######## design 1 ########
**Design 1: placement by RTL instance**

Scale: 1.5 px per um. Other cells in grey.
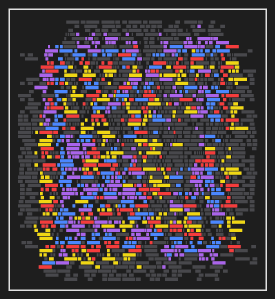

### src/rtl/scoreboard_pkg.sv
// Shared types for the top-N score table: entry layout, FSM encoding and the rank-compare helper.
// Optional feature macro used by the top: SCOREBOARD_CLEAR_EN.
package scoreboard_pkg;

    localparam int SB_SCORE_W = 32;
    localparam int SB_UID_W   = 16;

    typedef struct packed {
        logic                  valid;
        logic [SB_UID_W-1:0]   userid;
        logic [SB_SCORE_W-1:0] score;
    } entry_t;

    typedef enum logic [1:0] {
        ST_IDLE   = 2'd0,
        ST_SCAN   = 2'd1,
        ST_INSERT = 2'd2,
        ST_DONE   = 2'd3
    } state_t;

    // A new score outranks a slot only if the slot is empty or strictly lower; ties keep the incumbent.
    function automatic logic slot_hit(input entry_t slot, input logic [SB_SCORE_W-1:0] new_score);
        return (!slot.valid) || (new_score > slot.score);
    endfunction

endpackage

### src/rtl/scoreboard_slot.sv
// One ranked table entry: holds, takes the entry from the slot above, or loads the new result.
module scoreboard_slot
    import scoreboard_pkg::*;
(
    input  logic   clk,
    input  logic   rst,
    input  logic   clr,
    input  logic   load_en,
    input  logic   shift_en,
    input  entry_t above,
    input  entry_t new_entry,
    output entry_t entry
);

    entry_t entry_r;

    // Entry register: clear beats load, load beats shift.
    always_ff @(posedge clk or negedge rst) begin
        if (!rst) begin
            entry_r <= '0;
        end else if (clr) begin
            entry_r <= '0;
        end else if (load_en) begin
            entry_r <= new_entry;
        end else if (shift_en) begin
            entry_r <= above;
        end else begin
            entry_r <= entry_r;
        end
    end

    assign entry = entry_r;

endmodule

### src/rtl/scoreboard_ranker.sv
// Top-N (userid, score) table kept in descending score order, filled by a linear scan-then-insert FSM.
// Define SCOREBOARD_CLEAR_EN to add the synchronous clr input that empties the table and aborts inserts.
module scoreboard_ranker
    import scoreboard_pkg::*;
#(
    parameter int N_ENTRIES = 4,
    parameter int SCORE_W   = SB_SCORE_W,
    parameter int UID_W     = SB_UID_W,
    parameter int IDX_W     = 4
) (
    input  logic               clk,
    input  logic               rst,
`ifdef SCOREBOARD_CLEAR_EN
    input  logic               clr,
`endif
    input  logic               in_valid,
    output logic               in_ready,
    input  logic [SCORE_W-1:0] in_score,
    input  logic [UID_W-1:0]   in_userid,
    output logic               ins_done,
    output logic [IDX_W-1:0]   ins_rank,
    input  logic [IDX_W-1:0]   rd_idx,
    output logic               rd_valid,
    output logic [SCORE_W-1:0] rd_score,
    output logic [UID_W-1:0]   rd_userid
);

    localparam logic [IDX_W-1:0] LAST_IDX = IDX_W'(N_ENTRIES - 1);
    localparam logic [IDX_W-1:0] N_IDX    = IDX_W'(N_ENTRIES);

    state_t             state_r;
    logic [IDX_W-1:0]   idx_r;
    logic [IDX_W-1:0]   pos_r;
    entry_t             new_r;
    logic               in_ready_r;
    logic               ins_done_r;
    logic [IDX_W-1:0]   ins_rank_r;
    logic               rd_valid_r;
    logic [SCORE_W-1:0] rd_score_r;
    logic [UID_W-1:0]   rd_userid_r;

    entry_t             slot_q     [N_ENTRIES];
    entry_t             above_s    [N_ENTRIES];
    logic [N_ENTRIES-1:0] load_en_s;
    logic [N_ENTRIES-1:0] shift_en_s;
    entry_t             scan_sel_s;
    entry_t             rd_sel_s;
    logic               hit_s;
    logic               ins_hit_s;
    logic               clr_s;

`ifdef SCOREBOARD_CLEAR_EN
    assign clr_s = clr;
`else
    assign clr_s = 1'b0;
`endif

    // Slot currently under comparison during the scan.
    always_comb begin
        scan_sel_s = '0;
        for (int i = 0; i < N_ENTRIES; i++) begin
            scan_sel_s = (idx_r == IDX_W'(i)) ? slot_q[i] : scan_sel_s;
        end
    end

    // Slot addressed by the read port; out-of-range indices select nothing.
    always_comb begin
        rd_sel_s = '0;
        for (int i = 0; i < N_ENTRIES; i++) begin
            rd_sel_s = (rd_idx == IDX_W'(i)) ? slot_q[i] : rd_sel_s;
        end
    end

    assign hit_s     = slot_hit(scan_sel_s, new_r.score);
    assign ins_hit_s = (state_r == ST_INSERT) && (pos_r < N_IDX);

    genvar g;
    generate
        for (g = 0; g < N_ENTRIES; g++) begin : g_slot
            if (g == 0) begin : g_head
                assign above_s[g] = '0;
            end else begin : g_body
                assign above_s[g] = slot_q[g-1];
            end
            // Slots below the insert point move down; the bottom entry falls off the end.
            assign load_en_s[g]  = ins_hit_s && (pos_r == IDX_W'(g));
            assign shift_en_s[g] = ins_hit_s && (pos_r <  IDX_W'(g));

            scoreboard_slot u_slot (
                .clk       (clk),
                .rst       (rst),
                .clr       (clr_s),
                .load_en   (load_en_s[g]),
                .shift_en  (shift_en_s[g]),
                .above     (above_s[g]),
                .new_entry (new_r),
                .entry     (slot_q[g])
            );
        end
    endgenerate

    // Control FSM with its registered handshake and completion outputs.
    always_ff @(posedge clk or negedge rst) begin
        if (!rst) begin
            state_r    <= ST_IDLE;
            idx_r      <= '0;
            pos_r      <= '0;
            new_r      <= '0;
            in_ready_r <= 1'b0;
            ins_done_r <= 1'b0;
            ins_rank_r <= '0;
        end else if (clr_s) begin
            state_r    <= ST_IDLE;
            idx_r      <= '0;
            pos_r      <= '0;
            in_ready_r <= 1'b1;
            ins_done_r <= 1'b0;
            ins_rank_r <= '0;
        end else begin
            ins_done_r <= 1'b0;
            ins_rank_r <= '0;
            case (state_r)
                ST_IDLE: begin
                    if (in_valid && in_ready_r) begin
                        new_r      <= '{valid: 1'b1,
                                        userid: SB_UID_W'(in_userid),
                                        score: SB_SCORE_W'(in_score)};
                        idx_r      <= '0;
                        in_ready_r <= 1'b0;
                        state_r    <= ST_SCAN;
                    end else begin
                        in_ready_r <= 1'b1;
                    end
                end
                ST_SCAN: begin
                    if (hit_s) begin
                        pos_r   <= idx_r;
                        state_r <= ST_INSERT;
                    end else if (idx_r == LAST_IDX) begin
                        pos_r   <= N_IDX;
                        state_r <= ST_INSERT;
                    end else begin
                        idx_r   <= idx_r + IDX_W'(1);
                    end
                end
                ST_INSERT: begin
                    state_r <= ST_DONE;
                end
                ST_DONE: begin
                    ins_done_r <= 1'b1;
                    ins_rank_r <= pos_r;
                    in_ready_r <= 1'b1;
                    state_r    <= ST_IDLE;
                end
                default: begin
                    in_ready_r <= 1'b0;
                    state_r    <= ST_IDLE;
                end
            endcase
        end
    end

    // Registered read port; sees the table as it stood before the current edge.
    always_ff @(posedge clk or negedge rst) begin
        if (!rst) begin
            rd_valid_r  <= 1'b0;
            rd_score_r  <= '0;
            rd_userid_r <= '0;
        end else if ((rd_idx < N_IDX) && rd_sel_s.valid) begin
            rd_valid_r  <= 1'b1;
            rd_score_r  <= SCORE_W'(rd_sel_s.score);
            rd_userid_r <= UID_W'(rd_sel_s.userid);
        end else begin
            rd_valid_r  <= 1'b0;
            rd_score_r  <= '0;
            rd_userid_r <= '0;
        end
    end

    assign in_ready  = in_ready_r;
    assign ins_done  = ins_done_r;
    assign ins_rank  = ins_rank_r;
    assign rd_valid  = rd_valid_r;
    assign rd_score  = rd_score_r;
    assign rd_userid = rd_userid_r;

endmodule

### config.mk
export PLATFORM = sky130hd
export DESIGN_NAME = scoreboard_ranker
export DESIGN_NICKNAME = d
export VERILOG_FILES = /design/src/rtl/scoreboard_pkg.sv /design/src/rtl/scoreboard_slot.sv /design/src/rtl/scoreboard_ranker.sv
export SDC_FILE = /design/constraint.sdc
export NUM_CORES = 1
export LEC_CHECK = 0
export CORE_ASPECT_RATIO = 1.1
export CORE_MARGIN = 5
export CORE_UTILIZATION = 60
export DETAILED_ROUTE_END_ITERATION = 6
export GPL_TIMING_DRIVEN = 0
export PLACE_DENSITY = 0.8
export REMOVE_ABC_BUFFERS = 1
export SETUP_SLACK_MARGIN = 0.5
export SYNTH_ARGS = -nofsm -noshare
export SYNTH_HDL_FRONTEND = slang
export SYNTH_HIERARCHICAL = 1
export SYNTH_SLANG_ARGS = --single-unit
### constraint.sdc
create_clock -name clk -period 4.01 [get_ports clk]
set_clock_uncertainty 0.2 [all_clocks]
set_input_delay 0.401 -clock clk [delete_from_list [all_inputs] [get_ports clk]]
set_output_delay 0.401 -clock clk [all_outputs]
set_load 0.05 [all_outputs]
######## design 2 ########
$ cat config.mk
export PLATFORM = sky130hd
export DESIGN_NAME = booth_seq_ctrl
export DESIGN_NICKNAME = d
export VERILOG_FILES = /design/src/rtl/booth_seq_ctrl.sv
export SDC_FILE = /design/constraint.sdc
export NUM_CORES = 1
export LEC_CHECK = 0
export CAP_MARGIN = 20
export CORE_MARGIN = 2
export CORE_UTILIZATION = 24
export DETAILED_ROUTE_END_ITERATION = 12
export DONT_BUFFER_PORTS = 1
export PLACE_DENSITY = 0.46
export SLEW_MARGIN = 20
export SYNTH_ARGS = -nofsm -noshare
export SYNTH_HDL_FRONTEND = slang
export SYNTH_SLANG_ARGS = --single-unit
$ cat constraint.sdc
create_clock -name clk -period 6.55 [get_ports clk]
set_clock_uncertainty 0.15 [all_clocks]
set_input_delay 0.9825 -clock clk [delete_from_list [all_inputs] [get_ports clk]]
set_output_delay 0.9825 -clock clk [all_outputs]
set_load 0.02 [all_outputs]
$ cat src/rtl/booth_seq_ctrl.sv
// Sequencing control for the 4x4 signed Booth datapath: operand handshake, load pulse and one
// add/sub step per multiplier bit-pair transition. Define BOOTH_SEQ_CTRL_STATS_EN for step_count.
module booth_seq_ctrl #(
    parameter int unsigned N  = 4,
    parameter int unsigned SW = 3
) (
    input  logic          clk,
    input  logic          rst,
    input  logic          start,
    input  logic [N-1:0]  multiplicand_in,
    input  logic [N-1:0]  multiplier_in,
    output logic          ready,
    output logic [N-1:0]  mcand_q,
    output logic [N-1:0]  mplr_q,
    output logic          dp_load,
    output logic [SW-1:0] A_shift_amount,
    output logic [SW-1:0] B_shift_amount,
    output logic          op,
    output logic          done,
`ifdef BOOTH_SEQ_CTRL_STATS_EN
    output logic [SW-1:0] step_count,
`endif
    output logic          result_valid
);

    typedef enum logic [1:0] {StIdle, StLoad, StScan, StFinish} state_e;

    state_e        state_q;
    logic [SW-1:0] pos_q;
    logic [SW-1:0] last_q;

    logic [N-1:0]  pair_diff;
    logic          step_found;
    logic [SW-1:0] step_k;
    logic          step_op;
    logic          step_issue;

    // Bit k differs from bit k-1 (b[-1]=0) exactly where a Booth step is needed.
    assign pair_diff = mplr_q ^ {mplr_q[N-2:0], 1'b0};

    always_comb begin
        step_found = 1'b0;
        step_k     = '0;
        step_op    = 1'b0;
        // Descending scan so the lowest qualifying position is the one left selected.
        for (int k = N - 1; k >= 0; k--) begin
            if (pair_diff[k] && (k >= int'(pos_q))) begin
                step_found = 1'b1;
                step_k     = SW'(k);
                step_op    = ~mplr_q[k];
            end
        end
    end

    assign step_issue     = (state_q == StScan) && step_found;
    assign done           = ~step_issue;
    assign op             = step_issue & step_op;
    assign A_shift_amount = step_issue ? step_k : '0;
    assign B_shift_amount = step_issue ? (step_k - last_q) : '0;

    always_ff @(posedge clk) begin
        if (rst) begin
            state_q      <= StIdle;
            ready        <= 1'b1;
            dp_load      <= 1'b0;
            result_valid <= 1'b0;
            mcand_q      <= '0;
            mplr_q       <= '0;
            pos_q        <= '0;
            last_q       <= '0;
        end else begin
            unique case (state_q)
                StIdle: begin
                    if (start) begin
                        mcand_q <= multiplicand_in;
                        mplr_q  <= multiplier_in;
                        pos_q   <= '0;
                        last_q  <= '0;
                        ready   <= 1'b0;
                        dp_load <= 1'b1;
                        state_q <= StLoad;
                    end
                end
                StLoad: begin
                    dp_load <= 1'b0;
                    state_q <= StScan;
                end
                StScan: begin
                    if (step_found) begin
                        pos_q  <= step_k + SW'(1);
                        last_q <= step_k;
                    end else begin
                        result_valid <= 1'b1;
                        state_q      <= StFinish;
                    end
                end
                StFinish: begin
                    result_valid <= 1'b0;
                    ready        <= 1'b1;
                    state_q      <= StIdle;
                end
                default: state_q <= StIdle;
            endcase
        end
    end

`ifdef BOOTH_SEQ_CTRL_STATS_EN
    logic [SW-1:0] step_count_q;

    always_ff @(posedge clk) begin
        if (rst) begin
            step_count_q <= '0;
        end else if (state_q == StLoad) begin
            step_count_q <= '0;
        end else if (step_issue) begin
            step_count_q <= step_count_q + SW'(1);
        end
    end

    assign step_count = step_count_q;
`endif

endmodule

######## design 3 ########
`src/rtl/mdu_pkg.sv`:
```
// Shared definitions for the multiply/divide unit:
// op encodings, FSM state encoding and the iteration count.
package mdu_pkg;

   localparam int MDU_ITER = 32;

   typedef enum logic [1:0] {
      MDU_MULTU = 2'b00,
      MDU_MULT  = 2'b01,
      MDU_DIVU  = 2'b10,
      MDU_DIV   = 2'b11
   } mdu_op_e;

   typedef enum logic [1:0] {
      IDLE = 2'b00,
      CALC = 2'b01,
      FIX  = 2'b10
   } mdu_state_e;

   function automatic logic op_is_div(input logic [1:0] op);
      return op == MDU_DIVU || op == MDU_DIV;
   endfunction

   function automatic logic op_is_signed(input logic [1:0] op);
      return op == MDU_MULT || op == MDU_DIV;
   endfunction

endpackage

```
`src/rtl/mdu_datapath.sv`:
```
// Iterative multiply/divide datapath: 64-bit shift register, one
// shared 33-bit add/sub, abs on load and sign fix-up on the result.
// Ports: clk, rst (sync, active-high); load_i latches operands for
// op_i; step_i performs one iteration; hi_o/lo_o give the signed-
// corrected result, valid in the FIX cycle.
// Optional macro MDU_FAST_MULT_EN: product computed with '*' on load.
module mdu_datapath
   import mdu_pkg::*;
#(
   parameter int XLEN = 32
) (
   input  logic            clk,
   input  logic            rst,
   input  logic            load_i,
   input  logic            step_i,
   input  logic [1:0]      op_i,
   input  logic [XLEN-1:0] a_i,
   input  logic [XLEN-1:0] b_i,
   output logic [XLEN-1:0] hi_o,
   output logic [XLEN-1:0] lo_o
);

   localparam int W = 2 * XLEN;

   logic [W-1:0]    acc_q, acc_d;
   logic [XLEN-1:0] m_q, m_d;
   logic            div_q, div_d;
   logic            negq_q, negq_d;
   logic            negr_q, negr_d;

   logic            sa, sb, b_zero;
   logic [XLEN-1:0] abs_a, abs_b;
   logic [XLEN:0]   add_x, add_y, sum;
   logic            ge;
   logic [W-1:0]    prod;
   logic [XLEN-1:0] quo, rem;

   assign sa     = op_is_signed(op_i) & a_i[XLEN-1];
   assign sb     = op_is_signed(op_i) & b_i[XLEN-1];
   assign abs_a  = sa ? -a_i : a_i;
   assign abs_b  = sb ? -b_i : b_i;
   assign b_zero = (b_i == '0);

   // Multiply adds the multiplicand to the upper half; divide
   // subtracts the divisor from the 33-bit shifted remainder.
   assign add_x = div_q ? acc_q[W-1:XLEN-1]
                        : {1'b0, acc_q[W-1:XLEN]};
   assign add_y = div_q ? ~{1'b0, m_q} : {1'b0, m_m_fix(m_q)};
   assign sum   = add_x + add_y + (XLEN+1)'(div_q);

   // A set top bit means the remainder already exceeds any divisor.
   assign ge = acc_q[W-1] | ~sum[XLEN];

   function automatic logic [XLEN-1:0] m_m_fix(input logic [XLEN-1:0] v);
      return v;
   endfunction

   always_comb begin
      acc_d  = acc_q;
      m_d    = m_q;
      div_d  = div_q;
      negq_d = negq_q;
      negr_d = negr_q;
      if (load_i) begin
         div_d = op_is_div(op_i);
         if (op_is_div(op_i)) begin
            m_d    = abs_b;
            acc_d  = {{XLEN{1'b0}}, abs_a};
            // Divide by zero keeps an all-ones quotient.
            negq_d = (sa ^ sb) & ~b_zero;
            negr_d = sa;
         end else begin
            m_d    = abs_a;
            acc_d  = {{XLEN{1'b0}}, abs_b};
            negq_d = sa ^ sb;
            negr_d = 1'b0;
`ifdef MDU_FAST_MULT_EN
            acc_d  = {{XLEN{1'b0}}, abs_a} * {{XLEN{1'b0}}, abs_b};
`endif
         end
      end else if (step_i) begin
         if (div_q) begin
            acc_d = ge ? {sum[XLEN-1:0], acc_q[XLEN-2:0], 1'b1}
                       : {acc_q[W-2:0], 1'b0};
         end else begin
            acc_d = acc_q[0] ? {sum, acc_q[XLEN-1:1]}
                             : {1'b0, acc_q[W-1:1]};
         end
      end
   end

   always_ff @(posedge clk) begin
      if (rst) begin
         acc_q  <= '0;
         m_q    <= '0;
         div_q  <= 1'b0;
         negq_q <= 1'b0;
         negr_q <= 1'b0;
      end else begin
         acc_q  <= acc_d;
         m_q    <= m_d;
         div_q  <= div_d;
         negq_q <= negq_d;
         negr_q <= negr_d;
      end
   end

   assign prod = negq_q ? -acc_q : acc_q;
   assign quo  = acc_q[XLEN-1:0];
   assign rem  = acc_q[W-1:XLEN];

   assign hi_o = div_q ? (negr_q ? -rem : rem) : prod[W-1:XLEN];
   assign lo_o = div_q ? (negq_q ? -quo : quo) : prod[XLEN-1:0];

endmodule

```
`src/rtl/mul_div_unit.sv`:
```
// Multi-cycle MULT/MULTU/DIV/DIVU unit with HI/LO registers.
// Ports: clk, rst (sync, active-high); start/op/src_a/src_b issue an
// op; cancel aborts; mthi_we/mtlo_we/wdata write HI/LO; busy is
// state != IDLE; done pulses with new HI/LO; hi/lo feed the ALU.
// Optional macro MDU_FAST_MULT_EN: multiply goes IDLE -> FIX.
module mul_div_unit
   import mdu_pkg::*;
#(
   parameter int XLEN = 32
) (
   input  logic            clk,
   input  logic            rst,
   input  logic            start,
   input  logic [1:0]      op,
   input  logic [XLEN-1:0] src_a,
   input  logic [XLEN-1:0] src_b,
   input  logic            cancel,
   input  logic            mthi_we,
   input  logic            mtlo_we,
   input  logic [XLEN-1:0] wdata,
   output logic            busy,
   output logic            done,
   output logic [XLEN-1:0] hi,
   output logic [XLEN-1:0] lo
);

   localparam int CW = $clog2(MDU_ITER);

   mdu_state_e      state_q, state_d;
   logic [CW-1:0]   cnt_q, cnt_d;
   logic [XLEN-1:0] hi_q, hi_d;
   logic [XLEN-1:0] lo_q, lo_d;
   logic            done_q, done_d;
   logic            load, step;
   logic [XLEN-1:0] res_hi, res_lo;

   mdu_datapath #(
      .XLEN (XLEN)
   ) u_dp (
      .clk    (clk),
      .rst    (rst),
      .load_i (load),
      .step_i (step),
      .op_i   (op),
      .a_i    (src_a),
      .b_i    (src_b),
      .hi_o   (res_hi),
      .lo_o   (res_lo)
   );

   always_comb begin
      state_d = state_q;
      cnt_d   = cnt_q;
      hi_d    = hi_q;
      lo_d    = lo_q;
      done_d  = 1'b0;
      load    = 1'b0;
      step    = 1'b0;
      if (mthi_we) hi_d = wdata;
      if (mtlo_we) lo_d = wdata;
      unique case (state_q)
         IDLE: begin
            if (start && !cancel) begin
               load    = 1'b1;
               cnt_d   = '0;
               state_d = CALC;
`ifdef MDU_FAST_MULT_EN
               if (!op_is_div(op)) state_d = FIX;
`endif
            end
         end
         CALC: begin
            if (cancel) begin
               state_d = IDLE;
               cnt_d   = '0;
            end else begin
               step  = 1'b1;
               cnt_d = cnt_q + 1'b1;
               if (cnt_q == CW'(MDU_ITER - 1)) state_d = FIX;
            end
         end
         FIX: begin
            state_d = IDLE;
            // Writeback wins over a same-cycle MTHI/MTLO.
            if (!cancel) begin
               hi_d   = res_hi;
               lo_d   = res_lo;
               done_d = 1'b1;
            end
         end
         default: state_d = IDLE;
      endcase
   end

   always_ff @(posedge clk) begin
      if (rst) begin
         state_q <= IDLE;
         cnt_q   <= '0;
         hi_q    <= '0;
         lo_q    <= '0;
         done_q  <= 1'b0;
      end else begin
         state_q <= state_d;
         cnt_q   <= cnt_d;
         hi_q    <= hi_d;
         lo_q    <= lo_d;
         done_q  <= done_d;
      end
   end

   assign busy = (state_q != IDLE);
   assign done = done_q;
   assign hi   = hi_q;
   assign lo   = lo_q;

endmodule

```
`config.mk`:
```
export PLATFORM = sky130hd
export DESIGN_NAME = mul_div_unit
export DESIGN_NICKNAME = d
export VERILOG_FILES = /design/src/rtl/mdu_pkg.sv /design/src/rtl/mdu_datapath.sv /design/src/rtl/mul_div_unit.sv
export SDC_FILE = /design/constraint.sdc
export NUM_CORES = 1
export LEC_CHECK = 0
export CAP_MARGIN = 20
export CORE_UTILIZATION = 65
export DETAILED_ROUTE_END_ITERATION = 6
export DONT_BUFFER_PORTS = 1
export GPL_TIMING_DRIVEN = 1
export MAX_ROUTING_LAYER = met4
export PLACE_DENSITY = 0.81
export SLEW_MARGIN = 30
export SYNTH_ARGS = -nofsm -noshare
export SYNTH_HDL_FRONTEND = slang
export SYNTH_SLANG_ARGS = --single-unit
```
`constraint.sdc`:
```
create_clock -name clk -period 6.44 [get_ports clk]
set_clock_uncertainty 0.1 [all_clocks]
set_input_delay 1.288 -clock clk [delete_from_list [all_inputs] [get_ports clk]]
set_output_delay 1.288 -clock clk [all_outputs]
set_load 0.03 [all_outputs]
```
**Design 1: layout detail**

Window x 65 to 105, y 73 to 113 um. Cells in grey, sequential cells in the stronger grey; small squares are vias.
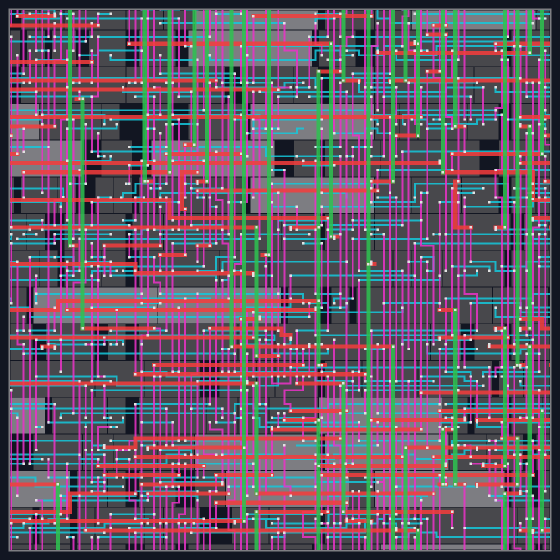
[cyan] M1
[magenta] M2
[red] M3
[green] M4
most frequent: mux2i_1 (15), a211oi_1 (13), dfrtp_1 (13)
sequential cells in the window: 14
cells with their middle in the window: 142
netlist names of flops here include: `g_slot.u_slot/entry` (11), `idx_r` (2)

Notes on 'placement by RTL instance' of design 1 above:
[blue] `g_slot[1].u_slot` | cells: 210
[yellow] `g_slot[3].u_slot` | cells: 206
[red] `g_slot[2].u_slot` | cells: 209 | where: spread over the die
[purple] `g_slot[0].u_slot` | cells: 256
not coloured: 892
die area: 31,700 um2
Finished Layout Cells: 2,136
Final Util: 0.741

==> flow_summary.toml, design 1 <==
# implementation run metrics
[outcome]
status = "finished with violations"
violations = "negative setup slack"

[worst_setup_path]
worstReg2RegEnd = "pos_r[3]"
crit_type = "reg2reg"
reg2reg_depth = 17
slowest_stage = "dfrtp_1"
max_stage_delay_ps = 410
cp-endpoint = "pos_r[3]"

[job]
log.warning_count = 37

[synthesis]
flop_cell = "dfrtp_1"
async_flop_share = 1.00
ys_ff = 310
synth_area_per_cell_um2 = 10.7

[final_timing]
fin_ws_ps = -125
final-setup-viol-count = 9

[drt]
wl_um = 54300
wl_met2_um = 24800

[floorplanning]
taps = 363

[cts]
root_buffer = "clkbuf_16"
hold_buffers = 1
cts_made_buffers = 34

[layout]
largest_class = "combinational gates"
[design 1: how the worst min path moves through the flow]
stage / start / endpoint / slack, ps / cells past startpoint
2_1_floorplan: rst / g_slot[0].u_slot/entry[0] / -90 / 0
3_3_place_gp: pos_r[2] / ins_rank[2] / 320 / 1
3_5_place_dp: pos_r[2] / ins_rank[2] / 330 / 1
4_1_cts: in_userid[3] / new_r[35] / 290 / 2
5_1_grt: in_userid[7] / new_r[39] / 290 / 2
6_report: in_score[7] / new_r[7] / 290 / 2
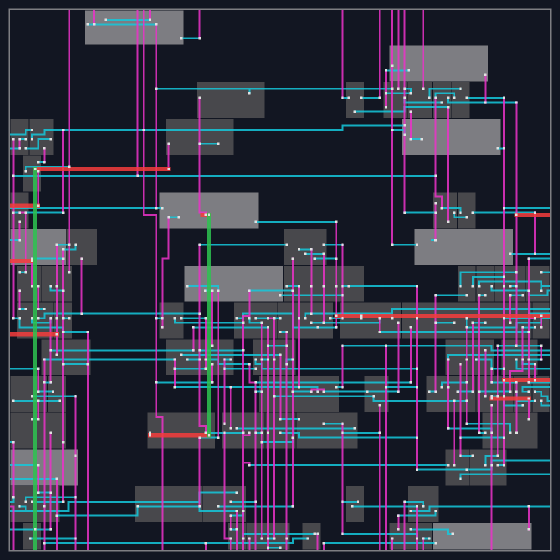
**Above:** design 2 (layout detail).
Window x 17 to 57, y 17 to 57 um. Cells in grey, sequential cells in the stronger grey; small squares are vias.
[green] M4
[cyan] M1
[magenta] M2
[red] M3
cells with their middle in the window: 72
most frequent: nand2_1 (11), dfxtp_1 (9), a21oi_1 (7)
netlist names of flops here include: `mplr_q` (3), `pos_q` (3)
sequential cells in the window: 9

==> flow_summary.toml, design 2 <==
# implementation run metrics
[worst_setup_path]
crit_family = "AND-OR/OR-AND gates"
slowest_stage = "dfxtp_1"
crit_chain = "a21bo_4, a22o_2, o211ai_1, ha_1, inv_1, fa_1, inv_1, nor2_1"
cp-end-kind = "primary output"
max_stage_delay_ps = 590

[layout]
register_area_um2 = 360
n_all_inverters = 8
largest_class = "combinational gates"
n_all_buffers = 0
top_regs = "mcand_q x4, mplr_q x4, pos_q x3"

[synthesis]
simple_gate_area_frac = 0.226
ys_warn_count = 0
common_cells = "nand2_1 (26), dfxtp_1 (18), a21oi_1 (14), nor2_1 (10), inv_1 (8)"
yosysSeqAreaShare = 0.313
logic_family = "AND-OR/OR-AND gates"
synth_cell_types = 42
synth_top_area_share = 0.313

[final_timing]
rsz0062_at_grt = "false"

[power_and_ir_drop]
powerDensity_nw_per_um2 = 375
power.total_mw = 0.464

[drt]
m1WireLength_um = 1260
via_count = 987

[placed_design]
pre_cts_ws_ps = 2890

[floorplanning]
initCoreUtil = 0.247

[cts]
post_cts_buffers = 0
clock-sinks = 18

[outcome]
status = "completed"
-- design 2: power by group --
| part | internal, mW | total (mW) | switching, mW |
|---|---|---|---|
| sequential | 0.133 | 0.182 | 0.0489 |
| combinational | 0.0700 | 0.188 | 0.118 |
| clock | 0.0535 | 0.0943 | 0.0408 |
| total | 0.257 | 0.464 | 0.208 |
-- design 2: final timing paths --
path / startpoint / end / slack, ps / depth (start not counted)
max: mplr_q[1] / B_shift_amount[1] / 2630 / 8
min: last_q[1] / last_q[1] / 340 / 2
max reg2reg: mplr_q[1] / pos_q[1] / 4150 / 7
min reg2reg: last_q[1] / last_q[1] / 340 / 2
**Design 3: ports around the boundary**

Scale: 3 px per um. Pins as bars across the die edge, other pins in grey.
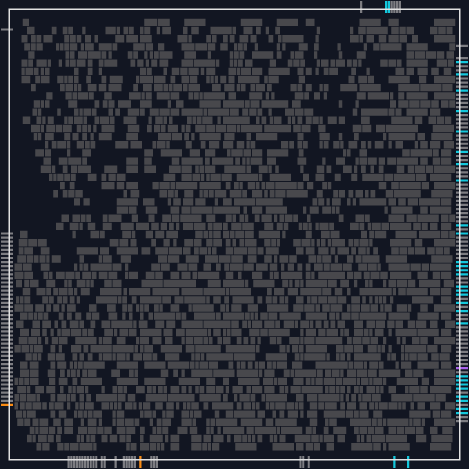
[purple] `mtlo_we` | pins: 1 | direction: input | edge: east
[orange] `op` | pins: 2 | direction: input | edge: 1 west, 1 south
[cyan] `lo` | pins: 32 | direction: output | edge: 28 east, 2 north, 2 south
all pins by edge: 91 east, 44 west, 28 south, 7 north
Die Ht: 150 um
PortBufs: 0
Die Width: 150 um

==> flow_summary.toml, design 3 <==
# implementation run metrics
[outcome]
status = "completed"

[power_and_ir_drop]
intPower_mw = 2.00
p_leak_nw = 5.62
power-top-group = "sequential cells"

[drt]
drt-initial-drc-count = 1720
viasPerCell = 6.91

[placed_design]
place_congestion = 0.996
dp_hpwl_um = 34800

[layout]
final.fill_count = 1808
fin_cells = 2033
seq_area_frac = 0.233
register_area_um2 = 3430
final_nets = 1887

[worst_setup_path]
reg2reg_from = "u_dp.div_q"
ff2ff_setup_slack_ps = 1600
critPathLaunchType = "flop"
cp-end-kind = "flop"

[final_timing]
rsz0062_at_grt = "false"
setup_tns_ps = 0

[synthesis]
common_cells = "nor2_1 (190), nand2_1 (172), dfxtp_1 (171), a21oi_1 (144), clkbuf_1 (135)"
fp_nets = 2017
area_leaders = "dfxtp_1 (24%), mux2i_1 (7.8%), xnor2_1 (5.8%)"
ys_ff = 171

[job]
log.warning_count = 28
## design 3: cells by family after synthesis
| family | Yosys count | share of synthesized area |
|---|---|---|
| simple gates | 589 | 0.196 |
| compound gates | 559 | 0.261 |
| buf+inv | 200 | 0.0548 |
| xor+xnor | 173 | 0.107 |
| flops | 171 | 0.242 |
| mux | 145 | 0.106 |
| fa+ha+maj | 38 | 0.0341 |
## design 3: worst reg2reg max path: cells and delay by family, from the launching register on
kind	cells	cell delay, ps
adders and majority gates	1	470
DFF	1	680
muxes	2	760
and+or+nand+nor	2	610
buffers and inverters	3	990
AOI/OAI and AO/OA	5	1100

######## design 4 ########
**Design 4: placement view**

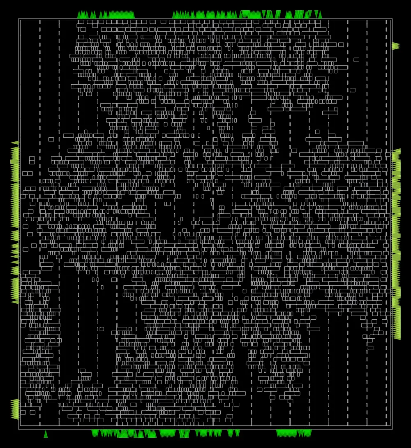

[src/rtl/netfpga_if_line_packer.sv]
// netfpga_if_line_packer: packs 64-bit netfpga_if words into 256-bit lines,
// one worker_id per line, and pushes them into an Avalon write-master user
// buffer. Optional idle auto-flush is enabled by defining LINE_PACKER_TIMEOUT_EN.
module netfpga_if_line_packer #(
  parameter int                    DATA_WIDTH    = 64,
  parameter int                    ID_WIDTH      = 8,
  parameter int                    LINE_WIDTH    = 256,
  parameter logic [DATA_WIDTH-1:0] PAD_WORD      = 64'hFFFF_FFFF_FFFF_FFFF,
  parameter int                    FLUSH_TIMEOUT = 1024
) (
  input  logic                  clk,
  input  logic                  reset_n,
  input  logic                  wr,
  input  logic [DATA_WIDTH-1:0] data,
  input  logic [ID_WIDTH-1:0]   worker_id,
  output logic                  rdy,
  input  logic                  flush,
  output logic                  wr_done,
  output logic                  user_write_buffer,
  output logic [LINE_WIDTH-1:0] user_buffer_data,
  input  logic                  user_buffer_full,
  output logic [31:0]           lines_written
);

  localparam logic [0:0] S_FILL = 1'b0;
  localparam logic [0:0] S_PUSH = 1'b1;

  logic [0:0]            state_q, state_d;
  logic [2:0]            cnt_q, cnt_d;
  logic [LINE_WIDTH-1:0] line_q, line_d;
  logic [ID_WIDTH-1:0]   cur_id_q, cur_id_d;
  logic [DATA_WIDTH-1:0] hold_q, hold_d;
  logic [ID_WIDTH-1:0]   hold_id_q, hold_id_d;
  logic                  hold_valid_q, hold_valid_d;
  logic                  flush_pend_q, flush_pend_d;
  logic                  rdy_q, rdy_d;
  logic                  wr_done_q, wr_done_d;
  logic [31:0]           lines_q, lines_d;
  logic                  accept;
  logic                  pend;
  logic [2:0]            cnt_n;
`ifdef LINE_PACKER_TIMEOUT_EN
  localparam int TW = $clog2(FLUSH_TIMEOUT + 1);
  logic [TW-1:0]         tmo_q, tmo_d;
`endif

  // Fill every slot from index n upward with the pad word.
  function automatic logic [LINE_WIDTH-1:0] pad_line(input logic [LINE_WIDTH-1:0] l,
                                                     input logic [2:0] n);
    logic [LINE_WIDTH-1:0] r;
    r = l;
    for (int k = 0; k < 4; k++) begin
      if (3'(k) >= n) r[k*DATA_WIDTH +: DATA_WIDTH] = PAD_WORD;
    end
    return r;
  endfunction

  assign accept            = wr && rdy_q;
  assign user_write_buffer = (state_q == S_PUSH) && !user_buffer_full;
  assign user_buffer_data  = line_q;
  assign rdy               = rdy_q;
  assign wr_done           = wr_done_q;
  assign lines_written     = lines_q;

  // Next-state logic: slot packing, id-change hold, flush handling and push.
  always_comb begin
    state_d      = state_q;
    cnt_d        = cnt_q;
    line_d       = line_q;
    cur_id_d     = cur_id_q;
    hold_d       = hold_q;
    hold_id_d    = hold_id_q;
    hold_valid_d = hold_valid_q;
    flush_pend_d = flush_pend_q;
    wr_done_d    = 1'b0;
    lines_d      = lines_q;
    pend         = flush_pend_q | flush;
    cnt_n        = cnt_q;
`ifdef LINE_PACKER_TIMEOUT_EN
    tmo_d        = '0;
`endif
    case (state_q)
      S_FILL: begin
        if (accept) begin
          if (cnt_q != 3'd0 && worker_id != cur_id_q) begin
            // Word belongs to another worker: park it, close the current line.
            hold_d       = data;
            hold_id_d    = worker_id;
            hold_valid_d = 1'b1;
            line_d       = pad_line(line_q, cnt_q);
            state_d      = S_PUSH;
          end else begin
            line_d[cnt_q[1:0]*DATA_WIDTH +: DATA_WIDTH] = data;
            if (cnt_q == 3'd0) cur_id_d = worker_id;
            cnt_n = cnt_q + 3'd1;
            cnt_d = cnt_n;
            if (cnt_n == 3'd4) state_d = S_PUSH;
          end
        end
        if (flush) begin
          flush_pend_d = 1'b1;
          if (state_d == S_FILL) begin
            if (cnt_n != 3'd0) begin
              line_d  = pad_line(line_d, cnt_n);
              state_d = S_PUSH;
            end else begin
              wr_done_d    = 1'b1;
              flush_pend_d = 1'b0;
            end
          end
        end
`ifdef LINE_PACKER_TIMEOUT_EN
        else if (state_d == S_FILL && cnt_q != 3'd0 && !accept) begin
          // Idle partial line: push it like a flush, without wr_done.
          tmo_d = tmo_q + TW'(1);
          if (tmo_d == TW'(FLUSH_TIMEOUT)) begin
            line_d  = pad_line(line_q, cnt_q);
            state_d = S_PUSH;
            tmo_d   = '0;
          end
        end
`endif
      end
      default: begin
        flush_pend_d = pend;
        if (user_write_buffer) begin
          lines_d = lines_q + 32'd1;
          cnt_d   = 3'd0;
          state_d = S_FILL;
          if (hold_valid_q) begin
            line_d[DATA_WIDTH-1:0] = hold_q;
            cur_id_d     = hold_id_q;
            cnt_d        = 3'd1;
            hold_valid_d = 1'b0;
          end
          if (pend) begin
            if (hold_valid_q) begin
              // Flush must also drain the line started by the held word.
              line_d  = pad_line(line_d, 3'd1);
              state_d = S_PUSH;
            end else begin
              wr_done_d    = 1'b1;
              flush_pend_d = 1'b0;
            end
          end
        end
      end
    endcase
    rdy_d = (state_d == S_FILL) && !hold_valid_d;
  end

  // Control state and the visible line register, cleared by reset.
  always_ff @(posedge clk) begin
    if (!reset_n) begin
      state_q      <= S_FILL;
      cnt_q        <= 3'd0;
      line_q       <= '0;
      hold_valid_q <= 1'b0;
      flush_pend_q <= 1'b0;
      rdy_q        <= 1'b0;
      wr_done_q    <= 1'b0;
      lines_q      <= 32'd0;
    end else begin
      state_q      <= state_d;
      cnt_q        <= cnt_d;
      line_q       <= line_d;
      hold_valid_q <= hold_valid_d;
      flush_pend_q <= flush_pend_d;
      rdy_q        <= rdy_d;
      wr_done_q    <= wr_done_d;
      lines_q      <= lines_d;
    end
  end

  // Payload-only registers; their contents are qualified by cnt/hold_valid.
  always_ff @(posedge clk) begin
    cur_id_q  <= cur_id_d;
    hold_q    <= hold_d;
    hold_id_q <= hold_id_d;
  end

`ifdef LINE_PACKER_TIMEOUT_EN
  // Idle cycle counter for the auto-flush of partial lines.
  always_ff @(posedge clk) begin
    if (!reset_n) tmo_q <= '0;
    else          tmo_q <= tmo_d;
  end
`endif

endmodule

[config.mk]
export PLATFORM = sky130hd
export DESIGN_NAME = netfpga_if_line_packer
export DESIGN_NICKNAME = d
export VERILOG_FILES = /design/src/rtl/netfpga_if_line_packer.sv
export SDC_FILE = /design/constraint.sdc
export NUM_CORES = 1
export LEC_CHECK = 0
export ABC_AREA = 1
export CAP_MARGIN = 20
export CORE_ASPECT_RATIO = 1.1
export CORE_UTILIZATION = 30
export DETAILED_ROUTE_END_ITERATION = 12
export SLEW_MARGIN = 30
export SYNTH_ARGS = -nofsm -noshare
export SYNTH_HDL_FRONTEND = slang
export SYNTH_SLANG_ARGS = --single-unit
[constraint.sdc]
create_clock -name clk -period 5.7 [get_ports clk]
set_input_delay 0.855 -clock clk [delete_from_list [all_inputs] [get_ports clk]]
set_output_delay 0.855 -clock clk [all_outputs]
set_load 0.02 [all_outputs]
######## design 5 ########
[config.mk]
export PLATFORM = sky130hd
export DESIGN_NAME = fsml_stream_arbiter
export DESIGN_NICKNAME = d
export VERILOG_FILES = /design/src/rtl/fsml_arb_pkg.sv /design/src/rtl/fsml_stream_arbiter_rr_pick.sv /design/src/rtl/fsml_stream_arbiter.sv
export SDC_FILE = /design/constraint.sdc
export NUM_CORES = 1
export LEC_CHECK = 0
export CORE_ASPECT_RATIO = 1.5
export CORE_UTILIZATION = 45
export DETAILED_ROUTE_END_ITERATION = 6
export PLACE_DENSITY = 0.67
export SLEW_MARGIN = 25
export SYNTH_ARGS = -nofsm -noshare
export SYNTH_HDL_FRONTEND = slang
export SYNTH_SLANG_ARGS = --single-unit
export TNS_END_PERCENT = 100
[constraint.sdc]
create_clock -name Clock -period 2.25 [get_ports Clock]
set_input_delay 0.225 -clock Clock [delete_from_list [all_inputs] [get_ports Clock]]
set_output_delay 0.225 -clock Clock [all_outputs]
set_load 0.02 [all_outputs]
[src/rtl/fsml_arb_pkg.sv]
// Shared definitions for the stream arbiter: frame-sequencer state encoding
// and the hit-count saturation helper.
package fsml_arb_pkg;

    localparam logic [2:0] ST_IDLE   = 3'd0;
    localparam logic [2:0] ST_CLEAR  = 3'd1;
    localparam logic [2:0] ST_STREAM = 3'd2;
    localparam logic [2:0] ST_DRAIN  = 3'd3;
    localparam logic [2:0] ST_DONE   = 3'd4;

    typedef enum logic [2:0] {
        IDLE   = ST_IDLE,
        CLEAR  = ST_CLEAR,
        STREAM = ST_STREAM,
        DRAIN  = ST_DRAIN,
        DONE   = ST_DONE
    } arb_state_e;

    function automatic int unsigned sat_max(input int unsigned width);
        return (32'd1 << width) - 32'd1;
    endfunction

endpackage

[src/rtl/fsml_stream_arbiter_rr_pick.sv]
// Combinational round-robin picker: first set request after ptr_i, wrapping,
// returned both as a one-hot grant and as an index.
module rr_pick #(
    parameter int N  = 4,
    parameter int IW = (N > 1) ? $clog2(N) : 1
) (
    input  logic [N-1:0]  req_i,
    input  logic [IW-1:0] ptr_i,
    output logic [N-1:0]  gnt_o,
    output logic [IW-1:0] idx_o,
    output logic          any_o
);

    logic [IW-1:0] cand;
    logic          found;

    always_comb begin
        gnt_o = '0;
        idx_o = '0;
        cand  = '0;
        found = 1'b0;
        // Offset 1 first, so the current pointer holder is considered last.
        for (int i = 1; i <= N; i++) begin
            cand = IW'((int'(ptr_i) + i) % N);
            if (!found && req_i[cand]) begin
                found       = 1'b1;
                gnt_o[cand] = 1'b1;
                idx_o       = cand;
            end
        end
        any_o = found;
    end

endmodule

[src/rtl/fsml_stream_arbiter.sv]
// Time-shares one serial sequence detector among N_REQ bit-stream sources,
// one fixed-length frame per grant, and reports hits per frame and owner.
module fsml_stream_arbiter
    import fsml_arb_pkg::*;
#(
    parameter int N_REQ     = 4,
    parameter int FRAME_LEN = 8,
    parameter int CNT_W     = 4
) (
    input  logic                       Clock,
    input  logic                       Reset,
    input  logic [N_REQ-1:0]           Req,
    input  logic [N_REQ-1:0]           Din_bus,
    output logic [N_REQ-1:0]           Grant,
    output logic                       Busy,
    output logic                       Det_Reset_n,
    output logic                       Det_Din,
    input  logic                       Det_Dout,
    output logic                       Frame_Done,
    output logic [CNT_W-1:0]           Hit_Count,
    output logic [$clog2(N_REQ)-1:0]   Hit_Owner
);

    localparam int OW = $clog2(N_REQ);
    localparam int BW = $clog2(FRAME_LEN);
    localparam logic [BW-1:0]    LAST_BIT = BW'(FRAME_LEN - 1);
    localparam logic [OW-1:0]    PTR_INIT = OW'(N_REQ - 1);
    localparam logic [CNT_W-1:0] CNT_MAX  = CNT_W'(sat_max(unsigned'(CNT_W)));

    arb_state_e       state_q, state_d;
    logic [N_REQ-1:0] grant_q, grant_d;
    logic [OW-1:0]    owner_q, owner_d;
    logic [OW-1:0]    ptr_q, ptr_d;
    logic [BW-1:0]    bitcnt_q, bitcnt_d;
    logic [CNT_W-1:0] acc_q, acc_d;
    logic [CNT_W-1:0] hit_cnt_q, hit_cnt_d;
    logic [OW-1:0]    hit_own_q, hit_own_d;

    logic [N_REQ-1:0] pick_gnt;
    logic [OW-1:0]    pick_idx;
    logic             pick_any;
    logic             hit_smp;
    logic [CNT_W-1:0] acc_inc;

    rr_pick #(.N(N_REQ), .IW(OW)) u_pick (
        .req_i (Req),
        .ptr_i (ptr_q),
        .gnt_o (pick_gnt),
        .idx_o (pick_idx),
        .any_o (pick_any)
    );

    assign Grant       = grant_q;
    assign Busy        = (state_q != IDLE);
    assign Frame_Done  = (state_q == DONE);
    assign Det_Reset_n = (state_q == STREAM) || (state_q == DRAIN);
    assign Det_Din     = (state_q == STREAM) && Din_bus[owner_q];
    assign Hit_Count   = hit_cnt_q;
    assign Hit_Owner   = hit_own_q;

    // The detector's Moore output lags its input by one edge, so the first
    // STREAM cycle carries no result and DRAIN carries the last bit's.
    assign hit_smp = Det_Dout && (((state_q == STREAM) && (bitcnt_q != '0)) ||
                                  (state_q == DRAIN));
    assign acc_inc = (hit_smp && (acc_q != CNT_MAX)) ? acc_q + 1'b1 : acc_q;

    always_comb begin
        state_d   = state_q;
        grant_d   = grant_q;
        owner_d   = owner_q;
        ptr_d     = ptr_q;
        bitcnt_d  = bitcnt_q;
        acc_d     = acc_q;
        hit_cnt_d = hit_cnt_q;
        hit_own_d = hit_own_q;
        unique case (state_q)
            IDLE: begin
                if (pick_any) begin
                    grant_d = pick_gnt;
                    owner_d = pick_idx;
                    state_d = CLEAR;
                end
            end
            CLEAR: begin
                bitcnt_d = '0;
                acc_d    = '0;
                state_d  = STREAM;
            end
            STREAM: begin
                bitcnt_d = bitcnt_q + 1'b1;
                acc_d    = acc_inc;
                if (bitcnt_q == LAST_BIT) state_d = DRAIN;
            end
            DRAIN: begin
                // Results are loaded on entry to DONE so they are valid
                // alongside the Frame_Done pulse.
                acc_d     = acc_inc;
                hit_cnt_d = acc_inc;
                hit_own_d = owner_q;
                ptr_d     = owner_q;
                grant_d   = '0;
                state_d   = DONE;
            end
            DONE: begin
                state_d = IDLE;
            end
            default: begin
                state_d = IDLE;
            end
        endcase
    end

    always_ff @(posedge Clock) begin
        if (Reset) begin
            state_q   <= IDLE;
            grant_q   <= '0;
            owner_q   <= '0;
            ptr_q     <= PTR_INIT;
            bitcnt_q  <= '0;
            acc_q     <= '0;
            hit_cnt_q <= '0;
            hit_own_q <= '0;
        end else begin
            state_q   <= state_d;
            grant_q   <= grant_d;
            owner_q   <= owner_d;
            ptr_q     <= ptr_d;
            bitcnt_q  <= bitcnt_d;
            acc_q     <= acc_d;
            hit_cnt_q <= hit_cnt_d;
            hit_own_q <= hit_own_d;
        end
    end

endmodule


==> screenshots <==
Signal wires by layer.
shot_01.png
Scale: 4 px per um. Two of the layers only.
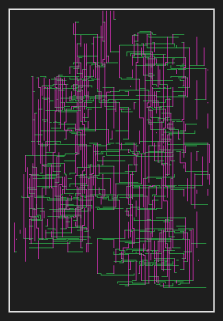
shot_02.png
Scale: 1 px per um. Two of the layers only.
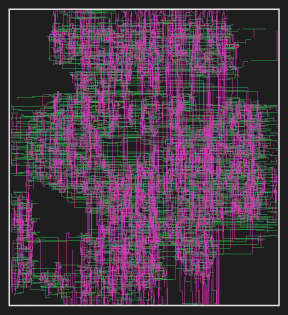
shot_02.png comes from design 4.
shot_01.png comes from design 5.

**Design 4: ports around the boundary**

Scale: 1.5 px per um. Pins as bars across the die edge, other pins in grey.
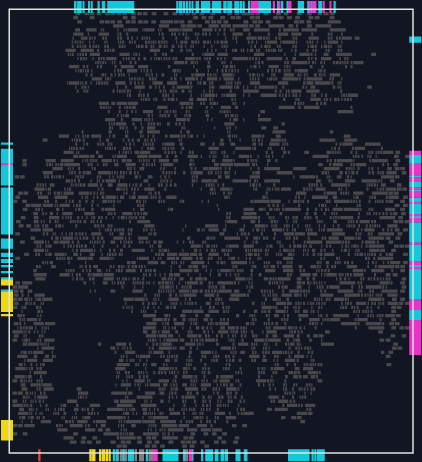
[magenta] `data` | pins: 64 | direction: input | edge: 44 east, 14 north, 5 south, 1 west
[yellow] `lines_written` | pins: 32 | direction: output | edge: 24 west, 8 south
[red] `clk` | pins: 1 | direction: input | edge: south
[cyan] `user_buffer_data` | pins: 256 | direction: output | edge: 83 north, 60 south, 59 east, 54 west
Die Ht: 295 um
Die Width: 268 um
PortBufs: 367

**Design 4: layout detail**

Window x 114 to 154, y 127 to 167 um. Cells in grey, sequential cells in the stronger grey; small squares are vias.
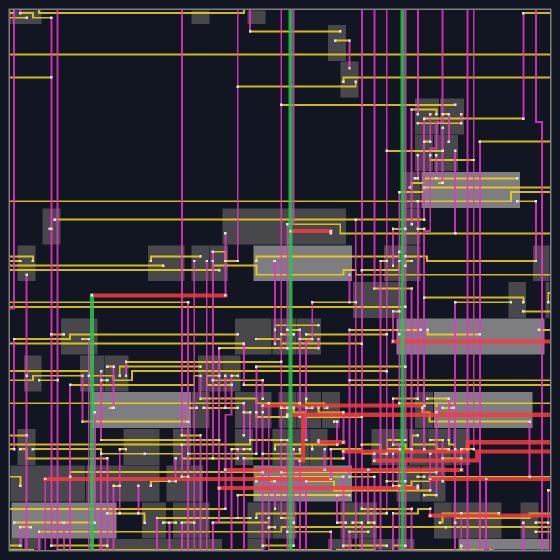
[yellow] M1
[green] M4
[magenta] M2
[red] M3
cells with their middle in the window: 63
most frequent: nand2_1 (15), a21oi_1 (9), inv_1 (8)
sequential cells in the window: 7
netlist names of flops here include: `user_buffer_data` (5)

About 'placement view' of design 4:
Final Util: 0.376
TAP cells: 1,035
Rows: 107
flip-flops: 376
fraction of area in registers: 0.287

==> flow_summary.toml, design 4 <==
# implementation run metrics
[hold_path]
worstHoldPathCells = 2

[worst_setup_path]
cp.depth = 12
cp-end-kind = "flop"
worstPathRequired_ps = 6210
ff2ff_setup_slack_ps = 1590
path_buffers = 5

[job]
max-cap-violations = 0

[placed_design]
place_congestion = 0.859

[final_timing]
rsz0062_at_grt = "false"
relSlewSlack = 0.370

[outcome]
status = "completed"

[power_and_ir_drop]
power.total_mw = 18.3
intPower_mw = 8.77
power_frac_clock = 0.161
p_seq_frac = 0.233

[synthesis]
synth_top_cell_by_count = "nand2_1"
async_flop_share = 0
ys_ff = 376
fa_ha_area_frac = 0.00375
flop_cell = "dfxtp_1"
synthesis.area_um2 = 23400

[cts]
path_clk_slew_ps = 60
insertion_delay_ps = 610
cts_made_buffers = 47

[drt]
via_count = 26100
ant_nets = 0

[floorplanning]
io_pins = 368

[grt]
grt.busiest_layer = "met2"

[layout]
layout-drive-gt1-share = 0.0403
==> design 4: power groups by stage <==
| stage | registers [mW] | clock network, mW | logic [mW] |
|---|---|---|---|
| floorplan | 4.82 | 0 | 6.64 |
| global placement | 4.30 | 0 | 10.8 |
| detailed placement | 4.30 | 0 | 10.9 |
| CTS | 4.26 | 3.00 | 11.0 |
| global route | 4.36 | 3.10 | 12.2 |
| finish | 4.27 | 2.94 | 11.1 |
**Design 5: M2 wires**

Scale: 4 px per um. Cells faint in the background.
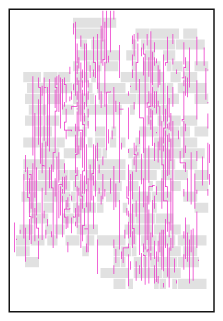
share of all routed wire: 56%
nets with wire on the layer: 200
main direction: vertical
longest straight run: 48.8 um
via count: 1,464
WL final: 3560 um
grt met2 use: 0.404

**Design 5: power grid**

Scale: 6 px per um. Pins as bars on the die edge. Tap cells in grey.
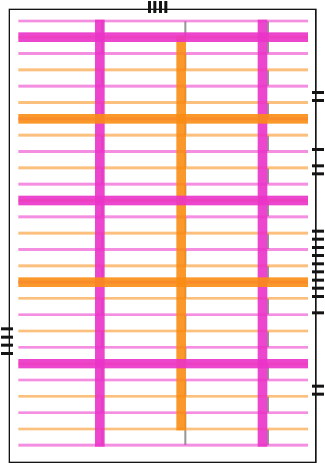
[orange] VDD
[magenta] VSS
rows: 26
met4 straps: 3
signal pins: 25
met5 straps: 5
met1 rails: 27
Die Ht: 75.3 um
Die Width: 50.8 um

==> flow_summary.toml, design 5 <==
# implementation run metrics
[placed_design]
dpl-instance-area_um2 = 1890
pre_cts_ws_ps = 179

[layout]
clk_share = 0.0283
fin_util = 0.569
logic_area_um2 = 1020
seq_area_frac = 0.247
finish.instance_area_um2 = 1940

[final_timing]
fin_skew_ps = 1.43
period_needed_ps = 2100
relSlewSlack = 0.694
final-setup-viol-count = 0
setup_tns_ps = 0
worst_hold_slack_ps = 474
slew_violations = 0

[hold_path]
hp-start = "Hit_Owner[1]"

[worst_setup_path]
crit_start = "owner_q[0]"
max_stage_delay_ps = 550
reg2reg_from = "ptr_q[1]"

[outcome]
status = "completed"

[cts]
post_cts_buffers = 0

[drt]
wl_met3_um = 88
routedWlPerCell_um = 14.1
firstDrtPassIters = 4

[synthesis]
flop_cell = "dfxtp_1"
yosysSeqAreaShare = 0.298
top_area_cell = "dfxtp_1"
design 5: state kept, by name, summed over array words and instances, names as in the netlist:
register   flops
Grant          4
Hit_Count      4
acc_q          4
bitcnt_q       3
state_q        3
Hit_Owner      2
owner_q        2
ptr_q          2
design 5: cells by family after synthesis:
family,synth area share
buf+inv,0.0684
simple gates,0.218
mux,0.0925
fa+ha+maj,0.0932
xor+xnor,0.0218
flops,0.298
compound gates,0.207
design 5: power breakdown:
part	leakage (nW)	internal (mW)	switching, mW
Combinational	0.516	0.266	0.301
Clock	0.0288	0.156	0.138
Sequential	0.195	0.474	0.0568
Total	0.740	0.896	0.495

######## design 6 ########
**Design 6: placement view**

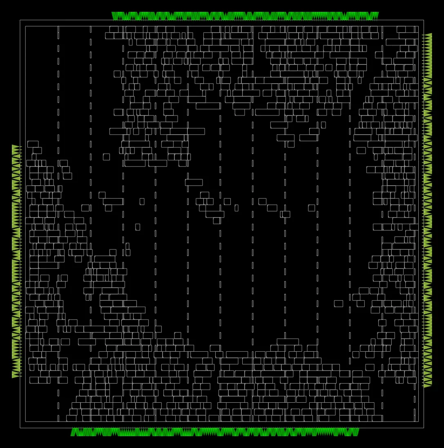

==> config.mk <==
export PLATFORM = sky130hd
export DESIGN_NAME = vga_axil_arbiter
export DESIGN_NICKNAME = d
export VERILOG_FILES = /design/src/rtl/vga_axil_arbiter.sv
export SDC_FILE = /design/constraint.sdc
export NUM_CORES = 1
export LEC_CHECK = 0
export CAP_MARGIN = 20
export CORE_AREA = 2 2 170 172
export CTS_BUF_LIST = sky130_fd_sc_hd__clkbuf_2
export DETAILED_ROUTE_END_ITERATION = 16
export DIE_AREA = 0 0 172 174
export PLACE_DENSITY = 0.5
export SYNTH_ARGS = -nofsm -noshare
export SYNTH_HDL_FRONTEND = slang
export SYNTH_SLANG_ARGS = --single-unit
==> constraint.sdc <==
create_clock -name clk -period 1.75 [get_ports clk]
set_input_delay 0.525 -clock clk [delete_from_list [all_inputs] [get_ports clk]]
set_output_delay 0.525 -clock clk [all_outputs]
set_load 0.01 [all_outputs]
==> src/rtl/vga_axil_arbiter.sv <==
// rtl/vga_axil_arbiter.sv - round-robin AXI4-Lite arbiter, N masters onto one VGA register slave
//
// Ports:
//   clk, rst                  clock and synchronous active-high reset
//   m_aw*/m_w*/m_b*           per-master write channels, slice i belongs to master i
//   m_ar*/m_r*                per-master read channels, slice i belongs to master i
//   s_aw*/s_w*/s_b*           slave write channels
//   s_ar*/s_r*                slave read channels
// The read and write paths each hold one outstanding transaction and arbitrate independently.
module vga_axil_arbiter #(
    parameter int N_MASTERS = 2,
    parameter int ADDR_W    = 32,
    parameter int DATA_W    = 32,
    localparam int STRB_W   = DATA_W / 8
) (
    input  logic                        clk,
    input  logic                        rst,
    input  logic [N_MASTERS*ADDR_W-1:0] m_awaddr,
    input  logic [N_MASTERS-1:0]        m_awvalid,
    output logic [N_MASTERS-1:0]        m_awready,
    input  logic [N_MASTERS*DATA_W-1:0] m_wdata,
    input  logic [N_MASTERS*STRB_W-1:0] m_wstrb,
    input  logic [N_MASTERS-1:0]        m_wvalid,
    output logic [N_MASTERS-1:0]        m_wready,
    output logic [N_MASTERS*2-1:0]      m_bresp,
    output logic [N_MASTERS-1:0]        m_bvalid,
    input  logic [N_MASTERS-1:0]        m_bready,
    input  logic [N_MASTERS*ADDR_W-1:0] m_araddr,
    input  logic [N_MASTERS-1:0]        m_arvalid,
    output logic [N_MASTERS-1:0]        m_arready,
    output logic [N_MASTERS*DATA_W-1:0] m_rdata,
    output logic [N_MASTERS*2-1:0]      m_rresp,
    output logic [N_MASTERS-1:0]        m_rvalid,
    input  logic [N_MASTERS-1:0]        m_rready,
    output logic [ADDR_W-1:0]           s_awaddr,
    output logic                        s_awvalid,
    input  logic                        s_awready,
    output logic [DATA_W-1:0]           s_wdata,
    output logic [STRB_W-1:0]           s_wstrb,
    output logic                        s_wvalid,
    input  logic                        s_wready,
    input  logic [1:0]                  s_bresp,
    input  logic                        s_bvalid,
    output logic                        s_bready,
    output logic [ADDR_W-1:0]           s_araddr,
    output logic                        s_arvalid,
    input  logic                        s_arready,
    input  logic [DATA_W-1:0]           s_rdata,
    input  logic [1:0]                  s_rresp,
    input  logic                        s_rvalid,
    output logic                        s_rready
);

    localparam int GW = $clog2(N_MASTERS);

    typedef enum logic [1:0] {W_IDLE, W_XFER, W_RESP} wstate_t;
    typedef enum logic [1:0] {R_IDLE, R_ADDR, R_RESP} rstate_t;

    wstate_t wstate, wstate_nx;
    rstate_t rstate, rstate_nx;
    logic [GW-1:0] wgnt, wptr, rgnt, rptr;
    logic          aw_done, w_done;

    // First requester at or after ptr, searching circularly.
    function automatic logic [GW-1:0] rr_pick(input logic [N_MASTERS-1:0] req,
                                              input logic [GW-1:0] ptr);
        logic [GW-1:0] pick;
        logic          found;
        int            idx;
        pick  = ptr;
        found = 1'b0;
        for (int k = 0; k < N_MASTERS; k++) begin
            idx = (int'(ptr) + k) % N_MASTERS;
            if (!found && req[idx]) begin
                pick  = GW'(idx);
                found = 1'b1;
            end
        end
        return pick;
    endfunction

    function automatic logic [GW-1:0] next_ptr(input logic [GW-1:0] g);
        return (g == GW'(N_MASTERS - 1)) ? '0 : g + 1'b1;
    endfunction

    // Handshakes seen by the slave; a finished channel has its valid masked off.
    logic aw_fire, w_fire, b_fire, ar_fire, r_fire;
    assign aw_fire = (wstate == W_XFER) && m_awvalid[wgnt] && !aw_done && s_awready;
    assign w_fire  = (wstate == W_XFER) && m_wvalid[wgnt]  && !w_done  && s_wready;
    assign b_fire  = (wstate == W_RESP) && s_bvalid && m_bready[wgnt];
    assign ar_fire = (rstate == R_ADDR) && m_arvalid[rgnt] && s_arready;
    assign r_fire  = (rstate == R_RESP) && s_rvalid && m_rready[rgnt];

    always_ff @(posedge clk) begin
        if (rst) begin
            wstate  <= W_IDLE;
            wgnt    <= '0;
            wptr    <= '0;
            aw_done <= 1'b0;
            w_done  <= 1'b0;
        end else begin
            wstate <= wstate_nx;
            if (wstate == W_IDLE && |m_awvalid)
                wgnt <= rr_pick(m_awvalid, wptr);
            if (aw_fire)
                aw_done <= 1'b1;
            if (w_fire)
                w_done <= 1'b1;
            if (b_fire) begin
                wptr    <= next_ptr(wgnt);
                aw_done <= 1'b0;
                w_done  <= 1'b0;
            end
        end
    end

    always_comb begin
        wstate_nx = wstate;
        m_awready = '0;
        m_wready  = '0;
        m_bresp   = '0;
        m_bvalid  = '0;
        s_awaddr  = '0;
        s_awvalid = 1'b0;
        s_wdata   = '0;
        s_wstrb   = '0;
        s_wvalid  = 1'b0;
        s_bready  = 1'b0;
        case (wstate)
            W_IDLE: begin
                if (|m_awvalid)
                    wstate_nx = W_XFER;
            end
            W_XFER: begin
                s_awaddr        = m_awaddr[int'(wgnt)*ADDR_W +: ADDR_W];
                s_awvalid       = m_awvalid[wgnt] && !aw_done;
                m_awready[wgnt] = s_awready && !aw_done;
                s_wdata         = m_wdata[int'(wgnt)*DATA_W +: DATA_W];
                s_wstrb         = m_wstrb[int'(wgnt)*STRB_W +: STRB_W];
                s_wvalid        = m_wvalid[wgnt] && !w_done;
                m_wready[wgnt]  = s_wready && !w_done;
                if ((aw_done || aw_fire) && (w_done || w_fire))
                    wstate_nx = W_RESP;
            end
            W_RESP: begin
                m_bresp[int'(wgnt)*2 +: 2] = s_bresp;
                m_bvalid[wgnt]             = s_bvalid;
                s_bready                   = m_bready[wgnt];
                if (b_fire)
                    wstate_nx = W_IDLE;
            end
            default: wstate_nx = W_IDLE;
        endcase
    end

    always_ff @(posedge clk) begin
        if (rst) begin
            rstate <= R_IDLE;
            rgnt   <= '0;
            rptr   <= '0;
        end else begin
            rstate <= rstate_nx;
            if (rstate == R_IDLE && |m_arvalid)
                rgnt <= rr_pick(m_arvalid, rptr);
            if (r_fire)
                rptr <= next_ptr(rgnt);
        end
    end

    always_comb begin
        rstate_nx = rstate;
        m_arready = '0;
        m_rdata   = '0;
        m_rresp   = '0;
        m_rvalid  = '0;
        s_araddr  = '0;
        s_arvalid = 1'b0;
        s_rready  = 1'b0;
        case (rstate)
            R_IDLE: begin
                if (|m_arvalid)
                    rstate_nx = R_ADDR;
            end
            R_ADDR: begin
                s_araddr        = m_araddr[int'(rgnt)*ADDR_W +: ADDR_W];
                s_arvalid       = m_arvalid[rgnt];
                m_arready[rgnt] = s_arready;
                if (ar_fire)
                    rstate_nx = R_RESP;
            end
            R_RESP: begin
                m_rdata[int'(rgnt)*DATA_W +: DATA_W] = s_rdata;
                m_rresp[int'(rgnt)*2 +: 2]           = s_rresp;
                m_rvalid[rgnt]                       = s_rvalid;
                s_rready                             = m_rready[rgnt];
                if (r_fire)
                    rstate_nx = R_IDLE;
            end
            default: rstate_nx = R_IDLE;
        endcase
    end

endmodule
######## design 7 ########
### src/rtl/tahmin_kontrol.sv
// Round sequencer for the number-guessing grid: button edges -> step registers, attempt counting, win/loss.
// Optional SECIM idle timeout is compiled in with `define TAHMIN_ZAMAN_ASIMI_EN.
module tahmin_kontrol #(
    parameter int unsigned MAX_DENEME   = 3,
    parameter int unsigned ZAMAN_SINIRI = 1000
) (
    input  logic       clk,
    input  logic       rst,
    input  logic       baslat,
    input  logic       btn_sag,
    input  logic       btn_asagi,
    input  logic       btn_onay,
    input  logic [3:0] sayi_giris,
    input  logic       tahmin_dogru,
    output logic [1:0] sag_adim,
    output logic [1:0] asagi_adim,
    output logic [3:0] sayi,
    output logic [3:0] kalan_deneme,
    output logic [2:0] durum,
    output logic       kontrol_gecerli,
    output logic       kazandi,
    output logic       kaybetti,
    output logic       zaman_asimi
);

    typedef enum logic [2:0] {
        BOSTA    = 3'd0,
        SECIM    = 3'd1,
        KONTROL  = 3'd2,
        KAZANDI  = 3'd3,
        KAYBETTI = 3'd4
    } durum_t;

    durum_t     r_durum;
    logic [1:0] r_sag_adim;
    logic [1:0] r_asagi_adim;
    logic [3:0] r_sayi;
    logic [3:0] r_kalan;
    logic       r_baslat_q;
    logic       r_sag_q;
    logic       r_asagi_q;
    logic       r_onay_q;

    logic w_baslat_bas;
    logic w_sag_bas;
    logic w_asagi_bas;
    logic w_onay_bas;

    // Previous-sample copies reset high so a button held through reset must be released first.
    assign w_baslat_bas = baslat    & ~r_baslat_q;
    assign w_sag_bas    = btn_sag   & ~r_sag_q;
    assign w_asagi_bas  = btn_asagi & ~r_asagi_q;
    assign w_onay_bas   = btn_onay  & ~r_onay_q;

`ifdef TAHMIN_ZAMAN_ASIMI_EN
    localparam logic [15:0] SAYAC_SON = 16'(ZAMAN_SINIRI - 1);
    logic [15:0] r_sayac;
    logic        r_zaman_asimi;
    assign zaman_asimi = r_zaman_asimi;
`else
    // Feature compiled out: constant low, parameter kept for interface compatibility.
    assign zaman_asimi = 1'b0 & (|ZAMAN_SINIRI);
`endif

    always_ff @(posedge clk) begin
        if (rst) begin
            r_durum      <= BOSTA;
            r_sag_adim   <= '0;
            r_asagi_adim <= '0;
            r_sayi       <= '0;
            r_kalan      <= '0;
            r_baslat_q   <= 1'b1;
            r_sag_q      <= 1'b1;
            r_asagi_q    <= 1'b1;
            r_onay_q     <= 1'b1;
`ifdef TAHMIN_ZAMAN_ASIMI_EN
            r_sayac       <= '0;
            r_zaman_asimi <= 1'b0;
`endif
        end else begin
            r_baslat_q <= baslat;
            r_sag_q    <= btn_sag;
            r_asagi_q  <= btn_asagi;
            r_onay_q   <= btn_onay;
`ifdef TAHMIN_ZAMAN_ASIMI_EN
            r_zaman_asimi <= 1'b0;
`endif
            case (r_durum)
                BOSTA, KAZANDI, KAYBETTI: begin
                    if (w_baslat_bas) begin
                        r_durum      <= SECIM;
                        r_sayi       <= sayi_giris;
                        r_sag_adim   <= '0;
                        r_asagi_adim <= '0;
                        r_kalan      <= 4'(MAX_DENEME);
`ifdef TAHMIN_ZAMAN_ASIMI_EN
                        r_sayac      <= '0;
`endif
                    end
                end
                SECIM: begin
                    if (w_onay_bas) begin
                        r_durum <= KONTROL;
                    end else begin
                        if (w_sag_bas)
                            r_sag_adim <= r_sag_adim + 2'd1;
                        if (w_asagi_bas)
                            r_asagi_adim <= r_asagi_adim + 2'd1;
`ifdef TAHMIN_ZAMAN_ASIMI_EN
                        // A move press restarts the idle window even on the would-be timeout cycle.
                        if (w_sag_bas || w_asagi_bas) begin
                            r_sayac <= '0;
                        end else if (r_sayac == SAYAC_SON) begin
                            r_durum       <= KONTROL;
                            r_zaman_asimi <= 1'b1;
                        end else begin
                            r_sayac <= r_sayac + 16'd1;
                        end
`endif
                    end
                end
                KONTROL: begin
                    if (tahmin_dogru) begin
                        r_durum <= KAZANDI;
                    end else if (r_kalan == 4'd1) begin
                        r_durum <= KAYBETTI;
                        r_kalan <= '0;
                    end else begin
                        r_durum <= SECIM;
                        r_kalan <= r_kalan - 4'd1;
`ifdef TAHMIN_ZAMAN_ASIMI_EN
                        r_sayac <= '0;
`endif
                    end
                end
                default: r_durum <= BOSTA;
            endcase
        end
    end

    assign sag_adim        = r_sag_adim;
    assign asagi_adim      = r_asagi_adim;
    assign sayi            = r_sayi;
    assign kalan_deneme    = r_kalan;
    assign durum           = r_durum;
    assign kontrol_gecerli = (r_durum == KONTROL);
    assign kazandi         = (r_durum == KAZANDI);
    assign kaybetti        = (r_durum == KAYBETTI);

endmodule

### config.mk
export PLATFORM = sky130hd
export DESIGN_NAME = tahmin_kontrol
export DESIGN_NICKNAME = d
export VERILOG_FILES = /design/src/rtl/tahmin_kontrol.sv
export SDC_FILE = /design/constraint.sdc
export NUM_CORES = 1
export LEC_CHECK = 0
export ABC_AREA = 1
export CAP_MARGIN = 20
export CORE_ASPECT_RATIO = 0.9
export CORE_MARGIN = 4
export CORE_UTILIZATION = 30
export DETAILED_ROUTE_END_ITERATION = 7
export GPL_ROUTABILITY_DRIVEN = 0
export HOLD_SLACK_MARGIN = 0.03
export PLACE_DENSITY = 0.54
export SYNTH_ARGS = -nofsm -noshare
export SYNTH_HDL_FRONTEND = slang
export SYNTH_SLANG_ARGS = --single-unit
### constraint.sdc
create_clock -name clk -period 1.8 [get_ports clk]
set_input_delay 0.27 -clock clk [delete_from_list [all_inputs] [get_ports clk]]
set_output_delay 0.27 -clock clk [all_outputs]
set_load 0.05 [all_outputs]
**Design 6: ports around the boundary**

Scale: 3 px per um. Pins as bars across the die edge, other pins in grey.
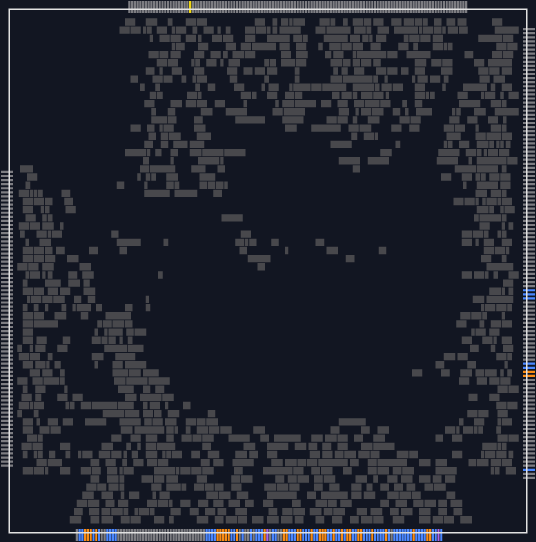
[orange] `s_rdata` | pins: 32 | direction: input | edge: 30 south, 2 east
[yellow] `s_bvalid` | pins: 1 | direction: input | edge: north
[blue] `m_rdata` | pins: 64 | direction: output | edge: 58 south, 6 east
[purple] `s_rresp` | pins: 2 | direction: input | edge: south
Die Width: 172 um
PortBufs: 439

About 'placement view' of design 6:
fill count: 2,991
fraction of area in registers: 0.0229
Rows: 62

==> flow_summary.toml, design 6 <==
# implementation run metrics
[outcome]
status = "finished with violations"
violations = "negative setup slack"

[layout]
layout-drive-gt1-share = 0.496
final_nets = 1197
syn2layout_area_growth_pct = 268

[job]
log.warning_count = 28

[synthesis]
yosysSeqAreaShare = 0.0775
synthesis.area_um2 = 2580
fp_nets = 635
ys_sh_mux = 0.407
ys_warn_count = 0

[power_and_ir_drop]
power_frac_clock = 0.055
p_comb_frac = 0.845
p_switching_mw = 0.941
p_leak_nw = 4.18

[final_timing]
slew_violations = 0
final-setup-viol-count = 187
max_freq_ghz = 0.474
fin_ws_ps = -358

[floorplanning]
core_um2 = 28200

[worst_setup_path]
crit_arrival_ps = 1580
max_stage_delay_ps = 400
worstReg2RegEnd = "wstate[1]"

[grt]
grt.busiest_layer = "met2"
grt_pass1_vias = 4620

[drt]
wl_met2_um = 11000
ant_nets = 0

[placed_design]
dp_hpwl_um = 15400
design 6: layout make-up:
| cell class | count | share of cell area |
|---|---|---|
| sequential | 10 | 0.0229 |
| clock buffer | 3 | 0.00158 |
| multi-input combinational | 335 | 0.292 |
| timing repair buffer | 590 | 0.631 |
| clock inverter | 1 | 0.000395 |
| inverter | 4 | 0.00158 |
| tap | 384 | 0.0505 |
| antenna | 1 | 0.000263 |
design 6: registers in the layout (all words and copies together) (netlist names):
signal / count
aw_done: 1
wgnt: 1
wstate: 2
rgnt: 1
rptr: 1
wptr: 1
w_done: 1
rstate: 2
**Design 7: layout detail**

Window x 15 to 55, y 12 to 52 um. Cells in grey, sequential cells in the stronger grey; small squares are vias.
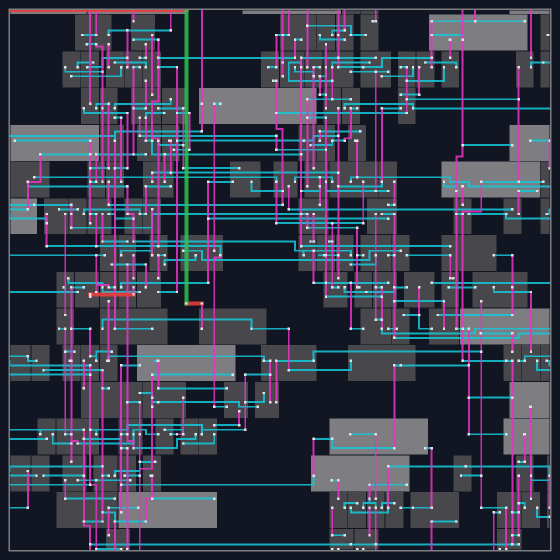
[red] M3
[magenta] M2
[cyan] M1
[green] M4
sequential cells in the window: 9
netlist names of flops here include: `durum` (2), `kalan_deneme` (2), `sayi` (2)
most frequent: nand2_1 (30), inv_1 (24), nor2_1 (16)
cells with their middle in the window: 128

==> flow_summary.toml, design 7 <==
# implementation run metrics
[outcome]
status = "completed"

[power_and_ir_drop]
powerClk_mw = 0.296
power.total_mw = 1.34
power_frac_clock = 0.221

[placed_design]
port_buffers = 28

[worst_setup_path]
slowest_stage = "clkdlybuf4s50_1"
crit_type = "reg2out"
critPathLaunchType = "flop"

[drt]
m1WireLength_um = 1160
wl_met3_um = 116

[floorplanning]
initCoreUtil = 0.324

[final_timing]
period_used_share = 0.945
slew_violations = 0

[synthesis]
area_leaders = "dfxtp_1 (37%), nand2_1 (12%), inv_1 (10%)"

[layout]
final_nets = 196
design 7: path summary, 6_finish.rpt:
kind                endpoint      from  slack, ps  cells after the start
min reg2reg          sayi[0]   sayi[0]        490                      2
max                 durum[1]  durum[1]        100                      1
min                  sayi[0]   sayi[0]        490                      2
max reg2reg  kalan_deneme[3]  durum[1]        420                      7
design 7: cells in the mapped netlist (2+ instances only):
library cell  count
nor2_2            4
inv_1            28
ha_1              2
dfxtp_1          19
xor2_1            2
nand2_4           3
nand2_1          33
o21ai_0           6
nor2_1           20
nand4_1           3
a21oi_1           7
nand2_2           3
nand3_1           9
o21ai_1           2

######## design 8 ########
**Design 8: M2 wires**

Scale: 1.5 px per um. Cells faint in the background.
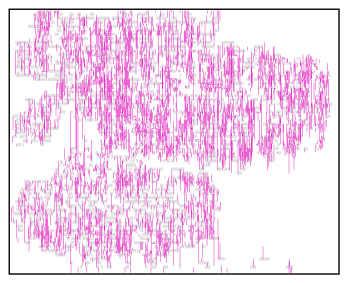

[config.mk]
export PLATFORM = sky130hd
export DESIGN_NAME = neuron_mac16
export DESIGN_NICKNAME = d
export VERILOG_FILES = /design/src/rtl/neuron_mac16.sv
export SDC_FILE = /design/constraint.sdc
export NUM_CORES = 1
export LEC_CHECK = 0
export ABC_AREA = 1
export CAP_MARGIN = 20
export CORE_ASPECT_RATIO = 0.8
export CORE_MARGIN = 1
export CORE_UTILIZATION = 30
export DETAILED_ROUTE_END_ITERATION = 10
export RECOVER_POWER = 25
export SLEW_MARGIN = 40
export SYNTH_ARGS = -nofsm -noshare
export SYNTH_HDL_FRONTEND = slang
export SYNTH_HIERARCHICAL = 1
export SYNTH_SLANG_ARGS = --single-unit
[constraint.sdc]
create_clock -name clk -period 9.95 [get_ports clk]
set_clock_uncertainty 0.2 [all_clocks]
set_input_delay 1.4925 -clock clk [delete_from_list [all_inputs] [get_ports clk]]
set_output_delay 1.4925 -clock clk [all_outputs]
set_load 0.005 [all_outputs]
[src/rtl/neuron_mac16.sv]
// neuron_mac16 -- sequential single-neuron dot-product engine, IEEE 754 half precision.
//   Streams N_INPUTS x/w pairs through one multi16 and one sum16 and accumulates
//   onto a bias. The output is y = act(bias + sum x[i]*w[i]).
//   Optional build macro: NEURON_RELU_EN. When it is defined, act() is ReLU.
//   When it is undefined, act() passes the value through unchanged.
// Ports:
//   clk, rst_n           clock, async active-low reset
//   start, bias          begin an evaluation in IDLE, latching bias
//   in_valid/in_ready, x, w   input pair stream
//   out_valid/out_ready, y    registered result handshake
//   busy                 high whenever not IDLE
// Also contains the multi16 / sum16 half-precision units. These units truncate,
// always infer a hidden 1, and let the exponent wrap on overflow.

// Half-precision multiplier. Returns +0 when either operand has a zero exponent
// or when the product underflows.
module multi16 (
   input  logic        en,
   input  logic [15:0] a,
   input  logic [15:0] b,
   output logic [15:0] p
);
   logic [21:0] prod;
   logic [6:0]  e_sum;
   logic        norm;
   logic        unused_bits;

   assign unused_bits = ^prod[9:0];

   always_comb begin
      prod  = 22'({1'b1, a[9:0]}) * 22'({1'b1, b[9:0]});
      norm  = prod[21];
      e_sum = 7'(a[14:10]) + 7'(b[14:10]) + 7'(norm);
      p     = '0;
      if (en && (a[14:10] != 5'd0) && (b[14:10] != 5'd0) && (e_sum > 7'd15)) begin
         p[15]    = a[15] ^ b[15];
         p[14:10] = 5'(e_sum - 7'd15);
         p[9:0]   = norm ? prod[20:11] : prod[19:10];
      end
   end
endmodule

// Half-precision adder. It carries 3 guard bits and truncates the result.
// Exact cancellation gives 16'h0000.
module sum16 (
   input  logic        en,
   input  logic [15:0] a,
   input  logic [15:0] b,
   output logic [15:0] s
);
   logic [15:0] big, sml;
   logic [4:0]  d;
   logic [13:0] mb, ms, diff, sh;
   logic [14:0] tot;
   logic [3:0]  lz;
   logic        found;
   logic        unused_bits;

   assign unused_bits = ^{tot[2:0], sh[13], sh[2:0]};

   always_comb begin
      big   = (a[14:0] >= b[14:0]) ? a : b;
      sml   = (a[14:0] >= b[14:0]) ? b : a;
      d     = big[14:10] - sml[14:10];
      mb    = {1'b1, big[9:0], 3'b000};
      ms    = (d > 5'd13) ? 14'd0 : ({1'b1, sml[9:0], 3'b000} >> d);
      tot   = 15'(mb) + 15'(ms);
      diff  = mb - ms;
      // leading-zero count for renormalising after subtraction
      lz    = '0;
      found = 1'b0;
      for (int i = 13; i >= 0; i--) begin
         if (!found && diff[i]) begin
            lz    = 4'(13 - i);
            found = 1'b1;
         end
      end
      sh = diff << lz;
      s  = '0;
      if (en) begin
         if (big[15] == sml[15]) begin
            s[15] = big[15];
            if (tot[14]) begin
               s[14:10] = big[14:10] + 5'd1;
               s[9:0]   = tot[13:4];
            end else begin
               s[14:10] = big[14:10];
               s[9:0]   = tot[12:3];
            end
         end else if ((diff != 14'd0) && (big[14:10] > {1'b0, lz})) begin
            s[15]    = big[15];
            s[14:10] = big[14:10] - {1'b0, lz};
            s[9:0]   = sh[12:3];
         end
      end
   end
endmodule

module neuron_mac16 #(
   parameter int tam      = 16,   // only 16 supported
   parameter int N_INPUTS = 4,    // 1..255
   parameter int CNT_W    = 8
) (
   input  logic           clk,
   input  logic           rst_n,
   input  logic           start,
   input  logic [tam-1:0] bias,
   input  logic           in_valid,
   output logic           in_ready,
   input  logic [tam-1:0] x,
   input  logic [tam-1:0] w,
   output logic           out_valid,
   input  logic           out_ready,
   output logic [tam-1:0] y,
   output logic           busy
);
   typedef enum logic [1:0] {IDLE, ACC, DONE} state_t;

   state_t           state_q, state_d;
   logic [tam-1:0]   acc, acc_next, p, s;
   logic [CNT_W-1:0] cnt;
   logic             accept, last;

   function automatic logic [tam-1:0] act(input logic [tam-1:0] v);
`ifdef NEURON_RELU_EN
      return v[tam-1] ? '0 : v;
`else
      return v;
`endif
   endfunction

   multi16 u_mul (.en(1'b1), .a(x),   .b(w), .p(p));
   sum16   u_add (.en(1'b1), .a(acc), .b(p), .s(s));

   assign accept = (state_q == ACC) && in_valid;
   assign last   = (cnt == CNT_W'(N_INPUTS - 1));

   // The adder always infers a hidden 1, so an exact zero on either side is
   // bypassed instead of being added.
   always_comb begin
      if (p == '0)               acc_next = acc;
      else if (acc[14:0] == '0)  acc_next = p;
      else                       acc_next = s;
   end

   always_comb begin
      state_d  = state_q;
      in_ready = 1'b0;
      busy     = (state_q != IDLE);
      case (state_q)
         IDLE: if (start) state_d = ACC;
         ACC: begin
            in_ready = 1'b1;
            if (accept && last) state_d = DONE;
         end
         DONE: if (out_ready) state_d = IDLE;
         default: state_d = IDLE;
      endcase
   end

   always_ff @(posedge clk or negedge rst_n) begin
      if (!rst_n) state_q <= IDLE;
      else        state_q <= state_d;
   end

   always_ff @(posedge clk or negedge rst_n) begin
      if (!rst_n) begin
         acc       <= '0;
         cnt       <= '0;
         y         <= '0;
         out_valid <= 1'b0;
      end else begin
         case (state_q)
            IDLE: if (start) begin
               acc <= bias;
               cnt <= '0;
            end
            ACC: if (accept) begin
               acc <= acc_next;
               if (last) begin
                  // result is registered as DONE is entered
                  y         <= act(acc_next);
                  out_valid <= 1'b1;
               end else begin
                  cnt <= cnt + CNT_W'(1);
               end
            end
            DONE: if (out_ready) out_valid <= 1'b0;
            default: ;
         endcase
      end
   end
endmodule

######## design 9 ########
<file path="config.mk">
export PLATFORM = sky130hd
export DESIGN_NAME = multiword_add_seq
export DESIGN_NICKNAME = d
export VERILOG_FILES = /design/src/rtl/multiword_add_seq.sv
export SDC_FILE = /design/constraint.sdc
export NUM_CORES = 1
export LEC_CHECK = 0
export CELL_PAD_IN_SITES_DETAIL_PLACEMENT = 1
export CELL_PAD_IN_SITES_GLOBAL_PLACEMENT = 1
export CORE_MARGIN = 2
export CORE_UTILIZATION = 39
export CTS_BUF_LIST = sky130_fd_sc_hd__clkbuf_8
export DETAILED_ROUTE_END_ITERATION = 12
export MAX_ROUTING_LAYER = met4
export PLACE_DENSITY = 0.94
export SLEW_MARGIN = 20
export SYNTH_ARGS = -nofsm -noshare
export SYNTH_HDL_FRONTEND = slang
export SYNTH_SLANG_ARGS = --single-unit
</file>
<file path="constraint.sdc">
create_clock -name clk -period 8.6 [get_ports clk]
set_clock_uncertainty 0.15 [all_clocks]
set_input_delay 1.29 -clock clk [delete_from_list [all_inputs] [get_ports clk]]
set_output_delay 1.29 -clock clk [all_outputs]
set_load 0.03 [all_outputs]
</file>
<file path="src/rtl/multiword_add_seq.sv">
// multiword_add_seq
//   Sequential multi-word adder/subtractor built around a single W-bit add
//   slice. Operands of W*WORDS bits are processed one word per clock, least
//   significant word first, with the inter-word carry held in a register.
//   Subtraction is a + ~b + 1: b is inverted on capture and the carry-in is
//   forced to 1 (cin is ignored).
//
// Ports
//   clk    in   rising-edge clock
//   rst    in   asynchronous, active-high reset
//   start  in   request a new operation (sampled only in IDLE or DONE)
//   sub    in   0: a + b + cin, 1: a - b
//   cin    in   carry-in for add mode
//   a      in   operand A (W*WORDS bits), captured on the accepting edge
//   b      in   operand B (W*WORDS bits), captured on the accepting edge
//   busy   out  high while words are being processed
//   done   out  one-cycle pulse; sum/cout/ovf valid
//   sum    out  result register; partially updated while busy
//   cout   out  carry out of the MS word (sub: 1 = no borrow)
//   ovf    out  signed overflow of the full-width operation
module multiword_add_seq #(
  parameter int unsigned W     = 16,
  parameter int unsigned WORDS = 4
) (
  input  logic               clk,
  input  logic               rst,
  input  logic               start,
  input  logic               sub,
  input  logic               cin,
  input  logic [W*WORDS-1:0] a,
  input  logic [W*WORDS-1:0] b,
  output logic               busy,
  output logic               done,
  output logic [W*WORDS-1:0] sum,
  output logic               cout,
  output logic               ovf
);

  localparam int unsigned N  = W * WORDS;
  localparam int unsigned IW = (WORDS > 1) ? $clog2(WORDS) : 1;
  localparam logic [IW-1:0] LAST_IDX = IW'(WORDS - 1);

  typedef enum logic [1:0] {
    S_IDLE,
    S_RUN,
    S_DONE
  } state_t;

  state_t state_q, state_d;

  // Captured operands; b_q already holds ~b for subtraction.
  logic [N-1:0]  a_q;
  logic [N-1:0]  b_q;
  logic          carry_q;
  logic [IW-1:0] idx_q;

  logic [N-1:0]  sum_q;
  logic          cout_q;
  logic          ovf_q;

  // FSM control strobes
  logic accept;
  logic step;
  logic last;

  // Add slice
  logic [W-1:0]  a_w;
  logic [W-1:0]  b_w;
  logic [W:0]    add_res;
  logic          ovf_next;

  // ---------------------------------------------------------------------
  // State register
  // ---------------------------------------------------------------------
  always_ff @(posedge clk or posedge rst) begin
    if (rst) begin
      state_q <= S_IDLE;
    end else begin
      state_q <= state_d;
    end
  end

  // ---------------------------------------------------------------------
  // Next-state and control decode
  // ---------------------------------------------------------------------
  always_comb begin
    state_d = state_q;
    accept  = 1'b0;
    step    = 1'b0;
    last    = 1'b0;
    unique case (state_q)
      S_IDLE: begin
        if (start) begin
          accept  = 1'b1;
          state_d = S_RUN;
        end
      end
      S_RUN: begin
        // start is deliberately not looked at here: requests during a run
        // are dropped, not queued.
        step = 1'b1;
        if (idx_q == LAST_IDX) begin
          last    = 1'b1;
          state_d = S_DONE;
        end
      end
      S_DONE: begin
        if (start) begin
          accept  = 1'b1;
          state_d = S_RUN;
        end else begin
          state_d = S_IDLE;
        end
      end
      default: begin
        state_d = S_IDLE;
      end
    endcase
  end

  // ---------------------------------------------------------------------
  // Word select and add slice
  // ---------------------------------------------------------------------
  always_comb begin
    a_w = '0;
    b_w = '0;
    for (int unsigned i = 0; i < WORDS; i++) begin
      if (idx_q == IW'(i)) begin
        a_w = a_q[i*W +: W];
        b_w = b_q[i*W +: W];
      end
    end
  end

  assign add_res = {1'b0, a_w} + {1'b0, b_w} + {{W{1'b0}}, carry_q};

  // Signed overflow: operands (after inversion) agree in sign but the result
  // sign differs. Only meaningful on the MS word.
  assign ovf_next = (a_q[N-1] == b_q[N-1]) && (add_res[W-1] != a_q[N-1]);

  // ---------------------------------------------------------------------
  // Datapath registers
  // ---------------------------------------------------------------------
  always_ff @(posedge clk or posedge rst) begin
    if (rst) begin
      a_q     <= '0;
      b_q     <= '0;
      carry_q <= 1'b0;
      idx_q   <= '0;
      sum_q   <= '0;
      cout_q  <= 1'b0;
      ovf_q   <= 1'b0;
    end else if (accept) begin
      a_q     <= a;
      b_q     <= sub ? ~b : b;
      carry_q <= sub ? 1'b1 : cin;
      idx_q   <= '0;
    end else if (step) begin
      for (int unsigned i = 0; i < WORDS; i++) begin
        if (idx_q == IW'(i)) begin
          sum_q[i*W +: W] <= add_res[W-1:0];
        end
      end
      carry_q <= add_res[W];
      idx_q   <= idx_q + 1'b1;
      if (last) begin
        cout_q <= add_res[W];
        ovf_q  <= ovf_next;
      end
    end
  end

  // ---------------------------------------------------------------------
  // Outputs
  // ---------------------------------------------------------------------
  assign busy = (state_q == S_RUN);
  assign done = (state_q == S_DONE);
  assign sum  = sum_q;
  assign cout = cout_q;
  assign ovf  = ovf_q;

endmodule
</file>
**Design 8: placement by RTL instance**

Scale: 1 px per um. Other cells in grey.
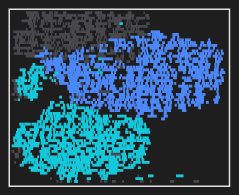
[blue] `u_add` | cells: 986
[cyan] `u_mul` | cells: 772
die area: 38,400 um2
Finished Layout Cells: 2,710
Final Util: 0.456

## Picture notes: 'M2 wires' of design 8
nets with wire on the layer: 2,073
share of all routed wire: 45%
wire length on this layer: 17,200 um
main direction: vertical
longest straight run: 47.9 um
WL final: 38,400 um
via count: 13,100

==> flow_summary.toml, design 8 <==
# implementation run metrics
[outcome]
status = "finished with violations"
violations = "max-capacitance violations, max-slew violations, negative setup slack"

[final_timing]
final-setup-viol-count = 32
fin_ws_ps = -3380
period_needed_ps = 13330
final_hold_viol_count = 0
slew_violations = 44

[layout]
final.fill_count = 3790
seq_area_frac = 0.0637
final_cell_mix = "nand2_1 (409), buf_4 (362), inv_1 (315)"
num_antenna_cells = 0
clkbuf_count = 6
n_all_inverters = 367

[synthesis]
synth_top_area_share = 0.160
synth-cells-yosys = 1817
synth_cells = 1817
edf_count = 0

[job]
max-cap-violations = 1

[floorplanning]
io_pins = 72
[design 8: per-stage QoR]
stage,setup slack [ps],setup TNS (ps),utilization,hold slack [ps],instance area [um2]
3_3_place_gp,-4560,-141140,0.407,313,15100
5_1_grt,-4090,-127430,0.456,368,16900
2_1_floorplan,-3120,-95500,-,290,11800
4_1_cts,-3190,-99210,0.444,329,16500
6_report,-3380,-104810,0.456,335,16900
3_5_place_dp,-4750,-148280,0.407,317,15100
[design 8: sequential cells by signal (all words and copies together) (netlist names)]
register and cells:
y 16, acc 16, cnt 8, out_valid 1, state_q 2
**Design 9: ports around the boundary**

Scale: 3 px per um. Pins as bars across the die edge, other pins in grey.
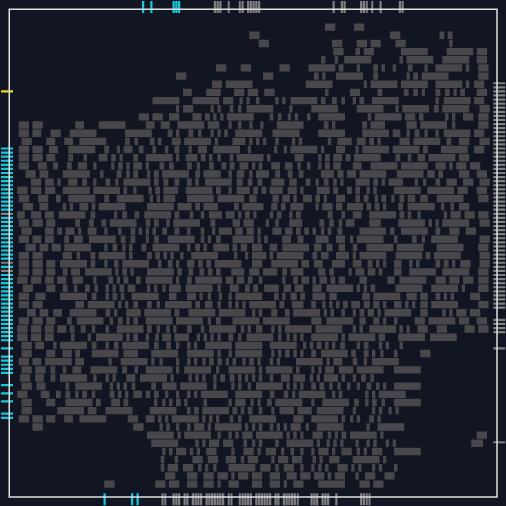
[cyan] `b` | pins: 64 | direction: input | edge: 56 west, 5 north, 3 south
[yellow] `clk` | pins: 1 | direction: input | edge: west
all pins by edge: 62 east, 60 west, 53 south, 26 north
PortBufs: 200
Die Ht: 162 um

==> flow_summary.toml, design 9 <==
# implementation run metrics
[outcome]
status = "completed"

[final_timing]
final-setup-viol-count = 0
max_freq_ghz = 0.222
period_used_share = 0.524

[placed_design]
place_congestion = 0.856
pre_cts_ws_ps = 4060

[hold_path]
hp-class = "reg2reg"

[grt]
grtUsageMet1 = 0.300
grt.busiest_layer = "met2"

[synthesis]
edf_count = 0
ys_ff = 199
common_cells = "nand2_1 (394), dfrtp_1 (199), o21ai_0 (153), nor2_1 (75), a21oi_1 (71)"
aoi_share = 0.156
synth_area_per_cell_um2 = 8.44

[layout]
mostFrequentLayoutCell = "nand2_1"

[cts]
hold_buffers = 0

[worst_setup_path]
cp-end-kind = "flop"
critPathLaunchType = "flop"

[drt]
wl_met3_um = 1210
## design 9: state kept, by name (all words and copies together), names as in the netlist
name and count:
a_q 64, b_q 64, carry_q 1, cout 1, idx_q 2, ovf 1, state_q 2, sum 64
## design 9: cell type report
cell class,instances,area [um2],share of cell area
Multi-Input combinational cell,872,4470,0.363
Tap cell,324,405,0.0329
Sequential cell,199,4980,0.404
Clock buffer,17,234,0.0190
Clock inverter,15,153,0.0124
Timing Repair Buffer,205,2040,0.165
Inverter,11,48.8,0.00396
Antenna cell,1,2.50,0.000203

######## design 10 ########
**Design 10: placement view**

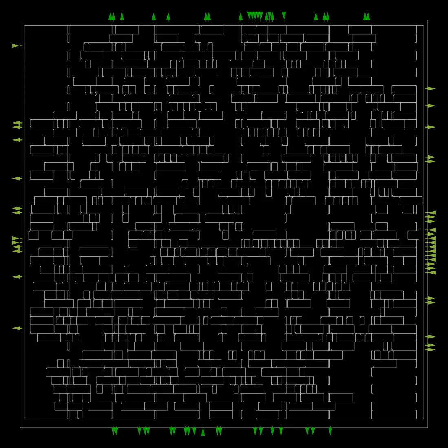

[config.mk]
export PLATFORM = sky130hd
export DESIGN_NAME = operand_gatherer
export DESIGN_NICKNAME = d
export VERILOG_FILES = /design/src/rtl/operand_gatherer_pkg.sv /design/src/rtl/operand_gatherer.sv
export SDC_FILE = /design/constraint.sdc
export NUM_CORES = 1
export LEC_CHECK = 0
export ABC_AREA = 0
export CAP_MARGIN = 20
export CELL_PAD_IN_SITES_DETAIL_PLACEMENT = 0
export CELL_PAD_IN_SITES_GLOBAL_PLACEMENT = 2
export CORE_MARGIN = 1
export CORE_UTILIZATION = 27
export DETAILED_ROUTE_END_ITERATION = 12
export PLACE_DENSITY_LB_ADDON = 0.1
export SLEW_MARGIN = 20
export SYNTH_ARGS = -nofsm -noshare
export SYNTH_HDL_FRONTEND = slang
export SYNTH_SLANG_ARGS = --single-unit
[constraint.sdc]
create_clock -name clk -period 1.5 [get_ports clk]
set_clock_uncertainty 0.1 [all_clocks]
set_input_delay 0.3 -clock clk [delete_from_list [all_inputs] [get_ports clk]]
set_output_delay 0.3 -clock clk [all_outputs]
set_load 0.05 [all_outputs]
[src/rtl/operand_gatherer_pkg.sv]
// Shared types and defaults for the operand gatherer: presentation states,
// operand width, and hold/gap counter sizing.
package operand_gatherer_pkg;

  typedef enum logic [1:0] {
    IDLE    = 2'd0,
    PRESENT = 2'd1,
    GAP     = 2'd2
  } state_e;

  localparam int WIDTH_DEF = 16;
  localparam int HOLD_DEF  = 4;
  localparam int GAP_DEF   = 1;

  // The counter only ever holds (cycles - 1), so clog2 of the larger phase suffices.
  function automatic int cnt_width(input int hold, input int gap);
    int m;
    m = (hold > gap) ? hold : gap;
    return (m < 2) ? 1 : $clog2(m);
  endfunction

  localparam int CNT_W = cnt_width(HOLD_DEF, GAP_DEF);

endpackage

[src/rtl/operand_gatherer.sv]
// Collects words into groups of three, double-buffers them, and presents each
// group on var1..3 with a HOLD_CYCLES-wide trigger pulse followed by a gap.
//
// state   | meaning
// IDLE    | waiting for a full staged group
// PRESENT | trigger high, operands held, counting HOLD_CYCLES
// GAP     | trigger low, counting GAP_CYCLES before returning to IDLE
module operand_gatherer
  import operand_gatherer_pkg::*;
#(
  parameter int WIDTH       = WIDTH_DEF,
  parameter int HOLD_CYCLES = HOLD_DEF,
  parameter int GAP_CYCLES  = GAP_DEF
) (
  input  logic             clk,
  input  logic             reset,
  input  logic [WIDTH-1:0] in_data,
  input  logic             in_valid,
  output logic             in_ready,
  input  logic             flush,
  output logic [WIDTH-1:0] var1,
  output logic [WIDTH-1:0] var2,
  output logic [WIDTH-1:0] var3,
  output logic             trigger,
  output logic             busy,
  output logic [7:0]       group_count
);

  localparam int CW = cnt_width(HOLD_CYCLES, GAP_CYCLES);

  state_e           state_q, state_d;
  logic [CW-1:0]    cnt_q, cnt_d;
  logic [1:0]       idx_q, idx_d;
  logic             stg_full_q, stg_full_d;
  logic [WIDTH-1:0] stg0_q, stg0_d, stg1_q, stg1_d, stg2_q, stg2_d;
  logic [WIDTH-1:0] var1_q, var1_d, var2_q, var2_d, var3_q, var3_d;
  logic             trigger_q, trigger_d;
  logic             busy_q, busy_d;
  logic [7:0]       group_count_q, group_count_d;
  logic             accept;

  assign in_ready = reset & ~stg_full_q;
  assign accept   = in_valid & in_ready;

  always_comb begin
    state_d       = state_q;
    cnt_d         = cnt_q;
    idx_d         = idx_q;
    stg_full_d    = stg_full_q;
    stg0_d        = stg0_q;
    stg1_d        = stg1_q;
    stg2_d        = stg2_q;
    var1_d        = var1_q;
    var2_d        = var2_q;
    var3_d        = var3_q;
    trigger_d     = trigger_q;
    busy_d        = busy_q;
    group_count_d = group_count_q;

    // Flush beats a same-cycle handshake: the word is consumed but dropped.
    if (flush) begin
      idx_d = 2'd0;
    end else if (accept) begin
      case (idx_q)
        2'd0:    stg0_d = in_data;
        2'd1:    stg1_d = in_data;
        default: stg2_d = in_data;
      endcase
      if (idx_q == 2'd2) begin
        idx_d      = 2'd0;
        stg_full_d = 1'b1;
      end else begin
        idx_d = idx_q + 2'd1;
      end
    end

    case (state_q)
      IDLE: begin
        if (stg_full_q) begin
          var1_d        = stg0_q;
          var2_d        = stg1_q;
          var3_d        = stg2_q;
          stg_full_d    = 1'b0;
          trigger_d     = 1'b1;
          busy_d        = 1'b1;
          group_count_d = group_count_q + 8'd1;
          cnt_d         = CW'(HOLD_CYCLES - 1);
          state_d       = PRESENT;
        end
      end
      PRESENT: begin
        if (cnt_q == '0) begin
          trigger_d = 1'b0;
          cnt_d     = CW'(GAP_CYCLES - 1);
          state_d   = GAP;
        end else begin
          cnt_d = cnt_q - CW'(1);
        end
      end
      GAP: begin
        if (cnt_q == '0) begin
          busy_d  = 1'b0;
          state_d = IDLE;
        end else begin
          cnt_d = cnt_q - CW'(1);
        end
      end
      default: begin
        trigger_d = 1'b0;
        busy_d    = 1'b0;
        state_d   = IDLE;
      end
    endcase
  end

  always_ff @(posedge clk) begin
    if (!reset) begin
      state_q       <= IDLE;
      cnt_q         <= '0;
      idx_q         <= 2'd0;
      stg_full_q    <= 1'b0;
      stg0_q        <= '0;
      stg1_q        <= '0;
      stg2_q        <= '0;
      var1_q        <= '0;
      var2_q        <= '0;
      var3_q        <= '0;
      trigger_q     <= 1'b0;
      busy_q        <= 1'b0;
      group_count_q <= 8'd0;
    end else begin
      state_q       <= state_d;
      cnt_q         <= cnt_d;
      idx_q         <= idx_d;
      stg_full_q    <= stg_full_d;
      stg0_q        <= stg0_d;
      stg1_q        <= stg1_d;
      stg2_q        <= stg2_d;
      var1_q        <= var1_d;
      var2_q        <= var2_d;
      var3_q        <= var3_d;
      trigger_q     <= trigger_d;
      busy_q        <= busy_d;
      group_count_q <= group_count_d;
    end
  end

  assign var1        = var1_q;
  assign var2        = var2_q;
  assign var3        = var3_q;
  assign trigger     = trigger_q;
  assign busy        = busy_q;
  assign group_count = group_count_q;

endmodule

######## design 11 ########
## src/rtl/stream_packer_pkg.sv

```systemverilog
// rtl/stream_packer_pkg.sv - shared types and derived widths for the stream packer
// Purpose: FSM state encoding plus default parameters and the widths derived from them.
// Ports:   none (package).
package stream_packer_pkg;

    typedef enum logic [1:0] {
        ST_IDLE = 2'd0,
        ST_PACK = 2'd1,
        ST_OUT  = 2'd2
    } state_t;

    localparam int DEF_BW    = 8;
    localparam int DEF_NPACK = 4;
    localparam int DEF_LW    = 8;

    // Widths for the default configuration.
    localparam int DEF_LANE_W = (DEF_NPACK > 1) ? $clog2(DEF_NPACK) : 1;
    localparam int DEF_OUT_W  = DEF_NPACK * DEF_BW;

    // Lane-index width for an arbitrary lane count; a single lane still needs one bit.
    function automatic int lane_idx_w(input int npack);
        return (npack > 1) ? $clog2(npack) : 1;
    endfunction

endpackage

```

## src/rtl/stream_packer.sv

```systemverilog
// rtl/stream_packer.sv - packs narrow FIFO words into masked wide beats per packet
// Purpose: accepts a packet length on the cfg channel, consumes that many BW-bit
//          words from src, and emits NPACK-lane beats (LSB lane first) on dst.
// Ports:   i_clk, i_rst (async, active-low)
//          cfg_rdy/cfg_ack/i_cfg_len : packet descriptor channel
//          src_rdy/src_ack/i_data    : narrow input word channel
//          dst_rdy/dst_ack           : wide output beat channel
//          o_data/o_mask/o_last      : beat payload, lane-valid mask, last-beat flag
module stream_packer
    import stream_packer_pkg::*;
#(
    parameter int BW    = DEF_BW,
    parameter int NPACK = DEF_NPACK,
    parameter int LW    = DEF_LW
) (
    input  logic                i_clk,
    input  logic                i_rst,
    input  logic                cfg_rdy,
    output logic                cfg_ack,
    input  logic [LW-1:0]       i_cfg_len,
    input  logic                src_rdy,
    output logic                src_ack,
    input  logic [BW-1:0]       i_data,
    output logic                dst_rdy,
    input  logic                dst_ack,
    output logic [NPACK*BW-1:0] o_data,
    output logic [NPACK-1:0]    o_mask,
    output logic                o_last
);

    localparam int LANE_W = lane_idx_w(NPACK);

    state_t             r_state;
    logic [LW-1:0]      r_rem;
    logic [LANE_W-1:0]  r_lane;
    logic [NPACK-1:0]   r_mask;
    logic               r_last;
    logic [BW-1:0]      r_lanes [NPACK];

    logic [NPACK-1:0]   w_lane_en;
    logic               w_lane_clr;

    // The only combinational input-to-output paths: acks gated by state.
    assign cfg_ack = (r_state == ST_IDLE) && cfg_rdy;
    assign src_ack = (r_state == ST_PACK) && src_rdy;
    assign dst_rdy = (r_state == ST_OUT);
    assign o_mask  = r_mask;
    assign o_last  = r_last;

    // Lanes clear when a new packet starts or when a non-final beat is handed off,
    // so a partial final beat always shows zeros in its unused lanes.
    assign w_lane_clr = (cfg_ack && (i_cfg_len != '0)) ||
                        ((r_state == ST_OUT) && dst_ack && !r_last);

    always_comb begin
        w_lane_en = '0;
        for (int k = 0; k < NPACK; k++) begin
            w_lane_en[k] = src_ack && (r_lane == LANE_W'(k));
        end
    end

    // Lane storage: each lane only loads when it is the write target.
    for (genvar k = 0; k < NPACK; k++) begin : g_lane
        always_ff @(posedge i_clk or negedge i_rst) begin
            if (!i_rst) begin
                r_lanes[k] <= '0;
            end else if (w_lane_clr) begin
                r_lanes[k] <= '0;
            end else if (w_lane_en[k]) begin
                r_lanes[k] <= i_data;
            end
        end
        assign o_data[k*BW +: BW] = r_lanes[k];
    end

    always_ff @(posedge i_clk or negedge i_rst) begin
        if (!i_rst) begin
            r_state <= ST_IDLE;
            r_rem   <= '0;
            r_lane  <= '0;
            r_mask  <= '0;
            r_last  <= 1'b0;
        end else begin
            case (r_state)
                ST_IDLE: begin
                    // Zero-length descriptors are accepted and silently dropped.
                    if (cfg_rdy && (i_cfg_len != '0)) begin
                        r_rem   <= i_cfg_len;
                        r_lane  <= '0;
                        r_mask  <= '0;
                        r_last  <= 1'b0;
                        r_state <= ST_PACK;
                    end
                end
                ST_PACK: begin
                    if (src_rdy) begin
                        r_mask[r_lane] <= 1'b1;
                        r_rem          <= r_rem - LW'(1);
                        r_lane         <= r_lane + LANE_W'(1);
                        if (r_rem == LW'(1)) begin
                            r_last  <= 1'b1;
                            r_state <= ST_OUT;
                        end else if (r_lane == LANE_W'(NPACK - 1)) begin
                            r_state <= ST_OUT;
                        end
                    end
                end
                ST_OUT: begin
                    if (dst_ack) begin
                        if (r_last) begin
                            r_state <= ST_IDLE;
                        end else begin
                            r_lane  <= '0;
                            r_mask  <= '0;
                            r_state <= ST_PACK;
                        end
                    end
                end
                default: r_state <= ST_IDLE;
            endcase
        end
    end

endmodule

```

## config.mk

```make
export PLATFORM = sky130hd
export DESIGN_NAME = stream_packer
export DESIGN_NICKNAME = d
export VERILOG_FILES = /design/src/rtl/stream_packer_pkg.sv /design/src/rtl/stream_packer.sv
export SDC_FILE = /design/constraint.sdc
export NUM_CORES = 1
export LEC_CHECK = 0
export CAP_MARGIN = 20
export CELL_PAD_IN_SITES_DETAIL_PLACEMENT = 0
export CELL_PAD_IN_SITES_GLOBAL_PLACEMENT = 1
export CORE_MARGIN = 1
export CORE_UTILIZATION = 36
export CTS_CLUSTER_SIZE = 14
export DETAILED_ROUTE_END_ITERATION = 8
export PLACE_DENSITY_LB_ADDON = 0.1
export RECOVER_POWER = 100
export SYNTH_ARGS = -nofsm -noshare
export SYNTH_HDL_FRONTEND = slang
export SYNTH_SLANG_ARGS = --single-unit
```

## constraint.sdc

```tcl
create_clock -name i_clk -period 2.3 [get_ports i_clk]
set_clock_uncertainty 0.15 [all_clocks]
set_input_delay 0.46 -clock i_clk [delete_from_list [all_inputs] [get_ports i_clk]]
set_output_delay 0.46 -clock i_clk [all_outputs]
set_load 0.02 [all_outputs]
```

######## design 12 ########
[src/rtl/eth_pkg.sv]
// rtl/eth_pkg.sv - state encoding, frame length limits and default timing constants for eth_tx_arb
// Ports: none (package). Provides eth_state_t, ETH_MIN_LEN, ETH_MAX_LEN,
// the NLP/IPG/watchdog default tick counts and the eth_clamp_len helper.
package eth_pkg;

    typedef enum logic [1:0] {
        ST_IDLE  = 2'd0,
        ST_START = 2'd1,
        ST_WAIT  = 2'd2,
        ST_IPG   = 2'd3
    } eth_state_t;

    localparam logic [10:0] ETH_MIN_LEN = 11'd60;
    localparam logic [10:0] ETH_MAX_LEN = 11'd1514;

    localparam int ETH_NLP_PERIOD_DEF = 160000;
    localparam int ETH_IPG_TICKS_DEF  = 96;
    localparam int ETH_WDOG_TICKS_DEF = 16384;

    // Runts are padded up to the minimum frame, oversize requests are cut to the maximum.
    function automatic logic [10:0] eth_clamp_len(input logic [10:0] len);
        if (len < ETH_MIN_LEN) begin
            return ETH_MIN_LEN;
        end else if (len > ETH_MAX_LEN) begin
            return ETH_MAX_LEN;
        end else begin
            return len;
        end
    endfunction

endpackage

[src/rtl/eth_rr_pick.sv]
// rtl/eth_rr_pick.sv - combinational 4-way round-robin winner selection
// Ports:
//   req      in  4  request flags
//   last_sel in  2  index of the previous winner; scanning starts at last_sel+1
//   valid    out 1  at least one request is set
//   idx      out 2  index of the winning requester (last_sel when valid=0)
module eth_rr_pick (
    input  logic [3:0] req,
    input  logic [1:0] last_sel,
    output logic       valid,
    output logic [1:0] idx
);

    // Walk the offsets from farthest to nearest so the nearest set bit after
    // last_sel is the one that remains assigned at the end of the loop.
    always_comb begin
        valid = |req;
        idx   = last_sel;
        for (int k = 4; k >= 1; k--) begin
            if (req[last_sel + 2'(k)]) begin
                idx = last_sel + 2'(k);
            end
        end
    end

endmodule

[src/rtl/eth_tx_arb.sv]
// rtl/eth_tx_arb.sv - 10BASE-T transmit arbiter: round-robin frame grant, inter-packet gap and link pulses
// Optional feature macro: ETH_TX_ARB_WDOG_EN enables the WAIT-state watchdog (abort/err).
// Ports:
//   clk        in  1   system clock
//   rst        in  1   asynchronous active-high reset
//   clk_en     in  1   bit-rate tick; all state advances only when set
//   req        in  4   per-requester frame-ready flags
//   req_len    in  44  four 11-bit frame lengths, requester i at [11i+10:11i]
//   grant      out 4   one-hot transmitter owner, or zero
//   tx_start   out 1   one-tick start pulse to the transmitter
//   tx_len     out 11  clamped length of the granted frame
//   tx_sel     out 2   index of the granted requester
//   tx_done    in  1   transmitter end-of-frame pulse
//   link_pulse out 1   one-tick normal link pulse request
//   abort      out 1   one-tick watchdog abort
//   err        out 1   sticky watchdog error
module eth_tx_arb
    import eth_pkg::*;
#(
    parameter int NLP_PERIOD = ETH_NLP_PERIOD_DEF,
    parameter int IPG_TICKS  = ETH_IPG_TICKS_DEF,
    parameter int WDOG_TICKS = ETH_WDOG_TICKS_DEF
) (
    input  logic        clk,
    input  logic        rst,
    input  logic        clk_en,
    input  logic [3:0]  req,
    input  logic [43:0] req_len,
    output logic [3:0]  grant,
    output logic        tx_start,
    output logic [10:0] tx_len,
    output logic [1:0]  tx_sel,
    input  logic        tx_done,
    output logic        link_pulse,
    output logic        abort,
    output logic        err
);

    localparam logic [31:0] NLP_LAST = 32'(NLP_PERIOD - 1);
    localparam logic [31:0] IPG_LAST = 32'(IPG_TICKS - 1);

    eth_state_t  state_q;
    eth_state_t  state_d;
    logic [1:0]  last_sel_q;
    logic [31:0] nlp_cnt_q;
    logic [31:0] ipg_cnt_q;

    logic        pick_valid;
    logic [1:0]  pick_idx;
    logic [10:0] pick_len;

    logic        nlp_hit;
    logic        arb_go;
    logic        ipg_end;
    logic        wdog_hit;

    eth_rr_pick u_pick (
        .req      (req),
        .last_sel (last_sel_q),
        .valid    (pick_valid),
        .idx      (pick_idx)
    );

    always_comb begin
        pick_len = '0;
        for (int i = 0; i < 4; i++) begin
            if (pick_idx == 2'(i)) begin
                pick_len = req_len[11*i +: 11];
            end
        end
    end

    // The NLP counter saturates at NLP_LAST outside IDLE, so an expiry during a
    // frame surfaces as a pulse on the first IDLE tick. The pulse is decoded from
    // the counter, occupying the NLP_PERIOD-th tick; the tick it occupies is the
    // one on which arbitration is suppressed.
    assign nlp_hit    = (state_q == ST_IDLE) && (nlp_cnt_q == NLP_LAST);
    assign link_pulse = nlp_hit;
    assign arb_go     = (state_q == ST_IDLE) && !nlp_hit && pick_valid;
    assign ipg_end    = (state_q == ST_IPG) && (ipg_cnt_q == IPG_LAST);

    always_comb begin
        state_d = state_q;
        unique case (state_q)
            ST_IDLE:  if (arb_go) state_d = ST_START;
            ST_START: state_d = ST_WAIT;
            ST_WAIT:  if (tx_done || wdog_hit) state_d = ST_IPG;
            ST_IPG:   if (ipg_end) state_d = ST_IDLE;
            default:  state_d = ST_IDLE;
        endcase
    end

    always_ff @(posedge clk or posedge rst) begin
        if (rst) begin
            state_q    <= ST_IDLE;
            last_sel_q <= 2'd3;
            nlp_cnt_q  <= '0;
            ipg_cnt_q  <= '0;
            grant      <= '0;
            tx_start   <= 1'b0;
            tx_len     <= '0;
            tx_sel     <= '0;
        end else if (clk_en) begin
            state_q  <= state_d;
            tx_start <= (state_q == ST_START);

            if (arb_go) begin
                grant  <= 4'b0001 << pick_idx;
                tx_sel <= pick_idx;
                tx_len <= eth_clamp_len(pick_len);
            end else if ((state_q == ST_WAIT) && (state_d == ST_IPG)) begin
                grant <= '0;
            end

            if (nlp_hit || (state_q == ST_START)) begin
                nlp_cnt_q <= '0;
            end else if (nlp_cnt_q != NLP_LAST) begin
                nlp_cnt_q <= nlp_cnt_q + 32'd1;
            end

            if ((state_q == ST_IPG) && !ipg_end) begin
                ipg_cnt_q <= ipg_cnt_q + 32'd1;
            end else begin
                ipg_cnt_q <= '0;
            end

            if (ipg_end) begin
                last_sel_q <= tx_sel;
            end
        end
    end

`ifdef ETH_TX_ARB_WDOG_EN
    localparam logic [31:0] WDOG_LAST = 32'(WDOG_TICKS - 1);

    logic [31:0] wdog_cnt_q;

    // Fires on the WDOG_TICKS-th WAIT tick unless tx_done arrives on that same tick.
    assign wdog_hit = (state_q == ST_WAIT) && !tx_done && (wdog_cnt_q == WDOG_LAST);

    always_ff @(posedge clk or posedge rst) begin
        if (rst) begin
            wdog_cnt_q <= '0;
            abort      <= 1'b0;
            err        <= 1'b0;
        end else if (clk_en) begin
            if ((state_q == ST_WAIT) && (state_d == ST_WAIT)) begin
                wdog_cnt_q <= wdog_cnt_q + 32'd1;
            end else begin
                wdog_cnt_q <= '0;
            end
            abort <= wdog_hit;
            if (wdog_hit) begin
                err <= 1'b1;
            end
        end
    end
`else
    assign wdog_hit = 1'b0;
    assign abort    = 1'b0;
    assign err      = 1'b0;
`endif

endmodule

[config.mk]
export PLATFORM = sky130hd
export DESIGN_NAME = eth_tx_arb
export DESIGN_NICKNAME = d
export VERILOG_FILES = /design/src/rtl/eth_pkg.sv /design/src/rtl/eth_rr_pick.sv /design/src/rtl/eth_tx_arb.sv
export SDC_FILE = /design/constraint.sdc
export NUM_CORES = 1
export LEC_CHECK = 0
export ABC_AREA = 1
export CAP_MARGIN = 15
export CORE_ASPECT_RATIO = 1.75
export CORE_MARGIN = 1
export CORE_UTILIZATION = 25
export DETAILED_ROUTE_END_ITERATION = 8
export GPL_TIMING_DRIVEN = 0
export SLEW_MARGIN = 20
export SYNTH_ARGS = -nofsm -noshare
export SYNTH_HDL_FRONTEND = slang
export SYNTH_SLANG_ARGS = --single-unit
[constraint.sdc]
create_clock -name clk -period 2.7 [get_ports clk]
set_clock_uncertainty 0.05 [all_clocks]
set_input_delay 0.675 -clock clk [delete_from_list [all_inputs] [get_ports clk]]
set_output_delay 0.675 -clock clk [all_outputs]
set_load 0.01 [all_outputs]
######## design 13 ########
===== config.mk =====
export PLATFORM = sky130hd
export DESIGN_NAME = tile_renderer
export DESIGN_NICKNAME = d
export VERILOG_FILES = /design/src/rtl/tile_renderer.sv
export SDC_FILE = /design/constraint.sdc
export NUM_CORES = 1
export LEC_CHECK = 0
export CAP_MARGIN = 0
export CORE_ASPECT_RATIO = 0.6
export CORE_MARGIN = 5
export CORE_UTILIZATION = 30
export CTS_CLUSTER_SIZE = 24
export DETAILED_ROUTE_END_ITERATION = 8
export GPL_TIMING_DRIVEN = 1
export PLACE_DENSITY = 0.41
export SYNTH_ARGS = -nofsm -noshare
export SYNTH_HDL_FRONTEND = slang
export SYNTH_SLANG_ARGS = --single-unit

===== constraint.sdc =====
create_clock -name clk -period 19.6 [get_ports clk]
set_input_delay 4.9 -clock clk [delete_from_list [all_inputs] [get_ports clk]]
set_output_delay 4.9 -clock clk [all_outputs]
set_load 0.1 [all_outputs]

===== src/rtl/tile_renderer.sv =====
`default_nettype none
// ============================================================================
// Module   : tile_renderer
// Summary  : 20x15 tile-map pixel colouring stage, 3-stage pipeline with
//            sync delay and a blank-only map write port.
//            Optional macro TILE_GRID_LINES_EN overlays a debug grid.
// Revision : 1.0  initial release
// ============================================================================
module tile_renderer #(
    parameter int TILE_COLS = 20,
    parameter int TILE_ROWS = 15
) (
    input  logic        clk,
    input  logic        reset,
    input  logic [9:0]  x_pos,
    input  logic [9:0]  y_pos,
    input  logic        display_on,
    input  logic        h_sync_in,
    input  logic        v_sync_in,
    input  logic        wr_valid,
    input  logic [8:0]  wr_addr,
    input  logic [2:0]  wr_data,
    output logic        wr_ready,
    output logic        init_done,
    output logic [11:0] rgb,
    output logic        h_sync_out,
    output logic        v_sync_out,
    output logic        de_out
);

    localparam int         c_MAP_DEPTH = TILE_COLS * TILE_ROWS;
    localparam logic [8:0] c_LAST_IDX  = 9'(c_MAP_DEPTH - 1);
    localparam logic [8:0] c_DEPTH9    = 9'(c_MAP_DEPTH);
    localparam logic [4:0] c_LAST_COL  = 5'(TILE_COLS - 1);
    localparam logic [3:0] c_LAST_ROW  = 4'(TILE_ROWS - 1);

    localparam logic [0:0] c_ST_INIT = 1'b0;
    localparam logic [0:0] c_ST_RUN  = 1'b1;

    localparam logic [11:0] c_FLOOR = 12'h0A0;

    // ------------------------------------------------------------------
    // Init sequencer
    // ------------------------------------------------------------------
    logic [0:0] state_q, state_d;
    logic [8:0] init_idx_q, init_idx_d;
    logic [4:0] init_col_q, init_col_d;
    logic [3:0] init_row_q, init_row_d;
    logic       w_init_we;
    logic [2:0] w_init_tile;

    always_comb begin
        state_d    = state_q;
        init_idx_d = init_idx_q;
        init_col_d = init_col_q;
        init_row_d = init_row_q;
        if (state_q == c_ST_INIT) begin
            init_idx_d = init_idx_q + 9'd1;
            if (init_col_q == c_LAST_COL) begin
                init_col_d = 5'd0;
                init_row_d = init_row_q + 4'd1;
            end else begin
                init_col_d = init_col_q + 5'd1;
            end
            if (init_idx_q == c_LAST_IDX) begin
                state_d = c_ST_RUN;
            end
        end
    end

    always_ff @(posedge clk) begin
        if (!reset) begin
            state_q    <= c_ST_INIT;
            init_idx_q <= 9'd0;
            init_col_q <= 5'd0;
            init_row_q <= 4'd0;
        end else begin
            state_q    <= state_d;
            init_idx_q <= init_idx_d;
            init_col_q <= init_col_d;
            init_row_q <= init_row_d;
        end
    end

    // Border ring plus the even/even pillar grid are hard walls.
    always_comb begin
        w_init_tile = 3'd0;
        if ((init_row_q == 4'd0) || (init_row_q == c_LAST_ROW) ||
            (init_col_q == 5'd0) || (init_col_q == c_LAST_COL) ||
            (!init_row_q[0] && !init_col_q[0])) begin
            w_init_tile = 3'd1;
        end
    end

    assign w_init_we = reset && (state_q == c_ST_INIT);

    // ------------------------------------------------------------------
    // Pipeline registers
    // ------------------------------------------------------------------
    logic        de1_q, hs1_q, vs1_q;
    logic [4:0]  subx1_q, suby1_q;
    logic [8:0]  addr1_q;
    logic        de2_q, hs2_q, vs2_q;
    logic [4:0]  subx2_q, suby2_q;
    logic [2:0]  tile2_q;
    logic        de3_q, hs3_q, vs3_q;
    logic [11:0] rgb_q, rgb_d;

    logic [8:0]  w_row9, w_col9, w_addr;
    logic [2:0]  w_tile_rd;
    logic        w_wr_fire;

    assign w_row9 = {4'd0, y_pos[9:5]};
    assign w_col9 = {4'd0, x_pos[9:5]};
    assign w_addr = display_on ? (w_row9 * 9'd20 + w_col9) : 9'd0;

    // ------------------------------------------------------------------
    // Tile map: init walk has priority, user writes only in blanking
    // ------------------------------------------------------------------
    logic [2:0] map_q [0:c_MAP_DEPTH-1];

    assign wr_ready  = (state_q == c_ST_RUN) && !de1_q;
    assign w_wr_fire = wr_valid && wr_ready;

    always_ff @(posedge clk) begin
        if (w_init_we) begin
            map_q[init_idx_q] <= w_init_tile;
        end else if (w_wr_fire && (wr_addr < c_DEPTH9)) begin
            map_q[wr_addr] <= wr_data;
        end
    end

    assign w_tile_rd = (addr1_q < c_DEPTH9) ? map_q[addr1_q] : 3'd0;

    // ------------------------------------------------------------------
    // Colour generation for stage 3
    // ------------------------------------------------------------------
    logic [5:0]  w_sx6, w_sy6, w_dx, w_dy, w_dist;
    logic        w_wall_edge, w_mortar;
    logic [11:0] w_colour;

    assign w_sx6  = {1'b0, subx2_q};
    assign w_sy6  = {1'b0, suby2_q};
    assign w_dx   = (w_sx6 >= 6'd16) ? (w_sx6 - 6'd16) : (6'd16 - w_sx6);
    assign w_dy   = (w_sy6 >= 6'd16) ? (w_sy6 - 6'd16) : (6'd16 - w_sy6);
    assign w_dist = w_dx + w_dy;

    assign w_wall_edge = (subx2_q <= 5'd1) || (subx2_q >= 5'd30) ||
                         (suby2_q <= 5'd1) || (suby2_q >= 5'd30);
    assign w_mortar    = (subx2_q[3:0] == 4'd0) || (suby2_q[3:0] == 4'd0);

    always_comb begin
        w_colour = 12'h000;
        case (tile2_q)
            3'd0:    w_colour = c_FLOOR;
            3'd1:    w_colour = w_wall_edge ? 12'h444 : 12'h888;
            3'd2:    w_colour = w_mortar ? 12'hDDB : 12'hA52;
            3'd3:    w_colour = (w_dist <= 6'd12) ? 12'h000 : c_FLOOR;
            3'd4:    w_colour = 12'hF80;
            3'd5:    w_colour = 12'h00F;
            3'd6:    w_colour = 12'hF0F;
            default: w_colour = 12'hFF0;
        endcase
`ifdef TILE_GRID_LINES_EN
        if ((subx2_q == 5'd31) || (suby2_q == 5'd31)) begin
            w_colour = 12'h222;
        end
`endif
    end

    assign rgb_d = (de2_q && (state_q == c_ST_RUN)) ? w_colour : 12'h000;

    always_ff @(posedge clk) begin
        if (!reset) begin
            de1_q   <= 1'b0;
            hs1_q   <= 1'b1;
            vs1_q   <= 1'b1;
            subx1_q <= 5'd0;
            suby1_q <= 5'd0;
            addr1_q <= 9'd0;
            de2_q   <= 1'b0;
            hs2_q   <= 1'b1;
            vs2_q   <= 1'b1;
            subx2_q <= 5'd0;
            suby2_q <= 5'd0;
            tile2_q <= 3'd0;
            de3_q   <= 1'b0;
            hs3_q   <= 1'b1;
            vs3_q   <= 1'b1;
            rgb_q   <= 12'h000;
        end else begin
            de1_q   <= display_on;
            hs1_q   <= h_sync_in;
            vs1_q   <= v_sync_in;
            subx1_q <= x_pos[4:0];
            suby1_q <= y_pos[4:0];
            addr1_q <= w_addr;
            de2_q   <= de1_q;
            hs2_q   <= hs1_q;
            vs2_q   <= vs1_q;
            subx2_q <= subx1_q;
            suby2_q <= suby1_q;
            tile2_q <= w_tile_rd;
            de3_q   <= de2_q;
            hs3_q   <= hs2_q;
            vs3_q   <= vs2_q;
            rgb_q   <= rgb_d;
        end
    end

    assign init_done  = (state_q == c_ST_RUN);
    assign rgb        = rgb_q;
    assign de_out     = de3_q;
    assign h_sync_out = hs3_q;
    assign v_sync_out = vs3_q;

endmodule
`default_nettype wire

**Design 10: ports around the boundary**

Scale: 4 px per um. Pins as bars across the die edge, other pins in grey.
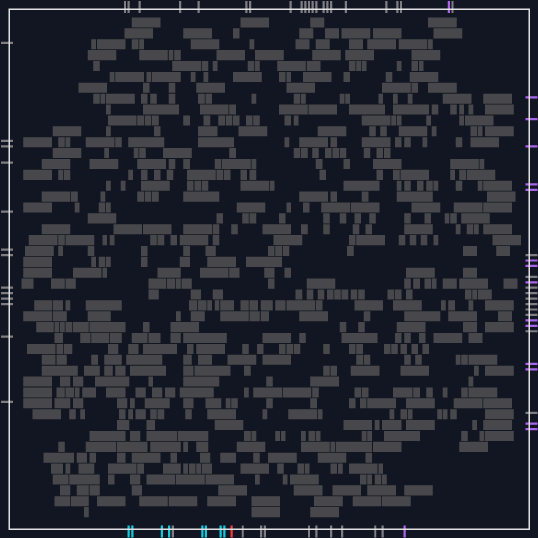
[red] `in_ready` | pins: 1 | direction: output | edge: south
[cyan] `group_count` | pins: 8 | direction: output | edge: south
[purple] `var2` | pins: 16 | direction: output | edge: 14 east, 1 south, 1 north
PortBufs: 78
Die Ht: 130 um

**Design 10: layout detail**

Window x 45 to 85, y 45 to 85 um. Cells in grey, sequential cells in the stronger grey; small squares are vias.
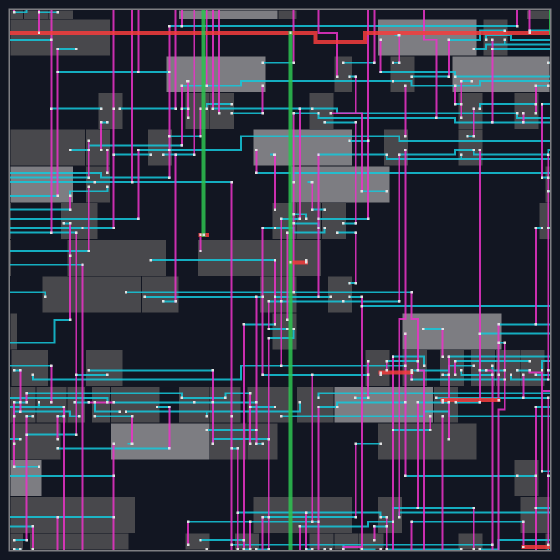
[magenta] M2
[cyan] M1
[red] M3
[green] M4
cells with their middle in the window: 62
most frequent: nand3_1 (10), dfxtp_1 (9)
sequential cells in the window: 9
netlist names of flops here include: `stg2_q` (6), `stg0_q` (2)

Notes on 'placement view' of design 10 above:
TAP cells: 216
fraction of area in registers: 0.331
Core ar.: 15,900 um2

==> flow_summary.toml, design 10 <==
# implementation run metrics
[synthesis]
simple_gate_area_frac = 0.188
synth-cells-yosys = 533

[power_and_ir_drop]
p_seq_mw = 3.11
p_switching_mw = 1.80
intPower_mw = 5.85

[drt]
topRoutingLayerUsed = "met4"

[cts]
path_clk_slew_ps = 50
root_buffer = "clkbuf_16"

[final_timing]
max_freq_ghz = 0.660
fin_ws_ps = -15.6
period_needed_ps = 1520
final-setup-viol-count = 2
final_hold_viol_count = 0

[outcome]
violations = "negative setup slack"
status = "finished with violations"

[hold_path]
whs_endpoint = "idx_q[0]"

[layout]
final_nets = 651
largest_class = "flip-flops and latches"
mostFrequentLayoutCell = "dfxtp_1"
ff_count = 113
nonClkBufAreaFrac = 0.255
final.fill_count = 1595

[worst_setup_path]
critPathLaunchType = "flop"
cp-endpoint = "state_q[0]"

[job]
max-cap-violations = 0
==> design 10: cells in the mapped netlist, drive strengths merged, types with 3 or more instances <==
library cell,number,area share
nor2,6,0.0057
o31ai,3,0.0051
nand2b,4,0.0057
buf,26,0.031
or3,3,0.0043
clkbuf,18,0.016
inv,10,0.0085
nor2b,3,0.0043
or4,3,0.0051
nand2,103,0.088
o21ai,54,0.061
a21oi,104,0.12
ha,9,0.026
nand3,52,0.062
dfxtp,113,0.51
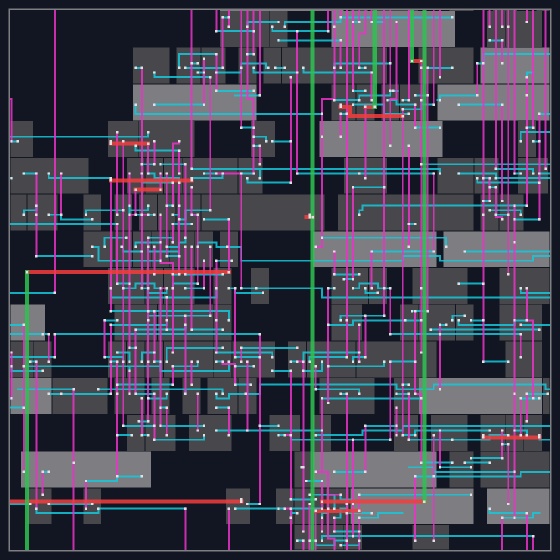
**Above:** design 12 (layout detail).
Window x 36 to 76, y 77 to 117 um. Cells in grey, sequential cells in the stronger grey; small squares are vias.
[green] M4
[magenta] M2
[red] M3
[cyan] M1
netlist names of flops here include: `nlp_cnt_q` (10)
cells with their middle in the window: 119
most frequent: nand2_1 (29), dfrtp_1 (11)
sequential cells in the window: 12

==> flow_summary.toml, design 12 <==
# implementation run metrics
[worst_setup_path]
max_stage_delay_ps = 550
worstReg2RegEnd = "tx_len[2]"
crit_chain = "buf_6, inv_6, nand2_4, nand2_2, nand2_1, nand2_1, nand2_2, nand2_2, nand2_4, nand3_4, buf_8, buf_4, nand2_1, a21oi_1, nand2_1, nand2_2, nor2_2, nand3_2, a21oi_4, buf_6, a21oi_1"

[synthesis]
synth_top_cell_by_count = "nand2_1"
common_cells = "nand2_1 (180), inv_1 (95), dfrtp_1 (84), nor2_1 (77), nand3_1 (45)"
area_leaders = "dfrtp_1 (40%), nand2_1 (13%), inv_1 (6.8%)"
yosys-stat-area_um2 = 5280

[layout]
finish.instance_area_um2 = 7420

[drt]
wl_um = 15000
via_count = 5204
wl_met2_um = 8030
drc = 1

[cts]
insertion_delay_ps = 340
path_clk_slew_ps = 60

[grt]
globalRouteMet3Util = 0.0231
grt_pass1_wl_um = 24300

[final_timing]
final-setup-viol-count = 4
fin_ws_ps = -20.5
slew_violations = 0
final_hold_viol_count = 0
worst_hold_slack_ps = 432

[outcome]
violations = "design-rule violations, negative setup slack"
status = "finished with violations"
==> design 12: registers in the layout, summed over array words and instances (netlist names) <==
name and flops:
grant 4, ipg_cnt_q 32, last_sel_q 2, nlp_cnt_q 32
state_q 2, tx_len 11, tx_sel 2, tx_start 1
==> design 12: power breakdown <==
group / internal [mW] / leakage [nW] / total (mW) / switching, mW
Combinational: 0.523 / 1.92 / 1.08 / 0.558
Clock: 0.838 / 0.150 / 1.35 / 0.514
Sequential: 1.48 / 1.14 / 1.65 / 0.166
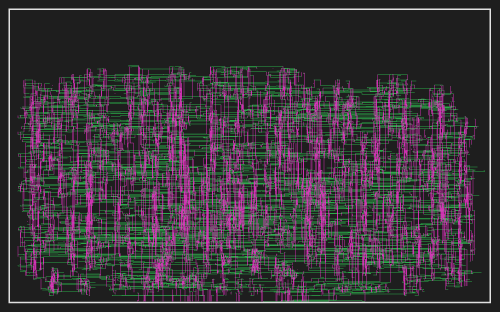
**Above:** design 13 (signal wires by layer).
Scale: 1 px per um. Two of the layers only.
[green] M1 | wire length: 56.6 mm
[magenta] M2 | wire length: 47.0 mm
WL final: 113,000 um
DR WL/cell: 27.0 um
via count: 21,300
GRT Overall Usage: 0.160

**Design 13: layout detail**

Window x 220 to 260, y 126 to 166 um. Cells in grey, sequential cells in the stronger grey; small squares are vias.
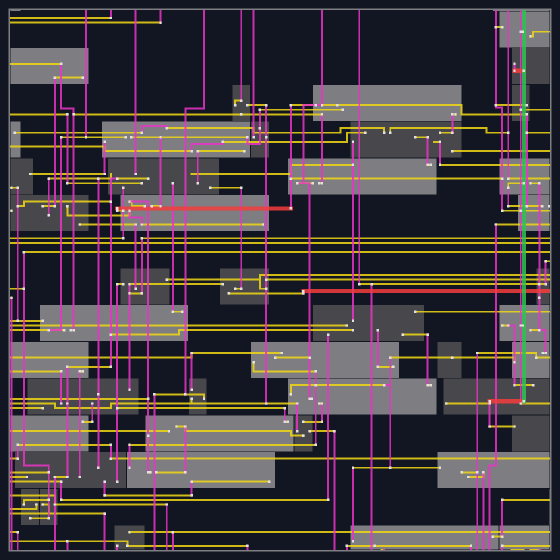
[magenta] M2
[red] M3
[green] M4
[yellow] M1
sequential cells in the window: 14
netlist names of flops here include: `map_q` (14)
cells with their middle in the window: 33
most frequent: edfxtp_1 (14), nor2_1 (6), mux4_2 (6)

==> flow_summary.toml, design 13 <==
# implementation run metrics
[outcome]
status = "completed"

[layout]
clk_share = 0.0665
seq_area_frac = 0.633
clkbuf_count = 113
fin_util = 0.343
fin_cells = 4204
final_cell_mix = "edfxtp_1 (900), nor2_1 (354), mux4_2 (161)"

[synthesis]
aoi_share = 0.0392
yosys-stat-area_um2 = 39700
ys_warn_count = 0
yosysSeqAreaShare = 0.717
ys_ff = 972

[cts]
path_clk_slew_ps = 60

[power_and_ir_drop]
p_comb_mw = 0.188
p_seq_frac = 0.530
power.total_mw = 4.26

[worst_setup_path]
crit_family = "buffers and inverters"
reg2reg_depth = 10
cp-endpoint = "map_q[107][1]"

[final_timing]
worstMarginPinSlew_ps = 1180

[drt]
firstDrtPassIters = 5
ant_nets = 0
drc = 0

[placed_design]
dp_hpwl_um = 68900

[floorplanning]
die_area_um2 = 140000

[grt]
grt_max_degree = 111
grtUsageMet1 = 0.252

[hold_path]
worstHoldPathCells = 1
## design 13: Yosys cell counts (12+ instances only)
cell	number
o22ai_1	21
nand2b_1	16
clkbuf_1	62
nand2_1	79
a21oi_1	60
edfxtp_1	900
buf_6	17
inv_1	20
mux4_2	161
nor2_1	355
o21ai_0	33
a211oi_1	12
and2_1	38
buf_4	20
mux2i_1	143
buf_2	25
ha_1	26
nor3_1	22
o221ai_1	33
mux2_2	26
nor2b_1	17
dfxtp_1	72
nand3_1	14
xnor2_1	16
**Design 11: ports around the boundary**

Scale: 6 px per um. Pins as bars across the die edge, other pins in grey.
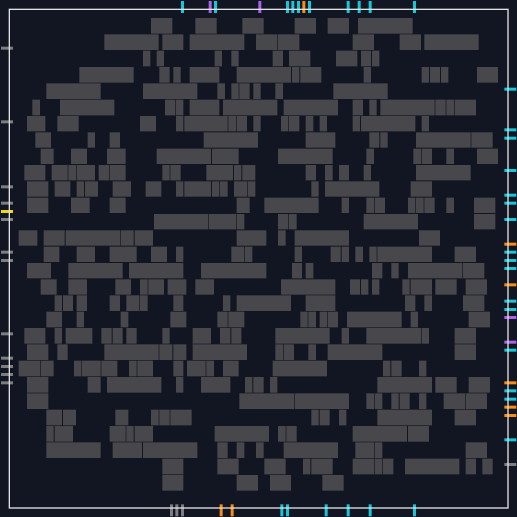
[orange] `i_data` | pins: 8 | direction: input | edge: 5 east, 2 south, 1 north
[cyan] `o_data` | pins: 32 | direction: output | edge: 16 east, 10 north, 6 south
[purple] `o_mask` | pins: 4 | direction: output | edge: 2 north, 2 east
[yellow] `dst_rdy` | pins: 1 | direction: output | edge: west
Die Ht: 82.9 um
Die Width: 82.9 um

==> flow_summary.toml, design 11 <==
# implementation run metrics
[outcome]
status = "completed"

[final_timing]
period_used_share = 0.956
fin_ws_ps = 102
final-setup-viol-count = 0
rsz0062_at_grt = "false"

[power_and_ir_drop]
powerDensity_nw_per_um2 = 1240
p_switching_mw = 1.57
power.total_mw = 3.91

[worst_setup_path]
reg2reg_from = "r_rem[0]"
cp.depth = 3
cp-end-kind = "primary output"
crit_type = "reg2out"

[job]
log.warning_count = 30

[synthesis]
ys_sh_xor = 0
aoi_share = 0.187
synth_area_per_cell_um2 = 9.31
flop_cell = "dfrtp_1"

[layout]
comb_cells = 181
largest_class = "flip-flops and latches"
clkbuf_count = 7

[hold_path]
hp-class = "in2async"

[cts]
root_buffer = "clkbuf_8"
ctsHtreeMaxLevel = 2
cts_made_buffers = 5

[placed_design]
dp_hpwl_um = 4170
==> design 11: synthesized netlist by cell type (4+ instances only) <==
library cell,instances,area share
nor2_1,16,0.026
a22oi_1,4,0.013
and2_1,4,0.011
a21oi_1,27,0.057
a21oi_2,10,0.037
inv_1,9,0.014
o2bb2ai_1,4,0.015
nand2_1,73,0.12
buf_2,6,0.013
ha_1,6,0.032
o21ai_1,4,0.0085
dfrtp_1,49,0.52
==> design 11: metal layers <==
metal	wire, um	track usage
met4	76	0.0611
met1	2700	0.250
met5	0	0
met3	249	0.0427
met2	2840	0.295

==> layout pictures side by side <==
M2 wires.
image #1
Scale: 3 px per um. Cells faint in the background.
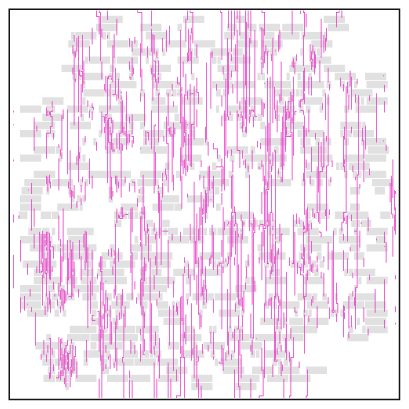
image #2
Scale: 1 px per um. Cells faint in the background.
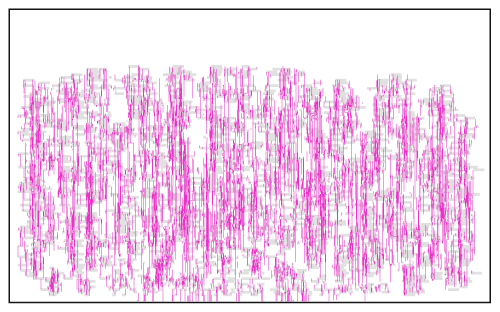
image #3
Scale: 4 px per um. Cells faint in the background.
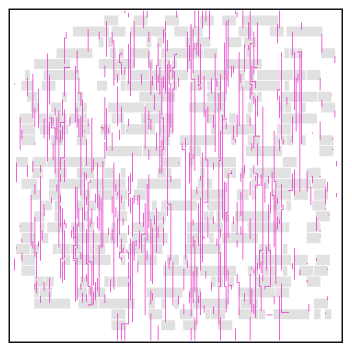
image #4
Scale: 2 px per um. Cells faint in the background.
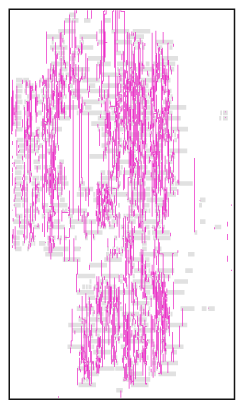
| from | picture |
|---|---|
| design 13 | image #2 |
| design 12 | image #4 |
| design 10 | image #1 |
| design 11 | image #3 |
- smallest die: image #3
- largest die: image #2

Key to image #3:
main direction: vertical
share of all routed wire: 48%
longest straight run: 58.5 um



==> gallery <==
Layout detail.
Plate I
Window x 55 to 95, y 55 to 95 um. Cells in grey, sequential cells in the stronger grey; small squares are vias.
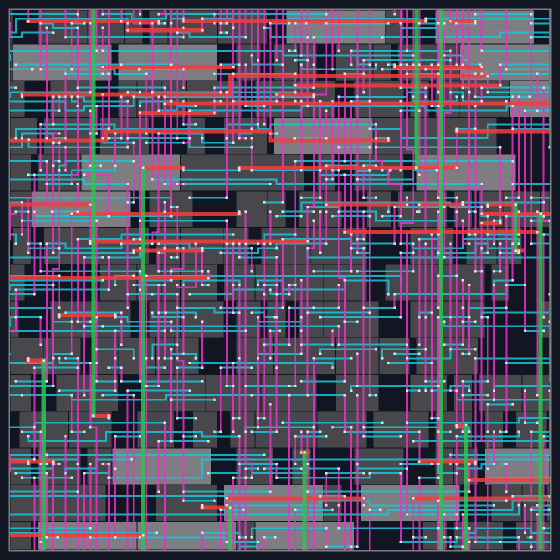
Plate II
Window x 61 to 101, y 61 to 101 um. Cells in grey, sequential cells in the stronger grey; small squares are vias.
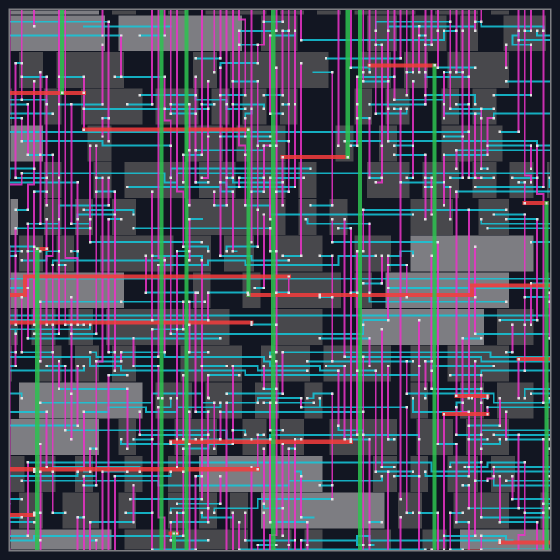
Plate III
Window x 66 to 106, y 67 to 107 um. Cells in grey, sequential cells in the stronger grey; small squares are vias.
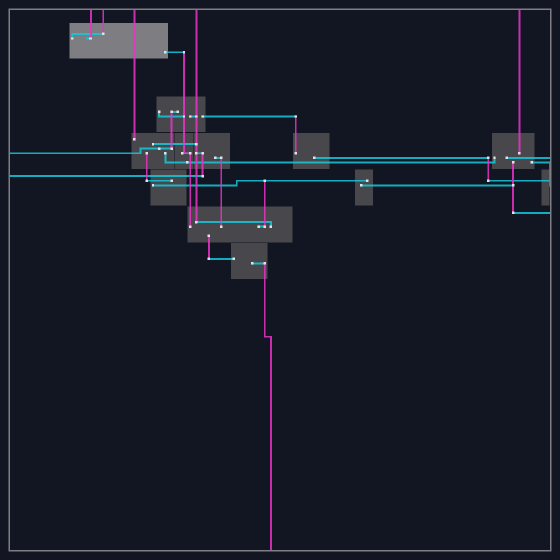
Plate IV
Window x 89 to 129, y 68 to 108 um. Cells in grey, sequential cells in the stronger grey; small squares are vias.
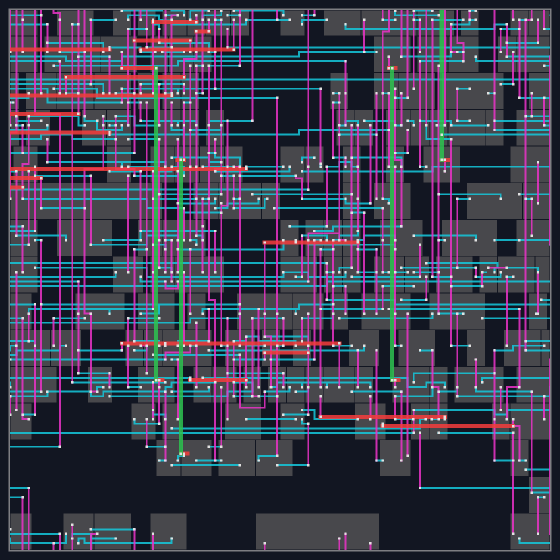
Plate V
Window x 21 to 61, y 21 to 61 um. Cells in grey, sequential cells in the stronger grey; small squares are vias.
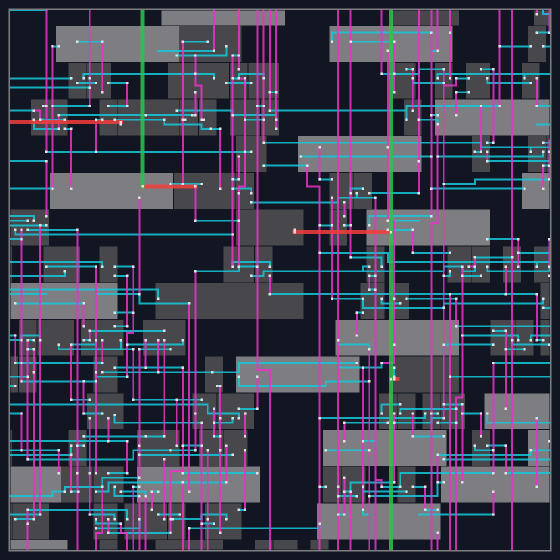
| picture | from |
|---|---|
| Plate IV | design 8 |
| Plate I | design 3 |
| Plate V | design 11 |
| Plate III | design 6 |
| Plate II | design 9 |


==> layout pictures side by side <==
Signal wires by layer.
panel A
Scale: 3 px per um. Two of the layers only.
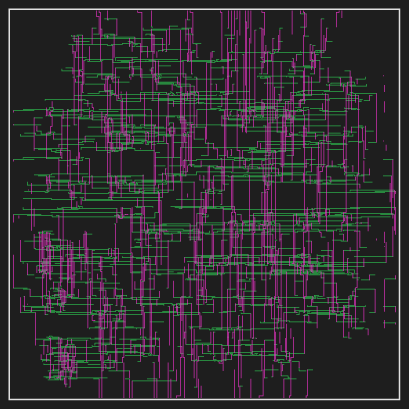
panel B
Scale: 2 px per um. Two of the layers only.
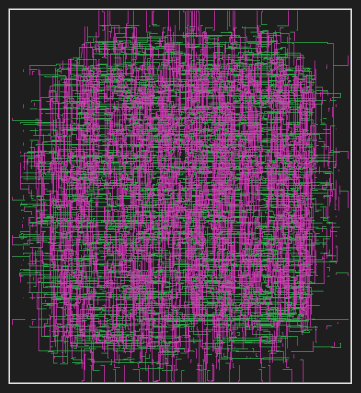
panel C
Scale: 1.5 px per um. Two of the layers only.
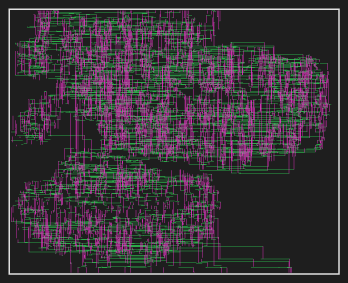
panel D
Scale: 2 px per um. Two of the layers only.
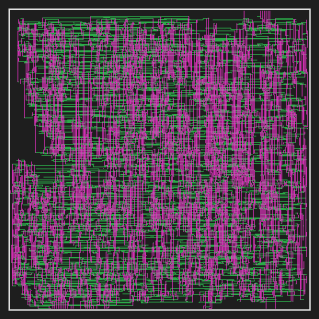
panel E
Scale: 4 px per um. Two of the layers only.
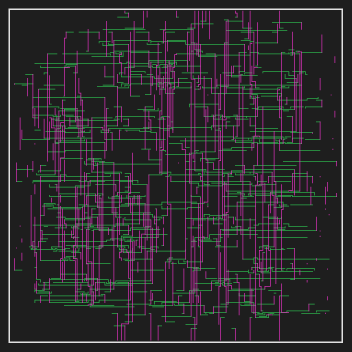
panel F
Scale: 6 px per um. Two of the layers only.
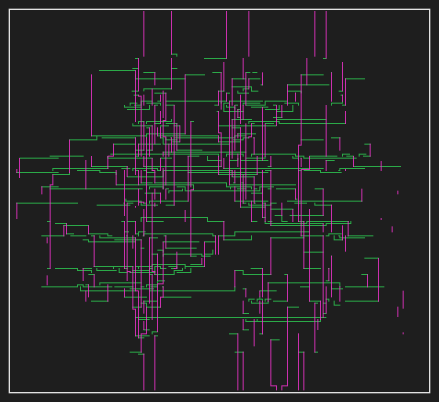
- panel E = design 11
- panel C = design 8
- panel B = design 1
- panel D = design 3
- panel A = design 10
- panel F = design 7

No activity file was given, so power comes from the tool's default toggle rates.
